=== block 1 ===
Figure 1. Where the registers sit (block 1).
Drawn at 2 px/um. Other sequential cells in the stronger gray, the rest of the logic in the fainter gray.
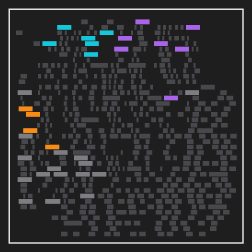
Figure 2. Nets reached from selected ports (block 1).
Drawn at 3 px/um.
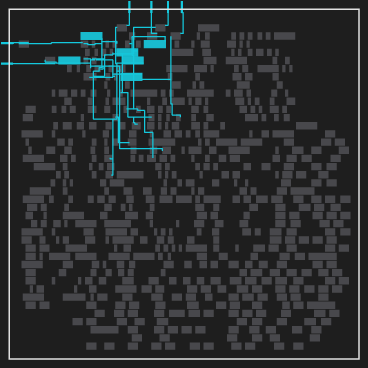
Figure 3. Routing congestion map (block 1).
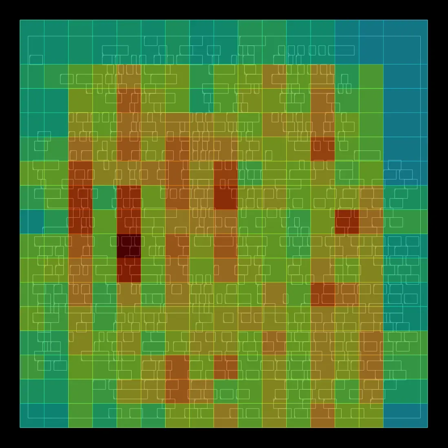
`src/rtl/simon_round_sequencer.sv`:
```
// -----------------------------------------------------------------------------
// simon_round_sequencer
//   Round controller for the Simon Says core. Each round it appends one random
//   colour to the history array, plays the stored sequence oldest-first on the
//   LED driver, and then checks the player's presses against it in the same
//   order. Every output is registered.
//
// Ports
//   clk, reset   clock; synchronous active-high reset
//   start        begin a new game (honoured in IDLE, FAIL, WIN)
//   rnd_colour   LFSR colour, captured as the game moves into ADD
//   segment      history array, segment[k] = k-th newest colour (slot 0 unused)
//   load_colour  one-cycle pulse: array shifts and captures new_colour
//   new_colour   colour presented with load_colour
//   seg_clear    one-cycle pulse on game start (clears the history array)
//   led_on       LED lit during playback
//   led_colour   colour shown while led_on, 0 otherwise
//   btn_valid    one-cycle pulse per debounced press
//   btn_colour   pressed colour, valid with btn_valid
//   level        current sequence length, 0..MAX_LEVEL
//   round_ok     one-cycle pulse when a round is fully matched
//   game_over    held high in FAIL
//   game_win     held high in WIN
//
// state    | meaning
// ---------+-------------------------------------------------------------
// IDLE     | waiting for start after reset
// CLEAR    | history array cleared, level zeroed
// ADD      | one new colour shifted into the history array
// SETTLE   | array update becomes visible; playback index loaded
// SHOW_ON  | colour at idx lit for ON_CYCLES cycles
// SHOW_OFF | dark gap for OFF_CYCLES cycles, then next colour or INPUT
// INPUT    | presses compared against the sequence, idle timeout running
// FAIL     | wrong press or timeout; waits for start
// WIN      | MAX_LEVEL reached; waits for start
// -----------------------------------------------------------------------------
module simon_round_sequencer #(
  parameter int ON_CYCLES      = 4,
  parameter int OFF_CYCLES     = 2,
  parameter int TIMEOUT_CYCLES = 64,
  parameter int MAX_LEVEL      = 32
) (
  input  logic             clk,
  input  logic             reset,
  input  logic             start,
  input  logic [1:0]       rnd_colour,
  input  logic [32:0][1:0] segment,
  output logic             load_colour,
  output logic [1:0]       new_colour,
  output logic             seg_clear,
  output logic             led_on,
  output logic [1:0]       led_colour,
  input  logic             btn_valid,
  input  logic [1:0]       btn_colour,
  output logic [5:0]       level,
  output logic             round_ok,
  output logic             game_over,
  output logic             game_win
);

  localparam int SHOW_MAX = (ON_CYCLES > OFF_CYCLES) ? ON_CYCLES : OFF_CYCLES;
  localparam int CNT_MAX  = (SHOW_MAX > TIMEOUT_CYCLES) ? SHOW_MAX : TIMEOUT_CYCLES;
  localparam int TW       = $clog2(CNT_MAX + 1);

  localparam logic [3:0] S_IDLE     = 4'd0;
  localparam logic [3:0] S_CLEAR    = 4'd1;
  localparam logic [3:0] S_ADD      = 4'd2;
  localparam logic [3:0] S_SETTLE   = 4'd3;
  localparam logic [3:0] S_SHOW_ON  = 4'd4;
  localparam logic [3:0] S_SHOW_OFF = 4'd5;
  localparam logic [3:0] S_INPUT    = 4'd6;
  localparam logic [3:0] S_FAIL     = 4'd7;
  localparam logic [3:0] S_WIN      = 4'd8;

  logic [3:0]    state_q, state_d;
  logic [5:0]    idx_q, idx_d;
  logic [5:0]    level_q, level_d;
  logic [TW-1:0] tmr_q, tmr_d;
  logic          round_ok_q, round_ok_d;
  logic [1:0]    new_colour_q;
  logic          load_colour_q, seg_clear_q, led_on_q, game_over_q, game_win_q;
  logic [1:0]    led_colour_q;

  // The timer counts down during playback (loaded with phase length - 1) and
  // counts up from zero in INPUT, where its value is the idle time so far.
  always_comb begin
    state_d    = state_q;
    idx_d      = idx_q;
    level_d    = level_q;
    tmr_d      = tmr_q;
    round_ok_d = 1'b0;
    case (state_q)
      S_IDLE, S_FAIL, S_WIN: begin
        if (start) begin
          state_d = S_CLEAR;
          level_d = '0;
          idx_d   = '0;
          tmr_d   = '0;
        end
      end
      S_CLEAR: state_d = S_ADD;
      S_ADD: begin
        level_d = level_q + 6'd1;
        state_d = S_SETTLE;
      end
      S_SETTLE: begin
        idx_d   = level_q;
        tmr_d   = TW'(ON_CYCLES - 1);
        state_d = S_SHOW_ON;
      end
      S_SHOW_ON: begin
        if (tmr_q == '0) begin
          tmr_d   = TW'(OFF_CYCLES - 1);
          state_d = S_SHOW_OFF;
        end else begin
          tmr_d = tmr_q - TW'(1);
        end
      end
      S_SHOW_OFF: begin
        if (tmr_q != '0) begin
          tmr_d = tmr_q - TW'(1);
        end else if (idx_q == 6'd1) begin
          idx_d   = level_q;
          tmr_d   = '0;
          state_d = S_INPUT;
        end else begin
          idx_d   = idx_q - 6'd1;
          tmr_d   = TW'(ON_CYCLES - 1);
          state_d = S_SHOW_ON;
        end
      end
      S_INPUT: begin
        // A press always wins over a timeout landing on the same cycle.
        if (btn_valid) begin
          if (btn_colour != segment[idx_q]) begin
            state_d = S_FAIL;
          end else if (idx_q != 6'd1) begin
            idx_d = idx_q - 6'd1;
            tmr_d = '0;
          end else begin
            round_ok_d = 1'b1;
            state_d    = (level_q == 6'(MAX_LEVEL)) ? S_WIN : S_ADD;
          end
        end else begin
          tmr_d = tmr_q + TW'(1);
          if (tmr_d == TW'(TIMEOUT_CYCLES)) state_d = S_FAIL;
        end
      end
      default: state_d = S_IDLE;
    endcase
  end

  // Output flags are registered from the next state so they line up with it.
  always_ff @(posedge clk) begin
    if (reset) begin
      state_q       <= S_IDLE;
      idx_q         <= '0;
      level_q       <= '0;
      tmr_q         <= '0;
      round_ok_q    <= 1'b0;
      new_colour_q  <= '0;
      load_colour_q <= 1'b0;
      seg_clear_q   <= 1'b0;
      led_on_q      <= 1'b0;
      led_colour_q  <= '0;
      game_over_q   <= 1'b0;
      game_win_q    <= 1'b0;
    end else begin
      state_q       <= state_d;
      idx_q         <= idx_d;
      level_q       <= level_d;
      tmr_q         <= tmr_d;
      round_ok_q    <= round_ok_d;
      load_colour_q <= (state_d == S_ADD);
      seg_clear_q   <= (state_d == S_CLEAR);
      led_on_q      <= (state_d == S_SHOW_ON);
      led_colour_q  <= (state_d == S_SHOW_ON) ? segment[idx_d] : 2'b00;
      game_over_q   <= (state_d == S_FAIL);
      game_win_q    <= (state_d == S_WIN);
      if (state_d == S_ADD) new_colour_q <= rnd_colour;
    end
  end

  assign load_colour = load_colour_q;
  assign new_colour  = new_colour_q;
  assign seg_clear   = seg_clear_q;
  assign led_on      = led_on_q;
  assign led_colour  = led_colour_q;
  assign level       = level_q;
  assign round_ok    = round_ok_q;
  assign game_over   = game_over_q;
  assign game_win    = game_win_q;

endmodule

```
`config.mk`:
```
export PLATFORM = sky130hd
export DESIGN_NAME = simon_round_sequencer
export DESIGN_NICKNAME = d
export VERILOG_FILES = /design/src/rtl/simon_round_sequencer.sv
export SDC_FILE = /design/constraint.sdc
export NUM_CORES = 1
export LEC_CHECK = 0
export ABC_CLOCK_PERIOD_IN_PS = 4200
export CAP_MARGIN = 20
export CELL_PAD_IN_SITES_DETAIL_PLACEMENT = 1
export CELL_PAD_IN_SITES_GLOBAL_PLACEMENT = 2
export CORE_MARGIN = 2
export CORE_UTILIZATION = 29
export DETAILED_ROUTE_END_ITERATION = 7
export PLACE_DENSITY_LB_ADDON = 0.2
export SYNTH_ARGS = -nofsm -noshare
export SYNTH_HDL_FRONTEND = slang
export SYNTH_SLANG_ARGS = --single-unit
export TNS_END_PERCENT = 50
```
`constraint.sdc`:
```
create_clock -name clk -period 4.2 [get_ports clk]
set_clock_uncertainty 0.15 [all_clocks]
set_input_delay 0.63 -clock clk [delete_from_list [all_inputs] [get_ports clk]]
set_output_delay 0.63 -clock clk [all_outputs]
set_load 0.02 [all_outputs]
```
==> impl_results.html <==
<!-- implementation run metrics -->
<table>
<tr><th>Metric</th><th>Value</th></tr>
<tr><th colspan="2">Critical path</th></tr>
<tr><td>Critical path required time</td><td>roughly 4.2 ns</td></tr>
<tr><td>Crit-path slowest cell</td><td>sky130_fd_sc_hd__clkdlybuf4s50_1</td></tr>
<tr><th colspan="2">STA</th></tr>
<tr><td>Setup Total Neg Slack</td><td>0 ns</td></tr>
<tr><td>Endpoints failing hold</td><td>0</td></tr>
<tr><td>Smallest hold slack</td><td>0.357 ns</td></tr>
<tr><th colspan="2">Min path</th></tr>
<tr><td>Worst hold path endpoint</td><td>new_colour[1]$_SDFFE_PP0P_</td></tr>
<tr><th colspan="2">Cells and area</th></tr>
<tr><td>Multi-input combinational cell count</td><td>374</td></tr>
<tr><td>Ant. Diodes</td><td>0</td></tr>
<tr><td>Post-route non-filler standard cell count</td><td>718</td></tr>
<tr><th colspan="2">Global routing</th></tr>
<tr><td>Via count of the first global-routing pass</td><td>4038</td></tr>
<tr><td>Total track usage</td><td>20.5%</td></tr>
<tr><th colspan="2">Die</th></tr>
<tr><td>Die width</td><td>roughly 120 um</td></tr>
<tr><th colspan="2">Synth</th></tr>
<tr><td>Mean cell area of the mapped netlist</td><td>about 8.0 um2</td></tr>
<tr><td>Proportion of synthesized chip area in sequential cells</td><td>18.1%</td></tr>
<tr><td>AND-OR/OR-AND Cells, Area Fraction</td><td>21.8%</td></tr>
<tr><td>Leading register cell type out of synthesis</td><td>sky130_fd_sc_hd__dfxtp_1</td></tr>
<tr><th colspan="2">Clock network</th></tr>
<tr><td>Clock Path Buffers</td><td>2</td></tr>
<tr><td>Post-CTS setup-driven buffer insertion count</td><td>0</td></tr>
<tr><td>CTS root buffer</td><td>sky130_fd_sc_hd__clkbuf_16</td></tr>
<tr><th colspan="2">Outcome</th></tr>
<tr><td>Run status</td><td>finished clean</td></tr>
<tr><th colspan="2">Placement</th></tr>
<tr><td>Global placement routability congestion</td><td>0.796</td></tr>
<tr><td>Worst setup slack before clock tree synthesis</td><td>-0.0314 ns</td></tr>
<tr><th colspan="2">Detailed routing</th></tr>
<tr><td>First drt pass iteration count</td><td>5</td></tr>
<tr><td>Detail Route met3 WL</td><td>about 650 um</td></tr>
</table>
About Figure 1:
Key: purple = `tmr_q` [flops 7]; cyan = `level` [flops 6]; orange = `state_q` [flops 4, where west]
Another 16 sequential cells are not colored.
footprint of the flip-flops and latches: 662 um2
power of the sequential group: 0.500 mW

About Figure 2:
Key: cyan = `level` [direction output, edge 4 north, 2 west, end cells 6, buffers 6, wire 486 um]

About Figure 3:
routed length per placed instance: 19.0 um
met2 demand-to-capacity share in global routing: 34.0%
final cell utilization of the core: 41.1%
GR Util met3: 2.75%
routing usage on met1: 29.4%

## cells in the mapped netlist (all sizes together) (5+ instances only)
library cell  number
a211oi             5
a21oi             32
a221oi             6
and2               5
buf               16
clkbuf            18
dfxtp             33
ha                 7
inv               13
mux2              21
mux2i             66
nand2             31
nand3             14
nand3b             6
nand4              5
nor2              36
nor2b              7
nor3              18
nor4               5
o211ai             5
o21ai             25
o221ai             7
or3                5
xor2               5

=== block 2 ===
Figure 4. Nets reached from selected ports (block 2).
Drawn at 4 px/um.
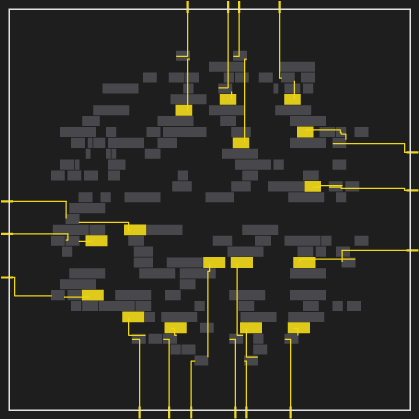
Figure 5. Routing congestion map (block 2).
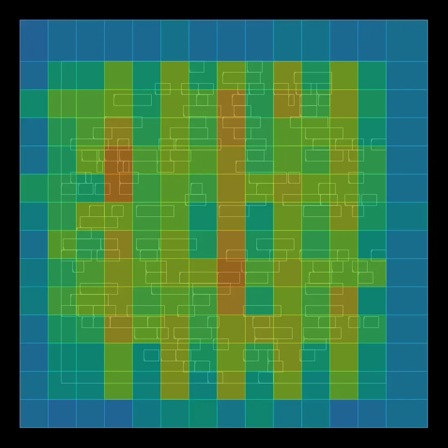
## config.mk

```make
export PLATFORM = sky130hd
export DESIGN_NAME = pipe_reg_chain
export DESIGN_NICKNAME = d
export VERILOG_FILES = /design/src/rtl/pipe_reg_chain.sv
export SDC_FILE = /design/constraint.sdc
export NUM_CORES = 1
export LEC_CHECK = 0
export CORE_MARGIN = 10
export CORE_UTILIZATION = 24
export DETAILED_ROUTE_END_ITERATION = 8
export GPL_TIMING_DRIVEN = 0
export HOLD_SLACK_MARGIN = 0.12
export PLACE_DENSITY_LB_ADDON = 0.08
export SKIP_CTS_REPAIR_TIMING = 1
export SYNTH_ARGS = -nofsm -noshare
export SYNTH_HDL_FRONTEND = slang
export SYNTH_SLANG_ARGS = --single-unit
export TNS_END_PERCENT = 50
```

## constraint.sdc

```tcl
create_clock -name clk -period 3.6 [get_ports clk]
set_input_delay 0.72 -clock clk [delete_from_list [all_inputs] [get_ports clk]]
set_output_delay 0.72 -clock clk [all_outputs]
set_load 0.01 [all_outputs]
```

## src/rtl/pipe_reg_chain.sv

```systemverilog
// pipe_reg_chain: elastic pipeline register of DEPTH valid-tagged stages.
// Words advance under valid/ready. Empty stages always accept, so bubbles
// collapse behind a stalled output. A synchronous flush clears every valid bit.
module pipe_reg_chain #(
    parameter int unsigned      WIDTH       = 16,
    parameter int unsigned      DEPTH       = 2,
    parameter logic [WIDTH-1:0] RESET_VALUE = '0
) (
    input  logic                         clk,
    input  logic                         rst,
    input  logic                         in_valid,
    output logic                         in_ready,
    input  logic [WIDTH-1:0]             in_data,
    output logic                         out_valid,
    input  logic                         out_ready,
    output logic [WIDTH-1:0]             out_data,
    input  logic                         flush,
    output logic [$clog2(DEPTH+1)-1:0]   count
);

    localparam int unsigned CW = $clog2(DEPTH + 1);

    logic [DEPTH-1:0] v;
    logic [DEPTH-1:0] v_nxt;
    logic [DEPTH-1:0] adv;
    logic [WIDTH-1:0] d [DEPTH];
    logic [CW-1:0]    cnt_nxt;

    // Advance terms ripple from the output stage back toward the input.
    always_comb begin
        adv = '0;
        adv[DEPTH-1] = !v[DEPTH-1] | out_ready;
        for (int unsigned k = 1; k < DEPTH; k++) begin
            adv[DEPTH-1-k] = !v[DEPTH-1-k] | adv[DEPTH-k];
        end
    end

    // Next valid vector and its population, so count lands on the same edge as v.
    always_comb begin
        v_nxt   = v;
        cnt_nxt = '0;
        if (flush) begin
            v_nxt = '0;
        end else begin
            if (adv[0]) v_nxt[0] = in_valid;
            for (int unsigned i = 1; i < DEPTH; i++) begin
                if (adv[i]) v_nxt[i] = v[i-1];
            end
        end
        for (int unsigned i = 0; i < DEPTH; i++) begin
            cnt_nxt = cnt_nxt + CW'(v_nxt[i]);
        end
    end

    // Valid bits and occupancy count.
    always_ff @(posedge clk or posedge rst) begin
        if (rst) begin
            v     <= '0;
            count <= '0;
        end else begin
            v     <= v_nxt;
            count <= cnt_nxt;
        end
    end

    // Data registers load only when a valid word moves in; bubbles keep old data.
    always_ff @(posedge clk or posedge rst) begin
        if (rst) begin
            for (int unsigned i = 0; i < DEPTH; i++) begin
                d[i] <= RESET_VALUE;
            end
        end else if (!flush) begin
            if (adv[0] && in_valid) d[0] <= in_data;
            for (int unsigned i = 1; i < DEPTH; i++) begin
                if (adv[i] && v[i-1]) d[i] <= d[i-1];
            end
        end
    end

    assign in_ready  = adv[0] & !flush;
    assign out_valid = v[DEPTH-1];
    assign out_data  = d[DEPTH-1];

endmodule

```

==> impl_results.html <==
<!-- implementation run metrics -->
<table>
<tr><th>Metric</th><th>Value</th></tr>
<tr><th colspan="2">Cells and area</th></tr>
<tr><td>Final-layout clock buffer total</td><td>7</td></tr>
<tr><td>Number of non-clock buffers</td><td>59</td></tr>
<tr><td>Multi-input combinational cell count</td><td>roughly 42</td></tr>
<tr><th colspan="2">Global routing</th></tr>
<tr><td>First-pass GRT wire length</td><td>between 5000 and 6000 um</td></tr>
<tr><td>Total track usage</td><td>under 10%</td></tr>
<tr><td>Via count of the first global-routing pass</td><td>1045</td></tr>
<tr><td>Largest net degree at the start of global routing</td><td>37</td></tr>
<tr><th colspan="2">Flow run</th></tr>
<tr><td>Number of logged tool warnings</td><td>26</td></tr>
<tr><th colspan="2">Clock network</th></tr>
<tr><td>Sink count of the clock tree</td><td>36</td></tr>
<tr><td>Cts bufs inserted</td><td>5</td></tr>
<tr><td>Clock-pin slew on the worst setup and hold paths</td><td>0.07 ns</td></tr>
<tr><td>Clock Path Buffers</td><td>2</td></tr>
<tr><td>Clock H-tree levels</td><td>2</td></tr>
<tr><th colspan="2">Detailed routing</th></tr>
<tr><td>Detail Route met3 WL</td><td>285 um</td></tr>
<tr><td>Uppermost routed layer</td><td>met4</td></tr>
<tr><td>Vias per std cell</td><td>3.89</td></tr>
<tr><th colspan="2">Outcome</th></tr>
<tr><td>Run status</td><td>finished clean</td></tr>
<tr><th colspan="2">Min path</th></tr>
<tr><td>Worst min-delay path category</td><td>register to register</td></tr>
<tr><td>Start point of the worst hold path</td><td>d[20]$_DFFE_PP0P_</td></tr>
<tr><th colspan="2">Synth</th></tr>
<tr><td>Mapped cell area</td><td>roughly 1500 um2</td></tr>
<tr><td>Synth cell count leaders</td><td>36 x sky130_fd_sc_hd__dfrtp_1, 22 x sky130_fd_sc_hd__mux2_2, 17 x sky130_fd_sc_hd__buf_4, 10 x sky130_fd_sc_hd__mux2_4, 5 x sky130_fd_sc_hd__nor2_1</td></tr>
<tr><td>Proportion of register bits with asynchronous set or reset after synthesis</td><td>100%</td></tr>
<tr><td>Post-Synth XOR/XNOR Area</td><td>0%</td></tr>
<tr><td>Mux contribution to synthesized area</td><td>a little over a quarter</td></tr>
<tr><td>Yosys top cell by area</td><td>sky130_fd_sc_hd__dfrtp_1</td></tr>
<tr><th colspan="2">Die</th></tr>
<tr><td>Height of the die</td><td>~100 um</td></tr>
<tr><td>Num tapcells</td><td>around 77</td></tr>
<tr><th colspan="2">Critical path</th></tr>
<tr><td>Critical Path Stages</td><td>4</td></tr>
<tr><td>Critical path destination</td><td>in_ready</td></tr>
<tr><td>Count of buffer and inverter cells on the critical path</td><td>2</td></tr>
<tr><td>Most common cell on crit path</td><td>sky130_fd_sc_hd__clkdlybuf4s50_1</td></tr>
<tr><th colspan="2">Power</th></tr>
<tr><td>Part of the total power dissipated in combinational logic</td><td>28.4%</td></tr>
<tr><td>Worst IR drop on VDD</td><td>0.242 mV</td></tr>
<tr><th colspan="2">STA</th></tr>
<tr><td>Count of final setup violators</td><td>0</td></tr>
<tr><td>Smallest hold slack</td><td>between 0.5 and 0.6 ns</td></tr>
<tr><td>Max Clock Freq</td><td>361 MHz</td></tr>
</table>
Notes on Figure 4 above:
Key: yellow = `in_data` [direction input, edge 6 south, 4 north, 3 west, 3 east, end cells 16, buffers 16, wire 442 um]
number of input and output port buffers inserted: 40
top-level I/O count: 41

Notes on Figure 5 above:
most used routing layer in global routing: met2
GR Util met3: 3.91%
met2 demand-to-capacity share in global routing: 10.6%
routing usage on met1: 7.53%
routed length per placed instance: 13.8 um

[power by group through the flow]
stage / registers, mW / logic (mW) / clock network (mW)
after floorplan: 0.526 / 0.214 / 0
after global placement: 0.533 / 0.369 / 0
after detailed placement: 0.539 / 0.372 / 0
after CTS: 0.531 / 0.374 / 0.402
after global routing: 0.543 / 0.397 / 0.427
final: 0.529 / 0.363 / 0.386
[state kept, by name, indices dropped and copies added, names as in the netlist]
name and count:
out_data 16, v 2, d 16, count 2

=== block 3 ===
Figure 6. Pin placement (block 3).
Drawn at 3 px/um. Pins as bars across the die edge, other pins in gray.
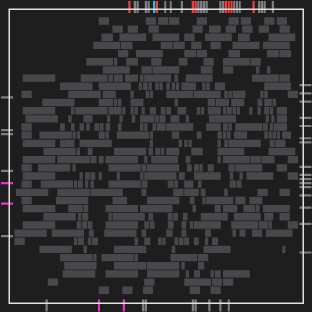
Figure 7. Nets reached from selected ports (block 3).
Drawn at 4 px/um.
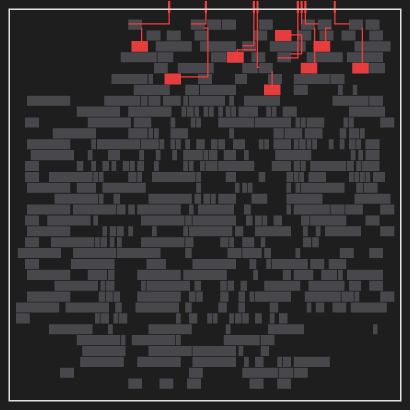
Figure 8. Where the registers sit (block 3).
Drawn at 3 px/um. Other sequential cells in the stronger gray, the rest of the logic in the fainter gray.
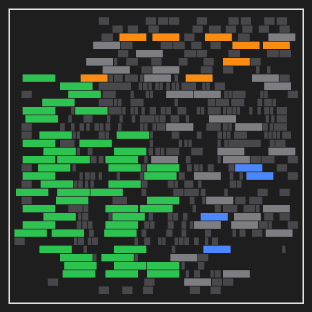
**src/rtl/alu_pkg.sv**
```systemverilog
// Shared widths, command/flag records and sequencer state encoding for the
// ALU operation sequencer and its command FIFO.
package alu_pkg;

    localparam int OPC_W           = 4;
    localparam int OPND_W          = 4;
    localparam int RES_W           = 8;
    localparam int ADDR_W          = 3;
    localparam int DEFAULT_NUM_OPS = 10;

    typedef struct packed {
        logic gt;
        logic st;
        logic eq;
        logic v;
    } alu_flags_t;

    typedef struct packed {
        logic [OPC_W-1:0]  opcode;
        logic [OPND_W-1:0] a;
        logic [OPND_W-1:0] b;
    } alu_cmd_t;

    localparam int CMD_W = $bits(alu_cmd_t);

    typedef enum logic [1:0] {
        ST_IDLE  = 2'd0,
        ST_ISSUE = 2'd1,
        ST_WAIT  = 2'd2,
        ST_WRITE = 2'd3
    } seq_state_e;

    function automatic logic is_legal_op(input logic [OPC_W-1:0] op, input int num_ops);
        return int'(op) < num_ops;
    endfunction

endpackage

```
**src/rtl/cmd_fifo.sv**
```systemverilog
// Small synchronous FIFO for queued ALU commands; a push into a full FIFO is
// accepted when a pop happens in the same cycle.
module cmd_fifo #(
    parameter int DEPTH = 4,
    parameter int WIDTH = 12
) (
    input  logic             clk,
    input  logic             rst_n,
    input  logic             push,
    input  logic [WIDTH-1:0] push_data,
    input  logic             pop,
    output logic [WIDTH-1:0] pop_data,
    output logic             full,
    output logic             empty
);

    localparam int AW = $clog2(DEPTH);

    logic [AW:0]      wr_ptr_q, wr_ptr_d;
    logic [AW:0]      rd_ptr_q, rd_ptr_d;
    logic [WIDTH-1:0] mem_q [DEPTH];
    logic             do_push, do_pop;

    // Pointers carry one extra wrap bit so full and empty are distinguishable.
    assign empty   = (wr_ptr_q == rd_ptr_q);
    assign full    = (wr_ptr_q[AW] != rd_ptr_q[AW]) && (wr_ptr_q[AW-1:0] == rd_ptr_q[AW-1:0]);
    assign do_pop  = pop && !empty;
    assign do_push = push && (!full || do_pop);
    assign pop_data = mem_q[rd_ptr_q[AW-1:0]];

    always_comb begin
        // NOTE: every always_comb output gets a default first so no path can infer a latch.
        wr_ptr_d = wr_ptr_q;
        rd_ptr_d = rd_ptr_q;
        if (do_push) wr_ptr_d = wr_ptr_q + (AW+1)'(1);
        if (do_pop)  rd_ptr_d = rd_ptr_q + (AW+1)'(1);
    end

    always_ff @(posedge clk or negedge rst_n) begin
        // NOTE: sequential state uses non-blocking assignments so all flops update together.
        if (!rst_n) begin
            wr_ptr_q <= '0;
            rd_ptr_q <= '0;
        end else begin
            wr_ptr_q <= wr_ptr_d;
            rd_ptr_q <= rd_ptr_d;
        end
    end

    // NOTE: storage is not reset; emptiness comes from the pointers, so stale data is never read.
    always_ff @(posedge clk) begin
        if (do_push) mem_q[wr_ptr_q[AW-1:0]] <= push_data;
    end

endmodule

```
**src/rtl/alu_op_sequencer.sv**
```systemverilog
// Queues {opcode, A, B} commands, issues each to the shared ALU, waits for
// done with a timeout, and emits one write beat per completed command.
module alu_op_sequencer
    import alu_pkg::*;
#(
    parameter int FIFO_DEPTH = 4,
    parameter int NUM_OPS    = DEFAULT_NUM_OPS,
    parameter int TIMEOUT    = 8
) (
    input  logic              clk,
    input  logic              reset,
    input  logic              cmd_valid,
    output logic              cmd_ready,
    input  logic [OPC_W-1:0]  cmd_opcode,
    input  logic [OPND_W-1:0] cmd_a,
    input  logic [OPND_W-1:0] cmd_b,
    output logic              alu_start,
    output logic [OPC_W-1:0]  alu_opcode,
    output logic [OPND_W-1:0] alu_a,
    output logic [OPND_W-1:0] alu_b,
    input  logic [RES_W-1:0]  alu_result,
    input  logic [3:0]        alu_flags,
    input  logic              alu_done,
    output logic              wr_en,
    output logic [ADDR_W-1:0] wr_addr,
    output logic [RES_W-1:0]  wr_data,
    output logic [3:0]        wr_flags,
    output logic              busy,
    output logic              err_opcode,
    output logic              err_timeout,
    input  logic              err_clr
);

    localparam int CNT_W = (TIMEOUT > 2) ? $clog2(TIMEOUT) : 1;
    // Abort on the WAIT cycle whose increment would reach TIMEOUT-1.
    localparam logic [CNT_W-1:0] CNT_LAST = CNT_W'(TIMEOUT - 2);

    seq_state_e        state_q, state_d;
    alu_cmd_t          alu_cmd_q, alu_cmd_d;
    logic [CNT_W-1:0]  cnt_q, cnt_d;
    logic [ADDR_W-1:0] wr_addr_q, wr_addr_d;
    logic [RES_W-1:0]  wr_data_q, wr_data_d;
    alu_flags_t        wr_flags_q, wr_flags_d;
    logic              err_opcode_q, err_opcode_d;
    logic              err_timeout_q, err_timeout_d;

    alu_cmd_t          fifo_head;
    logic              fifo_full, fifo_empty, fifo_pop;
    logic              set_err_opcode, set_err_timeout;

    cmd_fifo #(
        .DEPTH (FIFO_DEPTH),
        .WIDTH (CMD_W)
    ) u_cmd_fifo (
        .clk       (clk),
        .rst_n     (reset),
        .push      (cmd_valid),
        .push_data ({cmd_opcode, cmd_a, cmd_b}),
        .pop       (fifo_pop),
        .pop_data  (fifo_head),
        .full      (fifo_full),
        .empty     (fifo_empty)
    );

    always_comb begin
        state_d         = state_q;
        alu_cmd_d       = alu_cmd_q;
        cnt_d           = cnt_q;
        wr_addr_d       = wr_addr_q;
        wr_data_d       = wr_data_q;
        wr_flags_d      = wr_flags_q;
        fifo_pop        = 1'b0;
        set_err_opcode  = 1'b0;
        set_err_timeout = 1'b0;

        case (state_q)
            ST_IDLE: begin
                if (!fifo_empty) begin
                    fifo_pop = 1'b1;
                    if (is_legal_op(fifo_head.opcode, NUM_OPS)) begin
                        alu_cmd_d = fifo_head;
                        state_d   = ST_ISSUE;
                    end else begin
                        set_err_opcode = 1'b1;
                    end
                end
            end
            ST_ISSUE: begin
                cnt_d   = '0;
                state_d = ST_WAIT;
            end
            ST_WAIT: begin
                if (alu_done) begin
                    wr_data_d  = alu_result;
                    wr_flags_d = alu_flags_t'(alu_flags);
                    state_d    = ST_WRITE;
                end else if (cnt_q == CNT_LAST) begin
                    set_err_timeout = 1'b1;
                    state_d         = ST_IDLE;
                end else begin
                    cnt_d = cnt_q + CNT_W'(1);
                end
            end
            ST_WRITE: begin
                wr_addr_d = wr_addr_q + ADDR_W'(1);
                state_d   = ST_IDLE;
            end
            default: state_d = ST_IDLE;
        endcase

        // Clear wins over a same-cycle set.
        err_opcode_d  = err_clr ? 1'b0 : (err_opcode_q  | set_err_opcode);
        err_timeout_d = err_clr ? 1'b0 : (err_timeout_q | set_err_timeout);
    end

    always_ff @(posedge clk or negedge reset) begin
        if (!reset) begin
            state_q       <= ST_IDLE;
            alu_cmd_q     <= '0;
            cnt_q         <= '0;
            wr_addr_q     <= '0;
            wr_data_q     <= '0;
            wr_flags_q    <= '0;
            err_opcode_q  <= 1'b0;
            err_timeout_q <= 1'b0;
        end else begin
            state_q       <= state_d;
            alu_cmd_q     <= alu_cmd_d;
            cnt_q         <= cnt_d;
            wr_addr_q     <= wr_addr_d;
            wr_data_q     <= wr_data_d;
            wr_flags_q    <= wr_flags_d;
            err_opcode_q  <= err_opcode_d;
            err_timeout_q <= err_timeout_d;
        end
    end

    // A full FIFO still takes a push in the cycle the sequencer pops it.
    assign cmd_ready   = !fifo_full || fifo_pop;
    assign alu_start   = (state_q == ST_ISSUE);
    assign wr_en       = (state_q == ST_WRITE);
    assign alu_opcode  = alu_cmd_q.opcode;
    assign alu_a       = alu_cmd_q.a;
    assign alu_b       = alu_cmd_q.b;
    assign wr_addr     = wr_addr_q;
    assign wr_data     = wr_data_q;
    assign wr_flags    = wr_flags_q;
    assign busy        = (state_q != ST_IDLE) || !fifo_empty;
    assign err_opcode  = err_opcode_q;
    assign err_timeout = err_timeout_q;

endmodule

```
**config.mk**
```make
export PLATFORM = sky130hd
export DESIGN_NAME = alu_op_sequencer
export DESIGN_NICKNAME = d
export VERILOG_FILES = /design/src/rtl/alu_pkg.sv /design/src/rtl/cmd_fifo.sv /design/src/rtl/alu_op_sequencer.sv
export SDC_FILE = /design/constraint.sdc
export NUM_CORES = 1
export LEC_CHECK = 0
export ABC_AREA = 1
export CAP_MARGIN = 20
export CORE_UTILIZATION = 41
export DETAILED_ROUTE_END_ITERATION = 8
export RECOVER_POWER = 100
export REMOVE_ABC_BUFFERS = 1
export SYNTH_ARGS = -nofsm -noshare
export SYNTH_HDL_FRONTEND = slang
export SYNTH_SLANG_ARGS = --single-unit
```
**constraint.sdc**
```tcl
create_clock -name clk -period 3.11 [get_ports clk]
set_input_delay 0.311 -clock clk [delete_from_list [all_inputs] [get_ports clk]]
set_output_delay 0.311 -clock clk [all_outputs]
set_load 0.03 [all_outputs]
```
==> impl_results.html <==
<!-- implementation run metrics -->
<table>
<tr><th>Metric</th><th>Value</th></tr>
<tr><th colspan="2">Synth</th></tr>
<tr><td>Post-synth cell types</td><td>26</td></tr>
<tr><td>Total number of yosys warnings</td><td>0</td></tr>
<tr><td>Number of enable-type register cells in the synthesized netlist</td><td>48</td></tr>
<tr><td>Proportion of synthesized chip area in sequential cells</td><td>~65%</td></tr>
<tr><td>Cells in synth_stat.txt</td><td>312</td></tr>
<tr><th colspan="2">Critical path</th></tr>
<tr><td>Signal arrival time at the worst endpoint</td><td>2.41 ns</td></tr>
<tr><td>Minimum setup slack among reg-to-reg paths</td><td>0.50 ns</td></tr>
<tr><td>Crit-path slowest cell</td><td>sky130_fd_sc_hd__clkdlybuf4s50_1</td></tr>
<tr><td>Critical Path Stages</td><td>7</td></tr>
<tr><td>Critical path destination</td><td>busy</td></tr>
<tr><th colspan="2">Placement</th></tr>
<tr><td>Number of input and output port buffers inserted</td><td>between 60 and 70</td></tr>
<tr><td>Worst setup slack before clock tree synthesis</td><td>0.783 ns</td></tr>
<tr><th colspan="2">STA</th></tr>
<tr><td>Max Clock Freq</td><td>368 MHz</td></tr>
<tr><td>Smallest hold slack</td><td>0.477 ns</td></tr>
<tr><td>Final Slew Violations</td><td>41</td></tr>
<tr><td>Endpoints failing hold</td><td>0</td></tr>
<tr><td>Count of final setup violators</td><td>0</td></tr>
<tr><th colspan="2">Die</th></tr>
<tr><td>Initial Utilization</td><td>42.7%</td></tr>
<tr><td>Cell row count</td><td>34</td></tr>
<tr><td>Core ar.</td><td>8760 um2</td></tr>
<tr><th colspan="2">Clock network</th></tr>
<tr><td>Post-CTS setup-driven buffer insertion count</td><td>0</td></tr>
<tr><td>Clock H-tree levels</td><td>3</td></tr>
<tr><td>Clock-pin slew on the worst setup and hold paths</td><td>about 0.08 ns</td></tr>
<tr><td>Latest clock arrival within the worst-skew pair</td><td>between 0.3 and 0.4 ns</td></tr>
<tr><th colspan="2">Power</th></tr>
<tr><td>Worst IR drop on VDD</td><td>0.377 mV</td></tr>
<tr><td>Static leakage</td><td>between 1.5 and 2 nW</td></tr>
<tr><th colspan="2">Cells and area</th></tr>
<tr><td>Flip-flop count of the largest register after layout</td><td>48</td></tr>
<tr><td>Multi-input gate share of the layout cell area</td><td>24.1%</td></tr>
<tr><td>Final-layout non-clock buffer area share</td><td>13.6%</td></tr>
<tr><th colspan="2">Flow run</th></tr>
<tr><td>Maximum Capacitance Violations</td><td>1</td></tr>
<tr><th colspan="2">Detailed routing</th></tr>
<tr><td>First drt pass iteration count</td><td>4</td></tr>
<tr><th colspan="2">Outcome</th></tr>
<tr><td>Run status</td><td>finished with violations</td></tr>
<tr><td>Failing checks</td><td>capacitance limit, slew limit</td></tr>
</table>
## Picture notes: Figure 6
Key: red = `alu_result` [pins 8, direction input, edge north]; cyan = `cmd_ready` [pins 1, direction output, edge north]; magenta = `cmd_b` [pins 4, direction input, edge 2 south, 2 west]
All pins by edge: 29 north, 16 east, 10 south, 7 west.

## Picture notes: Figure 7
Key: red = `alu_result` [direction input, edge north, end cells 8, buffers 8, wire 155 um]

## Picture notes: Figure 8
Key: green = `u_cmd_fifo.mem_q` [flops 48]; blue = `alu_opcode` [flops 4]; orange = `wr_data` [flops 8]
Another 28 sequential cells are not colored.
footprint of the flip-flops and latches: 2440 um2
power of the sequential group: 1.84 mW

==> where the power goes <==
group          leakage [nW]  switching (mW)  total [mW]  internal (mW)
sequential            0.932           0.209        1.84           1.63
combinational         0.889            1.35        2.10          0.750
clock                 0.107           0.402       0.859          0.457
total                  1.93            1.97        4.80           2.83
==> kinds of logic after synthesis <==
group           synth area share, %
mux                            3.92
fa+ha+maj                      4.35
simple gates                   15.0
flops                          65.3
xor+xnor                       1.41
buf+inv                        4.48
compound gates                 5.49

=== block 4 ===
<file path="config.mk">
export PLATFORM = sky130hd
export DESIGN_NAME = steak_draw_arbiter
export DESIGN_NICKNAME = d
export VERILOG_FILES = /design/src/rtl/barbecue_pkg.sv /design/src/rtl/steak_draw_arbiter_rr_picker.sv /design/src/rtl/steak_draw_arbiter.sv
export SDC_FILE = /design/constraint.sdc
export NUM_CORES = 1
export LEC_CHECK = 0
export CAP_MARGIN = 25
export CORE_MARGIN = 4
export CORE_UTILIZATION = 40
export CTS_BUF_LIST = sky130_fd_sc_hd__clkbuf_4 sky130_fd_sc_hd__clkbuf_8 sky130_fd_sc_hd__clkbuf_16
export DETAILED_ROUTE_END_ITERATION = 16
export GPL_TIMING_DRIVEN = 0
export PLACE_DENSITY = 0.84
export SETUP_SLACK_MARGIN = 0.02
export SLEW_MARGIN = 10
export SYNTH_ARGS = -nofsm -noshare
export SYNTH_HDL_FRONTEND = slang
export SYNTH_SLANG_ARGS = --single-unit
</file>
<file path="constraint.sdc">
create_clock -name clk -period 4.5 [get_ports clk]
set_input_delay 0.9 -clock clk [delete_from_list [all_inputs] [get_ports clk]]
set_output_delay 0.9 -clock clk [all_outputs]
set_load 0.05 [all_outputs]
</file>
<file path="src/rtl/barbecue_pkg.sv">
// barbecue_pkg: shared widths, sprite geometry, FSM state type and colour defaults for the barbecue display blocks.
package barbecue_pkg;
  localparam int COORD_W = 8;
  localparam int COLOUR_W = 9;
  localparam int NUM_SLOTS = 6;
  localparam int SPRITE_W = 8;
  localparam int SPRITE_H = 5;
  localparam logic [COLOUR_W-1:0] DEFAULT_FAT = 9'h1b6;
  localparam logic [COLOUR_W-1:0] DEFAULT_MUSCLE = 9'h180;
  typedef enum logic [1:0] {IDLE, LOAD, DRAW, DONE} state_t;
  function automatic logic is_border(input int col, input int row, input int w, input int h);
    return col == 0 || row == 0 || col == w - 1 || row == h - 1;
  endfunction
endpackage

</file>
<file path="src/rtl/steak_draw_arbiter_rr_picker.sv">
// rr_picker: combinational rotating-priority encoder; first set request at or after ptr, wrapping.
module rr_picker #(
  parameter int N = 6,
  parameter int IDX_W = $clog2(N)
) (
  input  logic [N-1:0]     req,
  input  logic [IDX_W-1:0] ptr,
  output logic             valid,
  output logic [IDX_W-1:0] index
);
  always_comb begin
    valid = 1'b0;
    index = '0;
    for (int k = N - 1; k >= 0; k--) begin
      if (req[IDX_W'((int'(ptr) + k) % N)]) begin
        valid = 1'b1;
        index = IDX_W'((int'(ptr) + k) % N);
      end
    end
  end
endmodule

</file>
<file path="src/rtl/steak_draw_arbiter.sv">
// steak_draw_arbiter: round-robin redraw of dirty steak sprites through the single VGA write port.
// Define FULL_REFRESH_EN to force a redraw of every slot each REFRESH_PERIOD cycles.
module steak_draw_arbiter
  import barbecue_pkg::*;
#(
  parameter int NUM_SLOTS = barbecue_pkg::NUM_SLOTS,
  parameter int SPRITE_W = barbecue_pkg::SPRITE_W,
  parameter int SPRITE_H = barbecue_pkg::SPRITE_H,
  parameter int REFRESH_PERIOD = 1000000
) (
  input  logic                          clk,
  input  logic                          resetn,
  input  logic [NUM_SLOTS-1:0]          req,
  input  logic [COORD_W*NUM_SLOTS-1:0]  base_x_flat,
  input  logic [COORD_W*NUM_SLOTS-1:0]  base_y_flat,
  input  logic [COLOUR_W*NUM_SLOTS-1:0] fat_flat,
  input  logic [COLOUR_W*NUM_SLOTS-1:0] muscle_flat,
  output logic [COORD_W-1:0]            x_out,
  output logic [COORD_W-1:0]            y_out,
  output logic [COLOUR_W-1:0]           colour_out,
  output logic                          plot,
  output logic [NUM_SLOTS-1:0]          ack,
  output logic                          busy
);
  localparam int IDX_W = $clog2(NUM_SLOTS);
  localparam int COL_W = $clog2(SPRITE_W);
  localparam int ROW_W = $clog2(SPRITE_H);
  state_t state, nxt;
  logic [IDX_W-1:0] ptr, grant, pick_idx;
  logic pick_valid, last;
  logic [NUM_SLOTS-1:0] eff_req;
  logic [COORD_W-1:0] bx, by, src_bx, src_by;
  logic [COLOUR_W-1:0] fat, muscle, src_fat, src_muscle;
  logic [COL_W-1:0] col, col_n;
  logic [ROW_W-1:0] row, row_n;
`ifdef FULL_REFRESH_EN
  localparam int RC_W = $clog2(REFRESH_PERIOD);
  logic [RC_W-1:0] rcnt;
  logic [NUM_SLOTS-1:0] pending;
  logic wrap;
  assign wrap = rcnt == RC_W'(REFRESH_PERIOD - 1);
  // a wrap coinciding with an ack re-arms that slot rather than clearing it
  always_ff @(posedge clk) begin
    if (!resetn) begin
      rcnt <= '0;
      pending <= '0;
    end else begin
      rcnt <= wrap ? '0 : rcnt + 1'b1;
      pending <= wrap ? '1 : pending & ~ack;
    end
  end
  assign eff_req = req | pending;
`else
  assign eff_req = req;
`endif
  rr_picker #(.N(NUM_SLOTS), .IDX_W(IDX_W)) u_pick (
    .req(eff_req), .ptr(ptr), .valid(pick_valid), .index(pick_idx)
  );
  // in LOAD the sprite source is the live inputs; afterwards only the snapshot
  always_comb begin
    src_bx = state == LOAD ? base_x_flat[grant*COORD_W +: COORD_W] : bx;
    src_by = state == LOAD ? base_y_flat[grant*COORD_W +: COORD_W] : by;
    src_fat = state == LOAD ? fat_flat[grant*COLOUR_W +: COLOUR_W] : fat;
    src_muscle = state == LOAD ? muscle_flat[grant*COLOUR_W +: COLOUR_W] : muscle;
    last = col == COL_W'(SPRITE_W - 1) && row == ROW_W'(SPRITE_H - 1);
    col_n = state == DRAW ? (col == COL_W'(SPRITE_W - 1) ? '0 : col + 1'b1) : '0;
    row_n = state == DRAW ? (col == COL_W'(SPRITE_W - 1) ? row + 1'b1 : row) : '0;
  end
  always_ff @(posedge clk) begin
    state <= !resetn ? IDLE : nxt;
  end
  always_comb begin
    nxt = state == IDLE ? (pick_valid ? LOAD : IDLE) :
          state == LOAD ? DRAW :
          state == DRAW ? (last ? DONE : DRAW) : IDLE;
  end
  always_ff @(posedge clk) begin
    if (!resetn) begin
      ptr <= '0;
      grant <= '0;
      bx <= '0;
      by <= '0;
      fat <= '0;
      muscle <= '0;
      col <= '0;
      row <= '0;
    end else begin
      if (state == IDLE && pick_valid) grant <= pick_idx;
      if (state == LOAD) begin
        bx <= src_bx;
        by <= src_by;
        fat <= src_fat;
        muscle <= src_muscle;
      end
      if (state == DONE) ptr <= grant == IDX_W'(NUM_SLOTS - 1) ? '0 : grant + 1'b1;
      col <= col_n;
      row <= row_n;
    end
  end
  // outputs are registered from the next state so they line up with the DRAW/DONE cycles
  always_ff @(posedge clk) begin
    if (!resetn) begin
      x_out <= '0;
      y_out <= '0;
      colour_out <= '0;
      plot <= 1'b0;
      ack <= '0;
      busy <= 1'b0;
    end else begin
      plot <= nxt == DRAW;
      busy <= nxt != IDLE;
      ack <= nxt == DONE ? NUM_SLOTS'(1) << grant : '0;
      if (nxt == DRAW) begin
        x_out <= src_bx + COORD_W'(col_n);
        y_out <= src_by + COORD_W'(row_n);
        colour_out <= is_border(int'(col_n), int'(row_n), SPRITE_W, SPRITE_H) ? src_fat : src_muscle;
      end
    end
  end
endmodule
</file>
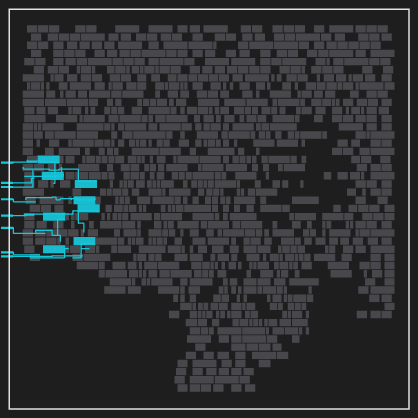
Figure 9: block 4, nets reached from selected ports.
Drawn at 3 px/um.
Key: cyan = `x_out` [direction output, edge west, end cells 8, buffers 8, wire 273 um]
number of input and output port buffers inserted: 244
top-level I/O count: 245

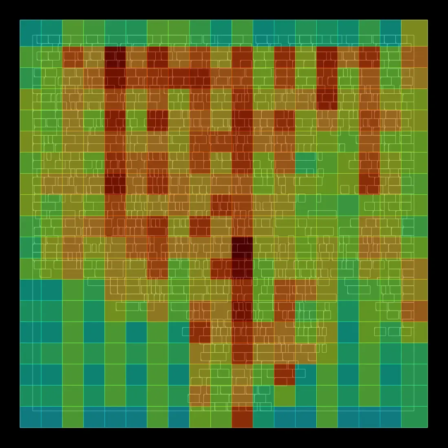
Figure 10: block 4, routing congestion map.
most used routing layer in global routing: met2
final cell utilization of the core: 60.6%
GR Util met3: 7.07%
routed length per placed instance: 20.0 um

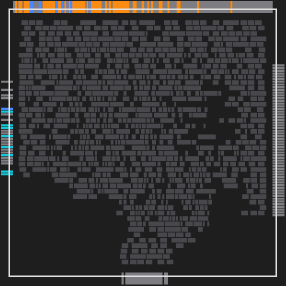
Figure 11: block 4, pin placement.
Drawn at 2 px/um. Pins as bars across the die edge, other pins in gray.
Key: cyan = `x_out` [pins 8, direction output, edge west]; blue = `colour_out` [pins 9, direction output, edge 8 north, 1 west]; orange = `muscle_flat` [pins 54, direction input, edge north]
All pins by edge: 141 north, 56 east, 25 west, 23 south.
die width: 133 um
height of the die: 133 um

[worst paths after layout]
check,startpoint,to,slack (ns)
min reg2reg,colour_out[2]$_SDFFE_PN0P_,colour_out[2]$_SDFFE_PN0P_,0.46
min,colour_out[2]$_SDFFE_PN0P_,colour_out[2]$_SDFFE_PN0P_,0.46
max,state[1]$_SDFF_PN0_,x_out[7]$_SDFFE_PN0P_,0.41
max reg2reg,state[1]$_SDFF_PN0_,x_out[7]$_SDFFE_PN0P_,0.41
==> impl_results.html <==
<!-- implementation run metrics -->
<table>
<tr><th>Metric</th><th>Value</th></tr>
<tr><th colspan="2">Detailed routing</th></tr>
<tr><td>Antenna viol nets, final</td><td>0</td></tr>
<tr><th colspan="2">Cells and area</th></tr>
<tr><td>Layout cells sized above 1</td><td>12.7%</td></tr>
<tr><td>Registers</td><td>81</td></tr>
<tr><td>Cell area after layout</td><td>9210 um2</td></tr>
<tr><th colspan="2">Global routing</th></tr>
<tr><td>Routing usage on met1</td><td>33.2%</td></tr>
<tr><td>Total track usage</td><td>24.4%</td></tr>
<tr><td>Met2 demand-to-capacity share in global routing</td><td>a little under two fifths</td></tr>
<tr><td>Largest net degree at the start of global routing</td><td>16</td></tr>
<tr><th colspan="2">Synth</th></tr>
<tr><td>AND-OR/OR-AND Cells, Area Fraction</td><td>18.0%</td></tr>
<tr><td>Top cell type by instance count after synthesis</td><td>sky130_fd_sc_hd__dfxtp_1</td></tr>
<tr><td>Mean cell area of the mapped netlist</td><td>~9.3 um2</td></tr>
<tr><td>Post-Synth XOR/XNOR Area</td><td>2.55%</td></tr>
<tr><td>Chip area in the Yosys report</td><td>6230 um2</td></tr>
<tr><td>Mux contribution to synthesized area</td><td>~23%</td></tr>
<tr><th colspan="2">Outcome</th></tr>
<tr><td>Run status</td><td>finished clean</td></tr>
<tr><th colspan="2">Power</th></tr>
<tr><td>Static leakage</td><td>between 3 and 4 nW</td></tr>
<tr><td>Power in the clock group</td><td>0.746 mW</td></tr>
<tr><td>Total combinational power</td><td>2.42 mW</td></tr>
<tr><th colspan="2">Critical path</th></tr>
<tr><td>Signal arrival time at the worst endpoint</td><td>around 4.4 ns</td></tr>
<tr><th colspan="2">Min path</th></tr>
<tr><td>Worst min-delay path category</td><td>register to register</td></tr>
<tr><th colspan="2">STA</th></tr>
<tr><td>Final Slew Violations</td><td>0</td></tr>
<tr><td>Relative slew slack</td><td>51.3%</td></tr>
<tr><th colspan="2">Flow run</th></tr>
<tr><td>Maximum Capacitance Violations</td><td>0</td></tr>
</table>

=== block 5 ===
Figure 12. Nets reached from selected ports (block 5).
Drawn at 4 px/um.
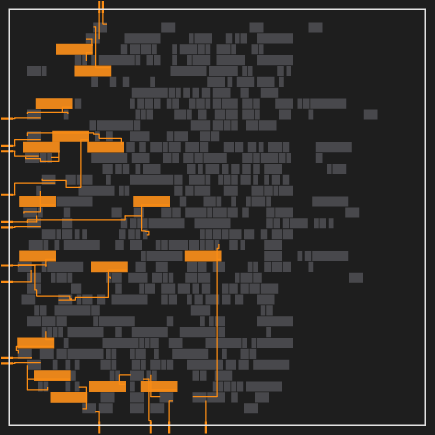
Figure 13. Metal layers overlaid (block 5).
Drawn at 4 px/um.
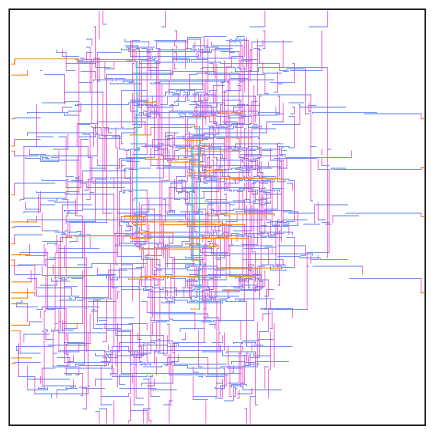
Figure 14. Routing congestion map (block 5).
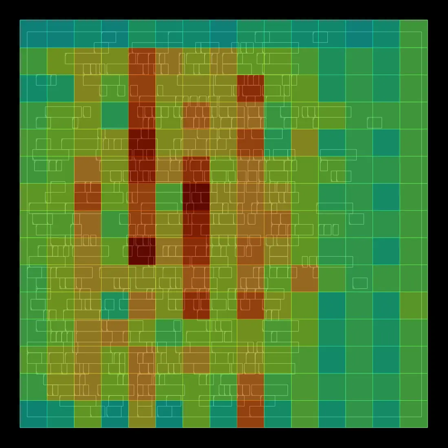
<file path="src/rtl/signed_mult_seq.sv">
// Sequential radix-2 multiplier: Booth recoding for two's-complement operands,
// shift-add for unsigned ones. Define SIGNED_MULT_SEQ_OVF_EN to add the ovf output.
module signed_mult_seq #(
  parameter int WIDTH = 8
) (
  input  logic                 clk,
  input  logic                 rst,
  input  logic                 in_valid,
  output logic                 in_ready,
  input  logic [WIDTH-1:0]     a_in,
  input  logic [WIDTH-1:0]     b_in,
  input  logic                 signed_mode,
  output logic                 out_valid,
  input  logic                 out_ready,
  output logic [2*WIDTH-1:0]   prod_out,
`ifdef SIGNED_MULT_SEQ_OVF_EN
  output logic                 ovf,
`endif
  output logic                 busy
);

  localparam int CW = $clog2(WIDTH + 1);

  typedef enum logic [1:0] {
    IDLE = 2'd0,
    BUSY = 2'd1,
    DONE = 2'd2
  } state_t;

  state_t state, state_next;

  // One guard bit on the accumulator lets Booth subtract the most-negative value
  // and lets shift-add keep its carry.
  logic [WIDTH:0]   mcand;
  logic [WIDTH:0]   acc, acc_next;
  logic [WIDTH-1:0] mplier, mplier_next;
  logic             booth_bit, booth_bit_next;
  logic             mode;
  logic [CW-1:0]    cnt;
  logic [WIDTH:0]   sum;
  logic             last_iter;

  assign last_iter = (cnt == CW'(1));

  always_ff @(posedge clk or posedge rst) begin
    if (rst) state <= IDLE;
    else     state <= state_next;
  end

  always_comb begin
    state_next = state;
    case (state)
      IDLE:    if (in_valid)  state_next = BUSY;
      BUSY:    if (last_iter) state_next = DONE;
      DONE:    if (out_ready) state_next = IDLE;
      default: state_next = IDLE;
    endcase
  end

  assign in_ready  = (state == IDLE);
  assign busy      = (state == BUSY);
  assign out_valid = (state == DONE);

  always_comb begin
    sum      = acc;
    acc_next = acc;
    if (mode) begin
      case ({mplier[0], booth_bit})
        2'b01:   sum = acc + mcand;
        2'b10:   sum = acc - mcand;
        default: sum = acc;
      endcase
      acc_next = {sum[WIDTH], sum[WIDTH:1]};
    end else begin
      if (mplier[0]) sum = acc + mcand;
      acc_next = {1'b0, sum[WIDTH:1]};
    end
    mplier_next    = {sum[0], mplier[WIDTH-1:1]};
    booth_bit_next = mplier[0];
  end

  always_ff @(posedge clk or posedge rst) begin
    if (rst) begin
      mcand     <= '0;
      acc       <= '0;
      mplier    <= '0;
      booth_bit <= 1'b0;
      mode      <= 1'b0;
      cnt       <= '0;
      prod_out  <= '0;
    end else begin
      case (state)
        IDLE: begin
          if (in_valid) begin
            mcand     <= {a_in[WIDTH-1] & signed_mode, a_in};
            mplier    <= b_in;
            booth_bit <= 1'b0;
            acc       <= '0;
            mode      <= signed_mode;
            cnt       <= CW'(WIDTH);
          end
        end
        BUSY: begin
          acc       <= acc_next;
          mplier    <= mplier_next;
          booth_bit <= booth_bit_next;
          cnt       <= cnt - CW'(1);
          if (last_iter) prod_out <= {acc_next[WIDTH-1:0], mplier_next};
        end
        default: ;
      endcase
    end
  end

`ifdef SIGNED_MULT_SEQ_OVF_EN
  // Signed fit: top WIDTH+1 bits all equal; unsigned fit: top WIDTH bits zero.
  logic ovf_cond;

  always_comb begin
    ovf_cond = 1'b0;
    if (mode)
      ovf_cond = ~((&prod_out[2*WIDTH-1:WIDTH-1]) | ~(|prod_out[2*WIDTH-1:WIDTH-1]));
    else
      ovf_cond = |prod_out[2*WIDTH-1:WIDTH];
  end

  assign ovf = (state == DONE) && ovf_cond;
`endif

endmodule

</file>
<file path="config.mk">
export PLATFORM = sky130hd
export DESIGN_NAME = signed_mult_seq
export DESIGN_NICKNAME = d
export VERILOG_FILES = /design/src/rtl/signed_mult_seq.sv
export SDC_FILE = /design/constraint.sdc
export NUM_CORES = 1
export LEC_CHECK = 0
export CAP_MARGIN = 20
export CORE_MARGIN = 1.5
export CORE_UTILIZATION = 33
export CTS_CLUSTER_SIZE = 24
export DETAILED_ROUTE_END_ITERATION = 10
export SETUP_SLACK_MARGIN = 0.05
export SYNTH_ARGS = -nofsm -noshare
export SYNTH_HDL_FRONTEND = slang
export SYNTH_SLANG_ARGS = --single-unit
</file>
<file path="constraint.sdc">
create_clock -name clk -period 3.5 [get_ports clk]
set_clock_uncertainty 0.2 [all_clocks]
set_input_delay 0.7 -clock clk [delete_from_list [all_inputs] [get_ports clk]]
set_output_delay 0.7 -clock clk [all_outputs]
set_load 0.01 [all_outputs]
</file>
==> impl_results.html <==
<!-- implementation run metrics -->
<table>
<tr><th>Metric</th><th>Value</th></tr>
<tr><th colspan="2">Critical path</th></tr>
<tr><td>Crit-path slowest cell</td><td>sky130_fd_sc_hd__a2111oi_2</td></tr>
<tr><td>Minimum setup slack among reg-to-reg paths</td><td>0.65 ns</td></tr>
<tr><td>Max Fanout on Critical Path</td><td>5</td></tr>
<tr><th colspan="2">Synth</th></tr>
<tr><td>Number of synthesized register bits</td><td>50</td></tr>
<tr><td>Yosys top cell by area</td><td>sky130_fd_sc_hd__dfrtp_1</td></tr>
<tr><th colspan="2">Global routing</th></tr>
<tr><td>Residual overflow from global routing</td><td>0</td></tr>
<tr><td>First-pass GRT wire length</td><td>14600 um</td></tr>
<tr><td>GR Util met3</td><td>1.76%</td></tr>
<tr><td>Via count of the first global-routing pass</td><td>2928</td></tr>
<tr><th colspan="2">STA</th></tr>
<tr><td>Final Slew Violations</td><td>0</td></tr>
<tr><td>Endpoints failing hold</td><td>0</td></tr>
<tr><td>Relative slew slack</td><td>45.9%</td></tr>
<tr><td>Tcrit/Tclk final</td><td>81.4%</td></tr>
<tr><th colspan="2">Min path</th></tr>
<tr><td>Worst min-delay path category</td><td>register to register</td></tr>
<tr><th colspan="2">Die</th></tr>
<tr><td>Initial Utilization</td><td>34.0%</td></tr>
<tr><td>Die width</td><td>104 um</td></tr>
<tr><th colspan="2">Detailed routing</th></tr>
<tr><td>Total length of routed wires</td><td>8830 um</td></tr>
<tr><td>First drt pass iteration count</td><td>6</td></tr>
<tr><td>DRC errors left</td><td>0</td></tr>
<tr><td>Vias per std cell</td><td>~5.4</td></tr>
<tr><th colspan="2">Power</th></tr>
<tr><td>Internal power</td><td>2.14 mW</td></tr>
<tr><td>Sequential power share</td><td>26.4%</td></tr>
<tr><th colspan="2">Cells and area</th></tr>
<tr><td>Ant. Diodes</td><td>0</td></tr>
<tr><td>Flip-flop count of the largest register after layout</td><td>16</td></tr>
<tr><td>Post-route non-filler standard cell count</td><td>568</td></tr>
<tr><td>Synth-to-layout area growth</td><td>18.8%</td></tr>
<tr><td>Register ranked first by flip-flop count</td><td>prod_out</td></tr>
<tr><td>Final-layout non-clock buffer area share</td><td>11.0%</td></tr>
<tr><th colspan="2">Flow run</th></tr>
<tr><td>Number of logged tool warnings</td><td>37</td></tr>
<tr><th colspan="2">Outcome</th></tr>
<tr><td>Run status</td><td>finished clean</td></tr>
<tr><th colspan="2">Clock network</th></tr>
<tr><td>Sink count of the clock tree</td><td>approximately 50</td></tr>
</table>
Notes on Figure 12 above:
Key: orange = `prod_out` [direction output, edge 10 west, 4 south, 2 north, end cells 16, buffers 16, wire 447 um]
number of input and output port buffers inserted: 39
top-level I/O count: 40

Notes on Figure 13 above:
Key: magenta = met2 [wire length 3940 um]; cyan = met4 [wire length 116 um]; orange = met3 [wire length 408 um]; blue = met1 [wire length 4360 um]

Notes on Figure 14 above:
routed length per placed instance: 15.5 um
total track usage: 16.5%
final cell utilization of the core: 40.5%
met2 demand-to-capacity share in global routing: 25.1%

## critical path, delay by kind of cell, from the launching register on
kind | cells | cell delay, ns
AOI/OAI and AO/OA | 4 | 1.05
adders and majority gates | 2 | 0.65
DFF | 1 | 0.44
and+or+nand+nor | 2 | 0.38
## cell usage after synthesis (all sizes together) (4+ instances only)
library cell	count
nand2	78
dfrtp	50
o21ai	38
inv	24
ha	21
nor2	19
a21oi	18
clkbuf	18
nand3	15
nand2b	10
a22oi	8
nor2b	8
a31oi	7
o211ai	7
nor3	6
mux2i	5
or3	5
a211oi	4
buf	4
nand4	4
nor3b	4
o31ai	4

=== block 6 ===
Figure 15. Metal layers overlaid (block 6).
Drawn at 8 px/um.
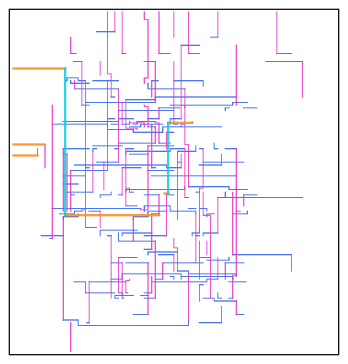
Figure 16. Where the registers sit (block 6).
Drawn at 6 px/um. Other sequential cells in the stronger gray, the rest of the logic in the fainter gray.
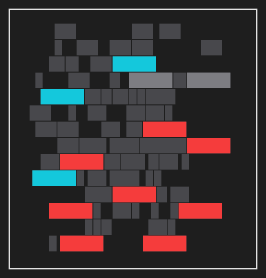
Figure 17. Routing congestion map (block 6).
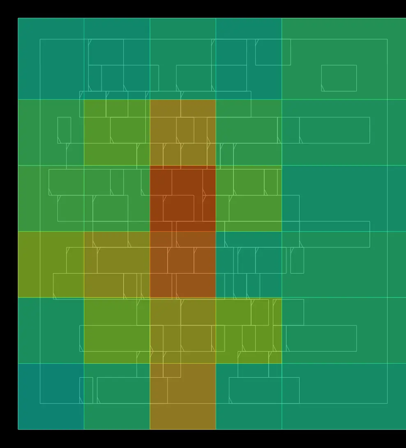
[src/rtl/rst_seq_ctl.sv]
// rst_seq_ctl -- cluster reset sequencer.
//
// Purpose: produces the active-low cluster reset (rst_l), the debug-init
// reset (adbginit_l) and the scan enable (se) for a cluster header buffer.
// The full sequence is HOLD (both resets low for HOLD_CYC cycles), then
// DBG_REL (adbginit_l released, rst_l still low for GAP_CYC cycles), then
// RUN. A warm reset goes RUN -> WARM (rst_l low for HOLD_CYC cycles) -> RUN.
//
// Ports:
//   clk           in   single rising-edge clock
//   reset         in   synchronous active-high reset
//   por_req       in   power-on/full reset request (level)
//   dbg_init_req  in   debug-init request (full sequence)
//   wmr_req       in   warm reset request (rst_l only)
//   scan_en_req   in   requested scan enable
//   rst_l         out  active-low cluster reset
//   adbginit_l    out  active-low debug-init reset
//   se            out  scan enable
//   seq_busy      out  high whenever state is not RUN
//   seq_done      out  one-cycle pulse after each entry into RUN
//   seq_state     out  HOLD=0, DBG_REL=1, WARM=2, RUN=3
//
// Configuration macro: RST_SEQ_SCAN_EN -- when defined, se is a flop that
// follows scan_en_req while in RUN; otherwise se is constant 0.
module rst_seq_ctl #(
  parameter int unsigned HOLD_CYC = 16,
  parameter int unsigned GAP_CYC  = 4
) (
  input  logic       clk,
  input  logic       reset,
  input  logic       por_req,
  input  logic       dbg_init_req,
  input  logic       wmr_req,
  input  logic       scan_en_req,
  output logic       rst_l,
  output logic       adbginit_l,
  output logic       se,
  output logic       seq_busy,
  output logic       seq_done,
  output logic [2:0] seq_state
);

  typedef enum logic [2:0] {
    ST_HOLD    = 3'd0,
    ST_DBG_REL = 3'd1,
    ST_WARM    = 3'd2,
    ST_RUN     = 3'd3
  } state_e;

  localparam logic [7:0] HOLD_LAST = 8'(HOLD_CYC - 1);
  localparam logic [7:0] GAP_LAST  = 8'(GAP_CYC - 1);

  state_e     state_q, state_d;
  logic [7:0] cnt_q, cnt_d;
  // entry_q marks that the previous edge moved us into RUN; seq_done is
  // registered from it so the pulse lands one cycle after RUN entry.
  logic       entry_q, entry_d;
  logic       done_q;

  always_ff @(posedge clk) begin
    if (reset) begin
      state_q <= ST_HOLD;
      cnt_q   <= 8'd0;
      entry_q <= 1'b0;
      done_q  <= 1'b0;
    end else begin
      state_q <= state_d;
      cnt_q   <= cnt_d;
      entry_q <= entry_d;
      done_q  <= entry_q;
    end
  end

  always_comb begin
    state_d = state_q;
    cnt_d   = cnt_q + 8'd1;
    case (state_q)
      ST_HOLD: begin
        // dbg_init_req is already being serviced here, only por restarts
        if (por_req) begin
          cnt_d = 8'd0;
        end else if (cnt_q == HOLD_LAST) begin
          state_d = ST_DBG_REL;
          cnt_d   = 8'd0;
        end
      end
      ST_DBG_REL: begin
        if (por_req || dbg_init_req) begin
          state_d = ST_HOLD;
          cnt_d   = 8'd0;
        end else if (cnt_q == GAP_LAST) begin
          state_d = ST_RUN;
          cnt_d   = 8'd0;
        end
      end
      ST_WARM: begin
        if (por_req || dbg_init_req) begin
          state_d = ST_HOLD;
          cnt_d   = 8'd0;
        end else if (cnt_q == HOLD_LAST) begin
          state_d = ST_RUN;
          cnt_d   = 8'd0;
        end
      end
      ST_RUN: begin
        cnt_d = 8'd0;
        if (por_req || dbg_init_req) begin
          state_d = ST_HOLD;
        end else if (wmr_req) begin
          state_d = ST_WARM;
        end
      end
      default: begin
        state_d = ST_HOLD;
        cnt_d   = 8'd0;
      end
    endcase
    entry_d = (state_d == ST_RUN) && (state_q != ST_RUN);
  end

  assign rst_l      = (state_q == ST_RUN);
  assign adbginit_l = (state_q != ST_HOLD);
  assign seq_busy   = (state_q != ST_RUN);
  assign seq_state  = state_q;
  assign seq_done   = done_q;

`ifdef RST_SEQ_SCAN_EN
  logic se_q;

  always_ff @(posedge clk) begin
    if (reset) begin
      se_q <= 1'b0;
    end else begin
      se_q <= (state_q == ST_RUN) ? scan_en_req : 1'b0;
    end
  end

  assign se = se_q;
`else
  logic unused_scan_en;
  assign unused_scan_en = scan_en_req;
  assign se = 1'b0;
`endif

endmodule
[config.mk]
export PLATFORM = sky130hd
export DESIGN_NAME = rst_seq_ctl
export DESIGN_NICKNAME = d
export VERILOG_FILES = /design/src/rtl/rst_seq_ctl.sv
export SDC_FILE = /design/constraint.sdc
export NUM_CORES = 1
export LEC_CHECK = 0
export CAP_MARGIN = 20
export CORE_AREA = 2 2 39 41
export CTS_BUF_LIST = sky130_fd_sc_hd__clkbuf_8 sky130_fd_sc_hd__clkbuf_16
export DETAILED_ROUTE_END_ITERATION = 7
export DIE_AREA = 0 0 41 43
export PLACE_DENSITY = 0.71
export SYNTH_ARGS = -nofsm -noshare
export SYNTH_HDL_FRONTEND = slang
export SYNTH_SLANG_ARGS = --single-unit
[constraint.sdc]
create_clock -name clk -period 2.6 [get_ports clk]
set_input_delay 0.52 -clock clk [delete_from_list [all_inputs] [get_ports clk]]
set_output_delay 0.52 -clock clk [all_outputs]
set_load 0.01 [all_outputs]
==> impl_results.html <==
<!-- implementation run metrics -->
<table>
<tr><th>Metric</th><th>Value</th></tr>
<tr><th colspan="2">Outcome</th></tr>
<tr><td>Run status</td><td>finished clean</td></tr>
<tr><th colspan="2">Die</th></tr>
<tr><td>Die area</td><td>1760 um2</td></tr>
<tr><th colspan="2">Clock network</th></tr>
<tr><td>Post-cts hold-fix buffer tally</td><td>0</td></tr>
<tr><th colspan="2">Detailed routing</th></tr>
<tr><td>DRC errors left</td><td>0</td></tr>
<tr><td>Routed wl met2</td><td>between 400 and 500 um</td></tr>
<tr><td>Metal1 wirelength</td><td>446 um</td></tr>
<tr><td>Vias per std cell</td><td>4.93</td></tr>
<tr><th colspan="2">STA</th></tr>
<tr><td>Unrepaired setup endpoints after global routing</td><td>no</td></tr>
<tr><th colspan="2">Critical path</th></tr>
<tr><td>Critical path destination</td><td>adbginit_l</td></tr>
<tr><th colspan="2">Flow run</th></tr>
<tr><td>Maximum Capacitance Violations</td><td>0</td></tr>
<tr><th colspan="2">Cells and area</th></tr>
<tr><td>Clock network area share</td><td>under 10%</td></tr>
<tr><td>Multi-input combinational cell count</td><td>roughly 43</td></tr>
<tr><th colspan="2">Power</th></tr>
<tr><td>Internal power</td><td>0.315 mW</td></tr>
<tr><td>Static leakage</td><td>0.256 nW</td></tr>
<tr><td>Power of the sequential group</td><td>0.203 mW</td></tr>
<tr><th colspan="2">Synth</th></tr>
<tr><td>Fraction of post-synthesis cell area in the top cell type by area</td><td>between 40% and 50%</td></tr>
<tr><td>Leading post-synthesis cells by cell area</td><td>sky130_fd_sc_hd__dfxtp_1 46%, sky130_fd_sc_hd__nor2_1 6.6%, sky130_fd_sc_hd__xnor2_1 6.2%</td></tr>
</table>
About Figure 15:
Key: magenta = met2 [wire length 435 um]; blue = met1 [wire length 447 um]; cyan = met4 [wire length 27.2 um]; orange = met3 [wire length 28.3 um]

About Figure 16:
Key: red = `cnt_q` [flops 8]; cyan = `seq_state` [flops 3]
Another 2 sequential cells are not colored.

About Figure 17:
final cell utilization of the core: 53.4%
most used routing layer in global routing: met2

==> state kept, by name, indices dropped and copies added, names as in the netlist <==
signal     count
seq_state      3
seq_done       1
cnt_q          8
entry_q        1
==> metal layers <==
metal | global-route usage, % | vias to the layer above
li1 | - | 232
met1 | 15.6 | 198
met2 | 16.9 | 5
met3 | 4.71 | 4
met4 | 10.0 | 0
met5 | 0 | -
==> critical path: stages, from the launching register on <==
cell and delay, ns:
sky130_fd_sc_hd__dfxtp_1 0.38, sky130_fd_sc_hd__or3_1 0.36, sky130_fd_sc_hd__clkdlybuf4s50_1 0.48

=== block 7 ===
[config.mk]
export PLATFORM = sky130hd
export DESIGN_NAME = mem_arbiter
export DESIGN_NICKNAME = d
export VERILOG_FILES = /design/src/rtl/mem_arb_pkg.sv /design/src/rtl/mem_arbiter.sv
export SDC_FILE = /design/constraint.sdc
export NUM_CORES = 1
export LEC_CHECK = 0
export ABC_AREA = 0
export CORE_ASPECT_RATIO = 0.75
export CORE_MARGIN = 8
export CORE_UTILIZATION = 21
export CTS_CLUSTER_DIAMETER = 120
export DETAILED_ROUTE_END_ITERATION = 8
export PLACE_DENSITY = 0.81
export SYNTH_ARGS = -nofsm -noshare
export SYNTH_HDL_FRONTEND = slang
export SYNTH_SLANG_ARGS = --single-unit
export TNS_END_PERCENT = 50
[constraint.sdc]
create_clock -name clk -period 1.5 [get_ports clk]
set_input_delay 0.375 -clock clk [delete_from_list [all_inputs] [get_ports clk]]
set_output_delay 0.375 -clock clk [all_outputs]
set_load 0.005 [all_outputs]
[src/rtl/mem_arb_pkg.sv]
// Shared defaults and state encoding for the fetch/data memory arbiter.
package mem_arb_pkg;

    localparam int ADDR_W_DEF     = 10;
    localparam int DATA_W_DEF     = 8;
    localparam int STARVE_MAX_DEF = 3;

    typedef enum logic {
        ARB_IDLE = 1'b0,
        ARB_LOCK = 1'b1
    } arb_state_e;

endpackage

[src/rtl/mem_arbiter.sv]
// Two-port (fetch/data) arbiter in front of a single-port memory with 1-cycle reads.
// MEM_ARB_RR_EN selects round-robin contention; default is data priority with fetch anti-starvation.
//
// state    | meaning
// ARB_IDLE | normal arbitration, contention resolved by policy
// ARB_LOCK | data port holds the memory for an atomic RMW, fetch denied
module mem_arbiter
    import mem_arb_pkg::*;
#(
    parameter int ADDR_W     = ADDR_W_DEF,
    parameter int DATA_W     = DATA_W_DEF,
    parameter int STARVE_MAX = STARVE_MAX_DEF
) (
    input  logic              clk,
    input  logic              rst,
    input  logic              f_req,
    input  logic [ADDR_W-1:0] f_addr,
    output logic              f_gnt,
    output logic              f_rvalid,
    output logic [DATA_W-1:0] f_rdata,
    input  logic              d_req,
    input  logic              d_we,
    input  logic              d_lock,
    input  logic [ADDR_W-1:0] d_addr,
    input  logic [DATA_W-1:0] d_wdata,
    output logic              d_gnt,
    output logic              d_rvalid,
    output logic [DATA_W-1:0] d_rdata,
    output logic [ADDR_W-1:0] m_addr,
    output logic              m_wen,
    output logic [DATA_W-1:0] m_wdata,
    input  logic [DATA_W-1:0] m_rdata
);

    arb_state_e state_q, state_d;
    logic       f_rvalid_q, d_rvalid_q;

`ifdef MEM_ARB_RR_EN
    logic last_d_q, last_d_d;
`else
    localparam int CNT_W = (STARVE_MAX < 2) ? 1 : $clog2(STARVE_MAX + 1);
    logic [CNT_W-1:0] deny_cnt_q, deny_cnt_d;
`endif

    always_comb begin
        f_gnt   = 1'b0;
        d_gnt   = 1'b0;
        state_d = state_q;

        if (!rst) begin
            if (state_q == ARB_LOCK) begin
                d_gnt = d_req;
            end else if (f_req && d_req) begin
`ifdef MEM_ARB_RR_EN
                f_gnt = last_d_q;
`else
                f_gnt = (deny_cnt_q == CNT_W'(STARVE_MAX));
`endif
                d_gnt = !f_gnt;
            end else begin
                f_gnt = f_req;
                d_gnt = d_req;
            end
        end

        case (state_q)
            ARB_IDLE: if (d_gnt && d_lock) state_d = ARB_LOCK;
            ARB_LOCK: if (!d_req || (d_gnt && !d_lock)) state_d = ARB_IDLE;
            default:  state_d = ARB_IDLE;
        endcase

`ifdef MEM_ARB_RR_EN
        last_d_d = last_d_q;
        if (d_gnt) begin
            last_d_d = 1'b1;
        end else if (f_gnt) begin
            last_d_d = 1'b0;
        end
`else
        // Denial history is frozen while a locked sequence owns the memory.
        deny_cnt_d = deny_cnt_q;
        if (state_q == ARB_IDLE) begin
            if (f_gnt || !f_req) begin
                deny_cnt_d = '0;
            end else if (deny_cnt_q != CNT_W'(STARVE_MAX)) begin
                deny_cnt_d = deny_cnt_q + CNT_W'(1);
            end
        end
`endif
    end

    always_ff @(posedge clk) begin
        if (rst) begin
            state_q    <= ARB_IDLE;
            f_rvalid_q <= 1'b0;
            d_rvalid_q <= 1'b0;
`ifdef MEM_ARB_RR_EN
            last_d_q   <= 1'b1;
`else
            deny_cnt_q <= '0;
`endif
        end else begin
            state_q    <= state_d;
            f_rvalid_q <= f_gnt;
            d_rvalid_q <= d_gnt && !d_we;
`ifdef MEM_ARB_RR_EN
            last_d_q   <= last_d_d;
`else
            deny_cnt_q <= deny_cnt_d;
`endif
        end
    end

    assign m_addr  = d_gnt ? d_addr : f_addr;
    assign m_wen   = d_gnt && d_we;
    assign m_wdata = d_gnt ? d_wdata : '0;

    // Reads completing into a reset cycle are discarded rather than reported.
    assign f_rvalid = f_rvalid_q && !rst;
    assign d_rvalid = d_rvalid_q && !rst;
    assign f_rdata  = m_rdata;
    assign d_rdata  = m_rdata;

endmodule
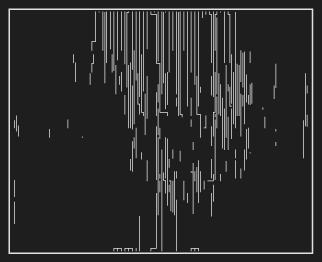
Figure 18: block 7, the metal 2 layer.
Drawn at 4 px/um.
The wires run mostly vertical. The layer carries 1430 um of wire.
total length of routed wires: 2350 um
via count of the routed design: 635
met2 demand-to-capacity share in global routing: 19.9%

==> impl_results.html <==
<!-- implementation run metrics -->
<table>
<tr><th>Metric</th><th>Value</th></tr>
<tr><th colspan="2">STA</th></tr>
<tr><td>Minimum clock period after layout</td><td>around 2.0 ns</td></tr>
<tr><td>Post-layout worst setup margin</td><td>-0.523 ns</td></tr>
<tr><td>Unrepaired setup endpoints after global routing</td><td>yes</td></tr>
<tr><td>Worst clock skew on the final layout</td><td>just under 0.003 ns</td></tr>
<tr><td>Count of final setup violators</td><td>22</td></tr>
<tr><th colspan="2">Clock network</th></tr>
<tr><td>Latest clock arrival within the worst-skew pair</td><td>0.24 ns</td></tr>
<tr><td>Post-cts hold-fix buffer tally</td><td>0</td></tr>
<tr><th colspan="2">Critical path</th></tr>
<tr><td>Critical Path Stages</td><td>7</td></tr>
<tr><td>Type of the worst setup path</td><td>register to output pin</td></tr>
<tr><td>Crit path from</td><td>deny_cnt_q[1]$_SDFFE_PP0P_</td></tr>
<tr><th colspan="2">Cells and area</th></tr>
<tr><td>Most common logic cell in the routed design</td><td>sky130_fd_sc_hd__clkdlybuf4s50_1</td></tr>
<tr><td>Final cell utilization of the core</td><td>49.6%</td></tr>
<tr><td>Post-route non-filler standard cell count</td><td>161</td></tr>
<tr><td>Number of fillers in the final layout</td><td>between 200 and 300</td></tr>
<tr><th colspan="2">Die</th></tr>
<tr><td>Core ar.</td><td>2560 um2</td></tr>
<tr><td>Die area</td><td>4570 um2</td></tr>
<tr><td>Height of the die</td><td>~60 um</td></tr>
<tr><th colspan="2">Detailed routing</th></tr>
<tr><td>Detail Route met3 WL</td><td>146 um</td></tr>
<tr><td>Uppermost routed layer</td><td>met4</td></tr>
<tr><th colspan="2">Power</th></tr>
<tr><td>Part of the total power dissipated in combinational logic</td><td>around half</td></tr>
<tr><td>Highest-power group</td><td>combinational logic</td></tr>
<tr><th colspan="2">Flow run</th></tr>
<tr><td>Number of logged tool warnings</td><td>28</td></tr>
<tr><th colspan="2">Placement</th></tr>
<tr><td>Placed instance count</td><td>143</td></tr>
<tr><th colspan="2">Synth</th></tr>
<tr><td>Chip area in the Yosys report</td><td>557 um2</td></tr>
<tr><td>Top cell type by instance count after synthesis</td><td>sky130_fd_sc_hd__buf_4</td></tr>
<tr><th colspan="2">Outcome</th></tr>
<tr><td>Failing checks</td><td>setup timing</td></tr>
<tr><td>Run status</td><td>finished with violations</td></tr>
<tr><th colspan="2">Global routing</th></tr>
<tr><td>Most used routing layer in global routing</td><td>met2</td></tr>
</table>
[timing repair]
item                                    CTS  global route
pin swaps                                 6             1
setup buffers                            11             3
resized                                 109             3
cloned                                    1             0
endpoints found under the setup margin   23            23
[area by class of cell]
class	instances	area, um2	area share (%)
Timing Repair Buffer	78	731	57.5
Multi-Input combinational cell	36	352	27.7
Sequential cell	5	103	8.07
Tap cell	36	45.0	3.54
Clock buffer	4	26.3	2.07
Inverter	1	7.51	0.591
Timing Repair inverter	1	7.51	0.591

=== block 8 ===
$ cat config.mk
export PLATFORM = sky130hd
export DESIGN_NAME = exp_delay_line
export DESIGN_NICKNAME = d
export VERILOG_FILES = /design/src/rtl/gate_chk_pkg.sv /design/src/rtl/gate_resp_checker_exp_delay_line.sv
export SDC_FILE = /design/constraint.sdc
export NUM_CORES = 1
export LEC_CHECK = 0
export CAP_MARGIN = 20
export CELL_PAD_IN_SITES_DETAIL_PLACEMENT = 0
export CELL_PAD_IN_SITES_GLOBAL_PLACEMENT = 1
export CORE_MARGIN = 5
export CORE_UTILIZATION = 20
export DETAILED_ROUTE_END_ITERATION = 10
export PLACE_DENSITY = 0.75
export REMOVE_ABC_BUFFERS = 1
export SETUP_SLACK_MARGIN = 0.2
export SLEW_MARGIN = 40
export SYNTH_ARGS = -nofsm -noshare
export SYNTH_HDL_FRONTEND = slang
export SYNTH_SLANG_ARGS = --single-unit
$ cat constraint.sdc
create_clock -name i_clk -period 0.8 [get_ports i_clk]
set_input_delay 0.08 -clock i_clk [delete_from_list [all_inputs] [get_ports i_clk]]
set_output_delay 0.08 -clock i_clk [all_outputs]
set_load 0.03 [all_outputs]
$ cat src/rtl/gate_chk_pkg.sv
// Shared types and the reference gate model for gate_resp_checker.
package gate_chk_pkg;

  typedef enum logic [1:0] {
    OP_AND  = 2'd0,
    OP_OR   = 2'd1,
    OP_XOR  = 2'd2,
    OP_NAND = 2'd3
  } op_e;

  typedef enum logic [1:0] {
    S_IDLE  = 2'd0,
    S_RUN   = 2'd1,
    S_DRAIN = 2'd2,
    S_DONE  = 2'd3
  } state_e;

  // Slot index width caps the usable CNT_W of the checker.
  localparam int SLOT_IDX_W = 16;

  typedef struct packed {
    logic                  vld;
    logic                  exp;
    logic [SLOT_IDX_W-1:0] idx;
  } slot_t;

  localparam int SLOT_W = $bits(slot_t);

  function automatic logic gate_eval(op_e op, logic a, logic b);
    logic y;
    case (op)
      OP_AND:  y = a & b;
      OP_OR:   y = a | b;
      OP_XOR:  y = a ^ b;
      default: y = ~(a & b);
    endcase
    return y;
  endfunction

endpackage

$ cat src/rtl/gate_resp_checker_exp_delay_line.sv
// exp_delay_line: DEPTH-stage shift register of expectation slots with sync clear.
// o_any_vld flags valid slots still queued behind the output stage.
module exp_delay_line
  import gate_chk_pkg::*;
#(
  parameter int DEPTH = 1
) (
  input  logic              i_clk,
  input  logic              i_clr,
  input  logic [SLOT_W-1:0] i_slot,
  output logic [SLOT_W-1:0] o_slot,
  output logic              o_any_vld
);

  if (DEPTH == 0) begin : g_comb
    logic w_unused_clk;
    assign w_unused_clk = i_clk ^ i_clr;
    assign o_slot       = i_slot;
    assign o_any_vld    = 1'b0;
  end else begin : g_pipe
    slot_t r_slot_p [DEPTH];

    // Only the valid bits are cleared; payload follows whatever is shifted in.
    always_ff @(posedge i_clk) begin
      r_slot_p[0] <= slot_t'(i_slot);
      for (int k = 1; k < DEPTH; k++) begin
        r_slot_p[k] <= r_slot_p[k-1];
      end
      if (i_clr) begin
        for (int k = 0; k < DEPTH; k++) begin
          r_slot_p[k].vld <= 1'b0;
        end
      end
    end

    assign o_slot = r_slot_p[DEPTH-1];

    always_comb begin
      o_any_vld = 1'b0;
      for (int k = 0; k < DEPTH - 1; k++) begin
        o_any_vld = o_any_vld | r_slot_p[k].vld;
      end
    end
  end

endmodule

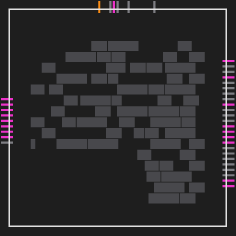
Figure 19: block 8, pin placement.
Drawn at 4 px/um. Pins as bars across the die edge, other pins in gray.
Key: orange = `i_clr` [pins 1, direction input, edge north]; magenta = `i_slot` [pins 18, direction input, edge 9 east, 8 west, 1 north]
All pins by edge: 24 east, 9 west, 6 north.

cell type report:
| type | count | area (um2) |
|---|---|---|
| fillers | 157 | 936 |
| repair buffers | 37 | 393 |
| flip-flops and latches | 18 | 383 |
| well taps | 25 | 31.3 |
| clock buffers | 3 | 22.5 |
| multi-input cells | 2 | 17.5 |
per-layer routing:
| layer | global-route usage (%) | share of wire (%) |
|---|---|---|
| met1 | 8.45 | 40 |
| met2 | 11.3 | 37 |
| met3 | 4.99 | 21 |
| met4 | 5.11 | 1.8 |
| met5 | 0 | 0 |
==> impl_results.html <==
<!-- implementation run metrics -->
<table>
<tr><th>Metric</th><th>Value</th></tr>
<tr><th colspan="2">Power</th></tr>
<tr><td>Worst IR drop on VDD</td><td>0.816 mV</td></tr>
<tr><td>Power in the clock group</td><td>0.417 mW</td></tr>
<tr><td>Cell area power density</td><td>2010 nW/um2</td></tr>
<tr><td>Sequential power share</td><td>57.3%</td></tr>
<tr><th colspan="2">Die</th></tr>
<tr><td>Initial Utilization</td><td>21.6%</td></tr>
<tr><td>Die area</td><td>between 2000 and 3000 um2</td></tr>
<tr><th colspan="2">Global routing</th></tr>
<tr><td>First-pass GRT wire length</td><td>1480 um</td></tr>
<tr><th colspan="2">Cells and area</th></tr>
<tr><td>Flip-flop count of the largest register after layout</td><td>18</td></tr>
<tr><td>Synth-to-layout area growth</td><td>120%</td></tr>
<tr><td>Leading cell types in the layout, fill and taps excluded</td><td>19 x sky130_fd_sc_hd__clkdlybuf4s50_1, 18 x sky130_fd_sc_hd__dfxtp_2, 18 x sky130_fd_sc_hd__buf_6</td></tr>
<tr><th colspan="2">Synth</th></tr>
<tr><td>Instance tally after logic synthesis</td><td>21</td></tr>
<tr><td>Simple-Gate Area Share</td><td>3.57%</td></tr>
<tr><td>Number of enable-type register cells in the synthesized netlist</td><td>0</td></tr>
<tr><td>Leading post-synthesis cells by cell area</td><td>sky130_fd_sc_hd__dfxtp_1 94%, sky130_fd_sc_hd__nor2b_4 3.6%, sky130_fd_sc_hd__buf_4 1.9%</td></tr>
<tr><th colspan="2">Detailed routing</th></tr>
<tr><td>Total length of routed wires</td><td>1060 um</td></tr>
<tr><td>DRC errors left</td><td>0</td></tr>
<tr><th colspan="2">STA</th></tr>
<tr><td>Final Slew Violations</td><td>0</td></tr>
<tr><td>Count of final setup violators</td><td>18</td></tr>
<tr><td>Post-layout worst setup margin</td><td>-0.0276 ns</td></tr>
<tr><th colspan="2">Min path</th></tr>
<tr><td>Min-Delay Path Depth</td><td>1</td></tr>
<tr><th colspan="2">Placement</th></tr>
<tr><td>Worst setup slack before clock tree synthesis</td><td>0.0611 ns</td></tr>
<tr><th colspan="2">Clock network</th></tr>
<tr><td>Sink count of the clock tree</td><td>18</td></tr>
<tr><td>Post-CTS Resized</td><td>36</td></tr>
<tr><th colspan="2">Outcome</th></tr>
<tr><td>Run status</td><td>finished with violations</td></tr>
<tr><td>Failing checks</td><td>setup timing</td></tr>
<tr><th colspan="2">Critical path</th></tr>
<tr><td>Type of the worst setup path</td><td>register to output pin</td></tr>
<tr><td>Max Fanout on Critical Path</td><td>1</td></tr>
</table>

=== block 9 ===
Figure 20. Routing congestion map (block 9).
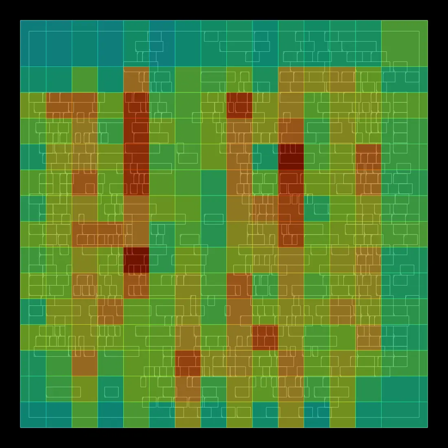
Figure 21. Where the registers sit (block 9).
Drawn at 2 px/um. Other sequential cells in the stronger gray, the rest of the logic in the fainter gray.
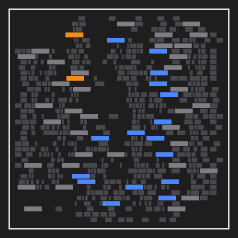
`src/rtl/es_string_dest_agu.sv`:
```
// String-destination address generator: issues one ES:DI write request per element,
// steps DI by DF/size and counts CX down under REP, returning the updated DI/CX.
module es_string_dest_agu #(
  parameter int CNT_W = 16
) (
  input  logic             clk,
  input  logic             rst_n,
  input  logic             start,
  input  logic [15:0]      es,
  input  logic [CNT_W-1:0] di_in,
  input  logic [CNT_W-1:0] cx_in,
  input  logic             rep,
  input  logic             df,
  input  logic             word,
  input  logic             mem_ack,
  output logic             mem_req,
  output logic [19:0]      addr,
  output logic             busy,
  output logic [CNT_W-1:0] di_out,
  output logic [CNT_W-1:0] cx_out,
  output logic             done
);

  typedef enum logic [1:0] {
    IDLE = 2'd0,
    REQ  = 2'd1,
    FIN  = 2'd2
  } state_t;

  state_t           state_q, state_d;
  logic [15:0]      es_q;
  logic [CNT_W-1:0] di_q, cx_q;
  logic             rep_q, df_q, word_q;
  logic [CNT_W-1:0] step;
  logic [CNT_W-1:0] di_step;
  logic             last_elem;

  assign step      = word_q ? CNT_W'(2) : CNT_W'(1);
  assign di_step   = df_q ? (di_q - step) : (di_q + step);
  assign last_elem = !rep_q || (cx_q == CNT_W'(1));

  always_comb begin
    state_d = state_q;
    case (state_q)
      IDLE: if (start) state_d = (rep && (cx_in == '0)) ? FIN : REQ;
      REQ:  if (mem_ack && last_elem) state_d = FIN;
      FIN:  state_d = IDLE;
      default: state_d = IDLE;
    endcase
  end

  always_ff @(posedge clk or negedge rst_n) begin
    if (!rst_n) state_q <= IDLE;
    else        state_q <= state_d;
  end

  // Operand latches: loaded on an accepted START, stepped on each acknowledged request.
  always_ff @(posedge clk or negedge rst_n) begin
    if (!rst_n) begin
      es_q   <= '0;
      di_q   <= '0;
      cx_q   <= '0;
      rep_q  <= 1'b0;
      df_q   <= 1'b0;
      word_q <= 1'b0;
    end else if (state_q == IDLE) begin
      if (start) begin
        es_q   <= es;
        di_q   <= di_in;
        cx_q   <= cx_in;
        rep_q  <= rep;
        df_q   <= df;
        word_q <= word;
      end
    end else if ((state_q == REQ) && mem_ack) begin
      di_q <= di_step;
      if (rep_q) cx_q <= cx_q - CNT_W'(1);
    end
  end

  // All outputs decode registered state; mem_ack never reaches them combinationally.
  assign mem_req = (state_q == REQ);
  assign busy    = (state_q != IDLE);
  assign done    = (state_q == FIN);
  assign addr    = 20'({es_q, 4'h0}) + 20'(di_q);
  assign di_out  = di_q;
  assign cx_out  = cx_q;

endmodule

```
`config.mk`:
```
export PLATFORM = sky130hd
export DESIGN_NAME = es_string_dest_agu
export DESIGN_NICKNAME = d
export VERILOG_FILES = /design/src/rtl/es_string_dest_agu.sv
export SDC_FILE = /design/constraint.sdc
export NUM_CORES = 1
export LEC_CHECK = 0
export CAP_MARGIN = 20
export CORE_MARGIN = 2
export CORE_UTILIZATION = 35
export CTS_CLUSTER_SIZE = 40
export DETAILED_ROUTE_END_ITERATION = 7
export HOLD_SLACK_MARGIN = 0.05
export SLEW_MARGIN = 15
export SYNTH_ARGS = -nofsm -noshare
export SYNTH_HDL_FRONTEND = slang
export SYNTH_SLANG_ARGS = --single-unit
```
`constraint.sdc`:
```
create_clock -name clk -period 4.97 [get_ports clk]
set_input_delay 0.7455 -clock clk [delete_from_list [all_inputs] [get_ports clk]]
set_output_delay 0.7455 -clock clk [all_outputs]
set_load 0.01 [all_outputs]
```
==> impl_results.html <==
<!-- implementation run metrics -->
<table>
<tr><th>Metric</th><th>Value</th></tr>
<tr><th colspan="2">Die</th></tr>
<tr><td>Cell row count</td><td>38</td></tr>
<tr><th colspan="2">Global routing</th></tr>
<tr><td>Number of antenna violations at the first check in global routing</td><td>0</td></tr>
<tr><th colspan="2">Placement</th></tr>
<tr><td>Global placement routability congestion</td><td>0.812</td></tr>
<tr><th colspan="2">Synth</th></tr>
<tr><td>Proportion of synthesized chip area in sequential cells</td><td>34.4%</td></tr>
<tr><td>Proportion of register bits with asynchronous set or reset after synthesis</td><td>100%</td></tr>
<tr><th colspan="2">Critical path</th></tr>
<tr><td>Critical path required time</td><td>between 4 and 5 ns</td></tr>
<tr><td>Crit-path slowest cell</td><td>sky130_fd_sc_hd__clkdlybuf4s50_1</td></tr>
<tr><td>Reg-to-reg critical path startpoint</td><td>df_q$_DFFE_PN0P_</td></tr>
<tr><td>Crit path launch type</td><td>register</td></tr>
<tr><th colspan="2">Clock network</th></tr>
<tr><td>CTS tree</td><td>yes</td></tr>
<tr><th colspan="2">STA</th></tr>
<tr><td>Endpoints failing hold</td><td>0</td></tr>
<tr><th colspan="2">Cells and area</th></tr>
<tr><td>Total area of multi-input combinational cells</td><td>2380 um2</td></tr>
<tr><td>Nets@finish</td><td>approximately 630</td></tr>
<tr><td>Ant. Diodes</td><td>0</td></tr>
<tr><td>Registers</td><td>53</td></tr>
<tr><th colspan="2">Outcome</th></tr>
<tr><td>Run status</td><td>finished clean</td></tr>
<tr><th colspan="2">Power</th></tr>
<tr><td>Worst IR drop on VDD</td><td>0.413 mV</td></tr>
<tr><th colspan="2">Min path</th></tr>
<tr><td>Min-Delay Path Depth</td><td>1</td></tr>
<tr><th colspan="2">Detailed routing</th></tr>
<tr><td>Routed length per placed instance</td><td>~15 um</td></tr>
<tr><td>Total length of routed wires</td><td>10300 um</td></tr>
<tr><td>Initial detailed-routing violation count</td><td>100</td></tr>
</table>
Notes on Figure 20 above:
routing usage on met1: 22.9%
total track usage: 17.8%

Notes on Figure 21 above:
Key: blue = `di_out` [flops 16]; orange = `state_q` [flops 2]
Another 35 sequential cells are not colored.
power of the sequential group: 0.912 mW
final cell utilization of the core: 47.9%
footprint of the flip-flops and latches: 1330 um2

## logic make-up after synthesis
kind of cell	count (synthesis)	synth area share, %
xor+xnor	22	5.00
compound gates	133	21.1
simple gates	149	18.6
fa+ha+maj	31	10.4
buf+inv	36	4.15
mux	22	6.33
flops	53	34.4
## state kept, by name, summed over array words and instances, names as in the netlist
register and count:
cx_out 16, di_out 16, es_q 16, state_q 2, df_q 1, rep_q 1, word_q 1
## where the power goes
part	switching, mW	total (mW)	internal, mW
registers	0.261	0.912	0.651
logic	1.67	3.38	1.71
clock network	0.152	0.279	0.127
total	2.08	4.57	2.49

=== block 10 ===
### config.mk
export PLATFORM = sky130hd
export DESIGN_NAME = gcd_reducer_flat
export DESIGN_NICKNAME = d
export VERILOG_FILES = /design/src/rtl/gcd_reducer_pkg.sv /design/src/rtl/gcd_reducer_if.sv /design/src/rtl/gcd_reducer_div_step.sv /design/src/rtl/gcd_reducer.sv /design/src/flat_wrapper.sv
export SDC_FILE = /design/constraint.sdc
export NUM_CORES = 1
export LEC_CHECK = 0
export CAP_MARGIN = 5
export CORE_ASPECT_RATIO = 1.1
export CORE_MARGIN = 2
export CORE_UTILIZATION = 48
export DETAILED_ROUTE_END_ITERATION = 8
export GPL_ROUTABILITY_DRIVEN = 0
export PLACE_DENSITY = 0.78
export RECOVER_POWER = 50
export SYNTH_ARGS = -nofsm -noshare
export SYNTH_HDL_FRONTEND = slang
export SYNTH_SLANG_ARGS = --single-unit
### constraint.sdc
create_clock -name clk -period 5.3 [get_ports clk]
set_input_delay 1.325 -clock clk [delete_from_list [all_inputs] [get_ports clk]]
set_output_delay 1.325 -clock clk [all_outputs]
set_load 0.01 [all_outputs]
### src/rtl/gcd_reducer_pkg.sv
// Shared types for the gcd reduction stage.
// Word width, FSM states and the operand word type.
package gcd_pkg;

    localparam int GCD_WIDTH = 8;

    typedef enum logic [1:0] {
        IDLE = 2'd0,
        DIV  = 2'd1,
        DONE = 2'd2
    } red_state_t;

    typedef logic [GCD_WIDTH-1:0] gcd_word_t;

endpackage

### src/rtl/gcd_reducer_if.sv
// Valid/ready bundle between the gcd stage, the reducer
// and the downstream consumer of reduced fractions.
interface gcd_reducer_if
    import gcd_pkg::*;
#(
    parameter int WIDTH = GCD_WIDTH
);

    logic             in_valid;
    logic             in_ready;
    logic [WIDTH-1:0] u;
    logic [WIDTH-1:0] v;
    logic [WIDTH-1:0] g;
    logic             out_valid;
    logic             out_ready;
    logic [WIDTH-1:0] u_red;
    logic [WIDTH-1:0] v_red;
    logic             err;

    modport master (
        output in_valid,
        output u,
        output v,
        output g,
        output out_ready,
        input  in_ready,
        input  out_valid,
        input  u_red,
        input  v_red,
        input  err
    );

    modport slave (
        input  in_valid,
        input  u,
        input  v,
        input  g,
        input  out_ready,
        output in_ready,
        output out_valid,
        output u_red,
        output v_red,
        output err
    );

endinterface

### src/rtl/gcd_reducer_div_step.sv
// One restoring-division step: shift in a dividend bit,
// subtract the divisor when it fits.
module restoring_div_step
    import gcd_pkg::*;
#(
    parameter int WIDTH = GCD_WIDTH
) (
    input  logic [WIDTH:0]   rem_in,
    input  logic             din,
    input  logic [WIDTH-1:0] divisor,
    output logic [WIDTH:0]   rem_out,
    output logic             qbit
);

    logic [WIDTH+1:0] wide;
    logic             ge;

    // rem_in stays below divisor, so its top bit is always zero
    // and the shifted value fits comfortably in WIDTH+1 bits.
    always_comb begin
        wide    = {rem_in, din};
        ge      = (wide >= {2'b00, divisor});
        qbit    = ge;
        rem_out = ge ? (wide[WIDTH:0] - {1'b0, divisor})
                     : wide[WIDTH:0];
    end

endmodule

### src/rtl/gcd_reducer.sv
// Divides u and v by their gcd with two lock-stepped
// restoring dividers, one quotient bit per cycle.
module gcd_reducer
    import gcd_pkg::*;
#(
    parameter int WIDTH = GCD_WIDTH
) (
    input  logic          clk,
    input  logic          rst,
    gcd_reducer_if.slave  bus
);

    localparam int CW = (WIDTH > 1) ? $clog2(WIDTH) : 1;

    red_state_t       state;
    logic [CW-1:0]    cnt;
    logic [WIDTH-1:0] u_q;
    logic [WIDTH-1:0] v_q;
    logic [WIDTH-1:0] g_q;
    logic [WIDTH:0]   u_rem;
    logic [WIDTH:0]   v_rem;
    logic [WIDTH-1:0] u_quo;
    logic [WIDTH-1:0] v_quo;
    logic             err_q;
    logic             in_ready_q;
    logic             out_valid_q;

    logic [WIDTH:0]   u_rem_nx;
    logic [WIDTH:0]   v_rem_nx;
    logic             u_bit;
    logic             v_bit;

    restoring_div_step #(.WIDTH(WIDTH)) u_div (
        .rem_in  (u_rem),
        .din     (u_q[cnt]),
        .divisor (g_q),
        .rem_out (u_rem_nx),
        .qbit    (u_bit)
    );

    restoring_div_step #(.WIDTH(WIDTH)) v_div (
        .rem_in  (v_rem),
        .din     (v_q[cnt]),
        .divisor (g_q),
        .rem_out (v_rem_nx),
        .qbit    (v_bit)
    );

    always_ff @(posedge clk) begin
        if (rst) begin
            state       <= IDLE;
            cnt         <= '0;
            u_q         <= '0;
            v_q         <= '0;
            g_q         <= '0;
            u_rem       <= '0;
            v_rem       <= '0;
            u_quo       <= '0;
            v_quo       <= '0;
            err_q       <= 1'b0;
            in_ready_q  <= 1'b1;
            out_valid_q <= 1'b0;
        end else begin
            unique case (state)
                IDLE: begin
                    if (bus.in_valid) begin
                        u_q        <= bus.u;
                        v_q        <= bus.v;
                        g_q        <= bus.g;
                        u_rem      <= '0;
                        v_rem      <= '0;
                        u_quo      <= '0;
                        v_quo      <= '0;
                        in_ready_q <= 1'b0;
                        if (bus.g == '0) begin
                            err_q       <= 1'b1;
                            out_valid_q <= 1'b1;
                            state       <= DONE;
                        end else begin
                            err_q <= 1'b0;
                            cnt   <= CW'(WIDTH - 1);
                            state <= DIV;
                        end
                    end
                end
                DIV: begin
                    u_rem <= u_rem_nx;
                    v_rem <= v_rem_nx;
                    u_quo <= {u_quo[WIDTH-2:0], u_bit};
                    v_quo <= {v_quo[WIDTH-2:0], v_bit};
                    if (cnt == '0) begin
                        out_valid_q <= 1'b1;
                        state       <= DONE;
                    end else begin
                        cnt <= cnt - 1'b1;
                    end
                end
                DONE: begin
                    if (bus.out_ready) begin
                        out_valid_q <= 1'b0;
                        in_ready_q  <= 1'b1;
                        state       <= IDLE;
                    end
                end
                default: begin
                    out_valid_q <= 1'b0;
                    in_ready_q  <= 1'b1;
                    state       <= IDLE;
                end
            endcase
        end
    end

    assign bus.in_ready  = in_ready_q;
    assign bus.out_valid = out_valid_q;
    assign bus.u_red     = u_quo;
    assign bus.v_red     = v_quo;
    assign bus.err       = err_q;

endmodule

### src/flat_wrapper.sv
// flat-port wrapper written by rule: the top's interface ports become plain ports
module gcd_reducer_flat import gcd_pkg::*;
#(
    parameter int WIDTH = GCD_WIDTH
)
  (clk, rst, bus_in_valid, bus_u, bus_v, bus_g, bus_out_ready, bus_in_ready, bus_out_valid, bus_u_red, bus_v_red, bus_err);
  gcd_reducer_if #(.WIDTH(WIDTH)) bus_i ();
  input  logic clk;
  input  logic rst;
  input wire logic [$bits(bus_i.in_valid)-1:0] bus_in_valid;
  input wire logic [$bits(bus_i.u)-1:0] bus_u;
  input wire logic [$bits(bus_i.v)-1:0] bus_v;
  input wire logic [$bits(bus_i.g)-1:0] bus_g;
  input wire logic [$bits(bus_i.out_ready)-1:0] bus_out_ready;
  output wire logic [$bits(bus_i.in_ready)-1:0] bus_in_ready;
  output wire logic [$bits(bus_i.out_valid)-1:0] bus_out_valid;
  output wire logic [$bits(bus_i.u_red)-1:0] bus_u_red;
  output wire logic [$bits(bus_i.v_red)-1:0] bus_v_red;
  output wire logic [$bits(bus_i.err)-1:0] bus_err;
  assign bus_i.in_valid = bus_in_valid;
  assign bus_i.u = bus_u;
  assign bus_i.v = bus_v;
  assign bus_i.g = bus_g;
  assign bus_i.out_ready = bus_out_ready;
  assign bus_in_ready = bus_i.in_ready;
  assign bus_out_valid = bus_i.out_valid;
  assign bus_u_red = bus_i.u_red;
  assign bus_v_red = bus_i.v_red;
  assign bus_err = bus_i.err;
  gcd_reducer #(.WIDTH(WIDTH)) u_core (.clk(clk), .rst(rst), .bus(bus_i));
endmodule
==> impl_results.html <==
<!-- implementation run metrics -->
<table>
<tr><th>Metric</th><th>Value</th></tr>
<tr><th colspan="2">Global routing</th></tr>
<tr><td>First-pass GRT wire length</td><td>13500 um</td></tr>
<tr><td>Largest net degree at the start of global routing</td><td>53</td></tr>
<tr><td>Via count of the first global-routing pass</td><td>3053</td></tr>
<tr><td>Number of antenna violations at the first check in global routing</td><td>0</td></tr>
<tr><th colspan="2">Synth</th></tr>
<tr><td>Number of enable-type register cells in the synthesized netlist</td><td>0</td></tr>
<tr><td>Fraction of post-synthesis cell area in the top cell type by area</td><td>around 37%</td></tr>
<tr><td>Cells in synth_stat.txt</td><td>427</td></tr>
<tr><td>Mapped cell area</td><td>3600 um2</td></tr>
<tr><td>Total number of yosys warnings</td><td>0</td></tr>
<tr><td>Post-synth cell types</td><td>66</td></tr>
<tr><td>Post-Synth XOR/XNOR Area</td><td>1.70%</td></tr>
<tr><td>Proportion of register bits with asynchronous set or reset after synthesis</td><td>0%</td></tr>
<tr><td>Adder-cell area share of the yosys netlist</td><td>about 7.4%</td></tr>
<tr><th colspan="2">Detailed routing</th></tr>
<tr><td>Uppermost routed layer</td><td>met4</td></tr>
<tr><td>Initial detailed-routing violation count</td><td>between 150 and 200</td></tr>
<tr><th colspan="2">Power</th></tr>
<tr><td>Power of the sequential group</td><td>0.626 mW</td></tr>
<tr><td>Overall power after layout</td><td>1.96 mW</td></tr>
<tr><td>Sequential power share</td><td>31.9%</td></tr>
<tr><td>Part of the total power dissipated in combinational logic</td><td>43.9%</td></tr>
<tr><th colspan="2">Cells and area</th></tr>
<tr><td>Biggest cell category by area in the final layout</td><td>multi-input combinational cells</td></tr>
<tr><td>Cell area after layout</td><td>4280 um2</td></tr>
<tr><td>Multi-input combinational cell count</td><td>318</td></tr>
<tr><th colspan="2">Outcome</th></tr>
<tr><td>Run status</td><td>finished clean</td></tr>
<tr><th colspan="2">Placement</th></tr>
<tr><td>Placed instance count</td><td>537</td></tr>
<tr><td>Worst setup slack before clock tree synthesis</td><td>between 1.5 and 2 ns</td></tr>
<tr><td>HPWL after DPL</td><td>5760 um</td></tr>
<tr><th colspan="2">STA</th></tr>
<tr><td>Minimum clock period after layout</td><td>3.25 ns</td></tr>
<tr><td>Unrepaired setup endpoints after global routing</td><td>no</td></tr>
<tr><td>Tcrit/Tclk final</td><td>61.4%</td></tr>
<tr><td>Endpoints failing hold</td><td>0</td></tr>
<tr><th colspan="2">Die</th></tr>
<tr><td>Core ar.</td><td>approximately 7300 um2</td></tr>
<tr><td>Top-level I/O count</td><td>about 47</td></tr>
<tr><td>Die width</td><td>slightly below 90 um</td></tr>
<tr><th colspan="2">Clock network</th></tr>
<tr><td>Cts bufs inserted</td><td>9</td></tr>
</table>
[path summary, 6_finish.rpt]
kind / startpoint / end / slack (ns) / depth (start not counted)
max: u_core.cnt[0]$_SDFFE_PP0P_ / u_core.u_rem[0]$_SDFFE_PP0P_ / 2.05 / 9
min: u_core.u_q[6]$_SDFFE_PP0P_ / u_core.u_q[6]$_SDFFE_PP0P_ / 0.45 / 2
max reg2reg: u_core.cnt[0]$_SDFFE_PP0P_ / u_core.u_rem[0]$_SDFFE_PP0P_ / 2.05 / 9
min reg2reg: u_core.u_q[6]$_SDFFE_PP0P_ / u_core.u_q[6]$_SDFFE_PP0P_ / 0.45 / 2
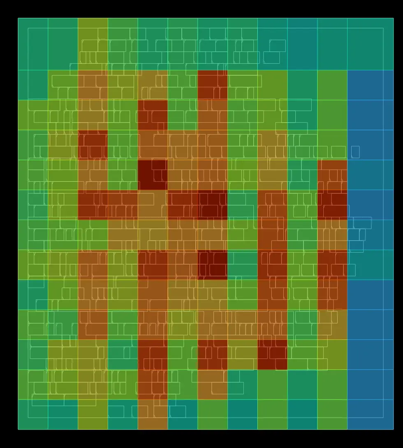
Figure 22: block 10, routing congestion map.
met2 demand-to-capacity share in global routing: 35.2%
total track usage: 20.4%
GR Util met3: 4.28%
routing usage on met1: 24.9%
most used routing layer in global routing: met2

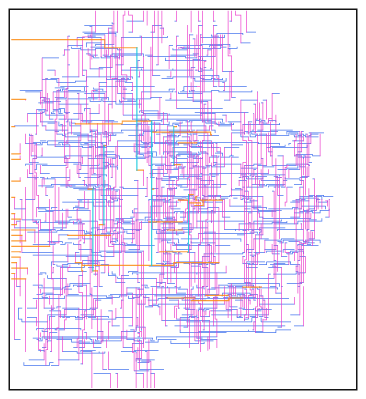
Figure 23: block 10, metal layers overlaid.
Drawn at 4 px/um.
Key: blue = met1 [wire length 3620 um]; cyan = met4 [wire length 131 um]; magenta = met2 [wire length 3950 um]; orange = met3 [wire length 247 um]
routed length per placed instance: 14.4 um
total length of routed wires: 7950 um
via count of the routed design: 3159


=== block 11 ===
Figure 24. Pin placement (block 11).
Drawn at 4 px/um. Pins as bars across the die edge, other pins in gray.
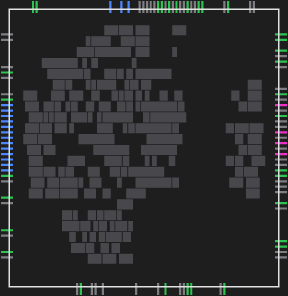
===== config.mk =====
export PLATFORM = sky130hd
export DESIGN_NAME = fifo_rd_arbiter_flat
export DESIGN_NICKNAME = d
export VERILOG_FILES = /design/src/rtl/fifo_rd_arbiter_if.sv /design/src/rtl/fifo_rd_arbiter.sv /design/src/flat_wrapper.sv
export SDC_FILE = /design/constraint.sdc
export NUM_CORES = 1
export LEC_CHECK = 0
export ABC_AREA = 0
export CAP_MARGIN = 15
export CORE_AREA = 3 3 64 66
export CTS_CLUSTER_SIZE = 8
export DETAILED_ROUTE_END_ITERATION = 8
export DIE_AREA = 0 0 67 69
export PLACE_DENSITY = 0.84
export SLEW_MARGIN = 20
export SYNTH_ARGS = -nofsm -noshare
export SYNTH_HDL_FRONTEND = slang
export SYNTH_SLANG_ARGS = --single-unit

===== constraint.sdc =====
create_clock -name r_clk -period 6.1 [get_ports r_clk]
set_clock_uncertainty 0.05 [all_clocks]
set_input_delay 0.61 -clock r_clk [delete_from_list [all_inputs] [get_ports r_clk]]
set_output_delay 0.61 -clock r_clk [all_outputs]
set_load 0.05 [all_outputs]

===== src/rtl/fifo_rd_arbiter_if.sv =====
`default_nettype none
// +----------------------------------------------------------------------+
// | fifo_rd_arbiter_if : FIFO read port and consumer bus for the arbiter |
// | Rev 1.0                                                              |
// +----------------------------------------------------------------------+
interface fifo_rd_arbiter_if #(
  parameter int NUM_REQ    = 4,
  parameter int DATA_WIDTH = 32,
  parameter int LEN_WIDTH  = 4
);
  logic [NUM_REQ-1:0]           req;
  logic [NUM_REQ*LEN_WIDTH-1:0] req_len;
  logic                         f_empty;
  logic [DATA_WIDTH-1:0]        r_data;
  logic                         r_en;
  logic [NUM_REQ-1:0]           gnt;
  logic [DATA_WIDTH-1:0]        rd_data;
  logic [NUM_REQ-1:0]           rd_valid;
  logic [NUM_REQ-1:0]           rd_done;
  logic                         busy;

  modport master (
    input  req, req_len, f_empty, r_data,
    output r_en, gnt, rd_data, rd_valid, rd_done, busy
  );

  modport slave (
    output req, req_len, f_empty, r_data,
    input  r_en, gnt, rd_data, rd_valid, rd_done, busy
  );
endinterface
`default_nettype wire


===== src/rtl/fifo_rd_arbiter.sv =====
`default_nettype none
// +----------------------------------------------------------------------+
// | fifo_rd_arbiter : round-robin burst arbiter on the async FIFO read   |
// | port; steers returned words to the granted consumer. Rev 1.0         |
// +----------------------------------------------------------------------+
module fifo_rd_arbiter #(
  parameter int NUM_REQ    = 4,
  parameter int DATA_WIDTH = 32,
  parameter int LEN_WIDTH  = 4
) (
  input  logic                r_clk,
  input  logic                rrst,
  fifo_rd_arbiter_if.master   bus_io
);
  localparam int PTR_W = (NUM_REQ > 1) ? $clog2(NUM_REQ) : 1;

  typedef enum logic [1:0] {
    ST_IDLE  = 2'd0,
    ST_BURST = 2'd1,
    ST_DRAIN = 2'd2
  } state_t;

  state_t               state_q, state_d;
  logic [LEN_WIDTH-1:0] cnt_q, cnt_d;
  logic [PTR_W-1:0]     ptr_q, ptr_d;
  logic [NUM_REQ-1:0]   gnt_q, gnt_d;
  logic                 ren_q;

  logic [NUM_REQ-1:0]   w_req_rot;
  logic                 w_found;
  int                   w_off;
  int                   w_sum;
  logic [PTR_W-1:0]     w_win;
  logic [PTR_W-1:0]     w_ptr_nxt;
  logic [NUM_REQ-1:0]   w_win_oh;
  logic [LEN_WIDTH-1:0] w_len;
  logic                 w_r_en;
  logic [NUM_REQ-1:0]   w_done;

  // Rotate requests so bit 0 is the consumer at the priority pointer.
  always_comb begin
    w_req_rot = NUM_REQ'({bus_io.req, bus_io.req} >> ptr_q);
    w_found   = 1'b0;
    w_off     = 0;
    for (int i = 0; i < NUM_REQ; i++) begin
      if (!w_found && w_req_rot[i]) begin
        w_found = 1'b1;
        w_off   = i;
      end
    end
    w_sum = int'(ptr_q) + w_off;
    if (w_sum >= NUM_REQ) begin
      w_sum = w_sum - NUM_REQ;
    end
    w_win     = PTR_W'(w_sum);
    w_ptr_nxt = (w_win == PTR_W'(NUM_REQ - 1)) ? '0 : w_win + 1'b1;
  end

  always_comb begin
    w_win_oh = '0;
    w_len    = '0;
    for (int i = 0; i < NUM_REQ; i++) begin
      if (w_win == PTR_W'(i)) begin
        w_win_oh[i] = 1'b1;
        w_len       = bus_io.req_len[i*LEN_WIDTH +: LEN_WIDTH];
      end
    end
  end

  always_comb begin
    state_d = state_q;
    cnt_d   = cnt_q;
    ptr_d   = ptr_q;
    gnt_d   = gnt_q;
    w_r_en  = 1'b0;
    w_done  = '0;
    case (state_q)
      ST_IDLE: begin
        if (w_found) begin
          gnt_d   = w_win_oh;
          cnt_d   = w_len;
          ptr_d   = w_ptr_nxt;
          state_d = ST_BURST;
        end
      end
      ST_BURST: begin
        // Never read an empty FIFO, regardless of the FIFO's own gating.
        w_r_en = !bus_io.f_empty;
        if (w_r_en) begin
          if (cnt_q == '0) begin
            state_d = ST_DRAIN;
          end else begin
            cnt_d = cnt_q - 1'b1;
          end
        end
      end
      ST_DRAIN: begin
        w_done  = gnt_q;
        gnt_d   = '0;
        state_d = ST_IDLE;
      end
      default: begin
        state_d = ST_IDLE;
      end
    endcase
  end

  always_ff @(posedge r_clk or posedge rrst) begin
    if (rrst) begin
      state_q <= ST_IDLE;
      cnt_q   <= '0;
      ptr_q   <= '0;
      gnt_q   <= '0;
      ren_q   <= 1'b0;
    end else begin
      state_q <= state_d;
      cnt_q   <= cnt_d;
      ptr_q   <= ptr_d;
      gnt_q   <= gnt_d;
      ren_q   <= w_r_en;
    end
  end

  // gnt is still held in DRAIN, so the final word is tagged to its owner.
  assign bus_io.r_en     = w_r_en;
  assign bus_io.gnt      = gnt_q;
  assign bus_io.rd_data  = bus_io.r_data;
  assign bus_io.rd_valid = {NUM_REQ{ren_q}} & gnt_q;
  assign bus_io.rd_done  = w_done;
  assign bus_io.busy     = (state_q != ST_IDLE);

endmodule
`default_nettype wire


===== src/flat_wrapper.sv =====
// flat-port wrapper written by rule: the top's interface ports become plain ports
module fifo_rd_arbiter_flat 
#(
  parameter int NUM_REQ    = 4,
  parameter int DATA_WIDTH = 32,
  parameter int LEN_WIDTH  = 4
)
  (r_clk, rrst, bus_io_req, bus_io_req_len, bus_io_f_empty, bus_io_r_data, bus_io_r_en, bus_io_gnt, bus_io_rd_data, bus_io_rd_valid, bus_io_rd_done, bus_io_busy);
  fifo_rd_arbiter_if #(.NUM_REQ(NUM_REQ), .DATA_WIDTH(DATA_WIDTH), .LEN_WIDTH(LEN_WIDTH)) bus_io_i ();
  input  logic r_clk;
  input  logic rrst;
  input wire logic [$bits(bus_io_i.req)-1:0] bus_io_req;
  input wire logic [$bits(bus_io_i.req_len)-1:0] bus_io_req_len;
  input wire logic [$bits(bus_io_i.f_empty)-1:0] bus_io_f_empty;
  input wire logic [$bits(bus_io_i.r_data)-1:0] bus_io_r_data;
  output wire logic [$bits(bus_io_i.r_en)-1:0] bus_io_r_en;
  output wire logic [$bits(bus_io_i.gnt)-1:0] bus_io_gnt;
  output wire logic [$bits(bus_io_i.rd_data)-1:0] bus_io_rd_data;
  output wire logic [$bits(bus_io_i.rd_valid)-1:0] bus_io_rd_valid;
  output wire logic [$bits(bus_io_i.rd_done)-1:0] bus_io_rd_done;
  output wire logic [$bits(bus_io_i.busy)-1:0] bus_io_busy;
  assign bus_io_i.req = bus_io_req;
  assign bus_io_i.req_len = bus_io_req_len;
  assign bus_io_i.f_empty = bus_io_f_empty;
  assign bus_io_i.r_data = bus_io_r_data;
  assign bus_io_r_en = bus_io_i.r_en;
  assign bus_io_gnt = bus_io_i.gnt;
  assign bus_io_rd_data = bus_io_i.rd_data;
  assign bus_io_rd_valid = bus_io_i.rd_valid;
  assign bus_io_rd_done = bus_io_i.rd_done;
  assign bus_io_busy = bus_io_i.busy;
  fifo_rd_arbiter #(.NUM_REQ(NUM_REQ), .DATA_WIDTH(DATA_WIDTH), .LEN_WIDTH(LEN_WIDTH)) u_core (.r_clk(r_clk), .rrst(rrst), .bus_io(bus_io_i));
endmodule

==> impl_results.html <==
<!-- implementation run metrics -->
<table>
<tr><th>Metric</th><th>Value</th></tr>
<tr><th colspan="2">Power</th></tr>
<tr><td>Switching component of the power</td><td>0.354 mW</td></tr>
<tr><td>Internal power</td><td>0.367 mW</td></tr>
<tr><td>Cell area power density</td><td>495 nW/um2</td></tr>
<tr><td>Worst IR drop on VDD</td><td>0.254 mV</td></tr>
<tr><td>Part of the total power dissipated in the clock network</td><td>10.6%</td></tr>
<tr><th colspan="2">Detailed routing</th></tr>
<tr><td>Initial detailed-routing violation count</td><td>16</td></tr>
<tr><td>Uppermost routed layer</td><td>met4</td></tr>
<tr><td>Total length of routed wires</td><td>around 2600 um</td></tr>
<tr><td>Antenna viol nets, final</td><td>0</td></tr>
<tr><th colspan="2">Outcome</th></tr>
<tr><td>Run status</td><td>finished clean</td></tr>
<tr><th colspan="2">Die</th></tr>
<tr><td>Core ar.</td><td>3630 um2</td></tr>
<tr><th colspan="2">Clock network</th></tr>
<tr><td>Post-CTS setup-driven buffer insertion count</td><td>0</td></tr>
<tr><th colspan="2">Critical path</th></tr>
<tr><td>Count of buffer and inverter cells on the critical path</td><td>1</td></tr>
<tr><td>Minimum setup slack among reg-to-reg paths</td><td>between 3 and 4 ns</td></tr>
<tr><td>Reg2reg end</td><td>u_core.cnt_q[3]$_DFFE_PP0P_</td></tr>
<tr><th colspan="2">Cells and area</th></tr>
<tr><td>Nets@finish</td><td>218</td></tr>
<tr><th colspan="2">STA</th></tr>
<tr><td>Max Clock Freq</td><td>288 MHz</td></tr>
<tr><th colspan="2">Flow run</th></tr>
<tr><td>Number of logged tool warnings</td><td>29</td></tr>
</table>
About Figure 24:
Key: magenta = `bus_io_rd_valid` [pins 4, direction output, edge east]; blue = `bus_io_req_len` [pins 16, direction input, edge 13 west, 3 north]; green = `bus_io_rd_data` [pins 32, direction output, edge 11 east, 10 north, 6 west, 5 south]
number of input and output port buffers inserted: 36
height of the die: 69 um
die width: 67 um

flip-flops by register name, summed over array words and instances (netlist names):
register           cells
u_core.state_q         2
u_core.bus_io.gnt      4
u_core.cnt_q           4
u_core.ptr_q           2
u_core.ren_q           1
kinds of logic (layout without fill, tap and decap cells):
kind of cell	count (synthesis)	count (layout)	synth area share (%)
xor gates and xnor gates	3	3	2.08
buffers and inverters	48	50	24.6
DFF	13	13	25.7
muxes	2	2	1.78
adders and majority gates	6	6	5.93
AOI/OAI and AO/OA	31	31	18.6
and+or+nand+nor	51	51	21.3

=== block 12 ===
Figure 25. Where the registers sit (block 12).
Drawn at 4 px/um. Other sequential cells in the stronger gray, the rest of the logic in the fainter gray.
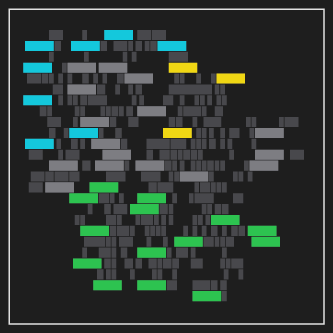
Figure 26. Pin placement (block 12).
Drawn at 4 px/um. Pins as bars across the die edge, other pins in gray.
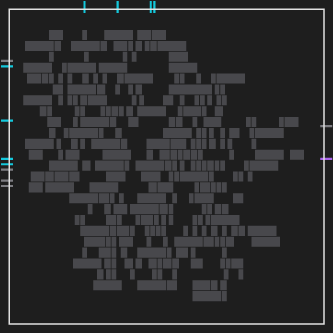
Figure 27. Nets reached from selected ports (block 12).
Drawn at 4 px/um.
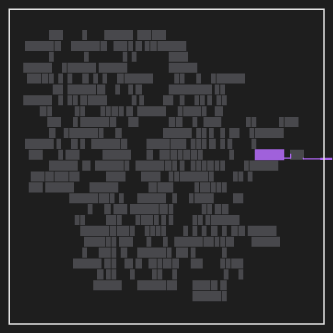
[src/rtl/uart_receiver.sv]
// 8N1 UART receive stage: synchronises RxD, validates the start bit, samples mid-bit, strobes per frame.
// Optional build macro RX_MAJORITY_VOTE_EN: each bit decision becomes a 3-sample majority of rx_s.
module uart_receiver #(
   parameter int CLKS_PER_BIT = 10416
) (
   input  logic       clk,
   input  logic       rst_n,
   input  logic       RxD,
   output logic [7:0] data,
   output logic       data_valid,
   output logic       frame_error,
   output logic       busy
);

   localparam logic [13:0] HALF_M1 = 14'(CLKS_PER_BIT / 2 - 1);
   localparam logic [13:0] FULL_M1 = 14'(CLKS_PER_BIT - 1);

   typedef enum logic [1:0] {
      IDLE  = 2'd0,
      START = 2'd1,
      DATA  = 2'd2,
      STOP  = 2'd3
   } state_t;

   state_t      state;
   logic        rx_meta;
   logic        rx_s;
   logic        rx_d;
   logic [13:0] counter;
   logic [2:0]  bit_idx;
   logic [7:0]  shift_reg;
   logic        sample_bit;

   // Flops reset high so an idle line never looks like a start edge out of reset.
   always_ff @(posedge clk) begin
      if (rst_n) begin
         rx_meta <= 1'b1;
         rx_s    <= 1'b1;
         rx_d    <= 1'b1;
      end else begin
         rx_meta <= RxD;
         rx_s    <= rx_meta;
         rx_d    <= rx_s;
      end
   end

`ifdef RX_MAJORITY_VOTE_EN
   logic [1:0] rx_hist;

   // rx_hist[0] and rx_hist[1] hold rx_s from the two cycles before the sample point.
   always_ff @(posedge clk) begin
      if (rst_n) begin
         rx_hist <= 2'b11;
      end else begin
         rx_hist <= {rx_hist[0], rx_s};
      end
   end

   assign sample_bit = (rx_hist[1] & rx_hist[0]) |
                       (rx_hist[1] & rx_s) |
                       (rx_hist[0] & rx_s);
`else
   assign sample_bit = rx_s;
`endif

   always_ff @(posedge clk) begin
      if (rst_n) begin
         state       <= IDLE;
         counter     <= '0;
         bit_idx     <= '0;
         shift_reg   <= '0;
         data        <= '0;
         data_valid  <= 1'b0;
         frame_error <= 1'b0;
         busy        <= 1'b0;
      end else begin
         data_valid  <= 1'b0;
         frame_error <= 1'b0;
         case (state)
            IDLE: begin
               counter <= '0;
               if (rx_d && !rx_s) begin
                  state <= START;
                  busy  <= 1'b1;
               end
            end
            START: begin
               if (counter == HALF_M1) begin
                  counter <= '0;
                  if (!sample_bit) begin
                     state   <= DATA;
                     bit_idx <= '0;
                  end else begin
                     state <= IDLE;
                     busy  <= 1'b0;
                  end
               end else begin
                  counter <= counter + 14'd1;
               end
            end
            DATA: begin
               if (counter == FULL_M1) begin
                  shift_reg <= {sample_bit, shift_reg[7:1]};
                  counter   <= '0;
                  bit_idx   <= bit_idx + 3'd1;
                  if (bit_idx == 3'd7) begin
                     state <= STOP;
                  end
               end else begin
                  counter <= counter + 14'd1;
               end
            end
            STOP: begin
               // Leaving at mid stop bit leaves half a bit to catch a back-to-back start edge.
               if (counter == FULL_M1) begin
                  if (sample_bit) begin
                     data       <= shift_reg;
                     data_valid <= 1'b1;
                  end else begin
                     frame_error <= 1'b1;
                  end
                  state   <= IDLE;
                  busy    <= 1'b0;
                  counter <= '0;
               end else begin
                  counter <= counter + 14'd1;
               end
            end
            default: begin
               state   <= IDLE;
               busy    <= 1'b0;
               counter <= '0;
            end
         endcase
      end
   end

endmodule

[config.mk]
export PLATFORM = sky130hd
export DESIGN_NAME = uart_receiver
export DESIGN_NICKNAME = d
export VERILOG_FILES = /design/src/rtl/uart_receiver.sv
export SDC_FILE = /design/constraint.sdc
export NUM_CORES = 1
export LEC_CHECK = 0
export ABC_AREA = 1
export CAP_MARGIN = 20
export CORE_MARGIN = 3
export CORE_UTILIZATION = 34
export CTS_BUF_LIST = sky130_fd_sc_hd__clkbuf_4 sky130_fd_sc_hd__clkbuf_8
export CTS_CLUSTER_SIZE = 40
export DETAILED_ROUTE_END_ITERATION = 8
export HOLD_SLACK_MARGIN = 0.12
export SETUP_SLACK_MARGIN = 0.2
export SLEW_MARGIN = 5
export SYNTH_ARGS = -nofsm -noshare
export SYNTH_HDL_FRONTEND = slang
export SYNTH_SLANG_ARGS = --single-unit
[constraint.sdc]
create_clock -name clk -period 2 [get_ports clk]
set_input_delay 0.2 -clock clk [delete_from_list [all_inputs] [get_ports clk]]
set_output_delay 0.2 -clock clk [all_outputs]
set_load 0.03 [all_outputs]
==> impl_results.html <==
<!-- implementation run metrics -->
<table>
<tr><th>Metric</th><th>Value</th></tr>
<tr><th colspan="2">Die</th></tr>
<tr><td>Height of the die</td><td>78.3 um</td></tr>
<tr><td>Cell row count</td><td>25</td></tr>
<tr><th colspan="2">Clock network</th></tr>
<tr><td>Cts bufs inserted</td><td>5</td></tr>
<tr><td>Sink count of the clock tree</td><td>41</td></tr>
<tr><td>Clock-pin slew on the worst setup and hold paths</td><td>around 0.080 ns</td></tr>
<tr><td>Latest clock arrival within the worst-skew pair</td><td>0.29 ns</td></tr>
<tr><th colspan="2">Detailed routing</th></tr>
<tr><td>Metal1 wirelength</td><td>between 1500 and 2000 um</td></tr>
<tr><td>Antenna viol nets, final</td><td>0</td></tr>
<tr><td>Routed wl met2</td><td>1400 um</td></tr>
<tr><td>Uppermost routed layer</td><td>met4</td></tr>
<tr><th colspan="2">Cells and area</th></tr>
<tr><td>Cell area after layout</td><td>2150 um2</td></tr>
<tr><td>Nets@finish</td><td>276</td></tr>
<tr><td>Multi-input combinational cell count</td><td>169</td></tr>
<tr><td>Final-layout non-clock buffer area share</td><td>under 10%</td></tr>
<tr><td>Registers</td><td>41</td></tr>
<tr><th colspan="2">Synth</th></tr>
<tr><td>Fraction of post-synthesis cell area in the top cell type by area</td><td>46.1%</td></tr>
<tr><td>Synth cell count leaders</td><td>59 x sky130_fd_sc_hd__nor2_1, 44 x sky130_fd_sc_hd__nand2_1, 41 x sky130_fd_sc_hd__dfxtp_1, 32 x sky130_fd_sc_hd__inv_1, 19 x sky130_fd_sc_hd__o21ai_0</td></tr>
<tr><td>Leading register cell type out of synthesis</td><td>sky130_fd_sc_hd__dfxtp_1</td></tr>
<tr><td>Post-synth cell types</td><td>26</td></tr>
<tr><td>Number of nets produced by synthesis</td><td>253</td></tr>
<tr><th colspan="2">STA</th></tr>
<tr><td>Final Slew Violations</td><td>0</td></tr>
<tr><td>Max Clock Freq</td><td>604 MHz</td></tr>
<tr><td>Tcrit/Tclk final</td><td>82.8%</td></tr>
<tr><td>Unrepaired setup endpoints after global routing</td><td>yes</td></tr>
<tr><th colspan="2">Outcome</th></tr>
<tr><td>Run status</td><td>finished clean</td></tr>
<tr><th colspan="2">Flow run</th></tr>
<tr><td>Maximum Capacitance Violations</td><td>0</td></tr>
<tr><th colspan="2">Global routing</th></tr>
<tr><td>Total track usage</td><td>12.5%</td></tr>
<tr><td>First-pass GRT wire length</td><td>6160 um</td></tr>
<tr><th colspan="2">Placement</th></tr>
<tr><td>Global placement routability congestion</td><td>0.842</td></tr>
<tr><td>Placed instance count</td><td>roughly 330</td></tr>
<tr><th colspan="2">Critical path</th></tr>
<tr><td>Crit-path max cell delay</td><td>0.36 ns</td></tr>
<tr><td>Most common cell on crit path</td><td>sky130_fd_sc_hd__buf_4</td></tr>
<tr><th colspan="2">Power</th></tr>
<tr><td>Highest-power group</td><td>registers</td></tr>
<tr><td>Cell area power density</td><td>approximately 770 nW/um2</td></tr>
<tr><th colspan="2">Min path</th></tr>
<tr><td>Worst min-delay path category</td><td>register to register</td></tr>
</table>
About Figure 25:
Key: yellow = `bit_idx` [flops 3]; green = `counter` [flops 14]; cyan = `data` [flops 8, where north-west]
Seq/total area: 38.1%
final cell utilization of the core: 44.1%
power of the sequential group: 0.841 mW
footprint of the flip-flops and latches: 821 um2

About Figure 26:
Key: cyan = `data` [pins 8, direction output, edge 4 north, 4 west]; purple = `frame_error` [pins 1, direction output, edge east]
All pins by edge: 8 west, 4 north, 2 east.

About Figure 27:
Key: purple = `frame_error` [direction output, edge east, end cells 1, buffers 1, wire 7.40 um]
number of input and output port buffers inserted: 13
top-level I/O count: 14

-- worst paths after layout --
check / start / end / slack [ns] / cells past startpoint
worst max-delay path: counter[0]$_SDFF_PP0_ / data[2]$_SDFFE_PP0P_ / 0.34 / 9
worst min register to register: rx_meta$_SDFF_PP1_ / rx_s$_SDFF_PP1_ / 0.42 / 1
worst max register to register: counter[0]$_SDFF_PP0_ / data[2]$_SDFFE_PP0P_ / 0.34 / 9
worst min-delay path: rx_meta$_SDFF_PP1_ / rx_s$_SDFF_PP1_ / 0.42 / 1

=== block 13 ===
Figure 28. Nets reached from selected ports (block 13).
Drawn at 2 px/um.
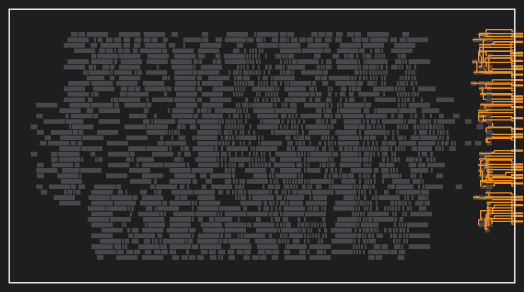
Figure 29. Metal layers overlaid (block 13).
Drawn at 2 px/um.
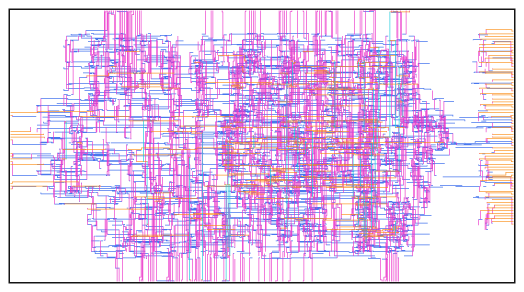
Figure 30. Routing congestion map (block 13).
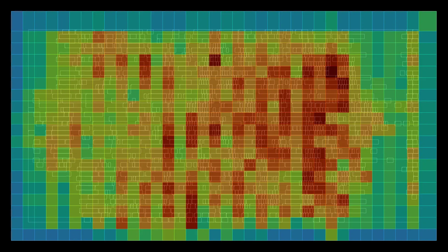
[src/rtl/rv32i_types.sv]
// Shared types for the L2 write buffer.
// Holds the upstream/downstream FSM state enums and the posted-write entry struct.
// Entry data is stored at WB_MAX_WIDTH bits. Users with a narrower data path
// zero-extend on the way in and slice on the way out.
package rv32i_types;

   localparam int unsigned WB_ADDR_W    = 32;
   localparam int unsigned WB_BE_W      = 4;
   localparam int unsigned WB_MAX_WIDTH = 64;

   typedef enum logic [1:0] {
      U_IDLE,
      U_WACK,
      U_RHAZ,
      U_RWAIT
   } up_state_e;

   typedef enum logic [1:0] {
      D_IDLE,
      D_DRAIN,
      D_READ
   } down_state_e;

   typedef struct packed {
      logic [WB_ADDR_W-1:0]    address;
      logic [WB_MAX_WIDTH-1:0] wdata;
      logic [WB_BE_W-1:0]      byte_enable;
   } wb_entry_t;

endpackage

[src/rtl/wb_fifo.sv]
// Circular FIFO of posted writes for l2_write_buffer.
// Ports:
//   clk, rst_n              - clock, async active-low reset (clears pointers and count)
//   enq, enq_entry          - push an entry at the tail (caller guarantees not full)
//   deq                     - pop the head entry (caller guarantees not empty)
//   match_addr              - address compared against every valid entry
//   head_entry              - entry at the head pointer
//   count                   - number of valid entries (0..DEPTH)
//   match                   - per-slot hit: slot is valid and its address equals match_addr
module wb_fifo
   import rv32i_types::*;
#(
   parameter int unsigned DEPTH = 4
) (
   input  logic                     clk,
   input  logic                     rst_n,
   input  logic                     enq,
   input  wb_entry_t                enq_entry,
   input  logic                     deq,
   input  logic [WB_ADDR_W-1:0]     match_addr,
   output wb_entry_t                head_entry,
   output logic [$clog2(DEPTH):0]   count,
   output logic [DEPTH-1:0]         match
);

   localparam int unsigned PTR_W = $clog2(DEPTH);
   localparam int unsigned CNT_W = PTR_W + 1;

   wb_entry_t          mem [DEPTH];
   logic [PTR_W-1:0]   head_q, head_d;
   logic [PTR_W-1:0]   tail_q, tail_d;
   logic [CNT_W-1:0]   count_q, count_d;

   // DEPTH is a power of two, so plain pointer overflow wraps modulo DEPTH.
   always_comb begin
      head_d  = head_q;
      tail_d  = tail_q;
      count_d = count_q;
      if (enq) tail_d = tail_q + PTR_W'(1);
      if (deq) head_d = head_q + PTR_W'(1);
      unique case ({enq, deq})
         2'b10:   count_d = count_q + CNT_W'(1);
         2'b01:   count_d = count_q - CNT_W'(1);
         default: count_d = count_q;
      endcase
   end

   always_ff @(posedge clk or negedge rst_n) begin
      if (!rst_n) begin
         head_q  <= '0;
         tail_q  <= '0;
         count_q <= '0;
      end else begin
         head_q  <= head_d;
         tail_q  <= tail_d;
         count_q <= count_d;
      end
   end

   // Storage needs no reset: slots outside [head, head+count) are never observed.
   always_ff @(posedge clk) begin
      if (enq) mem[tail_q] <= enq_entry;
   end

   // A slot is valid when its distance from head (mod DEPTH) is below count.
   for (genvar i = 0; i < DEPTH; i++) begin : g_match
      logic [PTR_W-1:0] offset;
      assign offset   = PTR_W'(i) - head_q;
      assign match[i] = ({1'b0, offset} < count_q) && (mem[i].address == match_addr);
   end

   assign head_entry = mem[head_q];
   assign count      = count_q;

endmodule

[src/rtl/l2_write_buffer.sv]
// Posted write buffer between the arbiter and the L2 cache.
// Writes are acknowledged once buffered and drained in order. Reads bypass
// buffered writes unless a buffered write targets the same address, in which
// case the read waits until that write has drained.
// Ports:
//   clk, rst_n        - clock, async active-low reset
//   up_*              - arbiter side: read/write requests held until up_resp
//   L2cache_*         - L2 side: one read or write request at a time
//   wb_empty          - high when no writes are buffered
module l2_write_buffer
   import rv32i_types::*;
#(
   parameter int unsigned DEPTH = 4,
   parameter int unsigned width = 32
) (
   input  logic                 clk,
   input  logic                 rst_n,
   // upstream
   input  logic                 up_read,
   input  logic                 up_write,
   input  logic [31:0]          up_address,
   input  logic [width-1:0]     up_wdata,
   input  logic [3:0]           up_byte_enable,
   output logic [width-1:0]     up_rdata,
   output logic                 up_resp,
   // downstream
   output logic                 L2cache_read,
   output logic                 L2cache_write,
   output logic [31:0]          L2cache_address,
   output logic [width-1:0]     L2cache_wdata,
   output logic [3:0]           L2cache_byte_enable,
   input  logic [width-1:0]     L2cache_rdata,
   input  logic                 L2cache_resp,
   // status
   output logic                 wb_empty
);

   localparam int unsigned CNT_W = $clog2(DEPTH) + 1;

   up_state_e           u_state_q, u_state_d;
   down_state_e         d_state_q, d_state_d;
   logic                enq, deq;
   wb_entry_t           enq_entry, head_entry;
   logic [CNT_W-1:0]    count;
   logic [DEPTH-1:0]    match;
   logic                hazard, full;

   assign enq_entry = '{address:     up_address,
                        wdata:       WB_MAX_WIDTH'(up_wdata),
                        byte_enable: up_byte_enable};

   wb_fifo #(
      .DEPTH (DEPTH)
   ) u_fifo (
      .clk        (clk),
      .rst_n      (rst_n),
      .enq        (enq),
      .enq_entry  (enq_entry),
      .deq        (deq),
      .match_addr (up_address),
      .head_entry (head_entry),
      .count      (count),
      .match      (match)
   );

   assign hazard   = |match;
   assign full     = (count == CNT_W'(DEPTH));
   assign wb_empty = (count == '0);

   // Upstream FSM: a write wins over a simultaneous read, and a read that hits
   // a buffered write parks in U_RHAZ until the drain removes every match.
   always_comb begin
      u_state_d = u_state_q;
      enq       = 1'b0;
      unique case (u_state_q)
         U_IDLE: begin
            if (up_write) begin
               if (!full) begin
                  enq       = 1'b1;
                  u_state_d = U_WACK;
               end
            end else if (up_read) begin
               u_state_d = hazard ? U_RHAZ : U_RWAIT;
            end
         end
         U_WACK:  u_state_d = U_IDLE;
         U_RHAZ:  if (!hazard) u_state_d = U_RWAIT;
         U_RWAIT: if ((d_state_q == D_READ) && L2cache_resp) u_state_d = U_IDLE;
         default: u_state_d = U_IDLE;
      endcase
   end

   // Downstream FSM: a pending read goes ahead of draining; a started drain
   // always runs to completion.
   always_comb begin
      d_state_d = d_state_q;
      deq       = 1'b0;
      unique case (d_state_q)
         D_IDLE: begin
            if (u_state_q == U_RWAIT) d_state_d = D_READ;
            else if (!wb_empty)       d_state_d = D_DRAIN;
         end
         D_DRAIN: begin
            if (L2cache_resp) begin
               deq       = 1'b1;
               d_state_d = D_IDLE;
            end
         end
         D_READ:  if (L2cache_resp) d_state_d = D_IDLE;
         default: d_state_d = D_IDLE;
      endcase
   end

   always_ff @(posedge clk or negedge rst_n) begin
      if (!rst_n) begin
         u_state_q <= U_IDLE;
         d_state_q <= D_IDLE;
      end else begin
         u_state_q <= u_state_d;
         d_state_q <= d_state_d;
      end
   end

   always_comb begin
      L2cache_read        = (d_state_q == D_READ);
      L2cache_write       = (d_state_q == D_DRAIN);
      L2cache_address     = L2cache_read ? up_address : head_entry.address;
      L2cache_wdata       = head_entry.wdata[width-1:0];
      L2cache_byte_enable = L2cache_write ? head_entry.byte_enable : 4'b0000;
      up_rdata            = L2cache_rdata;
      up_resp             = (u_state_q == U_WACK) || (L2cache_read && L2cache_resp);
   end

   if (width < WB_MAX_WIDTH) begin : g_unused_hi
      logic unused_wdata_hi;
      assign unused_wdata_hi = ^head_entry.wdata[WB_MAX_WIDTH-1:width];
   end

endmodule

[config.mk]
export PLATFORM = sky130hd
export DESIGN_NAME = l2_write_buffer
export DESIGN_NICKNAME = d
export VERILOG_FILES = /design/src/rtl/rv32i_types.sv /design/src/rtl/wb_fifo.sv /design/src/rtl/l2_write_buffer.sv
export SDC_FILE = /design/constraint.sdc
export NUM_CORES = 1
export LEC_CHECK = 0
export ABC_AREA = 1
export CAP_MARGIN = 0
export CORE_ASPECT_RATIO = 0.5
export CORE_MARGIN = 10
export CORE_UTILIZATION = 49
export DETAILED_ROUTE_END_ITERATION = 10
export GPL_TIMING_DRIVEN = 0
export PLACE_DENSITY = 0.76
export SYNTH_ARGS = -nofsm -noshare
export SYNTH_HDL_FRONTEND = slang
export SYNTH_SLANG_ARGS = --single-unit
[constraint.sdc]
create_clock -name clk -period 4 [get_ports clk]
set_input_delay 0.6 -clock clk [delete_from_list [all_inputs] [get_ports clk]]
set_output_delay 0.6 -clock clk [all_outputs]
set_load 0.05 [all_outputs]
==> impl_results.html <==
<!-- implementation run metrics -->
<table>
<tr><th>Metric</th><th>Value</th></tr>
<tr><th colspan="2">Outcome</th></tr>
<tr><td>Run status</td><td>finished clean</td></tr>
<tr><th colspan="2">Cells and area</th></tr>
<tr><td>Leading cell types in the layout, fill and taps excluded</td><td>375 x sky130_fd_sc_hd__nand2_1, 272 x sky130_fd_sc_hd__edfxtp_1, 176 x sky130_fd_sc_hd__clkdlybuf4s50_1</td></tr>
<tr><td>Cell area after layout</td><td>16500 um2</td></tr>
<tr><td>Registers</td><td>around 280</td></tr>
<tr><td>Multi-input combinational cell count</td><td>751</td></tr>
<tr><td>Final cell utilization of the core</td><td>62.2%</td></tr>
<tr><td>Layout cells sized above 1</td><td>approximately 8.6%</td></tr>
<tr><th colspan="2">Synth</th></tr>
<tr><td>Fraction of post-synthesis cell area in the top cell type by area</td><td>roughly three fifths</td></tr>
<tr><td>Simple-Gate Area Share</td><td>15.1%</td></tr>
<tr><td>Mapped cell area</td><td>13200 um2</td></tr>
<tr><th colspan="2">Power</th></tr>
<tr><td>Worst IR drop on VDD</td><td>0.502 mV</td></tr>
<tr><td>Internal power</td><td>6.81 mW</td></tr>
<tr><td>Cell area power density</td><td>739 nW/um2</td></tr>
<tr><td>Switching portion of total power</td><td>a little over two fifths</td></tr>
<tr><td>Sequential power share</td><td>30.9%</td></tr>
<tr><td>Part of the total power dissipated in combinational logic</td><td>48.2%</td></tr>
<tr><th colspan="2">Placement</th></tr>
<tr><td>HPWL after DPL</td><td>24700 um</td></tr>
<tr><th colspan="2">Die</th></tr>
<tr><td>Die width</td><td>252 um</td></tr>
<tr><td>Cell row count</td><td>between 40 and 50</td></tr>
<tr><th colspan="2">Global routing</th></tr>
<tr><td>Number of antenna violations at the first check in global routing</td><td>1</td></tr>
<tr><td>Via count of the first global-routing pass</td><td>9887</td></tr>
<tr><th colspan="2">STA</th></tr>
<tr><td>Unrepaired setup endpoints after global routing</td><td>no</td></tr>
<tr><td>Tcrit/Tclk final</td><td>a little over nine tenths</td></tr>
<tr><td>Slew @ Worst Pin</td><td>0.926 ns</td></tr>
<tr><td>Endpoints failing hold</td><td>0</td></tr>
<tr><td>Worst clock skew on the final layout</td><td>0.00835 ns</td></tr>
<tr><td>Smallest hold slack</td><td>slightly above 0.4 ns</td></tr>
<tr><td>Minimum clock period after layout</td><td>3.82 ns</td></tr>
<tr><th colspan="2">Detailed routing</th></tr>
<tr><td>Metal1 wirelength</td><td>about 14000 um</td></tr>
<tr><td>First drt pass iteration count</td><td>8</td></tr>
<tr><td>Routed length per placed instance</td><td>19.7 um</td></tr>
<tr><td>Routed wl met2</td><td>17800 um</td></tr>
<tr><th colspan="2">Clock network</th></tr>
<tr><td>Sink count of the clock tree</td><td>283</td></tr>
<tr><td>Clock Path Buffers</td><td>3</td></tr>
<tr><th colspan="2">Critical path</th></tr>
<tr><td>Count of cells along the worst register-to-register path</td><td>6</td></tr>
<tr><td>Critical path destination</td><td>L2cache_address[10]</td></tr>
<tr><td>Crit-path slowest cell</td><td>sky130_fd_sc_hd__clkdlybuf4s50_1</td></tr>
<tr><td>Reg2reg end</td><td>u_fifo.mem[1][17]$_DFFE_PP_</td></tr>
<tr><td>Minimum setup slack among reg-to-reg paths</td><td>roughly 1.2 ns</td></tr>
<tr><th colspan="2">Min path</th></tr>
<tr><td>Worst min-delay path category</td><td>primary input to asynchronous set/reset pin</td></tr>
</table>
Notes on Figure 28 above:
Key: orange = `up_rdata` [direction output, edge east, end cells 0, buffers 64, wire 1180 um]
number of input and output port buffers inserted: 176
top-level I/O count: 209

Notes on Figure 29 above:
Key: blue = met1 [wire length 13800 um]; orange = met3 [wire length 3310 um]; magenta = met2 [wire length 17800 um]; cyan = met4 [wire length 1030 um]

Notes on Figure 30 above:
met2 demand-to-capacity share in global routing: 36.4%
GR Util met3: 4.36%
routing usage on met1: 24.4%

[per-layer routing]
metal,vias to the layer above,track usage (%)
met5,-,0
met4,0,6.32
met3,80,4.36
met2,470,36.4
met1,4721,24.4
li1,4589,-
[through the flow]
stage | std cells | TNS (ns) | setup WS, ns
CTS | 1824 | 0 | 0.0183
global placement | 1768 | -883.80 | -3.40
detailed placement | 1776 | 0 | 0.451
floorplan | 1240 | -54.23 | -0.199
finish | 1825 | 0 | 0.179
global route | 1825 | 0 | 0.0599
[worst register-to-register path, delay by kind of cell, from the launching register on]
family	cells	cell delay, ns
buf+inv	3	0.63
flops	1	0.47
simple gates	3	1.41

=== block 14 ===
### config.mk
export PLATFORM = sky130hd
export DESIGN_NAME = usb_packet_rx
export DESIGN_NICKNAME = d
export VERILOG_FILES = /design/src/rtl/usb_packet_rx.sv
export SDC_FILE = /design/constraint.sdc
export NUM_CORES = 1
export LEC_CHECK = 0
export CORE_MARGIN = 5
export CORE_UTILIZATION = 35
export CTS_BUF_LIST = sky130_fd_sc_hd__clkbuf_8 sky130_fd_sc_hd__clkbuf_16
export CTS_CLUSTER_SIZE = 8
export DETAILED_ROUTE_END_ITERATION = 16
export SKIP_LAST_GASP = 1
export SYNTH_ARGS = -nofsm -noshare
export SYNTH_HDL_FRONTEND = slang
export SYNTH_SLANG_ARGS = --single-unit
export TNS_END_PERCENT = 50
### constraint.sdc
create_clock -name clk -period 2.9 [get_ports clk]
set_input_delay 0.29 -clock clk [delete_from_list [all_inputs] [get_ports clk]]
set_output_delay 0.29 -clock clk [all_outputs]
set_load 0.02 [all_outputs]
### src/rtl/usb_packet_rx.sv
// usb_packet_rx: USB packet decoder behind a byte-wide transceiver.
// In: clk, reset (async, high), rx_active, rx_valid, rx_data[7:0],
//     rx_error. Out: pid/pid_valid, token_addr/token_endp/token_valid,
//     data/data_valid, packet_end/packet_error. Macro USB_RX_SOF_EN
//     adds frame_number[10:0]/sof_valid for CRC-correct SOF tokens.
module usb_packet_rx #(
  parameter int MAX_PAYLOAD = 8
) (
  input  logic        clk,
  input  logic        reset,
  input  logic        rx_active,
  input  logic        rx_valid,
  input  logic [7:0]  rx_data,
  input  logic        rx_error,
  output logic [3:0]  pid,
  output logic        pid_valid,
  output logic [6:0]  token_addr,
  output logic [3:0]  token_endp,
  output logic        token_valid,
  output logic [7:0]  data,
  output logic        data_valid,
`ifdef USB_RX_SOF_EN
  output logic [10:0] frame_number,
  output logic        sof_valid,
`endif
  output logic        packet_end,
  output logic        packet_error
);
  localparam logic [2:0] S_IDLE  = 3'd0;
  localparam logic [2:0] S_PID   = 3'd1;
  localparam logic [2:0] S_TOKEN = 3'd2;
  localparam logic [2:0] S_DATA  = 3'd3;
  localparam logic [2:0] S_HSHK  = 3'd4;
  localparam logic [2:0] S_DRAIN = 3'd5;

  localparam int CW = $clog2(MAX_PAYLOAD + 4) + 1;
  localparam logic [CW-1:0] LEN_MAX = CW'(MAX_PAYLOAD + 2);
  // counter sticks one above the legal maximum
  localparam logic [CW-1:0] LEN_SAT = CW'(MAX_PAYLOAD + 3);

  function automatic logic [4:0] crc5_byte(
    input logic [4:0] c, input logic [7:0] d);
    logic [4:0] r;
    r = c;
    for (int i = 0; i < 8; i++) begin
      if (r[4] ^ d[i]) r = {r[3:0], 1'b0} ^ 5'h05;
      else             r = {r[3:0], 1'b0};
    end
    return r;
  endfunction

  function automatic logic [15:0] crc16_byte(
    input logic [15:0] c, input logic [7:0] d);
    logic [15:0] r;
    r = c;
    for (int i = 0; i < 8; i++) begin
      if (r[15] ^ d[i]) r = {r[14:0], 1'b0} ^ 16'h8005;
      else              r = {r[14:0], 1'b0};
    end
    return r;
  endfunction

  logic [2:0]    state_q, state_d, st_b;
  logic          act_q;
  logic [CW-1:0] cnt_q, cnt_d;
  logic [4:0]    crc5_q, crc5_d;
  logic [15:0]   crc16_q, crc16_d;
  logic          err_q, err_d, bad;
  logic [7:0]    buf1_q, buf1_d, buf2_q, buf2_d;
  logic [3:0]    pid_q, pid_d;
  logic          pv_q, pv_d;
  logic [6:0]    addr_q, addr_d;
  logic [3:0]    endp_q, endp_d;
  logic          tv_q, tv_d;
  logic [7:0]    data_q, data_d;
  logic          dv_q, dv_d;
  logic          pe_q, pe_d, perr_q, perr_d;
`ifdef USB_RX_SOF_EN
  logic [10:0]   frame_q, frame_d;
  logic          sof_q, sof_d;
`endif

  always_comb begin
    st_b    = state_q;
    cnt_d   = cnt_q;
    crc5_d  = crc5_q;
    crc16_d = crc16_q;
    err_d   = err_q;
    buf1_d  = buf1_q;
    buf2_d  = buf2_q;
    pid_d   = pid_q;
    pv_d    = 1'b0;
    addr_d  = addr_q;
    endp_d  = endp_q;
    tv_d    = 1'b0;
    data_d  = data_q;
    dv_d    = 1'b0;
    pe_d    = 1'b0;
    perr_d  = 1'b0;
    bad     = 1'b0;
`ifdef USB_RX_SOF_EN
    frame_d = frame_q;
    sof_d   = 1'b0;
`endif
    // byte handling first; end-of-packet below sees its result
    if (state_q != S_IDLE && rx_error) begin
      err_d = 1'b1;
      st_b  = S_DRAIN;
    end else if (rx_valid) begin
      case (state_q)
        S_PID: begin
          if (rx_data[7:4] == ~rx_data[3:0]) begin
            pid_d = rx_data[3:0];
            pv_d  = 1'b1;
            case (rx_data[3:0])
              4'h1, 4'h5, 4'h9, 4'hD: st_b = S_TOKEN;
              4'h3, 4'hB:             st_b = S_DATA;
              4'h2, 4'h6, 4'hA, 4'hE: st_b = S_HSHK;
              // DATA2/MDATA/PING/SPLIT/PRE/reserved unsupported
              default: begin
                st_b  = S_DRAIN;
                err_d = 1'b1;
              end
            endcase
          end else begin
            st_b  = S_DRAIN;
            err_d = 1'b1;
          end
        end
        S_TOKEN, S_DATA, S_HSHK: begin
          if (cnt_q != LEN_SAT) cnt_d = cnt_q + 1'b1;
          crc5_d  = crc5_byte(crc5_q, rx_data);
          crc16_d = crc16_byte(crc16_q, rx_data);
          buf1_d  = rx_data;
          buf2_d  = buf1_q;
          // two-byte lag keeps the CRC bytes off the output
          if (state_q == S_DATA && cnt_d >= CW'(3) &&
              cnt_d <= LEN_MAX) begin
            data_d = buf2_q;
            dv_d   = 1'b1;
          end
        end
        default: ;
      endcase
    end

    state_d = st_b;
    if (state_q == S_IDLE) begin
      if (rx_active && !act_q) begin
        state_d = S_PID;
        cnt_d   = '0;
        crc5_d  = 5'h1F;
        crc16_d = 16'hFFFF;
        err_d   = 1'b0;
      end
    end else if (!rx_active) begin
      state_d = S_IDLE;
      pe_d    = 1'b1;
      case (st_b)
        S_PID:   bad = 1'b1;
        S_TOKEN: bad = (cnt_d != CW'(2)) ||
                       (crc5_d != 5'b01100);
        S_DATA:  bad = (cnt_d < CW'(2)) ||
                       (cnt_d > LEN_MAX) ||
                       (crc16_d != 16'h800D);
        S_HSHK:  bad = (cnt_d != '0);
        default: bad = 1'b0;
      endcase
      perr_d = err_d | bad;
      if (st_b == S_TOKEN && !(err_d | bad)) begin
        if (pid_d == 4'h5) begin
`ifdef USB_RX_SOF_EN
          frame_d = {buf1_d[2:0], buf2_d};
          sof_d   = 1'b1;
`endif
        end else begin
          tv_d   = 1'b1;
          addr_d = buf2_d[6:0];
          endp_d = {buf1_d[2:0], buf2_d[7]};
        end
      end
    end
  end

  always_ff @(posedge clk or posedge reset) begin
    if (reset) begin
      state_q <= S_IDLE;
      // treat the line as already active so a packet in flight
      // at release is not mistaken for a new one
      act_q   <= 1'b1;
      cnt_q   <= '0;
      crc5_q  <= '0;
      crc16_q <= '0;
      err_q   <= 1'b0;
      buf1_q  <= '0;
      buf2_q  <= '0;
      pid_q   <= '0;
      pv_q    <= 1'b0;
      addr_q  <= '0;
      endp_q  <= '0;
      tv_q    <= 1'b0;
      data_q  <= '0;
      dv_q    <= 1'b0;
      pe_q    <= 1'b0;
      perr_q  <= 1'b0;
`ifdef USB_RX_SOF_EN
      frame_q <= '0;
      sof_q   <= 1'b0;
`endif
    end else begin
      state_q <= state_d;
      act_q   <= rx_active;
      cnt_q   <= cnt_d;
      crc5_q  <= crc5_d;
      crc16_q <= crc16_d;
      err_q   <= err_d;
      buf1_q  <= buf1_d;
      buf2_q  <= buf2_d;
      pid_q   <= pid_d;
      pv_q    <= pv_d;
      addr_q  <= addr_d;
      endp_q  <= endp_d;
      tv_q    <= tv_d;
      data_q  <= data_d;
      dv_q    <= dv_d;
      pe_q    <= pe_d;
      perr_q  <= perr_d;
`ifdef USB_RX_SOF_EN
      frame_q <= frame_d;
      sof_q   <= sof_d;
`endif
    end
  end

  assign pid          = pid_q;
  assign pid_valid    = pv_q;
  assign token_addr   = addr_q;
  assign token_endp   = endp_q;
  assign token_valid  = tv_q;
  assign data         = data_q;
  assign data_valid   = dv_q;
  assign packet_end   = pe_q;
  assign packet_error = perr_q;
`ifdef USB_RX_SOF_EN
  assign frame_number = frame_q;
  assign sof_valid    = sof_q;
`endif

endmodule

==> impl_results.html <==
<!-- implementation run metrics -->
<table>
<tr><th>Metric</th><th>Value</th></tr>
<tr><th colspan="2">Flow run</th></tr>
<tr><td>Number of logged tool warnings</td><td>27</td></tr>
<tr><th colspan="2">Clock network</th></tr>
<tr><td>Clock-pin slew on the worst setup and hold paths</td><td>0.06 ns</td></tr>
<tr><td>Sink count of the clock tree</td><td>75</td></tr>
<tr><td>Post-cts hold-fix buffer tally</td><td>0</td></tr>
<tr><th colspan="2">Detailed routing</th></tr>
<tr><td>Detail Route met3 WL</td><td>between 300 and 400 um</td></tr>
<tr><td>Initial detailed-routing violation count</td><td>142</td></tr>
<tr><td>Routed wl met2</td><td>4720 um</td></tr>
<tr><td>DRC errors left</td><td>0</td></tr>
<tr><th colspan="2">Synth</th></tr>
<tr><td>AND-OR/OR-AND Cells, Area Fraction</td><td>9.37%</td></tr>
<tr><td>Cells in synth_stat.txt</td><td>408</td></tr>
<tr><td>Proportion of register bits with asynchronous set or reset after synthesis</td><td>100%</td></tr>
<tr><td>Number of synthesized register bits</td><td>75</td></tr>
<tr><th colspan="2">STA</th></tr>
<tr><td>Unrepaired setup endpoints after global routing</td><td>no</td></tr>
<tr><td>Final Slew Violations</td><td>0</td></tr>
<tr><th colspan="2">Global routing</th></tr>
<tr><td>First-pass GRT wire length</td><td>~17000 um</td></tr>
<tr><td>Via count of the first global-routing pass</td><td>~3300</td></tr>
<tr><td>Largest net degree at the start of global routing</td><td>47</td></tr>
<tr><th colspan="2">Cells and area</th></tr>
<tr><td>Final-layout clock buffer total</td><td>11</td></tr>
<tr><td>Multi-input combinational cell count</td><td>301</td></tr>
<tr><td>Register ranked first by flip-flop count</td><td>crc16_q</td></tr>
<tr><td>Footprint of the flip-flops and latches</td><td>1880 um2</td></tr>
<tr><td>Biggest cell category by area in the final layout</td><td>multi-input combinational cells</td></tr>
<tr><td>Flip-flop count of the largest register after layout</td><td>16</td></tr>
<tr><th colspan="2">Power</th></tr>
<tr><td>Total combinational power</td><td>about 2.3 mW</td></tr>
<tr><td>Part of the total power dissipated in the clock network</td><td>21.5%</td></tr>
<tr><td>Highest-power group</td><td>combinational logic</td></tr>
<tr><td>Part of the total power dissipated in combinational logic</td><td>45.8%</td></tr>
<tr><th colspan="2">Critical path</th></tr>
<tr><td>Crit end category</td><td>register</td></tr>
<tr><th colspan="2">Outcome</th></tr>
<tr><td>Run status</td><td>finished clean</td></tr>
</table>
worst paths after layout:
kind	start	to	slack, ns	cells past startpoint
worst max-delay path	rx_data[4]	token_endp[2]$_DFFE_PP0P_	0.15	9
worst min-delay path	reset	data_valid$_DFF_PP0_	0.37	2
worst max register to register	cnt_q[1]$_DFF_PP0_	token_endp[2]$_DFFE_PP0P_	0.20	9
worst min register to register	buf1_q[3]$_DFFE_PP0P_	buf1_q[3]$_DFFE_PP0P_	0.48	2
max in group asynchronous	reset	pid[0]$_DFF_PP0_	1.86	3
min in group clk	buf1_q[3]$_DFFE_PP0P_	buf1_q[3]$_DFFE_PP0P_	0.48	2
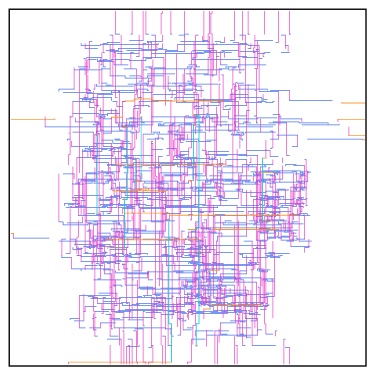
Figure 31: block 14, metal layers overlaid.
Drawn at 3 px/um.
Key: magenta = met2 [wire length 4720 um]; blue = met1 [wire length 4490 um]; cyan = met4 [wire length 275 um]; orange = met3 [wire length 330 um]
total length of routed wires: 9810 um
total track usage: 14.5%
via count of the routed design: 3223
routed length per placed instance: 15.5 um

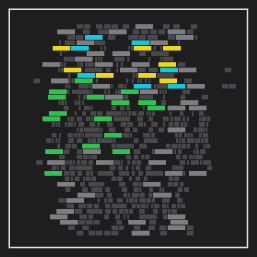
Figure 32: block 14, where the registers sit.
Drawn at 2 px/um. Other sequential cells in the stronger gray, the rest of the logic in the fainter gray.
Key: cyan = `token_addr` [flops 7]; green = `crc16_q` [flops 16]; yellow = `buf2_q` [flops 8]
Another 44 sequential cells are not colored.


=== block 15 ===
--- config.mk ---
export PLATFORM = sky130hd
export DESIGN_NAME = sine_pwm_modulator
export DESIGN_NICKNAME = d
export VERILOG_FILES = /design/src/rtl/pwm_pkg.sv /design/src/rtl/dead_time_gen.sv /design/src/rtl/sine_pwm_modulator.sv
export SDC_FILE = /design/constraint.sdc
export NUM_CORES = 1
export LEC_CHECK = 0
export CORE_ASPECT_RATIO = 0.9
export CORE_MARGIN = 3
export CORE_UTILIZATION = 55
export CTS_CLUSTER_DIAMETER = 60
export DETAILED_ROUTE_END_ITERATION = 8
export PLACE_DENSITY = 0.85
export SYNTH_ARGS = -nofsm -noshare
export SYNTH_HDL_FRONTEND = slang
export SYNTH_SLANG_ARGS = --single-unit
--- constraint.sdc ---
create_clock -name clock -period 3.2 [get_ports clock]
set_input_delay 0.64 -clock clock [delete_from_list [all_inputs] [get_ports clock]]
set_output_delay 0.64 -clock clock [all_outputs]
set_load 0.01 [all_outputs]
--- src/rtl/pwm_pkg.sv ---
// -----------------------------------------------------------------------------
// pwm_pkg
// Shared definitions for the sine-to-PWM modulator:
//   pwm_state_t  : dead-time generator states (SAFE, HI_ON, DEAD, LO_ON)
//   CARRIER_MAX  : last carrier count for an 8-bit sample width
//   DT_WIDTH     : width of the dead-time down-counter
//   carrier_max(): last carrier count for an arbitrary sample width
// -----------------------------------------------------------------------------
package pwm_pkg;

    typedef enum logic [1:0] {
        SAFE  = 2'd0,
        HI_ON = 2'd1,
        DEAD  = 2'd2,
        LO_ON = 2'd3
    } pwm_state_t;

    localparam int CARRIER_MAX = 254;
    localparam int DT_WIDTH    = 4;

    // The carrier stops one short of the all-ones sample so that a full-scale
    // sample keeps the compare true for the whole period (100 % duty).
    function automatic int carrier_max(input int width);
        if (width == 8) begin
            return CARRIER_MAX;
        end
        return (1 << width) - 2;
    endfunction

endpackage

--- src/rtl/dead_time_gen.sv ---
// -----------------------------------------------------------------------------
// dead_time_gen
// Turns the raw compare bit into a complementary gate-drive pair with a
// guaranteed both-off interval of DEAD_CYCLES clocks on every side change.
// A raw level that does not persist for the whole dead time restarts the
// timer, so pulses shorter than the dead time never reach the outputs.
//
// Ports:
//   clock   in   system clock
//   reset   in   synchronous active-high reset (forces SAFE)
//   enable  in   run control; low forces SAFE on the next cycle
//   raw     in   unregistered carrier compare (1 = high side wanted)
//   pwm_hi  out  registered high-side gate drive
//   pwm_lo  out  registered low-side gate drive
// -----------------------------------------------------------------------------
module dead_time_gen
    import pwm_pkg::*;
#(
    parameter int DEAD_CYCLES = 4
) (
    input  logic clock,
    input  logic reset,
    input  logic enable,
    input  logic raw,
    output logic pwm_hi,
    output logic pwm_lo
);

    localparam logic [DT_WIDTH-1:0] DT_LOAD = DT_WIDTH'(DEAD_CYCLES);

    pwm_state_t          state_q,  state_d;
    logic [DT_WIDTH-1:0] dt_q,     dt_d;
    logic                target_q, target_d;
    logic                pwm_hi_q, pwm_hi_d;
    logic                pwm_lo_q, pwm_lo_d;

    always_comb begin
        state_d  = state_q;
        dt_d     = dt_q;
        target_d = target_q;

        if (!enable) begin
            state_d = SAFE;
        end else begin
            case (state_q)
                SAFE: begin
                    state_d  = DEAD;
                    target_d = raw;
                    dt_d     = DT_LOAD;
                end
                HI_ON: begin
                    if (!raw) begin
                        state_d  = DEAD;
                        target_d = 1'b0;
                        dt_d     = DT_LOAD;
                    end
                end
                LO_ON: begin
                    if (raw) begin
                        state_d  = DEAD;
                        target_d = 1'b1;
                        dt_d     = DT_LOAD;
                    end
                end
                DEAD: begin
                    if (raw != target_q) begin
                        // Wanted side changed during the gap: start over.
                        target_d = raw;
                        dt_d     = DT_LOAD;
                    end else if (dt_q <= DT_WIDTH'(1)) begin
                        // dt counts DEAD_CYCLES..1 while in DEAD, so the gap
                        // is exactly DEAD_CYCLES clocks long.
                        state_d = target_q ? HI_ON : LO_ON;
                        dt_d    = '0;
                    end else begin
                        dt_d = dt_q - DT_WIDTH'(1);
                    end
                end
                default: begin
                    state_d = SAFE;
                end
            endcase
        end

        // Outputs are decoded from the next state and registered, so they
        // switch in the same cycle the state register does, glitch-free.
        pwm_hi_d = (state_d == HI_ON);
        pwm_lo_d = (state_d == LO_ON);
    end

    always_ff @(posedge clock) begin
        if (reset) begin
            state_q  <= SAFE;
            dt_q     <= '0;
            target_q <= 1'b0;
            pwm_hi_q <= 1'b0;
            pwm_lo_q <= 1'b0;
        end else begin
            state_q  <= state_d;
            dt_q     <= dt_d;
            target_q <= target_d;
            pwm_hi_q <= pwm_hi_d;
            pwm_lo_q <= pwm_lo_d;
        end
    end

    assign pwm_hi = pwm_hi_q;
    assign pwm_lo = pwm_lo_q;

endmodule

--- src/rtl/sine_pwm_modulator.sv ---
// -----------------------------------------------------------------------------
// sine_pwm_modulator
// Converts unsigned sine samples into a complementary, dead-time-protected PWM
// pair. Samples arrive over a valid/ready handshake into a one-deep shadow
// register; the shadow is promoted to the active duty only when the carrier
// wraps, so the compare value never changes in the middle of a period.
//
// Parameters:
//   SINE_SIZE    sample / carrier width (default 8)
//   DEAD_CYCLES  dead time in clocks, 1..15 (default 4)
//
// Ports:
//   clock         in   system clock
//   reset         in   synchronous active-high reset
//   enable        in   run control; low holds the carrier, outputs go safe
//   sample        in   unsigned duty sample (0 = 0 %, all ones = 100 %)
//   sample_valid  in   sample offered this cycle
//   sample_ready  out  shadow empty, sample can be accepted
//   pwm_hi        out  high-side gate drive
//   pwm_lo        out  low-side gate drive
//   period_start  out  one-cycle pulse in the cycle the carrier reads 0
//   duty          out  active compare value
// -----------------------------------------------------------------------------
module sine_pwm_modulator
    import pwm_pkg::*;
#(
    parameter int SINE_SIZE   = 8,
    parameter int DEAD_CYCLES = 4
) (
    input  logic                 clock,
    input  logic                 reset,
    input  logic                 enable,
    input  logic [SINE_SIZE-1:0] sample,
    input  logic                 sample_valid,
    output logic                 sample_ready,
    output logic                 pwm_hi,
    output logic                 pwm_lo,
    output logic                 period_start,
    output logic [SINE_SIZE-1:0] duty
);

    localparam logic [SINE_SIZE-1:0] CNT_LAST = SINE_SIZE'(carrier_max(SINE_SIZE));

    if (DEAD_CYCLES < 1 || DEAD_CYCLES > 15) begin : g_bad_dead_cycles
        $error("sine_pwm_modulator: DEAD_CYCLES must be in 1..15");
    end

    logic [SINE_SIZE-1:0] cnt_q,          cnt_d;
    logic [SINE_SIZE-1:0] duty_q,         duty_d;
    logic [SINE_SIZE-1:0] shadow_q,       shadow_d;
    logic                 shadow_full_q,  shadow_full_d;
    logic                 period_start_q, period_start_d;

    logic wrap;
    logic accept;
    logic raw;

    assign wrap   = enable && (cnt_q == CNT_LAST);
    assign accept = sample_valid && !shadow_full_q;

    // cnt never reaches the all-ones value, so duty = all ones is always on
    // and duty = 0 is always off.
    assign raw = (cnt_q < duty_q);

    always_comb begin
        cnt_d          = cnt_q;
        duty_d         = duty_q;
        shadow_d       = shadow_q;
        shadow_full_d  = shadow_full_q;
        period_start_d = wrap;

        if (enable) begin
            cnt_d = wrap ? '0 : cnt_q + SINE_SIZE'(1);
        end

        if (wrap && shadow_full_q) begin
            duty_d        = shadow_q;
            shadow_full_d = 1'b0;
        end

        // An accept can only happen with the shadow empty, so it never
        // collides with the promotion above; a sample accepted on the wrap
        // cycle waits for the following wrap.
        if (accept) begin
            shadow_d      = sample;
            shadow_full_d = 1'b1;
        end
    end

    always_ff @(posedge clock) begin
        if (reset) begin
            cnt_q          <= '0;
            duty_q         <= '0;
            shadow_q       <= '0;
            shadow_full_q  <= 1'b0;
            period_start_q <= 1'b0;
        end else begin
            cnt_q          <= cnt_d;
            duty_q         <= duty_d;
            shadow_q       <= shadow_d;
            shadow_full_q  <= shadow_full_d;
            period_start_q <= period_start_d;
        end
    end

    dead_time_gen #(
        .DEAD_CYCLES (DEAD_CYCLES)
    ) u_dead_time_gen (
        .clock  (clock),
        .reset  (reset),
        .enable (enable),
        .raw    (raw),
        .pwm_hi (pwm_hi),
        .pwm_lo (pwm_lo)
    );

    assign sample_ready = !shadow_full_q;
    assign period_start = period_start_q;
    assign duty         = duty_q;

endmodule

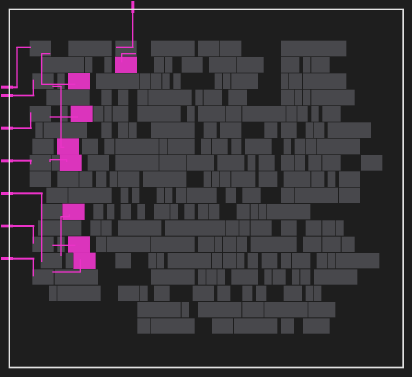
Figure 33: block 15, nets reached from selected ports.
Drawn at 6 px/um.
Key: magenta = `sample` [direction input, edge 7 west, 1 north, end cells 8, buffers 8, wire 117 um]

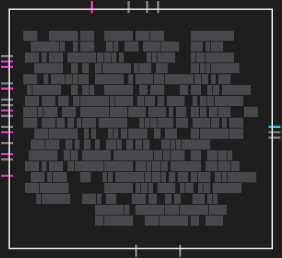
Figure 34: block 15, pin placement.
Drawn at 4 px/um. Pins as bars across the die edge, other pins in gray.
Key: cyan = `period_start` [pins 1, direction output, edge east]; magenta = `sample` [pins 8, direction input, edge 7 west, 1 north]
height of the die: 59.5 um
number of input and output port buffers inserted: 23
die width: 65.4 um

==> routing by layer <==
metal | up-vias | global-route usage (%)
li1 | 755 | -
met1 | 676 | 24.5
met2 | 50 | 35.6
met3 | 8 | 5.88
met4 | 0 | 11.2
met5 | - | 0
==> cell families after synthesis <==
family,count (synthesis),synth area share (%)
and+or+nand+nor,80,24.0
xor gates and xnor gates,4,2.01
adders and majority gates,11,7.88
buffers and inverters,22,4.87
DFF,35,40.1
muxes,9,5.16
AOI/OAI and AO/OA,40,16.0
==> impl_results.html <==
<!-- implementation run metrics -->
<table>
<tr><th>Metric</th><th>Value</th></tr>
<tr><th colspan="2">Die</th></tr>
<tr><td>Core ar.</td><td>2880 um2</td></tr>
<tr><td>Num tapcells</td><td>40</td></tr>
<tr><th colspan="2">Placement</th></tr>
<tr><td>HPWL after DPL</td><td>2760 um</td></tr>
<tr><td>Placed instance count</td><td>259</td></tr>
<tr><th colspan="2">Critical path</th></tr>
<tr><td>Crit-path max cell delay</td><td>0.37 ns</td></tr>
<tr><td>Crit end category</td><td>register</td></tr>
<tr><th colspan="2">Power</th></tr>
<tr><td>Static leakage</td><td>0.784 nW</td></tr>
<tr><td>Part of the total power dissipated in the clock network</td><td>35.7%</td></tr>
<tr><td>Worst IR drop on VDD</td><td>roughly 0.28 mV</td></tr>
<tr><th colspan="2">Clock network</th></tr>
<tr><td>Post-cts hold-fix buffer tally</td><td>0</td></tr>
<tr><td>Clock H-tree levels</td><td>2</td></tr>
<tr><th colspan="2">Synth</th></tr>
<tr><td>Number of enable-type register cells in the synthesized netlist</td><td>0</td></tr>
<tr><td>Number of nets produced by synthesis</td><td>224</td></tr>
<tr><td>Fraction of post-synthesis cell area in the top cell type by area</td><td>40.1%</td></tr>
<tr><td>Instance tally after logic synthesis</td><td>201</td></tr>
<tr><th colspan="2">Detailed routing</th></tr>
<tr><td>Routed length per placed instance</td><td>roughly 14 um</td></tr>
<tr><td>Via count of the routed design</td><td>1489</td></tr>
<tr><th colspan="2">Global routing</th></tr>
<tr><td>Total track usage</td><td>21.2%</td></tr>
<tr><th colspan="2">Cells and area</th></tr>
<tr><td>Footprint of the flip-flops and latches</td><td>701 um2</td></tr>
<tr><td>Seq/total area</td><td>33.5%</td></tr>
<tr><th colspan="2">Outcome</th></tr>
<tr><td>Run status</td><td>finished clean</td></tr>
<tr><th colspan="2">Min path</th></tr>
<tr><td>Start point of the worst hold path</td><td>duty[7]$_SDFFE_PP0P_</td></tr>
</table>

=== block 16 ===
==> src/rtl/flag_unit.sv <==
// Z/C/S/V status flags with deferred carry/overflow capture and an optional LIFO flag stack.
// The stack is built only when FLAG_STACK_EN is defined; otherwise push/pop are ignored.
module flag_unit #(
    parameter int DATA_W      = 16,
    parameter int STACK_DEPTH = 4
) (
    input  logic              clk,
    input  logic              rst_n,
    input  logic [DATA_W-1:0] acc_value,
    input  logic              acc_upd,
    input  logic              alu_op,
    input  logic              alu_c,
    input  logic              alu_v,
    input  logic              a_op,
    input  logic              a_c,
    input  logic              flag_wr,
    input  logic [3:0]        flag_wdata,
    input  logic              push,
    input  logic              pop,
    output logic [3:0]        flags,
    output logic              stack_full,
    output logic              stack_empty,
    output logic              stack_err
);

    localparam int PW = $clog2(STACK_DEPTH + 1);

    localparam int FZ = 0;
    localparam int FC = 1;
    localparam int FS = 2;
    localparam int FV = 3;

    logic       r_pend_alu;
    logic       r_pend_a;
    logic [3:0] r_flags;

    logic       w_pend_alu_nxt;
    logic       w_pend_a_nxt;
    logic [3:0] w_cap;
    logic [3:0] w_flags_nxt;
    logic       w_pop_ok;
    logic [3:0] w_top;

    // A new op strobe always re-arms, so back-to-back ops capture every cycle.
    always_comb begin
        w_pend_alu_nxt = 1'b0;
        w_pend_a_nxt   = 1'b0;
        if (alu_op) begin
            w_pend_alu_nxt = 1'b1;
        end else if (a_op) begin
            w_pend_a_nxt = 1'b1;
        end
    end

    always_comb begin
        w_cap = r_flags;
        if (r_pend_alu) begin
            w_cap[FC] = alu_c;
            w_cap[FV] = alu_v;
        end else if (r_pend_a) begin
            w_cap[FC] = a_c;
        end
        if (acc_upd) begin
            w_cap[FZ] = (acc_value == '0);
            w_cap[FS] = acc_value[DATA_W-1];
        end
    end

    always_comb begin
        w_flags_nxt = w_cap;
        if (w_pop_ok) begin
            w_flags_nxt = w_top;
        end else if (flag_wr) begin
            w_flags_nxt = flag_wdata;
        end
    end

    always_ff @(posedge clk or negedge rst_n) begin
        if (!rst_n) begin
            r_pend_alu <= 1'b0;
            r_pend_a   <= 1'b0;
            r_flags    <= 4'b0001;
        end else begin
            r_pend_alu <= w_pend_alu_nxt;
            r_pend_a   <= w_pend_a_nxt;
            r_flags    <= w_flags_nxt;
        end
    end

    assign flags = r_flags;

`ifdef FLAG_STACK_EN

    logic [PW-1:0] r_ptr;
    logic          r_err;
    logic [3:0]    r_stack [STACK_DEPTH];

    logic w_full;
    logic w_empty;
    logic w_push_ok;
    logic w_err_set;

    assign w_full    = (r_ptr == PW'(STACK_DEPTH));
    assign w_empty   = (r_ptr == '0);
    assign w_push_ok = push & ~pop & ~w_full;
    assign w_pop_ok  = pop & ~push & ~w_empty;
    assign w_err_set = (push & ~pop & w_full) | (pop & ~push & w_empty);

    always_comb begin
        w_top = 4'b0000;
        for (int i = 0; i < STACK_DEPTH; i++) begin
            if (r_ptr == PW'(i + 1)) begin
                w_top = r_stack[i];
            end
        end
    end

    always_ff @(posedge clk or negedge rst_n) begin
        if (!rst_n) begin
            r_ptr <= '0;
            r_err <= 1'b0;
        end else begin
            if (w_push_ok) begin
                r_ptr <= r_ptr + 1'b1;
            end else if (w_pop_ok) begin
                r_ptr <= r_ptr - 1'b1;
            end
            if (w_err_set) begin
                r_err <= 1'b1;
            end
        end
    end

    // Pushed value is the flags before this edge's own update.
    always_ff @(posedge clk or negedge rst_n) begin
        if (!rst_n) begin
            for (int i = 0; i < STACK_DEPTH; i++) begin
                r_stack[i] <= 4'b0000;
            end
        end else begin
            for (int i = 0; i < STACK_DEPTH; i++) begin
                if (w_push_ok && (r_ptr == PW'(i))) begin
                    r_stack[i] <= r_flags;
                end
            end
        end
    end

    assign stack_full  = w_full;
    assign stack_empty = w_empty;
    assign stack_err   = r_err;

`else

    logic w_unused;

    assign w_unused    = &{1'b0, push, pop};
    assign w_pop_ok    = 1'b0;
    assign w_top       = 4'b0000;
    assign stack_full  = 1'b0;
    assign stack_empty = 1'b1;
    assign stack_err   = 1'b0;

`endif

endmodule
==> config.mk <==
export PLATFORM = sky130hd
export DESIGN_NAME = flag_unit
export DESIGN_NICKNAME = d
export VERILOG_FILES = /design/src/rtl/flag_unit.sv
export SDC_FILE = /design/constraint.sdc
export NUM_CORES = 1
export LEC_CHECK = 0
export CAP_MARGIN = 15
export CORE_AREA = 2 2 39 41
export DETAILED_ROUTE_END_ITERATION = 7
export DIE_AREA = 0 0 41 43
export GPL_TIMING_DRIVEN = 0
export PLACE_DENSITY = 0.73
export SYNTH_ARGS = -nofsm -noshare
export SYNTH_HDL_FRONTEND = slang
export SYNTH_SLANG_ARGS = --single-unit
==> constraint.sdc <==
create_clock -name clk -period 1.12 [get_ports clk]
set_clock_uncertainty 0.1 [all_clocks]
set_input_delay 0.224 -clock clk [delete_from_list [all_inputs] [get_ports clk]]
set_output_delay 0.224 -clock clk [all_outputs]
set_load 0.005 [all_outputs]
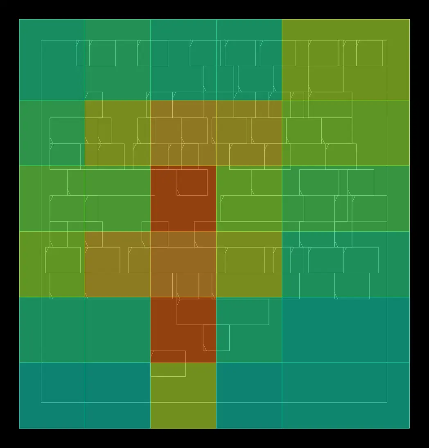
Figure 35: block 16, routing congestion map.
met2 demand-to-capacity share in global routing: 15.9%
GR Util met3: 3.14%

==> impl_results.html <==
<!-- implementation run metrics -->
<table>
<tr><th>Metric</th><th>Value</th></tr>
<tr><th colspan="2">Outcome</th></tr>
<tr><td>Run status</td><td>finished with violations</td></tr>
<tr><td>Failing checks</td><td>setup timing</td></tr>
<tr><th colspan="2">Synth</th></tr>
<tr><td>Chip area in the Yosys report</td><td>around 310 um2</td></tr>
<tr><td>Simple-Gate Area Share</td><td>19.4%</td></tr>
<tr><td>Number of enable-type register cells in the synthesized netlist</td><td>0</td></tr>
<tr><td>Synth cell count leaders</td><td>5 x sky130_fd_sc_hd__dfrtp_1, 3 x sky130_fd_sc_hd__buf_4, 3 x sky130_fd_sc_hd__mux2i_1, 3 x sky130_fd_sc_hd__nand2_1, 3 x sky130_fd_sc_hd__o21ai_0</td></tr>
<tr><td>Fraction of post-synthesis cell area in the top cell type by area</td><td>between 40% and 50%</td></tr>
<tr><td>Number of synthesized register bits</td><td>6</td></tr>
<tr><td>Top cell type by instance count after synthesis</td><td>sky130_fd_sc_hd__dfrtp_1</td></tr>
<tr><th colspan="2">Critical path</th></tr>
<tr><td>Critical path destination</td><td>flags[0]</td></tr>
<tr><td>Count of cells along the worst register-to-register path</td><td>3</td></tr>
<tr><td>Critical Path Stages</td><td>1</td></tr>
<tr><td>Crit path from</td><td>flags[0]$_DFFE_PN1P_</td></tr>
<tr><td>Reg-to-reg critical path startpoint</td><td>r_pend_a$_DFF_PN0_</td></tr>
<tr><td>Count of buffer and inverter cells on the critical path</td><td>1</td></tr>
<tr><td>Crit-path max cell delay</td><td>0.54 ns</td></tr>
<tr><th colspan="2">Power</th></tr>
<tr><td>Part of the total power dissipated in combinational logic</td><td>25.4%</td></tr>
<tr><td>Highest-power group</td><td>registers</td></tr>
<tr><th colspan="2">Cells and area</th></tr>
<tr><td>Leading cell types in the layout, fill and taps excluded</td><td>17 x sky130_fd_sc_hd__clkdlybuf4s50_1, 11 x sky130_fd_sc_hd__dlygate4sd2_1, 5 x sky130_fd_sc_hd__dfrtp_1</td></tr>
<tr><td>Ant. Diodes</td><td>0</td></tr>
<tr><th colspan="2">Detailed routing</th></tr>
<tr><td>First drt pass iteration count</td><td>1</td></tr>
<tr><td>Antenna viol nets, final</td><td>0</td></tr>
<tr><th colspan="2">STA</th></tr>
<tr><td>Count of final setup violators</td><td>1</td></tr>
<tr><td>Minimum clock period after layout</td><td>1.20 ns</td></tr>
<tr><td>Post-layout worst setup margin</td><td>-0.0757 ns</td></tr>
<tr><th colspan="2">Clock network</th></tr>
<tr><td>Latest clock arrival within the worst-skew pair</td><td>around 0.25 ns</td></tr>
<tr><td>Clock-pin slew on the worst setup and hold paths</td><td>0.05 ns</td></tr>
<tr><th colspan="2">Die</th></tr>
<tr><td>Die area</td><td>between 1500 and 2000 um2</td></tr>
<tr><th colspan="2">Global routing</th></tr>
<tr><td>Via count of the first global-routing pass</td><td>317</td></tr>
<tr><td>Largest net degree at the start of global routing</td><td>9</td></tr>
</table>
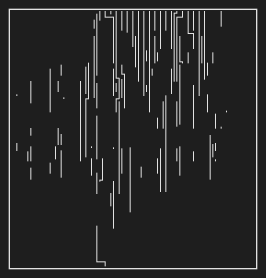
Figure 36: block 16, the metal 2 layer.
Drawn at 6 px/um.
The layer holds 48% of the routed length. The longest straight run is 16.7 um. The wires run mostly vertical. 82 nets have wire on it. The layer carries 455 um of wire.

[stage by stage]
step / TNS (ns) / util, % / area [um2] / cells
floorplan: 0 / - / 314 / 32
global placement: -1.22 / 47.3 / 654 / 80
detailed placement: -1.31 / 47.3 / 654 / 80
CTS: -0.0924 / 48.4 / 669 / 85
global route: -0.154 / 49.3 / 682 / 85
finish: -0.0757 / 49.3 / 682 / 85
[layout make-up]
cell class / count / share of cell area (%)
timing repair buffer: 33 / 44.0
buffer: 3 / 3.30
multi-input combinational: 23 / 23.7
tap: 16 / 2.94
clock buffer: 4 / 3.85
sequential: 6 / 22.2

=== block 17 ===
Figure 37. Metal layers overlaid (block 17).
Drawn at 4 px/um.
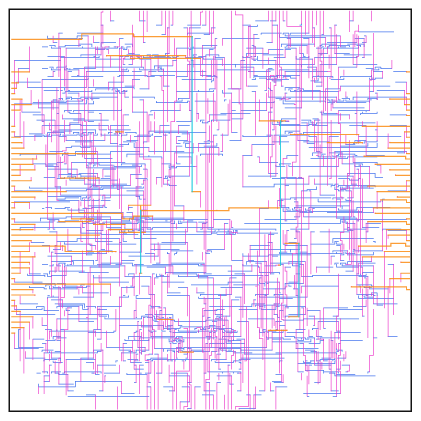
Figure 38. Routing congestion map (block 17).
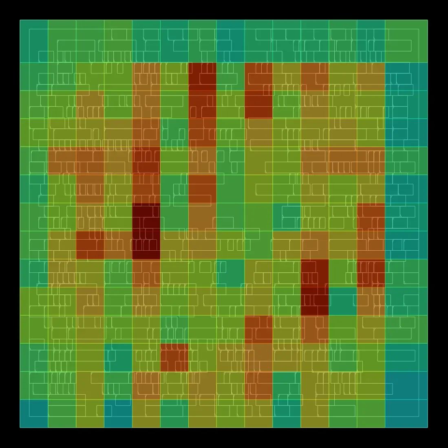
## config.mk

```make
export PLATFORM = sky130hd
export DESIGN_NAME = mem_stage_sram_ctrl
export DESIGN_NICKNAME = d
export VERILOG_FILES = /design/src/rtl/mem_stage_sram_ctrl_pkg.sv /design/src/rtl/mem_read_buffer.sv /design/src/rtl/mem_stage_sram_ctrl.sv
export SDC_FILE = /design/constraint.sdc
export NUM_CORES = 1
export LEC_CHECK = 0
export ABC_AREA = 1
export CORE_MARGIN = 2
export CORE_UTILIZATION = 44
export CTS_CLUSTER_SIZE = 16
export DETAILED_ROUTE_END_ITERATION = 7
export GPL_TIMING_DRIVEN = 0
export MAX_ROUTING_LAYER = met4
export PLACE_DENSITY_LB_ADDON = 0.15
export SYNTH_ARGS = -nofsm -noshare
export SYNTH_HDL_FRONTEND = slang
export SYNTH_SLANG_ARGS = --single-unit
```

## constraint.sdc

```tcl
create_clock -name clk -period 4 [get_ports clk]
set_clock_uncertainty 0.15 [all_clocks]
set_input_delay 0.6 -clock clk [delete_from_list [all_inputs] [get_ports clk]]
set_output_delay 0.6 -clock clk [all_outputs]
set_load 0.05 [all_outputs]
```

## src/rtl/mem_stage_sram_ctrl_pkg.sv

```systemverilog
// Shared types and constants for the MEM-stage SRAM controller.
// Holds the FSM state enum, SRAM widths, default base address and word mapping.
package mem_stage_sram_ctrl_pkg;

    localparam int SRAM_AW = 18;
    localparam int SRAM_DW = 16;
    localparam int TAG_W   = 17;

    localparam logic [31:0] DEF_BASE_ADDR = 32'd1024;

    typedef enum logic [1:0] {
        S_IDLE,
        S_LOW,
        S_HIGH,
        S_DONE
    } state_e;

    // 32-bit word index relative to the SRAM window; addr[1:0] drop out.
    function automatic logic [TAG_W-1:0] word_of(
        input logic [31:0] a,
        input logic [31:0] base
    );
        return TAG_W'((a - base) >> 2);
    endfunction

endpackage

```

## src/rtl/mem_read_buffer.sv

```systemverilog
// One-entry read buffer (valid, word tag, 32-bit data) for the SRAM controller.
// Ports: look_tag_i/hit_o/data_o lookup; fill_i loads; upd_i refreshes on tag match.
module mem_read_buffer
    import mem_stage_sram_ctrl_pkg::*;
(
    input  logic             clk,
    input  logic             rst,
    input  logic [TAG_W-1:0] look_tag_i,
    output logic             hit_o,
    output logic [31:0]      data_o,
    input  logic             fill_i,
    input  logic             upd_i,
    input  logic [TAG_W-1:0] tag_i,
    input  logic [31:0]      data_i
);

    logic             valid_q, valid_d;
    logic [TAG_W-1:0] tag_q, tag_d;
    logic [31:0]      data_q, data_d;

    always_comb begin
        valid_d = valid_q;
        tag_d   = tag_q;
        data_d  = data_q;
        if (fill_i) begin
            valid_d = 1'b1;
            tag_d   = tag_i;
            data_d  = data_i;
        end else if (upd_i && valid_q && (tag_q == tag_i)) begin
            data_d  = data_i;
        end
    end

    always_ff @(posedge clk or posedge rst) begin
        if (rst) begin
            valid_q <= 1'b0;
            tag_q   <= '0;
            data_q  <= '0;
        end else begin
            valid_q <= valid_d;
            tag_q   <= tag_d;
            data_q  <= data_d;
        end
    end

    assign hit_o  = valid_q && (tag_q == look_tag_i);
    assign data_o = data_q;

endmodule

```

## src/rtl/mem_stage_sram_ctrl.sv

```systemverilog
// MEM-stage controller: splits 32-bit loads/stores into two 16-bit SRAM accesses.
// Ports: clk, rst (async high); mem_r_en/mem_w_en/addr/wdata in; rdata/ready out;
// sram_addr/sram_dq_out/sram_dq_in/sram_dq_oe/sram_we_n to the SRAM.
// Optional read buffer: define MEM_READ_BUFFER_EN.
module mem_stage_sram_ctrl
    import mem_stage_sram_ctrl_pkg::*;
#(
    parameter int          WAIT_CYCLES = 2,
    parameter logic [31:0] BASE_ADDR   = DEF_BASE_ADDR
) (
    input  logic               clk,
    input  logic               rst,
    input  logic               mem_r_en,
    input  logic               mem_w_en,
    input  logic [31:0]        addr,
    input  logic [31:0]        wdata,
    output logic [31:0]        rdata,
    output logic               ready,
    output logic [SRAM_AW-1:0] sram_addr,
    output logic [SRAM_DW-1:0] sram_dq_out,
    input  logic [SRAM_DW-1:0] sram_dq_in,
    output logic               sram_dq_oe,
    output logic               sram_we_n
);

    localparam logic [3:0] CNT_LAST = 4'(WAIT_CYCLES - 1);

    state_e      state_q, state_d;
    logic [3:0]  cnt_q, cnt_d;
    logic [31:0] addr_q, addr_d;
    logic [31:0] wdata_q, wdata_d;
    logic        we_q, we_d;
    logic [31:0] rdata_q, rdata_d;

    logic             req;
    logic             rd_req;
    logic             last;
    logic             active;
    logic             hsel;
    logic             wr_act;
    logic [TAG_W-1:0] word_q;
    logic             buf_hit;
    logic [31:0]      buf_data;

    // Both enables set means store.
    assign req    = mem_r_en | mem_w_en;
    assign rd_req = mem_r_en & ~mem_w_en;
    assign last   = (cnt_q == CNT_LAST);
    assign word_q = word_of(addr_q, BASE_ADDR);

`ifdef MEM_READ_BUFFER_EN
    logic look_hit;

    mem_read_buffer u_rbuf (
        .clk        (clk),
        .rst        (rst),
        .look_tag_i (word_of(addr, BASE_ADDR)),
        .hit_o      (look_hit),
        .data_o     (buf_data),
        .fill_i     ((state_q == S_DONE) && !we_q),
        .upd_i      ((state_q == S_DONE) && we_q),
        .tag_i      (word_q),
        .data_i     (we_q ? wdata_q : rdata_q)
    );

    // Hits are only served from IDLE so an access is never interrupted.
    assign buf_hit = (state_q == S_IDLE) && rd_req && look_hit;
`else
    assign buf_hit  = 1'b0;
    assign buf_data = '0;
`endif

    always_comb begin
        state_d = state_q;
        cnt_d   = cnt_q;
        addr_d  = addr_q;
        wdata_d = wdata_q;
        we_d    = we_q;
        rdata_d = rdata_q;
        unique case (state_q)
            S_IDLE: begin
                if (buf_hit) begin
                    rdata_d = buf_data;
                end else if (req) begin
                    state_d = S_LOW;
                    cnt_d   = '0;
                    addr_d  = addr;
                    wdata_d = wdata;
                    we_d    = mem_w_en;
                end
            end
            S_LOW: begin
                if (last) begin
                    state_d = S_HIGH;
                    cnt_d   = '0;
                    if (!we_q) rdata_d[15:0] = sram_dq_in;
                end else begin
                    cnt_d = cnt_q + 4'd1;
                end
            end
            S_HIGH: begin
                if (last) begin
                    state_d = S_DONE;
                    cnt_d   = '0;
                    if (!we_q) rdata_d[31:16] = sram_dq_in;
                end else begin
                    cnt_d = cnt_q + 4'd1;
                end
            end
            S_DONE: begin
                state_d = S_IDLE;
            end
            default: begin
                state_d = S_IDLE;
            end
        endcase
    end

    always_ff @(posedge clk or posedge rst) begin
        if (rst) begin
            state_q <= S_IDLE;
            cnt_q   <= '0;
            addr_q  <= '0;
            wdata_q <= '0;
            we_q    <= 1'b0;
            rdata_q <= '0;
        end else begin
            state_q <= state_d;
            cnt_q   <= cnt_d;
            addr_q  <= addr_d;
            wdata_q <= wdata_d;
            we_q    <= we_d;
            rdata_q <= rdata_d;
        end
    end

    assign active = (state_q == S_LOW) || (state_q == S_HIGH);
    assign hsel   = (state_q == S_HIGH);
    assign wr_act = active && we_q;

    assign sram_addr   = active ? {word_q, hsel} : '0;
    assign sram_dq_oe  = wr_act;
    assign sram_we_n   = ~wr_act;
    assign sram_dq_out = !wr_act ? '0
                       : hsel    ? wdata_q[31:16]
                       :           wdata_q[15:0];

    // No request means nothing to stall; a hit completes in IDLE.
    assign ready = ~req | (state_q == S_DONE) | buf_hit;
    assign rdata = buf_hit ? buf_data : rdata_q;

endmodule

```

==> impl_results.html <==
<!-- implementation run metrics -->
<table>
<tr><th>Metric</th><th>Value</th></tr>
<tr><th colspan="2">Global routing</th></tr>
<tr><td>Largest net degree at the start of global routing</td><td>around 60</td></tr>
<tr><td>First-pass GRT wire length</td><td>16900 um</td></tr>
<tr><th colspan="2">Placement</th></tr>
<tr><td>HPWL after DPL</td><td>7450 um</td></tr>
<tr><td>Post-DP Area</td><td>5610 um2</td></tr>
<tr><td>Global placement routability congestion</td><td>0.817</td></tr>
<tr><th colspan="2">Clock network</th></tr>
<tr><td>Post-CTS Resized</td><td>0</td></tr>
<tr><td>Post-CTS setup-driven buffer insertion count</td><td>0</td></tr>
<tr><td>Post-cts hold-fix buffer tally</td><td>0</td></tr>
<tr><th colspan="2">STA</th></tr>
<tr><td>Tcrit/Tclk final</td><td>87.7%</td></tr>
<tr><td>Relative slew slack</td><td>63.5%</td></tr>
<tr><td>Max Clock Freq</td><td>285 MHz</td></tr>
<tr><td>Final Slew Violations</td><td>0</td></tr>
<tr><td>Smallest hold slack</td><td>~0.33 ns</td></tr>
<tr><td>Unrepaired setup endpoints after global routing</td><td>no</td></tr>
<tr><th colspan="2">Min path</th></tr>
<tr><td>Worst hold path endpoint</td><td>addr_q[7]$_DFFE_PP0P_</td></tr>
<tr><td>Start point of the worst hold path</td><td>addr_q[7]$_DFFE_PP0P_</td></tr>
<tr><th colspan="2">Critical path</th></tr>
<tr><td>Signal arrival time at the worst endpoint</td><td>2.76 ns</td></tr>
<tr><td>Count of buffer and inverter cells on the critical path</td><td>4</td></tr>
<tr><td>Crit end category</td><td>output pin</td></tr>
<tr><td>Type of the worst setup path</td><td>register to output pin</td></tr>
<tr><th colspan="2">Detailed routing</th></tr>
<tr><td>DRC errors left</td><td>0</td></tr>
<tr><th colspan="2">Synth</th></tr>
<tr><td>Fraction of post-synthesis cell area in the top cell type by area</td><td>54.1%</td></tr>
<tr><td>Mapped cell area</td><td>4070 um2</td></tr>
<tr><td>Chip area in the Yosys report</td><td>~4100 um2</td></tr>
<tr><td>Proportion of register bits with asynchronous set or reset after synthesis</td><td>100%</td></tr>
<tr><td>Number of synthesized register bits</td><td>88</td></tr>
<tr><td>Comb area leader</td><td>simple AND/OR/NAND/NOR gates</td></tr>
<tr><td>Mean cell area of the mapped netlist</td><td>7.91 um2</td></tr>
<tr><th colspan="2">Power</th></tr>
<tr><td>Static leakage</td><td>around 2.9 nW</td></tr>
<tr><td>Cell area power density</td><td>1010 nW/um2</td></tr>
<tr><td>Internal power</td><td>2.74 mW</td></tr>
<tr><td>Worst IR drop on VDD</td><td>0.529 mV</td></tr>
<tr><th colspan="2">Cells and area</th></tr>
<tr><td>Synth-to-layout area growth</td><td>42.3%</td></tr>
<tr><td>Biggest cell category by area in the final layout</td><td>sequential cells</td></tr>
<tr><td>Number of non-clock buffers</td><td>between 150 and 200</td></tr>
<tr><td>Most common logic cell in the routed design</td><td>sky130_fd_sc_hd__nand2_1</td></tr>
<tr><th colspan="2">Outcome</th></tr>
<tr><td>Run status</td><td>finished clean</td></tr>
</table>
## Picture notes: Figure 37
Key: cyan = met4 [wire length 109 um]; orange = met3 [wire length 687 um]; blue = met1 [wire length 4600 um]; magenta = met2 [wire length 4730 um]
total track usage: 21.7%
routed length per placed instance: 13.0 um
via count of the routed design: 3730

## Picture notes: Figure 38
most used routing layer in global routing: met2
GR Util met3: 4.11%
met2 demand-to-capacity share in global routing: 34.6%
routing usage on met1: 28.1%

per-stage QoR:
step	power [mW]	setup WS (ns)	setup TNS, ns
2_1_floorplan	4.09	0.971	0
3_5_place_dp	5.30	0.850	0
5_1_grt	6.23	0.342	0
3_3_place_gp	5.21	-0.429	-37.22
6_report	5.83	0.493	0
4_1_cts	5.88	0.454	0
logic make-up (layout without fill, tap and decap cells):
group           count (synthesis)  count (layout)
compound gates                 39              39
xor+xnor                        1               1
fa+ha+maj                       8               8
buf+inv                        54             208
flops                          88              88
simple gates                  324             324

=== block 18 ===
Figure 39. Routing congestion map (block 18).
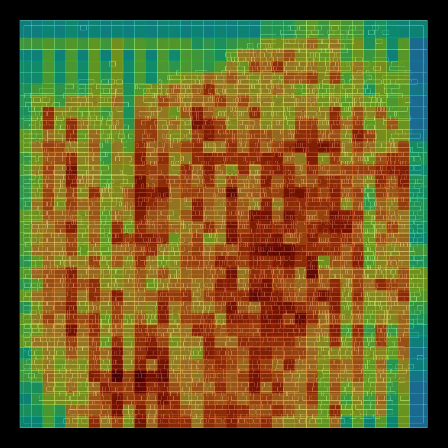
Figure 40. Where the registers sit (block 18).
Drawn at 1 px/um. Other sequential cells in the stronger gray, the rest of the logic in the fainter gray.
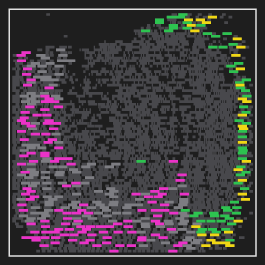
`config.mk`:
```
export PLATFORM = sky130hd
export DESIGN_NAME = synthesijer_mul32_arbiter
export DESIGN_NICKNAME = d
export VERILOG_FILES = /design/src/rtl/synthesijer_mul32_arbiter.sv
export SDC_FILE = /design/constraint.sdc
export NUM_CORES = 2
export LEC_CHECK = 0
export CAP_MARGIN = 20
export CORE_MARGIN = 2
export CORE_UTILIZATION = 54
export CTS_CLUSTER_SIZE = 14
export DETAILED_ROUTE_END_ITERATION = 8
export PLACE_DENSITY = 0.79
export SLEW_MARGIN = 30
export SYNTH_ARGS = -nofsm -noshare
export SYNTH_HDL_FRONTEND = slang
export SYNTH_SLANG_ARGS = --single-unit
```
`constraint.sdc`:
```
create_clock -name clk -period 9.4 [get_ports clk]
set_input_delay 1.88 -clock clk [delete_from_list [all_inputs] [get_ports clk]]
set_output_delay 1.88 -clock clk [all_outputs]
set_load 0.005 [all_outputs]
```
`src/rtl/synthesijer_mul32_arbiter.sv`:
```
// Four-requester arbiter in front of one shared 32x32 signed multiplier.
// Each requester latches its operands on nd when ready. A round-robin
// grant picks one pending requester per cycle. The low 32 bits of the
// product come out LATENCY cycles later, tagged one-hot on valid.
//
// Ports:
//   clk    : rising-edge clock
//   reset  : asynchronous active-low reset
//   a, b   : 4 x 32-bit signed operands, requester i uses [32*i +: 32]
//   nd     : per-requester new-data strobe
//   ready  : per-requester accept-ready (= not pending)
//   result : shared product bus, holds its value between results
//   valid  : one-hot owner tag of result, one cycle per product
//   idle   : nothing pending and nothing in flight
module synthesijer_mul32_arbiter #(
    parameter int LATENCY = 3
) (
    input  logic         clk,
    input  logic         reset,
    input  logic [127:0] a,
    input  logic [127:0] b,
    input  logic [3:0]   nd,
    output logic [3:0]   ready,
    output logic [31:0]  result,
    output logic [3:0]   valid,
    output logic         idle
);

    logic [3:0]  pend_q;
    logic [3:0]  pend_d;
    logic [31:0] opa_q [4];
    logic [31:0] opb_q [4];
    logic [1:0]  ptr_q;
    logic [1:0]  ptr_d;

    logic [3:0]  gnt;
    logic [1:0]  gidx;
    logic        gany;
    logic [1:0]  cand;
    logic [31:0] prod;

    logic [31:0] res_q [LATENCY];
    logic [3:0]  tag_q [LATENCY];
    logic        busy;

    // Round-robin search starting at ptr_q, wrapping 3 -> 0.
    always_comb begin
        gany = 1'b0;
        gidx = ptr_q;
        cand = ptr_q;
        for (int k = 0; k < 4; k++) begin
            cand = ptr_q + 2'(k);
            if (!gany && pend_q[cand]) begin
                gany = 1'b1;
                gidx = cand;
            end
        end
        gnt = gany ? (4'b0001 << gidx) : 4'b0000;
    end

    // Low 32 bits of a two's-complement product do not depend on
    // signedness, so a 32-bit multiply yields the wrapped signed result.
    assign prod = opa_q[gidx] * opb_q[gidx];

    // The granted bit is always set in pend_q, so it can never be
    // re-accepted on the same edge it is cleared.
    always_comb begin
        pend_d = (pend_q & ~gnt) | (nd & ~pend_q);
        ptr_d  = gany ? gidx + 2'd1 : ptr_q;
    end

    always_ff @(posedge clk or negedge reset) begin
        if (!reset) begin
            pend_q <= '0;
            ptr_q  <= '0;
            for (int i = 0; i < 4; i++) begin
                opa_q[i] <= '0;
                opb_q[i] <= '0;
            end
        end else begin
            pend_q <= pend_d;
            ptr_q  <= ptr_d;
            for (int i = 0; i < 4; i++) begin
                if (nd[i] && !pend_q[i]) begin
                    opa_q[i] <= a[32*i +: 32];
                    opb_q[i] <= b[32*i +: 32];
                end
            end
        end
    end

    // Data only moves with a valid tag, so the last stage holds the
    // previous product while no result is due.
    always_ff @(posedge clk or negedge reset) begin
        if (!reset) begin
            for (int k = 0; k < LATENCY; k++) begin
                res_q[k] <= '0;
                tag_q[k] <= '0;
            end
        end else begin
            tag_q[0] <= gnt;
            if (gany) begin
                res_q[0] <= prod;
            end
            for (int k = 1; k < LATENCY; k++) begin
                tag_q[k] <= tag_q[k-1];
                if (|tag_q[k-1]) begin
                    res_q[k] <= res_q[k-1];
                end
            end
        end
    end

    always_comb begin
        busy = 1'b0;
        for (int k = 0; k < LATENCY; k++) begin
            busy = busy | (|tag_q[k]);
        end
    end

    assign ready  = ~pend_q;
    assign valid  = tag_q[LATENCY-1];
    assign result = res_q[LATENCY-1];
    assign idle   = ~(|pend_q) & ~busy;

endmodule

```
==> impl_results.html <==
<!-- implementation run metrics -->
<table>
<tr><th>Metric</th><th>Value</th></tr>
<tr><th colspan="2">Clock network</th></tr>
<tr><td>Post-CTS setup-driven buffer insertion count</td><td>0</td></tr>
<tr><td>CTS tree</td><td>yes</td></tr>
<tr><th colspan="2">Synth</th></tr>
<tr><td>Number of nets produced by synthesis</td><td>3711</td></tr>
<tr><td>Post-Synth XOR/XNOR Area</td><td>2.48%</td></tr>
<tr><td>Proportion of synthesized chip area in sequential cells</td><td>29.5%</td></tr>
<tr><td>Leading register cell type out of synthesis</td><td>sky130_fd_sc_hd__dfrtp_1</td></tr>
<tr><td>Simple-Gate Area Share</td><td>9.60%</td></tr>
<tr><td>Adder-cell area share of the yosys netlist</td><td>~31%</td></tr>
<tr><td>Comb area leader</td><td>adder cells</td></tr>
<tr><th colspan="2">Cells and area</th></tr>
<tr><td>Final-layout non-clock buffer area share</td><td>11.6%</td></tr>
<tr><td>Seq/total area</td><td>24.8%</td></tr>
<tr><td>Synth-to-layout area growth</td><td>18.8%</td></tr>
<tr><td>Number of non-clock inverters</td><td>401</td></tr>
<tr><td>Footprint of the flip-flops and latches</td><td>9260 um2</td></tr>
<tr><td>Multi-input gate share of the layout cell area</td><td>53.0%</td></tr>
<tr><td>Layout cells sized above 1</td><td>19.2%</td></tr>
<tr><td>Cell area after layout</td><td>37300 um2</td></tr>
<tr><th colspan="2">Outcome</th></tr>
<tr><td>Run status</td><td>finished clean</td></tr>
<tr><th colspan="2">Critical path</th></tr>
<tr><td>Count of buffer and inverter cells on the critical path</td><td>7</td></tr>
<tr><td>Reg-to-reg critical path startpoint</td><td>pend_q[0]$_DFF_PN0_</td></tr>
<tr><th colspan="2">Detailed routing</th></tr>
<tr><td>Vias per std cell</td><td>5.69</td></tr>
<tr><td>Antenna viol nets, final</td><td>0</td></tr>
<tr><th colspan="2">Placement</th></tr>
<tr><td>Number of input and output port buffers inserted</td><td>about 300</td></tr>
<tr><td>Worst setup slack before clock tree synthesis</td><td>0.169 ns</td></tr>
<tr><td>HPWL after DPL</td><td>72800 um</td></tr>
<tr><th colspan="2">Global routing</th></tr>
<tr><td>Residual overflow from global routing</td><td>0</td></tr>
<tr><td>Met2 demand-to-capacity share in global routing</td><td>54.6%</td></tr>
<tr><th colspan="2">Die</th></tr>
<tr><td>Top-level I/O count</td><td>303</td></tr>
<tr><td>Num tapcells</td><td>765</td></tr>
<tr><td>Die width</td><td>245 um</td></tr>
<tr><td>Initial Utilization</td><td>about 55%</td></tr>
<tr><td>Height of the die</td><td>around 250 um</td></tr>
<tr><th colspan="2">Flow run</th></tr>
<tr><td>Maximum Capacitance Violations</td><td>0</td></tr>
<tr><th colspan="2">STA</th></tr>
<tr><td>Unrepaired setup endpoints after global routing</td><td>no</td></tr>
<tr><td>Max Clock Freq</td><td>110 MHz</td></tr>
<tr><td>Endpoints failing hold</td><td>0</td></tr>
<tr><td>Slew @ Worst Pin</td><td>between 0.9 and 1 ns</td></tr>
<tr><td>Final Slew Violations</td><td>0</td></tr>
</table>
About Figure 39:
GR Util met3: 5.08%
routing usage on met1: 39.2%
most used routing layer in global routing: met2

About Figure 40:
Key: green = `res_q` [flops 64]; magenta = `opb_q` [flops 128]; yellow = `result` [flops 32, where a column on the right]
Another 146 sequential cells are not colored.

==> per-stage QoR <==
stage	utilization (%)
CTS	64.6
global route	64.8
floorplan	-
finish	64.8
detailed placement	62.1
global placement	62.1

=== block 19 ===
[src/rtl/alu_cmd_ctrl_pkg.sv]
// Shared types and constants for the ALU command controller: FSM states,
// frame header default, status nibble and ALU unit-select codes.
package alu_cmd_ctrl_pkg;

    localparam int OPER_W = 16;
    localparam int RES_W  = 17;
    localparam int WAIT_W = 3;

    localparam logic [7:0] HEADER_DEF = 8'hCC;
    localparam logic [3:0] STATUS_NIB = 4'hA;

    localparam logic [1:0] SEL_ARITH = 2'b00;
    localparam logic [1:0] SEL_LOGIC = 2'b01;
    localparam logic [1:0] SEL_CMP   = 2'b10;
    localparam logic [1:0] SEL_SHIFT = 2'b11;

    typedef enum logic [3:0] {
        ST_IDLE  = 4'd0,
        ST_RX_AL = 4'd1,
        ST_RX_AH = 4'd2,
        ST_RX_BL = 4'd3,
        ST_RX_BH = 4'd4,
        ST_RX_FN = 4'd5,
        ST_EXEC  = 4'd6,
        ST_TX_ST = 4'd7,
        ST_TX_LO = 4'd8,
        ST_TX_HI = 4'd9
    } state_e;

    function automatic logic [7:0] status_byte(input logic err, input logic res_msb);
        return {STATUS_NIB, 2'b00, err, res_msb};
    endfunction

endpackage

[src/rtl/alu_result_sel.sv]
// Selects the result of the ALU unit addressed by sel and flags an error when
// that unit's valid flag is low; an error forces the result to zero.
module alu_result_sel
    import alu_cmd_ctrl_pkg::*;
(
    input  logic [1:0]        i_sel,
    input  logic [OPER_W-1:0] i_arith_out,
    input  logic              i_carry_out,
    input  logic [RES_W-1:0]  i_logic_out,
    input  logic [1:0]        i_cmp_out,
    input  logic [OPER_W-1:0] i_shift_out,
    input  logic              i_arith_flag,
    input  logic              i_logic_flag,
    input  logic              i_cmp_flag,
    input  logic              i_shift_flag,
    output logic [RES_W-1:0]  o_res,
    output logic              o_err
);

    logic [RES_W-1:0] w_raw;
    logic             w_flag;

    // Unit multiplexer with flag check
    always_comb begin
        w_raw  = {RES_W{1'b0}};
        w_flag = 1'b0;
        case (i_sel)
            SEL_ARITH: begin
                w_raw  = {i_carry_out, i_arith_out};
                w_flag = i_arith_flag;
            end
            SEL_LOGIC: begin
                w_raw  = i_logic_out;
                w_flag = i_logic_flag;
            end
            SEL_CMP: begin
                w_raw  = {15'd0, i_cmp_out};
                w_flag = i_cmp_flag;
            end
            SEL_SHIFT: begin
                w_raw  = {1'b0, i_shift_out};
                w_flag = i_shift_flag;
            end
            default: begin
                w_raw  = {RES_W{1'b0}};
                w_flag = 1'b0;
            end
        endcase
        o_err = ~w_flag;
        if (w_flag) begin
            o_res = w_raw;
        end else begin
            o_res = {RES_W{1'b0}};
        end
    end

endmodule

[src/rtl/alu_cmd_ctrl.sv]
// Byte-serial command controller: assembles 6-byte frames into ALU operands,
// waits for the ALU latency, then returns a 3-byte status/result response.
module alu_cmd_ctrl
    import alu_cmd_ctrl_pkg::*;
#(
    parameter logic [7:0] HEADER  = HEADER_DEF,
    parameter int         ALU_LAT = 1
)(
    input  logic              CLK,
    input  logic              RST,
    input  logic [7:0]        RX_DATA,
    input  logic              RX_VALID,
    output logic              RX_READY,
    output logic [7:0]        TX_DATA,
    output logic              TX_VALID,
    input  logic              TX_READY,
    output logic [OPER_W-1:0] A,
    output logic [OPER_W-1:0] B,
    output logic [3:0]        ALU_FUN,
    input  logic [OPER_W-1:0] Arith_OUT,
    input  logic              Carry_OUT,
    input  logic [RES_W-1:0]  Logic_OUT,
    input  logic [1:0]        CMP_OUT,
    input  logic [OPER_W-1:0] SHIFT_OUT,
    input  logic              Arith_Flag,
    input  logic              Logic_Flag,
    input  logic              CMP_Flag,
    input  logic              SHIFT_Flag,
    output logic              BUSY
);

    state_e              r_state;
    state_e              w_next;
    logic                w_rx_state;
    logic                w_rx_fire;
    logic                w_tx_fire;
    logic [OPER_W-1:0]   r_stg_a;
    logic [OPER_W-1:0]   r_stg_b;
    logic [OPER_W-1:0]   r_a;
    logic [OPER_W-1:0]   r_b;
    logic [3:0]          r_fun;
    logic [WAIT_W-1:0]   r_wait;
    logic [RES_W-1:0]    r_res;
    logic [7:0]          r_tx_data;
    logic                r_tx_valid;
    logic [RES_W-1:0]    w_res;
    logic                w_err;

    alu_result_sel u_sel (
        .i_sel        (r_fun[3:2]),
        .i_arith_out  (Arith_OUT),
        .i_carry_out  (Carry_OUT),
        .i_logic_out  (Logic_OUT),
        .i_cmp_out    (CMP_OUT),
        .i_shift_out  (SHIFT_OUT),
        .i_arith_flag (Arith_Flag),
        .i_logic_flag (Logic_Flag),
        .i_cmp_flag   (CMP_Flag),
        .i_shift_flag (SHIFT_Flag),
        .o_res        (w_res),
        .o_err        (w_err)
    );

    // Gated by RST so the port reads 0 while reset is held, yet is high in IDLE right after.
    assign RX_READY  = w_rx_state & ~RST;
    assign w_rx_fire = RX_VALID & w_rx_state;
    assign w_tx_fire = r_tx_valid & TX_READY;
    assign TX_DATA   = r_tx_data;
    assign TX_VALID  = r_tx_valid;
    assign A         = r_a;
    assign B         = r_b;
    assign ALU_FUN   = r_fun;
    assign BUSY      = (r_state != ST_IDLE);

    // FSM state register
    always_ff @(posedge CLK or posedge RST) begin
        if (RST) begin
            r_state <= ST_IDLE;
        end else begin
            r_state <= w_next;
        end
    end

    // Next-state and RX-ready decode
    always_comb begin
        w_next     = r_state;
        w_rx_state = 1'b0;
        case (r_state)
            ST_IDLE: begin
                w_rx_state = 1'b1;
                if (w_rx_fire && (RX_DATA == HEADER)) w_next = ST_RX_AL;
                else                                  w_next = ST_IDLE;
            end
            ST_RX_AL: begin
                w_rx_state = 1'b1;
                if (w_rx_fire) w_next = ST_RX_AH; else w_next = r_state;
            end
            ST_RX_AH: begin
                w_rx_state = 1'b1;
                if (w_rx_fire) w_next = ST_RX_BL; else w_next = r_state;
            end
            ST_RX_BL: begin
                w_rx_state = 1'b1;
                if (w_rx_fire) w_next = ST_RX_BH; else w_next = r_state;
            end
            ST_RX_BH: begin
                w_rx_state = 1'b1;
                if (w_rx_fire) w_next = ST_RX_FN; else w_next = r_state;
            end
            ST_RX_FN: begin
                w_rx_state = 1'b1;
                if (w_rx_fire) w_next = ST_EXEC; else w_next = r_state;
            end
            ST_EXEC: begin
                if (r_wait == {WAIT_W{1'b0}}) w_next = ST_TX_ST; else w_next = r_state;
            end
            ST_TX_ST: begin
                if (w_tx_fire) w_next = ST_TX_LO; else w_next = r_state;
            end
            ST_TX_LO: begin
                if (w_tx_fire) w_next = ST_TX_HI; else w_next = r_state;
            end
            ST_TX_HI: begin
                if (w_tx_fire) w_next = ST_IDLE; else w_next = r_state;
            end
            default: begin
                w_next = ST_IDLE;
            end
        endcase
    end

    // Frame staging, operand registers, wait counter and TX byte register
    always_ff @(posedge CLK or posedge RST) begin
        if (RST) begin
            r_stg_a    <= {OPER_W{1'b0}};
            r_stg_b    <= {OPER_W{1'b0}};
            r_a        <= {OPER_W{1'b0}};
            r_b        <= {OPER_W{1'b0}};
            r_fun      <= 4'd0;
            r_wait     <= {WAIT_W{1'b0}};
            r_res      <= {RES_W{1'b0}};
            r_tx_data  <= 8'd0;
            r_tx_valid <= 1'b0;
        end else begin
            case (r_state)
                ST_RX_AL: if (w_rx_fire) r_stg_a[7:0]  <= RX_DATA;
                ST_RX_AH: if (w_rx_fire) r_stg_a[15:8] <= RX_DATA;
                ST_RX_BL: if (w_rx_fire) r_stg_b[7:0]  <= RX_DATA;
                ST_RX_BH: if (w_rx_fire) r_stg_b[15:8] <= RX_DATA;
                ST_RX_FN: begin
                    if (w_rx_fire) begin
                        r_a    <= r_stg_a;
                        r_b    <= r_stg_b;
                        r_fun  <= RX_DATA[3:0];
                        r_wait <= WAIT_W'(ALU_LAT);
                    end
                end
                ST_EXEC: begin
                    if (r_wait == {WAIT_W{1'b0}}) begin
                        r_res      <= w_res;
                        r_tx_data  <= status_byte(w_err, w_res[16]);
                        r_tx_valid <= 1'b1;
                    end else begin
                        r_wait <= r_wait - 3'd1;
                    end
                end
                ST_TX_ST: if (w_tx_fire) r_tx_data <= r_res[7:0];
                ST_TX_LO: if (w_tx_fire) r_tx_data <= r_res[15:8];
                ST_TX_HI: if (w_tx_fire) r_tx_valid <= 1'b0;
                default: begin
                end
            endcase
        end
    end

endmodule

[config.mk]
export PLATFORM = sky130hd
export DESIGN_NAME = alu_cmd_ctrl
export DESIGN_NICKNAME = d
export VERILOG_FILES = /design/src/rtl/alu_cmd_ctrl_pkg.sv /design/src/rtl/alu_result_sel.sv /design/src/rtl/alu_cmd_ctrl.sv
export SDC_FILE = /design/constraint.sdc
export NUM_CORES = 1
export LEC_CHECK = 0
export CAP_MARGIN = 40
export CORE_AREA = 2 2 108 110
export CTS_CLUSTER_SIZE = 28
export DETAILED_ROUTE_END_ITERATION = 12
export DIE_AREA = 0 0 110 112
export HOLD_SLACK_MARGIN = 0.08
export PLACE_DENSITY = 0.69
export SYNTH_ARGS = -nofsm -noshare
export SYNTH_HDL_FRONTEND = slang
export SYNTH_SLANG_ARGS = --single-unit
[constraint.sdc]
create_clock -name CLK -period 4.07 [get_ports CLK]
set_input_delay 0.814 -clock CLK [delete_from_list [all_inputs] [get_ports CLK]]
set_output_delay 0.814 -clock CLK [all_outputs]
set_load 0.1 [all_outputs]
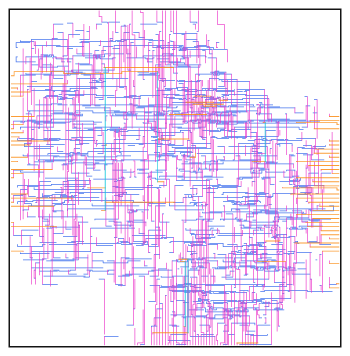
Figure 41: block 19, metal layers overlaid.
Drawn at 3 px/um.
Key: cyan = met4 [wire length 144 um]; magenta = met2 [wire length 5670 um]; orange = met3 [wire length 655 um]; blue = met1 [wire length 4840 um]
total track usage: 19.7%
routed length per placed instance: 16.8 um
via count of the routed design: 3442
total length of routed wires: 11300 um

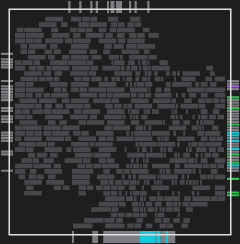
Figure 42: block 19, pin placement.
Drawn at 2 px/um. Pins as bars across the die edge, other pins in gray.
Key: green = `TX_DATA` [pins 8, direction output, edge east]; cyan = `SHIFT_OUT` [pins 16, direction input, edge 11 south, 5 east]; purple = `RST` [pins 1, direction input, edge east]
All pins by edge: 43 south, 35 east, 24 west, 13 north.

==> impl_results.html <==
<!-- implementation run metrics -->
<table>
<tr><th>Metric</th><th>Value</th></tr>
<tr><th colspan="2">Cells and area</th></tr>
<tr><td>Synth-to-layout area growth</td><td>50.9%</td></tr>
<tr><th colspan="2">Global routing</th></tr>
<tr><td>Via count of the first global-routing pass</td><td>between 3000 and 4000</td></tr>
<tr><th colspan="2">Die</th></tr>
<tr><td>Initial Utilization</td><td>about 40%</td></tr>
<tr><td>Die area</td><td>12300 um2</td></tr>
<tr><th colspan="2">Outcome</th></tr>
<tr><td>Run status</td><td>finished clean</td></tr>
<tr><th colspan="2">Critical path</th></tr>
<tr><td>Critical Path Stages</td><td>4</td></tr>
<tr><td>Crit-path slowest cell</td><td>sky130_fd_sc_hd__dfrtp_1</td></tr>
<tr><td>Crit-path max cell delay</td><td>0.54 ns</td></tr>
<tr><td>Signal arrival time at the worst endpoint</td><td>2.21 ns</td></tr>
<tr><th colspan="2">Power</th></tr>
<tr><td>Static leakage</td><td>3.04 nW</td></tr>
<tr><th colspan="2">Min path</th></tr>
<tr><td>Worst min-delay path category</td><td>register to register</td></tr>
<tr><td>Worst hold path endpoint</td><td>TX_DATA[6]$_DFFE_PP0P_</td></tr>
<tr><th colspan="2">Placement</th></tr>
<tr><td>Post-DP Area</td><td>6630 um2</td></tr>
<tr><th colspan="2">STA</th></tr>
<tr><td>Post-layout worst setup margin</td><td>1.05 ns</td></tr>
<tr><th colspan="2">Clock network</th></tr>
<tr><td>CTS root buffer</td><td>sky130_fd_sc_hd__clkbuf_16</td></tr>
</table>
[cell type report]
type | instances | area, um2 | area share, %
multi-input cells | 246 | 1940 | 28.0
clock inverters | 7 | 81.3 | 1.17
inverters | 5 | 21.3 | 0.307
flip-flops and latches | 100 | 2500 | 36.1
repair buffers | 165 | 1980 | 28.6
well taps | 143 | 179 | 2.58
clock buffers | 9 | 225 | 3.25
[per-stage QoR]
step	instances	hold slack (ns)	util, %
after floorplan	374	0.441	-
after global placement	613	0.459	52.1
after detailed placement	659	0.469	59.3
after CTS	675	0.484	62.0
after global routing	675	0.500	62.0
final	675	0.480	62.0

=== block 20 ===
## src/rtl/fa128_seq_arbiter.sv

```systemverilog
`default_nettype none
`timescale 1ns/1ps
//------------------------------------------------------------------------------
// fa128_seq_arbiter : round-robin front end for a slice-serial WIDTH-bit adder
// Rev 1.0
//------------------------------------------------------------------------------
module fa128_seq_arbiter #(
   parameter int WIDTH = 128,
   parameter int SLICE = 32
) (
   input  logic             clk,
   input  logic             rst,
   input  logic             req_valid0,
   output logic             req_ready0,
   input  logic [WIDTH-1:0] a0,
   input  logic [WIDTH-1:0] b0,
   input  logic             cin0,
   input  logic             req_valid1,
   output logic             req_ready1,
   input  logic [WIDTH-1:0] a1,
   input  logic [WIDTH-1:0] b1,
   input  logic             cin1,
   output logic             resp_valid,
   input  logic             resp_ready,
   output logic             resp_id,
   output logic [WIDTH-1:0] s,
   output logic             cout,
   output logic             busy
);

   localparam int NSL = WIDTH / SLICE;
   localparam int KW  = (NSL > 1) ? $clog2(NSL) : 1;
   localparam int IW  = (WIDTH > 1) ? $clog2(WIDTH) : 1;
   localparam logic [KW-1:0] K_LAST = KW'(NSL - 1);

   typedef enum logic [1:0] {
      IDLE = 2'd0,
      ADD  = 2'd1,
      DONE = 2'd2
   } state_t;

   state_t           state_q, state_d;
   logic             prio_q, prio_d;
   logic [KW-1:0]    k_q, k_d;
   logic             carry_q, carry_d;
   logic [WIDTH-1:0] a_q, a_d;
   logic [WIDTH-1:0] b_q, b_d;
   logic             cin_q, cin_d;
   logic             id_q, id_d;
   logic [WIDTH-1:0] s_q, s_d;
   logic             cout_q, cout_d;

   logic             idle;
   logic             grant0;
   logic             grant1;
   logic [IW-1:0]    base;
   logic [SLICE-1:0] slice_a;
   logic [SLICE-1:0] slice_b;
   logic             carry_in;
   logic [SLICE:0]   slice_sum;

   // prio_q names the requester that wins when both are valid
   assign idle   = (state_q == IDLE);
   assign grant0 = idle & req_valid0 & (~req_valid1 | ~prio_q);
   assign grant1 = idle & req_valid1 & (~req_valid0 |  prio_q);

   assign req_ready0 = grant0;
   assign req_ready1 = grant1;

   assign base      = IW'(int'(k_q) * SLICE);
   assign slice_a   = a_q[base +: SLICE];
   assign slice_b   = b_q[base +: SLICE];
   assign carry_in  = (k_q == '0) ? cin_q : carry_q;
   assign slice_sum = {1'b0, slice_a} + {1'b0, slice_b} + {{SLICE{1'b0}}, carry_in};

   always_comb begin
      state_d = state_q;
      prio_d  = prio_q;
      k_d     = k_q;
      carry_d = carry_q;
      a_d     = a_q;
      b_d     = b_q;
      cin_d   = cin_q;
      id_d    = id_q;
      s_d     = s_q;
      cout_d  = cout_q;

      case (state_q)
         IDLE: begin
            if (grant0) begin
               a_d     = a0;
               b_d     = b0;
               cin_d   = cin0;
               id_d    = 1'b0;
               prio_d  = 1'b1;
               k_d     = '0;
               state_d = ADD;
            end else if (grant1) begin
               a_d     = a1;
               b_d     = b1;
               cin_d   = cin1;
               id_d    = 1'b1;
               prio_d  = 1'b0;
               k_d     = '0;
               state_d = ADD;
            end
         end
         ADD: begin
            s_d[base +: SLICE] = slice_sum[SLICE-1:0];
            carry_d            = slice_sum[SLICE];
            if (k_q == K_LAST) begin
               cout_d  = slice_sum[SLICE];
               state_d = DONE;
            end else begin
               k_d = k_q + KW'(1);
            end
         end
         DONE: begin
            // no accept here: the next grant waits for IDLE one cycle later
            if (resp_ready) begin
               state_d = IDLE;
            end
         end
         default: begin
            state_d = IDLE;
         end
      endcase
   end

   always_ff @(posedge clk) begin
      if (rst) begin
         state_q <= IDLE;
         prio_q  <= 1'b0;
         k_q     <= '0;
         carry_q <= 1'b0;
         a_q     <= '0;
         b_q     <= '0;
         cin_q   <= 1'b0;
         id_q    <= 1'b0;
         s_q     <= '0;
         cout_q  <= 1'b0;
      end else begin
         state_q <= state_d;
         prio_q  <= prio_d;
         k_q     <= k_d;
         carry_q <= carry_d;
         a_q     <= a_d;
         b_q     <= b_d;
         cin_q   <= cin_d;
         id_q    <= id_d;
         s_q     <= s_d;
         cout_q  <= cout_d;
      end
   end

   assign resp_valid = (state_q == DONE);
   assign resp_id    = id_q;
   assign s          = s_q;
   assign cout       = cout_q;
   assign busy       = (state_q != IDLE);

endmodule

`default_nettype wire

```

## config.mk

```make
export PLATFORM = sky130hd
export DESIGN_NAME = fa128_seq_arbiter
export DESIGN_NICKNAME = d
export VERILOG_FILES = /design/src/rtl/fa128_seq_arbiter.sv
export SDC_FILE = /design/constraint.sdc
export NUM_CORES = 1
export LEC_CHECK = 0
export CAP_MARGIN = 10
export CORE_AREA = 2 2 253 255
export DETAILED_ROUTE_END_ITERATION = 12
export DIE_AREA = 0 0 255 257
export DONT_BUFFER_PORTS = 1
export PLACE_DENSITY = 0.39
export SLEW_MARGIN = 15
export SYNTH_ARGS = -nofsm -noshare
export SYNTH_HDL_FRONTEND = slang
export SYNTH_SLANG_ARGS = --single-unit
```

## constraint.sdc

```tcl
create_clock -name clk -period 4.9 [get_ports clk]
set_clock_uncertainty 0.1 [all_clocks]
set_input_delay 0.49 -clock clk [delete_from_list [all_inputs] [get_ports clk]]
set_output_delay 0.49 -clock clk [all_outputs]
set_load 0.03 [all_outputs]
```

==> impl_results.html <==
<!-- implementation run metrics -->
<table>
<tr><th>Metric</th><th>Value</th></tr>
<tr><th colspan="2">Critical path</th></tr>
<tr><td>List of cells traversed by the critical path</td><td>buf_12 -&gt; mux4_2 -&gt; ha_1 -&gt; a21oi_1 -&gt; o21ai_0 -&gt; nor2_1 -&gt; a21oi_1 -&gt; mux2_2 -&gt; a311oi_1 -&gt; buf_4 -&gt; o21ai_0</td></tr>
<tr><td>Crit-path max cell delay</td><td>a little over 0.6 ns</td></tr>
<tr><td>Type of the worst setup path</td><td>register to register</td></tr>
<tr><th colspan="2">Cells and area</th></tr>
<tr><td>Number of non-clock inverters</td><td>15</td></tr>
<tr><td>Post-route non-filler standard cell count</td><td>2856</td></tr>
<tr><td>Leading cell types in the layout, fill and taps excluded</td><td>391 x sky130_fd_sc_hd__dfxtp_1, 348 x sky130_fd_sc_hd__nand2_1, 274 x sky130_fd_sc_hd__a21oi_1</td></tr>
<tr><th colspan="2">Synth</th></tr>
<tr><td>Mapped cell area</td><td>about 18000 um2</td></tr>
<tr><td>Proportion of synthesized chip area in sequential cells</td><td>44.0%</td></tr>
<tr><td>Cells in synth_stat.txt</td><td>1983</td></tr>
<tr><td>Mux contribution to synthesized area</td><td>8.19%</td></tr>
<tr><td>Leading post-synthesis cells by cell area</td><td>sky130_fd_sc_hd__dfxtp_1 44%, sky130_fd_sc_hd__a22oi_1 11%, sky130_fd_sc_hd__mux4_2 8.1%</td></tr>
<tr><th colspan="2">Die</th></tr>
<tr><td>Die width</td><td>255 um</td></tr>
<tr><th colspan="2">Placement</th></tr>
<tr><td>Global placement routability congestion</td><td>0.875</td></tr>
<tr><th colspan="2">Min path</th></tr>
<tr><td>Worst hold path endpoint</td><td>a_q[65]$_SDFFE_PP0P_</td></tr>
<tr><td>Min-Delay Path Depth</td><td>2</td></tr>
<tr><td>Worst min-delay path category</td><td>primary input to register</td></tr>
<tr><th colspan="2">Outcome</th></tr>
<tr><td>Run status</td><td>finished clean</td></tr>
<tr><th colspan="2">Power</th></tr>
<tr><td>Static leakage</td><td>7.34 nW</td></tr>
<tr><th colspan="2">Global routing</th></tr>
<tr><td>Number of antenna violations at the first check in global routing</td><td>8</td></tr>
<tr><th colspan="2">STA</th></tr>
<tr><td>Post-layout worst setup margin</td><td>0.385 ns</td></tr>
<tr><td>Relative slew slack</td><td>between 10% and 20%</td></tr>
<tr><th colspan="2">Detailed routing</th></tr>
<tr><td>Vias per std cell</td><td>5.45</td></tr>
</table>
-- state kept, by name, indices dropped and copies added (netlist names) --
name / cells
cout: 1
k_q: 2
cin_q: 1
s: 128
a_q: 128
resp_id: 1
b_q: 128
carry_q: 1
prio_q: 1
state_q: 2
-- power by group --
part	internal, mW	leakage, nW	switching [mW]
Combinational	0.595	3.36	1.10
Clock	2.01	0.753	1.39
Sequential	3.43	3.22	0.186
-- what timing repair did --
item,in CTS,in global routing
endpoints found under the hold margin,240,0
setup endpoints to repair,0,4
resized,0,1
hold buffers,81,0
buffers inserted,0,0
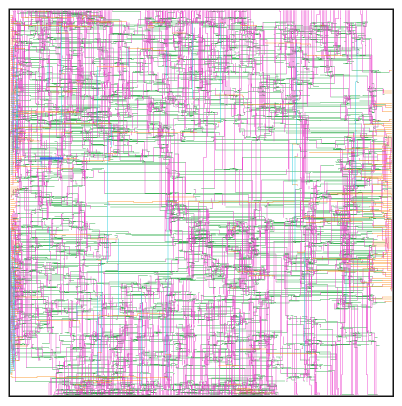
Figure 43: block 20, metal layers overlaid.
Drawn at 1.5 px/um.
Key: blue = met5 [wire length 13.8 um]; green = met1 [wire length 32.6 mm]; magenta = met2 [wire length 34.9 mm]; orange = met3 [wire length 3310 um]; cyan = met4 [wire length 1690 um]
total length of routed wires: 72500 um
via count of the routed design: 15600
routed length per placed instance: 25.4 um
total track usage: 21.4%

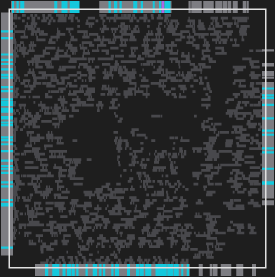
Figure 44: block 20, pin placement.
Drawn at 1 px/um. Pins as bars across the die edge, other pins in gray.
Key: purple = `cin1` [pins 1, direction input, edge north]; cyan = `b0` [pins 128, direction input, edge 49 south, 35 west, 32 north, 12 east]


=== block 21 ===
Figure 45. Metal layers overlaid (block 21).
Drawn at 8 px/um.
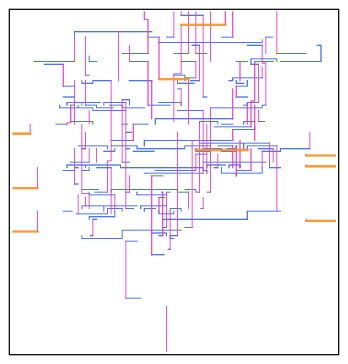
Figure 46. Nets reached from selected ports (block 21).
Drawn at 8 px/um.
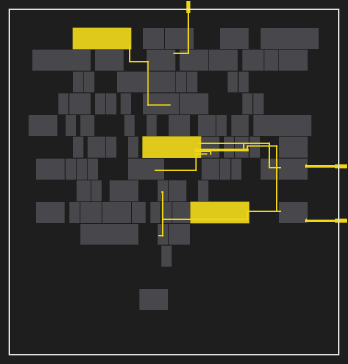
--- config.mk ---
export PLATFORM = sky130hd
export DESIGN_NAME = fifo_write_pointer_controller
export DESIGN_NICKNAME = d
export VERILOG_FILES = /design/src/rtl/fifo_write_pointer_controller.sv
export SDC_FILE = /design/constraint.sdc
export NUM_CORES = 1
export LEC_CHECK = 0
export ABC_AREA = 1
export CORE_AREA = 2 2 39 41
export DETAILED_ROUTE_END_ITERATION = 7
export DIE_AREA = 0 0 41 43
export GPL_ROUTABILITY_DRIVEN = 1
export GPL_TIMING_DRIVEN = 0
export PLACE_DENSITY = 0.66
export SETUP_SLACK_MARGIN = 0.2
export SLEW_MARGIN = 20
export SYNTH_ARGS = -nofsm -noshare
export SYNTH_HDL_FRONTEND = slang
export SYNTH_SLANG_ARGS = --single-unit
export TNS_END_PERCENT = 20
--- constraint.sdc ---
create_clock -name clk -period 3.95 [get_ports clk]
set_input_delay 0.395 -clock clk [delete_from_list [all_inputs] [get_ports clk]]
set_output_delay 0.395 -clock clk [all_outputs]
set_load 0.02 [all_outputs]
--- src/rtl/fifo_write_pointer_controller.sv ---
// Write-side pointer controller for the async FIFO (source clock domain).
// Holds the binary write pointer and drives the registered Gray write pointer
// toward the read domain. It also produces the RAM write address, the write
// strobe and the registered full flag.
// Optional build macro FIFO_ALMOST_FULL_EN adds the registered almost_full
// output together with its read-pointer decode and occupancy logic.
module fifo_write_pointer_controller #(
  parameter int ADDRESS_WIDTH      = 3,
  parameter int ALMOST_FULL_MARGIN = 2
) (
  input  logic                     clk,
  input  logic                     reset,
  input  logic                     write_enable,
  input  logic [ADDRESS_WIDTH:0]   synchronous_read_pointer,
  output logic [ADDRESS_WIDTH-1:0] write_address,
  output logic                     write_accepted,
  output logic [ADDRESS_WIDTH:0]   gray_write_pointer,
  output logic                     full
`ifdef FIFO_ALMOST_FULL_EN
  ,
  output logic                     almost_full
`endif
);

  localparam int P = ADDRESS_WIDTH + 1;

  logic [P-1:0] bin_q, bin_d;
  logic [P-1:0] gray_q, gray_d;
  logic [P-1:0] full_match;
  logic         full_q, full_d;

  // Accept, advance the pointer and evaluate full against the synchronized read pointer.
  // The full pattern is the read pointer with its top two Gray bits inverted.
  always_comb begin
    write_accepted = write_enable & ~full_q;
    bin_d          = bin_q + {{(P-1){1'b0}}, write_accepted};
    gray_d         = bin_d ^ (bin_d >> 1);
    full_match     = {~synchronous_read_pointer[P-1:P-2], synchronous_read_pointer[P-3:0]};
    full_d         = (gray_d == full_match);
  end

  // Pointer and flag registers; reset wins over a concurrent write.
  always_ff @(posedge clk) begin
    if (reset) begin
      bin_q  <= '0;
      gray_q <= '0;
      full_q <= 1'b0;
    end else begin
      bin_q  <= bin_d;
      gray_q <= gray_d;
      full_q <= full_d;
    end
  end

  assign write_address      = bin_q[ADDRESS_WIDTH-1:0];
  assign gray_write_pointer = gray_q;
  assign full               = full_q;

`ifdef FIFO_ALMOST_FULL_EN
  localparam int           DEPTH     = 1 << ADDRESS_WIDTH;
  localparam logic [P-1:0] AF_THRESH = P'(DEPTH - ALMOST_FULL_MARGIN);

  logic [P-1:0] read_bin;
  logic [P-1:0] occupancy;
  logic         almost_full_q, almost_full_d;

  // Gray-to-binary decode of the read pointer: each bit is the XOR of all Gray bits at or above it.
  always_comb begin
    read_bin = '0;
    for (int i = 0; i < P; i++) begin
      read_bin[i] = ^(synchronous_read_pointer >> i);
    end
    occupancy     = bin_d - read_bin;
    almost_full_d = (occupancy >= AF_THRESH) | full_d;
  end

  // Registered almost_full, cleared by reset.
  always_ff @(posedge clk) begin
    if (reset) begin
      almost_full_q <= 1'b0;
    end else begin
      almost_full_q <= almost_full_d;
    end
  end

  assign almost_full = almost_full_q;
`endif

endmodule

==> impl_results.html <==
<!-- implementation run metrics -->
<table>
<tr><th>Metric</th><th>Value</th></tr>
<tr><th colspan="2">Cells and area</th></tr>
<tr><td>Post-route non-filler standard cell count</td><td>96</td></tr>
<tr><td>Footprint of the flip-flops and latches</td><td>160 um2</td></tr>
<tr><th colspan="2">Critical path</th></tr>
<tr><td>Critical path destination</td><td>write_accepted</td></tr>
<tr><td>Crit path from</td><td>write_enable</td></tr>
<tr><td>Type of the worst setup path</td><td>primary input to output pin</td></tr>
<tr><td>Count of buffer and inverter cells on the critical path</td><td>3</td></tr>
<tr><td>Signal arrival time at the worst endpoint</td><td>1.63 ns</td></tr>
<tr><td>Most common cell on crit path</td><td>sky130_fd_sc_hd__clkdlybuf4s50_1</td></tr>
<tr><td>Cell type group with the largest total delay on the critical path</td><td>buffers and inverters</td></tr>
<tr><td>Crit end category</td><td>output pin</td></tr>
<tr><td>List of cells traversed by the critical path</td><td>clkdlybuf4s50_1 -&gt; inv_1 -&gt; nor2_1 -&gt; clkdlybuf4s50_1</td></tr>
<tr><td>Crit-path max cell delay</td><td>0.63 ns</td></tr>
<tr><th colspan="2">Outcome</th></tr>
<tr><td>Run status</td><td>finished clean</td></tr>
<tr><th colspan="2">Global routing</th></tr>
<tr><td>Met2 demand-to-capacity share in global routing</td><td>around an eighth</td></tr>
<tr><td>Via count of the first global-routing pass</td><td>302</td></tr>
<tr><th colspan="2">Synth</th></tr>
<tr><td>Mapped cell area</td><td>approximately 430 um2</td></tr>
<tr><td>Instance tally after logic synthesis</td><td>slightly above 60</td></tr>
<tr><td>AND-OR/OR-AND Cells, Area Fraction</td><td>2.33%</td></tr>
<tr><td>Leading post-synthesis cells by cell area</td><td>sky130_fd_sc_hd__dfxtp_1 37%, sky130_fd_sc_hd__nand2_1 14%, sky130_fd_sc_hd__nor2_1 7.8%</td></tr>
<tr><td>Proportion of register bits with asynchronous set or reset after synthesis</td><td>0%</td></tr>
<tr><td>Number of nets produced by synthesis</td><td>71</td></tr>
<tr><th colspan="2">Min path</th></tr>
<tr><td>Worst hold path endpoint</td><td>bin_q[3]$_SDFF_PP0_</td></tr>
<tr><td>Worst min-delay path category</td><td>register to register</td></tr>
<tr><th colspan="2">Die</th></tr>
<tr><td>Die width</td><td>41 um</td></tr>
<tr><td>Initial Utilization</td><td>roughly 31%</td></tr>
<tr><th colspan="2">Placement</th></tr>
<tr><td>Post-DP Area</td><td>601 um2</td></tr>
<tr><td>Global placement routability congestion</td><td>0.685</td></tr>
<tr><td>Number of input and output port buffers inserted</td><td>15</td></tr>
<tr><th colspan="2">STA</th></tr>
<tr><td>Count of final setup violators</td><td>0</td></tr>
<tr><td>Slew @ Worst Pin</td><td>between 0.2 and 0.3 ns</td></tr>
<tr><td>Minimum clock period after layout</td><td>2.03 ns</td></tr>
<tr><th colspan="2">Power</th></tr>
<tr><td>Highest-power group</td><td>registers</td></tr>
<tr><td>Internal power</td><td>0.150 mW</td></tr>
<tr><td>Part of the total power dissipated in the clock network</td><td>29.9%</td></tr>
<tr><td>Power in the clock group</td><td>0.0634 mW</td></tr>
<tr><td>Cell area power density</td><td>340 nW/um2</td></tr>
<tr><td>Worst IR drop on VDD</td><td>0.214 mV</td></tr>
<tr><th colspan="2">Detailed routing</th></tr>
<tr><td>Vias per std cell</td><td>4.35</td></tr>
<tr><td>Antenna viol nets, final</td><td>0</td></tr>
<tr><th colspan="2">Clock network</th></tr>
<tr><td>Latest clock arrival within the worst-skew pair</td><td>0.25 ns</td></tr>
<tr><td>Clock-pin slew on the worst setup and hold paths</td><td>0.06 ns</td></tr>
<tr><td>CTS root buffer</td><td>sky130_fd_sc_hd__clkbuf_4</td></tr>
</table>
About Figure 45:
Key: blue = met1 [wire length 413 um]; magenta = met2 [wire length 375 um]; orange = met3 [wire length 34.4 um]
via count of the routed design: 418
total track usage: 10.7%
routed length per placed instance: 8.56 um
total length of routed wires: 822 um

About Figure 46:
Key: yellow = `write_address` [direction output, edge 2 east, 1 north, end cells 3, buffers 3, wire 92.6 um]

[final cells by class]
| cell class | instances | area share [%] |
|---|---|---|
| clock buffer | 3 | 3.61 |
| sequential | 8 | 25.7 |
| inverter | 9 | 5.42 |
| multi-input combinational | 45 | 38.0 |
| tap | 16 | 3.21 |
| timing repair buffer | 15 | 24.1 |
[flip-flops by register name (all words and copies together), names as in the netlist]
register            count
bin_q                   4
gray_write_pointer      3
full                    1
[layer usage]
layer  wire (um)  vias to the layer above
met5           0                        -
li1            -                      234
met1         413                      172
met3          34                        0
met2         374                       12
met4           0                        0

=== block 22 ===
Figure 47. Nets reached from selected ports (block 22).
Drawn at 4 px/um.
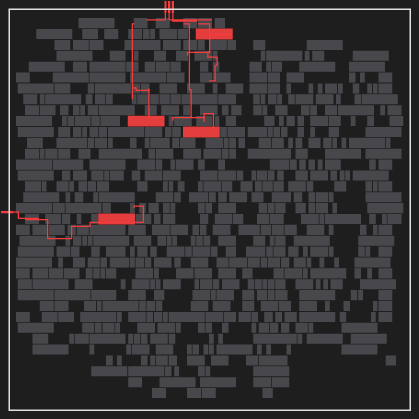
Figure 48. Routing congestion map (block 22).
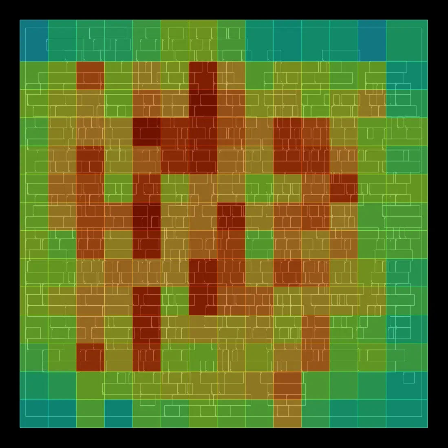
Figure 49. Pin placement (block 22).
Drawn at 3 px/um. Pins as bars across the die edge, other pins in gray.
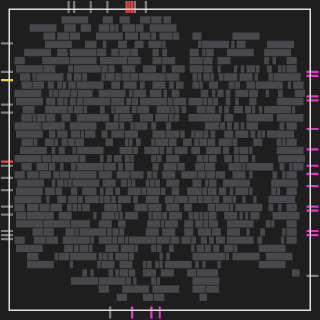
`src/rtl/pwm_pkg.sv`:
```
// Shared types and helpers for PWM generation/capture blocks.
// duty_bar is the single definition of the 4-level duty thermometer.
package pwm_pkg;

  localparam int CNT_W_DEFAULT = 16;
  localparam int LED_W         = 4;
  localparam int DUTY_W        = 32;

  typedef enum logic [0:0] {
    IDLE    = 1'b0,
    MEASURE = 1'b1
  } state_t;

  // Bit k set when 4*high >= (k+1)*period; all products built from shifts and one add.
  function automatic logic [LED_W-1:0] duty_bar(input logic [DUTY_W-1:0] high,
                                                input logic [DUTY_W-1:0] period);
    logic [DUTY_W+2:0] h4;
    logic [DUTY_W+2:0] p1;
    logic [DUTY_W+2:0] p2;
    logic [DUTY_W+2:0] p3;
    logic [DUTY_W+2:0] p4;
    h4 = {1'b0, high, 2'b00};
    p1 = {3'b000, period};
    p2 = {2'b00, period, 1'b0};
    p3 = p2 + p1;
    p4 = {1'b0, period, 2'b00};
    duty_bar = {h4 >= p4, h4 >= p3, h4 >= p2, h4 >= p1};
  endfunction

endpackage

```
`src/rtl/pwm_capture_in_sync.sv`:
```
// Multi-flop synchronizer for an asynchronous level plus rise/fall detection
// against one extra delayed copy.
module pwm_in_sync #(
  parameter int SYNC_STAGES = 2
) (
  input  logic clk,
  input  logic rst_n,
  input  logic raw,
  output logic s,
  output logic rise,
  output logic fall
);

  logic [SYNC_STAGES-1:0] sync_chain;
  logic                   s_d;

  always_ff @(posedge clk or negedge rst_n) begin
    if (!rst_n) begin
      sync_chain <= '0;
      s_d        <= 1'b0;
    end else begin
      sync_chain <= {sync_chain[SYNC_STAGES-2:0], raw};
      s_d        <= sync_chain[SYNC_STAGES-1];
    end
  end

  assign s    = sync_chain[SYNC_STAGES-1];
  assign rise = s & ~s_d;
  assign fall = ~s & s_d;

endmodule

```
`src/rtl/pwm_capture.sv`:
```
// Measures period (rise to rise) and high time of an external PWM waveform
// in clk cycles, with a sticky no-edge timeout and a duty thermometer.
module pwm_capture
  import pwm_pkg::*;
#(
  parameter int CNT_W       = CNT_W_DEFAULT,
  parameter int SYNC_STAGES = 2
) (
  input  logic             clk,
  input  logic             rst_n,
  input  logic             pwm_in,
  output logic [CNT_W-1:0] period_o,
  output logic [CNT_W-1:0] high_o,
  output logic             meas_valid_o,
  output logic             timeout_o,
  output logic [LED_W-1:0] led_o
);

  localparam logic [0:0]       S_IDLE    = IDLE;
  localparam logic [0:0]       S_MEASURE = MEASURE;
  localparam logic [CNT_W-1:0] CNT_MAX   = '1;
  localparam logic [CNT_W-1:0] CNT_ONE   = CNT_W'(1);

  logic             s;
  logic             rise;
  logic             fall_unused;
  logic [0:0]       state;
  logic [CNT_W-1:0] period_cnt;
  logic [CNT_W-1:0] high_cnt;
  logic             period_sat;
  logic             high_sat;

  pwm_in_sync #(
    .SYNC_STAGES(SYNC_STAGES)
  ) u_sync (
    .clk  (clk),
    .rst_n(rst_n),
    .raw  (pwm_in),
    .s    (s),
    .rise (rise),
    .fall (fall_unused)
  );

  assign period_sat = (period_cnt == CNT_MAX);
  assign high_sat   = (high_cnt == CNT_MAX);

  always_ff @(posedge clk or negedge rst_n) begin
    if (!rst_n) begin
      state        <= S_IDLE;
      period_cnt   <= '0;
      high_cnt     <= '0;
      period_o     <= '0;
      high_o       <= '0;
      meas_valid_o <= 1'b0;
      timeout_o    <= 1'b0;
      led_o        <= '0;
    end else begin
      meas_valid_o <= 1'b0;
      case (state)
        S_IDLE: begin
          // The first rise only opens a window; nothing is reported yet.
          if (rise) begin
            period_cnt <= CNT_ONE;
            high_cnt   <= CNT_ONE;
            state      <= S_MEASURE;
          end
        end
        S_MEASURE: begin
          if (rise) begin
            period_o     <= period_cnt;
            high_o       <= high_cnt;
            meas_valid_o <= 1'b1;
            timeout_o    <= 1'b0;
            led_o        <= duty_bar(DUTY_W'(high_cnt), DUTY_W'(period_cnt));
            period_cnt   <= CNT_ONE;
            high_cnt     <= CNT_ONE;
          end else if (period_sat) begin
            // No edge for a full counter span: report a constant level instead.
            timeout_o <= 1'b1;
            led_o     <= {LED_W{s}};
            state     <= S_IDLE;
          end else begin
            period_cnt <= period_cnt + CNT_ONE;
            if (s && !high_sat) begin
              high_cnt <= high_cnt + CNT_ONE;
            end
          end
        end
        default: state <= S_IDLE;
      endcase
    end
  end

endmodule

```
`config.mk`:
```
export PLATFORM = sky130hd
export DESIGN_NAME = pwm_capture
export DESIGN_NICKNAME = d
export VERILOG_FILES = /design/src/rtl/pwm_pkg.sv /design/src/rtl/pwm_capture_in_sync.sv /design/src/rtl/pwm_capture.sv
export SDC_FILE = /design/constraint.sdc
export NUM_CORES = 1
export LEC_CHECK = 0
export ABC_AREA = 0
export CAP_MARGIN = 20
export CORE_UTILIZATION = 55
export DETAILED_ROUTE_END_ITERATION = 16
export PLACE_DENSITY = 0.82
export SLEW_MARGIN = 0
export SYNTH_ARGS = -nofsm -noshare
export SYNTH_HDL_FRONTEND = slang
export SYNTH_HIERARCHICAL = 1
export SYNTH_SLANG_ARGS = --single-unit
```
`constraint.sdc`:
```
create_clock -name clk -period 5.2 [get_ports clk]
set_input_delay 0.78 -clock clk [delete_from_list [all_inputs] [get_ports clk]]
set_output_delay 0.78 -clock clk [all_outputs]
set_load 0.05 [all_outputs]
```
==> impl_results.html <==
<!-- implementation run metrics -->
<table>
<tr><th>Metric</th><th>Value</th></tr>
<tr><th colspan="2">Outcome</th></tr>
<tr><td>Run status</td><td>finished clean</td></tr>
<tr><th colspan="2">Clock network</th></tr>
<tr><td>CTS root buffer</td><td>sky130_fd_sc_hd__clkbuf_8</td></tr>
<tr><td>Post-cts hold-fix buffer tally</td><td>0</td></tr>
<tr><td>Latest clock arrival within the worst-skew pair</td><td>0.35 ns</td></tr>
<tr><td>Clock H-tree levels</td><td>3</td></tr>
<tr><td>CTS tree</td><td>yes</td></tr>
<tr><th colspan="2">STA</th></tr>
<tr><td>Slew @ Worst Pin</td><td>0.968 ns</td></tr>
<tr><td>Worst clock skew on the final layout</td><td>0.0116 ns</td></tr>
<tr><td>Minimum clock period after layout</td><td>around 3.8 ns</td></tr>
<tr><td>Setup Total Neg Slack</td><td>0 ns</td></tr>
<tr><th colspan="2">Critical path</th></tr>
<tr><td>Most common cell on crit path</td><td>sky130_fd_sc_hd__ha_1</td></tr>
<tr><td>Max Fanout on Critical Path</td><td>8</td></tr>
<tr><td>Reg2reg end</td><td>led_o[2]$_DFFE_PN0P_</td></tr>
<tr><td>List of cells traversed by the critical path</td><td>ha_1 -&gt; fa_1 -&gt; a21o_1 -&gt; a311oi_2 -&gt; o31ai_1 -&gt; a21oi_1 -&gt; xnor2_1 -&gt; ha_1 -&gt; nand3_1 -&gt; or4_1 -&gt; o21ai_0 -&gt; o221a_2</td></tr>
<tr><td>Reg-to-reg critical path startpoint</td><td>period_cnt[0]$_DFFE_PN0P_</td></tr>
<tr><td>Type of the worst setup path</td><td>register to register</td></tr>
<tr><th colspan="2">Detailed routing</th></tr>
<tr><td>Antenna viol nets, final</td><td>0</td></tr>
<tr><td>Routed length per placed instance</td><td>17.4 um</td></tr>
<tr><td>Via count of the routed design</td><td>approximately 4400</td></tr>
<tr><td>First drt pass iteration count</td><td>5</td></tr>
<tr><td>Total length of routed wires</td><td>12500 um</td></tr>
<tr><td>Initial detailed-routing violation count</td><td>245</td></tr>
<tr><th colspan="2">Cells and area</th></tr>
<tr><td>Seq/total area</td><td>30.8%</td></tr>
<tr><td>Biggest cell category by area in the final layout</td><td>multi-input combinational cells</td></tr>
<tr><td>Synth-to-layout area growth</td><td>14.1%</td></tr>
<tr><td>Final-layout clock buffer total</td><td>10</td></tr>
<tr><th colspan="2">Global routing</th></tr>
<tr><td>Met2 demand-to-capacity share in global routing</td><td>45.7%</td></tr>
<tr><td>Largest net degree at the start of global routing</td><td>75</td></tr>
<tr><td>Residual overflow from global routing</td><td>0</td></tr>
<tr><td>Number of antenna violations at the first check in global routing</td><td>0</td></tr>
<tr><td>First-pass GRT wire length</td><td>~21000 um</td></tr>
<tr><td>Most used routing layer in global routing</td><td>met2</td></tr>
<tr><th colspan="2">Power</th></tr>
<tr><td>Part of the total power dissipated in combinational logic</td><td>between 30 and 40%</td></tr>
<tr><th colspan="2">Min path</th></tr>
<tr><td>Worst hold path endpoint</td><td>u_sync/sync_chain[1]$_DFF_PN0_</td></tr>
<tr><th colspan="2">Die</th></tr>
<tr><td>Top-level I/O count</td><td>41</td></tr>
</table>
Notes on Figure 47 above:
Key: red = `led_o` [direction output, edge 3 north, 1 west, end cells 4, buffers 4, wire 193 um]

Notes on Figure 48 above:
GR Util met3: 4.53%
total track usage: 27.2%
routing usage on met1: 35.8%

Notes on Figure 49 above:
Key: red = `led_o` [pins 4, direction output, edge 3 north, 1 west]; yellow = `pwm_in` [pins 1, direction input, edge west]; magenta = `period_o` [pins 16, direction output, edge 13 east, 3 south]
number of input and output port buffers inserted: 40
die width: 99.9 um
height of the die: 99.9 um

metrics by stage:
| step | util, % | power [mW] | hold slack, ns | instances |
|---|---|---|---|---|
| after global routing | 65.0 | 2.15 | 0.376 | 721 |
| after detailed placement | 62.4 | 1.47 | 0.338 | 705 |
| after floorplan | - | 1.24 | 0.331 | 551 |
| final | 65.0 | 2.02 | 0.357 | 721 |
| after CTS | 65.0 | 2.03 | 0.358 | 721 |
| after global placement | 62.4 | 1.44 | 0.335 | 705 |

=== block 23 ===
Figure 50. Nets reached from selected ports (block 23).
Drawn at 1 px/um.
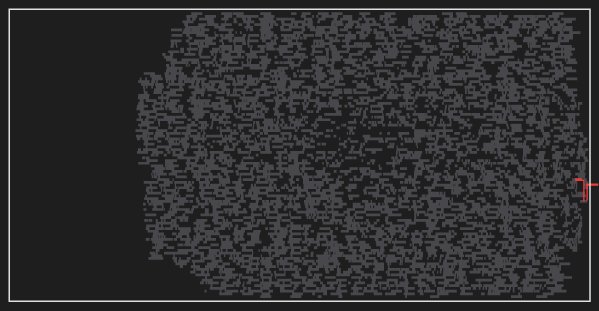
Figure 51. Pin placement (block 23).
Drawn at 0.5 px/um. Pins as bars across the die edge, other pins in gray.
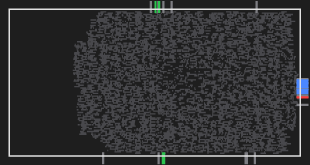
**config.mk**
```make
export PLATFORM = sky130hd
export DESIGN_NAME = plru_set_array_flat
export DESIGN_NICKNAME = d
export VERILOG_FILES = /design/src/rtl/plru_set_array_if.sv /design/src/rtl/plru_set_array.sv /design/src/flat_wrapper.sv
export SDC_FILE = /design/constraint.sdc
export NUM_CORES = 2
export LEC_CHECK = 0
export CAP_MARGIN = 25
export CORE_ASPECT_RATIO = 0.5
export CORE_UTILIZATION = 35
export DETAILED_ROUTE_END_ITERATION = 12
export PLACE_DENSITY_LB_ADDON = 0.25
export SETUP_SLACK_MARGIN = 0.05
export SLEW_MARGIN = 15
export SYNTH_ARGS = -nofsm -noshare
export SYNTH_HDL_FRONTEND = slang
export SYNTH_SLANG_ARGS = --single-unit
```
**constraint.sdc**
```tcl
create_clock -name clk -period 7.1 [get_ports clk]
set_input_delay 0.71 -clock clk [delete_from_list [all_inputs] [get_ports clk]]
set_output_delay 0.71 -clock clk [all_outputs]
set_load 0.02 [all_outputs]
```
**src/rtl/plru_set_array_if.sv**
```systemverilog
// ============================================================================
// Module  : plru_set_array_if
// Brief   : Request/response bundle between the cache controller and the
//           PLRU set array (hit updates, victim lookups, ready).
// Revision: 1.0 - initial release
// ============================================================================
`default_nettype none

interface plru_set_array_if #(
  parameter int N_WAY  = 16,
  parameter int N_SETS = 64
);
  localparam int WAY_W = $clog2(N_WAY);
  localparam int SET_W = $clog2(N_SETS);

  logic             rdy;
  logic             upd_vld;
  logic [SET_W-1:0] upd_set;
  logic [WAY_W-1:0] upd_way;
  logic             vic_req;
  logic [SET_W-1:0] vic_set;
  logic [N_WAY-1:0] vic_valid;
  logic             vic_vld;
  logic [WAY_W-1:0] vic_way;
  logic             vic_inv;

  modport master (
    input  rdy, vic_vld, vic_way, vic_inv,
    output upd_vld, upd_set, upd_way, vic_req, vic_set, vic_valid
  );

  modport slave (
    output rdy, vic_vld, vic_way, vic_inv,
    input  upd_vld, upd_set, upd_way, vic_req, vic_set, vic_valid
  );
endinterface

`default_nettype wire

```
**src/rtl/plru_set_array.sv**
```systemverilog
// ============================================================================
// Module  : plru_set_array
// Brief   : Per-set tree-PLRU storage with invalid-way-first victim select,
//           optional victim auto-touch and a post-reset clearing sweep.
// Revision: 1.0 - initial release
// ============================================================================
`default_nettype none

module plru_set_array #(
  parameter int N_WAY     = 16,
  parameter int N_SETS    = 64,
  parameter bit VIC_TOUCH = 1'b1
) (
  input  wire logic         clk,
  input  wire logic         rst_n,
  plru_set_array_if.slave   bus
);
  localparam int WAY_W = $clog2(N_WAY);
  localparam int SET_W = $clog2(N_SETS);
  localparam int NODES = N_WAY - 1;

  localparam logic [0:0] ST_INIT = 1'b0;
  localparam logic [0:0] ST_RUN  = 1'b1;

  generate
    if (N_WAY < 2 || (N_WAY & (N_WAY - 1)) != 0 || N_SETS < 2) begin : g_bad_cfg
      $fatal(1, "plru_set_array: N_WAY must be a power of 2 >= 2 and N_SETS >= 2");
    end
  endgenerate

  // Bit at each node is set to point toward the accessed way.
  function automatic logic [NODES-1:0] f_mark(input logic [NODES-1:0] t,
                                              input logic [WAY_W-1:0] w);
    logic [NODES-1:0] r;
    int               node;
    r    = t;
    node = 0;
    for (int i = WAY_W - 1; i >= 0; i--) begin
      r[node] = w[i];
      node    = 2 * node + 1 + int'(w[i]);
    end
    return r;
  endfunction

  function automatic logic [WAY_W-1:0] f_walk(input logic [NODES-1:0] t);
    logic [WAY_W-1:0] v;
    int               node;
    v    = '0;
    node = 0;
    for (int i = WAY_W - 1; i >= 0; i--) begin
      v[i] = ~t[node];
      node = 2 * node + 1 + int'(v[i]);
    end
    return v;
  endfunction

  function automatic logic [WAY_W-1:0] f_first_inv(input logic [N_WAY-1:0] valid);
    logic [WAY_W-1:0] r;
    r = '0;
    for (int i = N_WAY - 1; i >= 0; i--) begin
      if (!valid[i]) r = WAY_W'(i);
    end
    return r;
  endfunction

  logic [0:0]       state_q, state_d;
  logic [SET_W-1:0] ptr_q, ptr_d;
  logic             vic_vld_q, vic_inv_q;
  logic [WAY_W-1:0] vic_way_q;
  logic [NODES-1:0] tree_q [N_SETS];

  logic             w_rdy;
  logic             w_init_wr;
  logic             w_upd_wr;
  logic             w_vic_acc;
  logic             w_touch_wr;
  logic             w_all_valid;
  logic [NODES-1:0] w_vic_tree;
  logic [WAY_W-1:0] vic_way_d;
  logic             vic_inv_d;

  // FSM: state register
  always_ff @(posedge clk) begin
    if (!rst_n) begin
      state_q <= ST_INIT;
      ptr_q   <= '0;
    end else begin
      state_q <= state_d;
      ptr_q   <= ptr_d;
    end
  end

  // FSM: next state
  always_comb begin
    state_d = state_q;
    ptr_d   = ptr_q;
    if (state_q == ST_INIT) begin
      ptr_d = ptr_q + 1'b1;
      if (ptr_q == SET_W'(N_SETS - 1)) begin
        state_d = ST_RUN;
        ptr_d   = '0;
      end
    end
  end

  // FSM: outputs
  always_comb begin
    w_rdy     = 1'b0;
    w_init_wr = 1'b0;
    case (state_q)
      ST_INIT: w_init_wr = 1'b1;
      ST_RUN:  w_rdy     = 1'b1;
      default: w_rdy     = 1'b0;
    endcase
  end

  always_comb begin
    w_vic_tree  = tree_q[bus.vic_set];
    w_all_valid = &bus.vic_valid;
    w_upd_wr    = w_rdy && bus.upd_vld;
    w_vic_acc   = w_rdy && bus.vic_req;
    vic_inv_d   = !w_all_valid;
    vic_way_d   = w_all_valid ? f_walk(w_vic_tree) : f_first_inv(bus.vic_valid);
    // A same-set update wins over the victim touch.
    w_touch_wr  = VIC_TOUCH && w_vic_acc && !(w_upd_wr && bus.upd_set == bus.vic_set);
  end

  always_ff @(posedge clk) begin
    if (w_init_wr) begin
      tree_q[ptr_q] <= '0;
    end else begin
      if (w_upd_wr)   tree_q[bus.upd_set] <= f_mark(tree_q[bus.upd_set], bus.upd_way);
      if (w_touch_wr) tree_q[bus.vic_set] <= f_mark(w_vic_tree, vic_way_d);
    end
  end

  always_ff @(posedge clk) begin
    if (!rst_n) begin
      vic_vld_q <= 1'b0;
      vic_way_q <= '0;
      vic_inv_q <= 1'b0;
    end else begin
      vic_vld_q <= w_vic_acc;
      if (w_vic_acc) begin
        vic_way_q <= vic_way_d;
        vic_inv_q <= vic_inv_d;
      end
    end
  end

  assign bus.rdy     = w_rdy;
  assign bus.vic_vld = vic_vld_q;
  assign bus.vic_way = vic_way_q;
  assign bus.vic_inv = vic_inv_q;

endmodule

`default_nettype wire
```
**src/flat_wrapper.sv**
```systemverilog
// flat-port wrapper written by rule: the top's interface ports become plain ports
module plru_set_array_flat 
#(
  parameter int N_WAY     = 16,
  parameter int N_SETS    = 64,
  parameter bit VIC_TOUCH = 1'b1
)
  (clk, rst_n, bus_rdy, bus_vic_vld, bus_vic_way, bus_vic_inv, bus_upd_vld, bus_upd_set, bus_upd_way, bus_vic_req, bus_vic_set, bus_vic_valid);
  plru_set_array_if #(.N_WAY(N_WAY), .N_SETS(N_SETS)) bus_i ();
  input  wire logic clk;
  input  wire logic rst_n;
  output wire logic [$bits(bus_i.rdy)-1:0] bus_rdy;
  output wire logic [$bits(bus_i.vic_vld)-1:0] bus_vic_vld;
  output wire logic [$bits(bus_i.vic_way)-1:0] bus_vic_way;
  output wire logic [$bits(bus_i.vic_inv)-1:0] bus_vic_inv;
  input wire logic [$bits(bus_i.upd_vld)-1:0] bus_upd_vld;
  input wire logic [$bits(bus_i.upd_set)-1:0] bus_upd_set;
  input wire logic [$bits(bus_i.upd_way)-1:0] bus_upd_way;
  input wire logic [$bits(bus_i.vic_req)-1:0] bus_vic_req;
  input wire logic [$bits(bus_i.vic_set)-1:0] bus_vic_set;
  input wire logic [$bits(bus_i.vic_valid)-1:0] bus_vic_valid;
  assign bus_rdy = bus_i.rdy;
  assign bus_vic_vld = bus_i.vic_vld;
  assign bus_vic_way = bus_i.vic_way;
  assign bus_vic_inv = bus_i.vic_inv;
  assign bus_i.upd_vld = bus_upd_vld;
  assign bus_i.upd_set = bus_upd_set;
  assign bus_i.upd_way = bus_upd_way;
  assign bus_i.vic_req = bus_vic_req;
  assign bus_i.vic_set = bus_vic_set;
  assign bus_i.vic_valid = bus_vic_valid;
  plru_set_array #(.N_WAY(N_WAY), .N_SETS(N_SETS), .VIC_TOUCH(VIC_TOUCH)) u_core (.clk(clk), .rst_n(rst_n), .bus(bus_i));
endmodule
```
==> impl_results.html <==
<!-- implementation run metrics -->
<table>
<tr><th>Metric</th><th>Value</th></tr>
<tr><th colspan="2">Outcome</th></tr>
<tr><td>Run status</td><td>finished clean</td></tr>
<tr><th colspan="2">STA</th></tr>
<tr><td>Slew @ Worst Pin</td><td>1.33 ns</td></tr>
<tr><td>Count of final setup violators</td><td>0</td></tr>
<tr><td>Worst clock skew on the final layout</td><td>between 0.03 and 0.04 ns</td></tr>
<tr><th colspan="2">Global routing</th></tr>
<tr><td>Via count of the first global-routing pass</td><td>44400</td></tr>
<tr><td>Residual overflow from global routing</td><td>0</td></tr>
<tr><td>Routing usage on met1</td><td>45.6%</td></tr>
<tr><th colspan="2">Detailed routing</th></tr>
<tr><td>First drt pass iteration count</td><td>9</td></tr>
<tr><td>Routed wl met2</td><td>roughly 120000 um</td></tr>
<tr><td>Vias per std cell</td><td>6.95</td></tr>
<tr><td>Total length of routed wires</td><td>290000 um</td></tr>
<tr><th colspan="2">Synth</th></tr>
<tr><td>Top cell type by instance count after synthesis</td><td>sky130_fd_sc_hd__edfxtp_1</td></tr>
<tr><th colspan="2">Clock network</th></tr>
<tr><td>Post-CTS Resized</td><td>0</td></tr>
<tr><td>Cts bufs inserted</td><td>101</td></tr>
<tr><td>CTS tree</td><td>yes</td></tr>
<tr><th colspan="2">Min path</th></tr>
<tr><td>Start point of the worst hold path</td><td>u_core.bus.vic_way[2]$_SDFFE_PN0P_</td></tr>
<tr><td>Worst hold path endpoint</td><td>u_core.bus.vic_way[2]$_SDFFE_PN0P_</td></tr>
<tr><th colspan="2">Die</th></tr>
<tr><td>Cell row count</td><td>105</td></tr>
<tr><th colspan="2">Cells and area</th></tr>
<tr><td>Number of fillers in the final layout</td><td>15500</td></tr>
<tr><td>Layout cells sized above 1</td><td>23.9%</td></tr>
<tr><td>Biggest cell category by area in the final layout</td><td>sequential cells</td></tr>
<tr><td>Final-layout clock buffer total</td><td>127</td></tr>
<tr><td>Post-route non-filler standard cell count</td><td>roughly 7100</td></tr>
<tr><td>Number of non-clock buffers</td><td>466</td></tr>
<tr><th colspan="2">Critical path</th></tr>
<tr><td>Crit-path max cell delay</td><td>around 0.73 ns</td></tr>
<tr><td>Crit-path slowest cell</td><td>sky130_fd_sc_hd__clkdlybuf4s50_1</td></tr>
<tr><td>Type of the worst setup path</td><td>primary input to register</td></tr>
</table>
About Figure 50:
Key: red = `bus_vic_vld` [direction output, edge east, end cells 1, buffers 1, wire 40.1 um]
number of input and output port buffers inserted: 42
top-level I/O count: 43

About Figure 51:
Key: red = `bus_vic_vld` [pins 1, direction output, edge east]; blue = `bus_vic_valid` [pins 16, direction input, edge east]; green = `bus_vic_set` [pins 6, direction input, edge 4 south, 2 north]
height of the die: 291 um
die width: 579 um

[power breakdown]
part	switching [mW]	internal [mW]
registers	0.0218	6.25
logic	1.54	0.685
clock network	2.48	3.06
total	4.05	9.99
[cell families (layout without fill, tap and decap cells)]
kind of cell,Yosys count,in the layout,share of synthesized area (%)
buffers and inverters,580,672,4.66
DFF,973,973,49.9
muxes,929,929,23.5
AOI/OAI and AO/OA,1358,1358,14.4
and+or+nand+nor,904,904,6.94
xor gates and xnor gates,10,10,0.150
adders and majority gates,18,18,0.386
other,0,12,0

=== block 24 ===
File: src/rtl/rca_pkg.sv
// Shared constants and types for the ripple-carry adder and its benches.
// The optional RCA_SIGNED_OVF_EN build adds a registered signed-overflow output.
package rca_pkg;

  localparam int RCA_DEFAULT_WIDTH = 4;
  localparam int RCA_MAX_WIDTH     = 64;

  // Raw {carry, sum} result wide enough for the largest legal WIDTH.
  typedef logic [RCA_MAX_WIDTH:0] rca_raw_t;

endpackage

File: src/rtl/rca_full_adder.sv
// One-bit full-adder cell; WIDTH copies are chained to form the ripple adder.
module rca_full_adder (
  input  logic a,
  input  logic b,
  input  logic ci,
  output logic s,
  output logic co
);

  assign s  = a ^ b ^ ci;
  assign co = (a & b) | (ci & (a ^ b));

endmodule

File: src/rtl/rca_adder.sv
// Registered ripple-carry adder: {carry, sum} <= a + b + cin one cycle after in_valid.
// Define RCA_SIGNED_OVF_EN to add the registered two's-complement overflow output.
module rca_adder
  import rca_pkg::*;
#(
  parameter int WIDTH = RCA_DEFAULT_WIDTH
) (
  input  logic             clk,
  input  logic             rst,
  input  logic             in_valid,
  input  logic [WIDTH-1:0] a,
  input  logic [WIDTH-1:0] b,
  input  logic             cin,
  output logic             out_valid,
  output logic [WIDTH-1:0] sum,
  output logic             carry
`ifdef RCA_SIGNED_OVF_EN
  ,
  output logic             overflow
`endif
);

  logic [WIDTH:0]   c;
  logic [WIDTH-1:0] sum_n;

  assign c[0] = cin;

  // Carry ripples bit-serially from cell i into cell i+1.
  for (genvar i = 0; i < WIDTH; i++) begin : g_chain
    rca_full_adder u_fa (
      .a  (a[i]),
      .b  (b[i]),
      .ci (c[i]),
      .s  (sum_n[i]),
      .co (c[i+1])
    );
  end

  always_ff @(posedge clk or posedge rst) begin
    if (rst) begin
      out_valid <= 1'b0;
      sum       <= '0;
      carry     <= 1'b0;
    end else begin
      // NOTE: non-blocking assignments keep every register sampling pre-edge values.
      out_valid <= in_valid;
      if (in_valid) begin
        sum   <= sum_n;
        carry <= c[WIDTH];
      end
    end
  end

`ifdef RCA_SIGNED_OVF_EN
  // Signed overflow: carry into the sign bit differs from carry out of it.
  always_ff @(posedge clk or posedge rst) begin
    if (rst) begin
      overflow <= 1'b0;
    end else if (in_valid) begin
      overflow <= c[WIDTH] ^ c[WIDTH-1];
    end
  end
`endif

endmodule

File: config.mk
export PLATFORM = sky130hd
export DESIGN_NAME = rca_adder
export DESIGN_NICKNAME = d
export VERILOG_FILES = /design/src/rtl/rca_pkg.sv /design/src/rtl/rca_full_adder.sv /design/src/rtl/rca_adder.sv
export SDC_FILE = /design/constraint.sdc
export NUM_CORES = 1
export LEC_CHECK = 0
export ABC_AREA = 1
export CAP_MARGIN = 10
export CELL_PAD_IN_SITES_DETAIL_PLACEMENT = 2
export CELL_PAD_IN_SITES_GLOBAL_PLACEMENT = 2
export CORE_MARGIN = 3
export CORE_UTILIZATION = 20
export CTS_CLUSTER_DIAMETER = 200
export CTS_CLUSTER_SIZE = 8
export DETAILED_ROUTE_END_ITERATION = 12
export GPL_TIMING_DRIVEN = 0
export PLACE_DENSITY_LB_ADDON = 0.1
export SYNTH_ARGS = -nofsm -noshare
export SYNTH_HDL_FRONTEND = slang
export SYNTH_SLANG_ARGS = --single-unit
File: constraint.sdc
create_clock -name clk -period 1.4 [get_ports clk]
set_clock_uncertainty 0.2 [all_clocks]
set_input_delay 0.14 -clock clk [delete_from_list [all_inputs] [get_ports clk]]
set_output_delay 0.14 -clock clk [all_outputs]
set_load 0.005 [all_outputs]
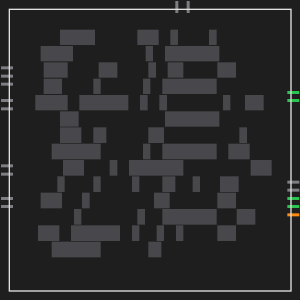
Figure 52: block 24, pin placement.
Drawn at 6 px/um. Pins as bars across the die edge, other pins in gray.
Key: green = `sum` [pins 4, direction output, edge east]; orange = `carry` [pins 1, direction output, edge east]

==> impl_results.html <==
<!-- implementation run metrics -->
<table>
<tr><th>Metric</th><th>Value</th></tr>
<tr><th colspan="2">Min path</th></tr>
<tr><td>Worst hold path endpoint</td><td>sum[0]$_DFFE_PP0P_</td></tr>
<tr><th colspan="2">Outcome</th></tr>
<tr><td>Run status</td><td>finished with violations</td></tr>
<tr><td>Failing checks</td><td>setup timing</td></tr>
<tr><th colspan="2">Cells and area</th></tr>
<tr><td>Most common logic cell in the routed design</td><td>sky130_fd_sc_hd__nand2_1</td></tr>
<tr><td>Number of fillers in the final layout</td><td>181</td></tr>
<tr><th colspan="2">Synth</th></tr>
<tr><td>Cells in synth_stat.txt</td><td>37</td></tr>
<tr><td>Instance tally after logic synthesis</td><td>37</td></tr>
<tr><td>Synth cell count leaders</td><td>15 x sky130_fd_sc_hd__nand2_1, 11 x sky130_fd_sc_hd__inv_1, 6 x sky130_fd_sc_hd__dfrtp_1, 4 x sky130_fd_sc_hd__fa_1, 1 x sky130_fd_sc_hd__inv_2</td></tr>
<tr><th colspan="2">Die</th></tr>
<tr><td>Top-level I/O count</td><td>18</td></tr>
<tr><th colspan="2">Clock network</th></tr>
<tr><td>Clock-pin slew on the worst setup and hold paths</td><td>0.04 ns</td></tr>
<tr><td>Post-CTS setup-driven buffer insertion count</td><td>0</td></tr>
<tr><th colspan="2">Critical path</th></tr>
<tr><td>Most common cell on crit path</td><td>sky130_fd_sc_hd__fa_2</td></tr>
<tr><th colspan="2">STA</th></tr>
<tr><td>Post-layout worst setup margin</td><td>-0.494 ns</td></tr>
<tr><td>Count of final setup violators</td><td>3</td></tr>
<tr><td>Endpoints failing hold</td><td>0</td></tr>
<tr><td>Minimum clock period after layout</td><td>about 1.9 ns</td></tr>
<tr><th colspan="2">Power</th></tr>
<tr><td>Total combinational power</td><td>0.163 mW</td></tr>
</table>
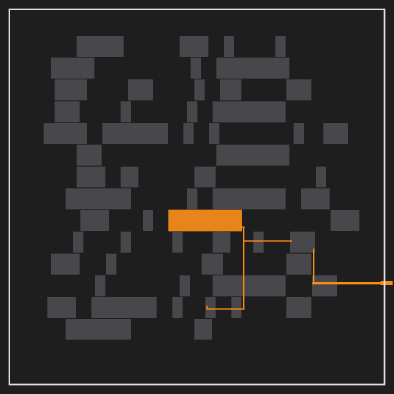
Figure 53: block 24, nets reached from selected ports.
Drawn at 8 px/um.
Key: orange = `carry` [direction output, edge east, end cells 1, buffers 1, wire 34.3 um]

## flip-flops by register name (all words and copies together) (netlist names)
signal	cells
sum	4
out_valid	1
carry	1
## area by class of cell
class                   instances  share of cell area (%)
clock buffers                   3                    3.81
inverters                      12                    11.0
multi-input cells              19                    25.6
flip-flops and latches          6                    25.4
well taps                      16                    3.39
repair buffers                 18                    30.7
## cells by family (layout without fill, tap and decap cells)
family / Yosys count / after routing / synth area share (%)
buffers and inverters: 12 / 33 / 13.6
flip-flops: 6 / 6 / 45.3
AND/OR/NAND/NOR: 15 / 15 / 17.0
adder cells (fa/ha/maj): 4 / 4 / 24.2


==> notes/layouts.md <==
Pictures saved along the way, in no particular order.

Where the registers sit.
Plate I
Drawn at 2 px/um. Other sequential cells in the stronger gray, the rest of the logic in the fainter gray.
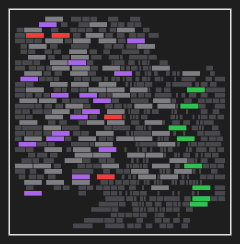
Plate II
Drawn at 3 px/um. Other sequential cells in the stronger gray, the rest of the logic in the fainter gray.
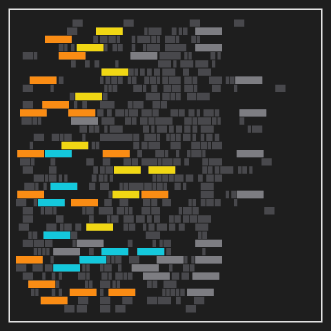
Plate III
Drawn at 4 px/um. Other sequential cells in the stronger gray, the rest of the logic in the fainter gray.
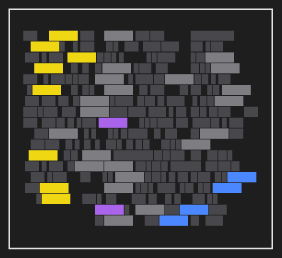
Plate IV
Drawn at 3 px/um. Other sequential cells in the stronger gray, the rest of the logic in the fainter gray.
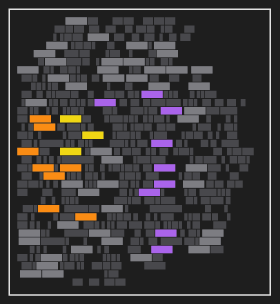
Plate V
Drawn at 1 px/um. Other sequential cells in the stronger gray, the rest of the logic in the fainter gray.
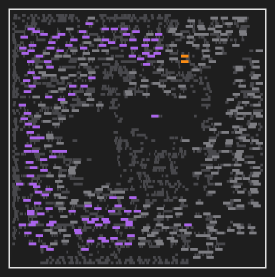
Plate VI
Drawn at 3 px/um. Other sequential cells in the stronger gray, the rest of the logic in the fainter gray.
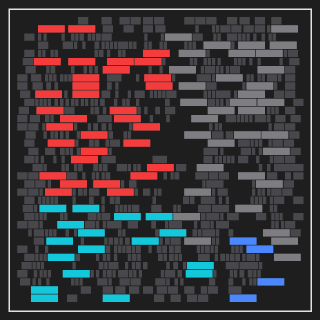
- block 10 = Plate IV
- block 20 = Plate V
- block 19 = Plate I
- block 15 = Plate III
- block 5 = Plate II
- block 17 = Plate VI
- largest die: Plate V


==> gallery <==
Nets reached from selected ports.
(a)
Drawn at 3 px/um.
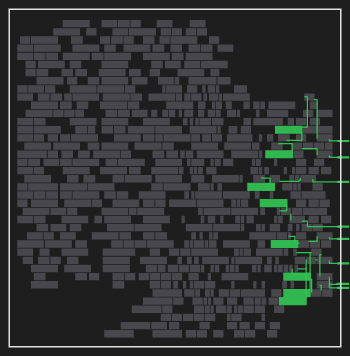
(b)
Drawn at 8 px/um.
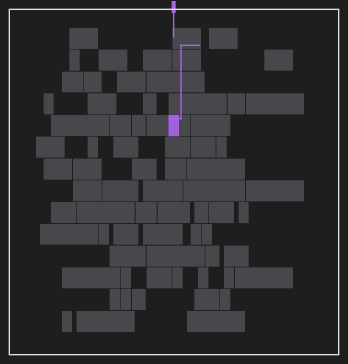
(c)
Drawn at 6 px/um.
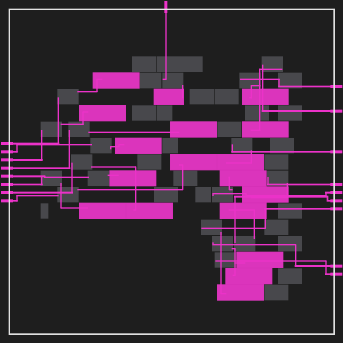
(d)
Drawn at 4 px/um.
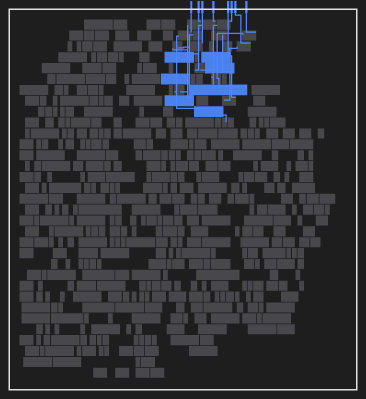
(e)
Drawn at 3 px/um.
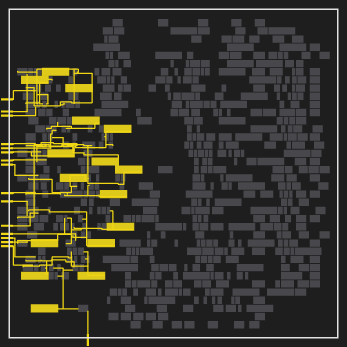
(f)
Drawn at 8 px/um.
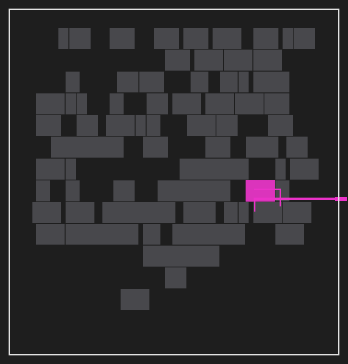
(d): block 10
(e): block 9
(c): block 8
(a): block 19
(b): block 6
(f): block 16

Key to (d):
Key: blue = `bus_u_red` [direction output, edge north, end cells 8, buffers 8, wire 225 um]

Power and IR drop assume default switching activity.
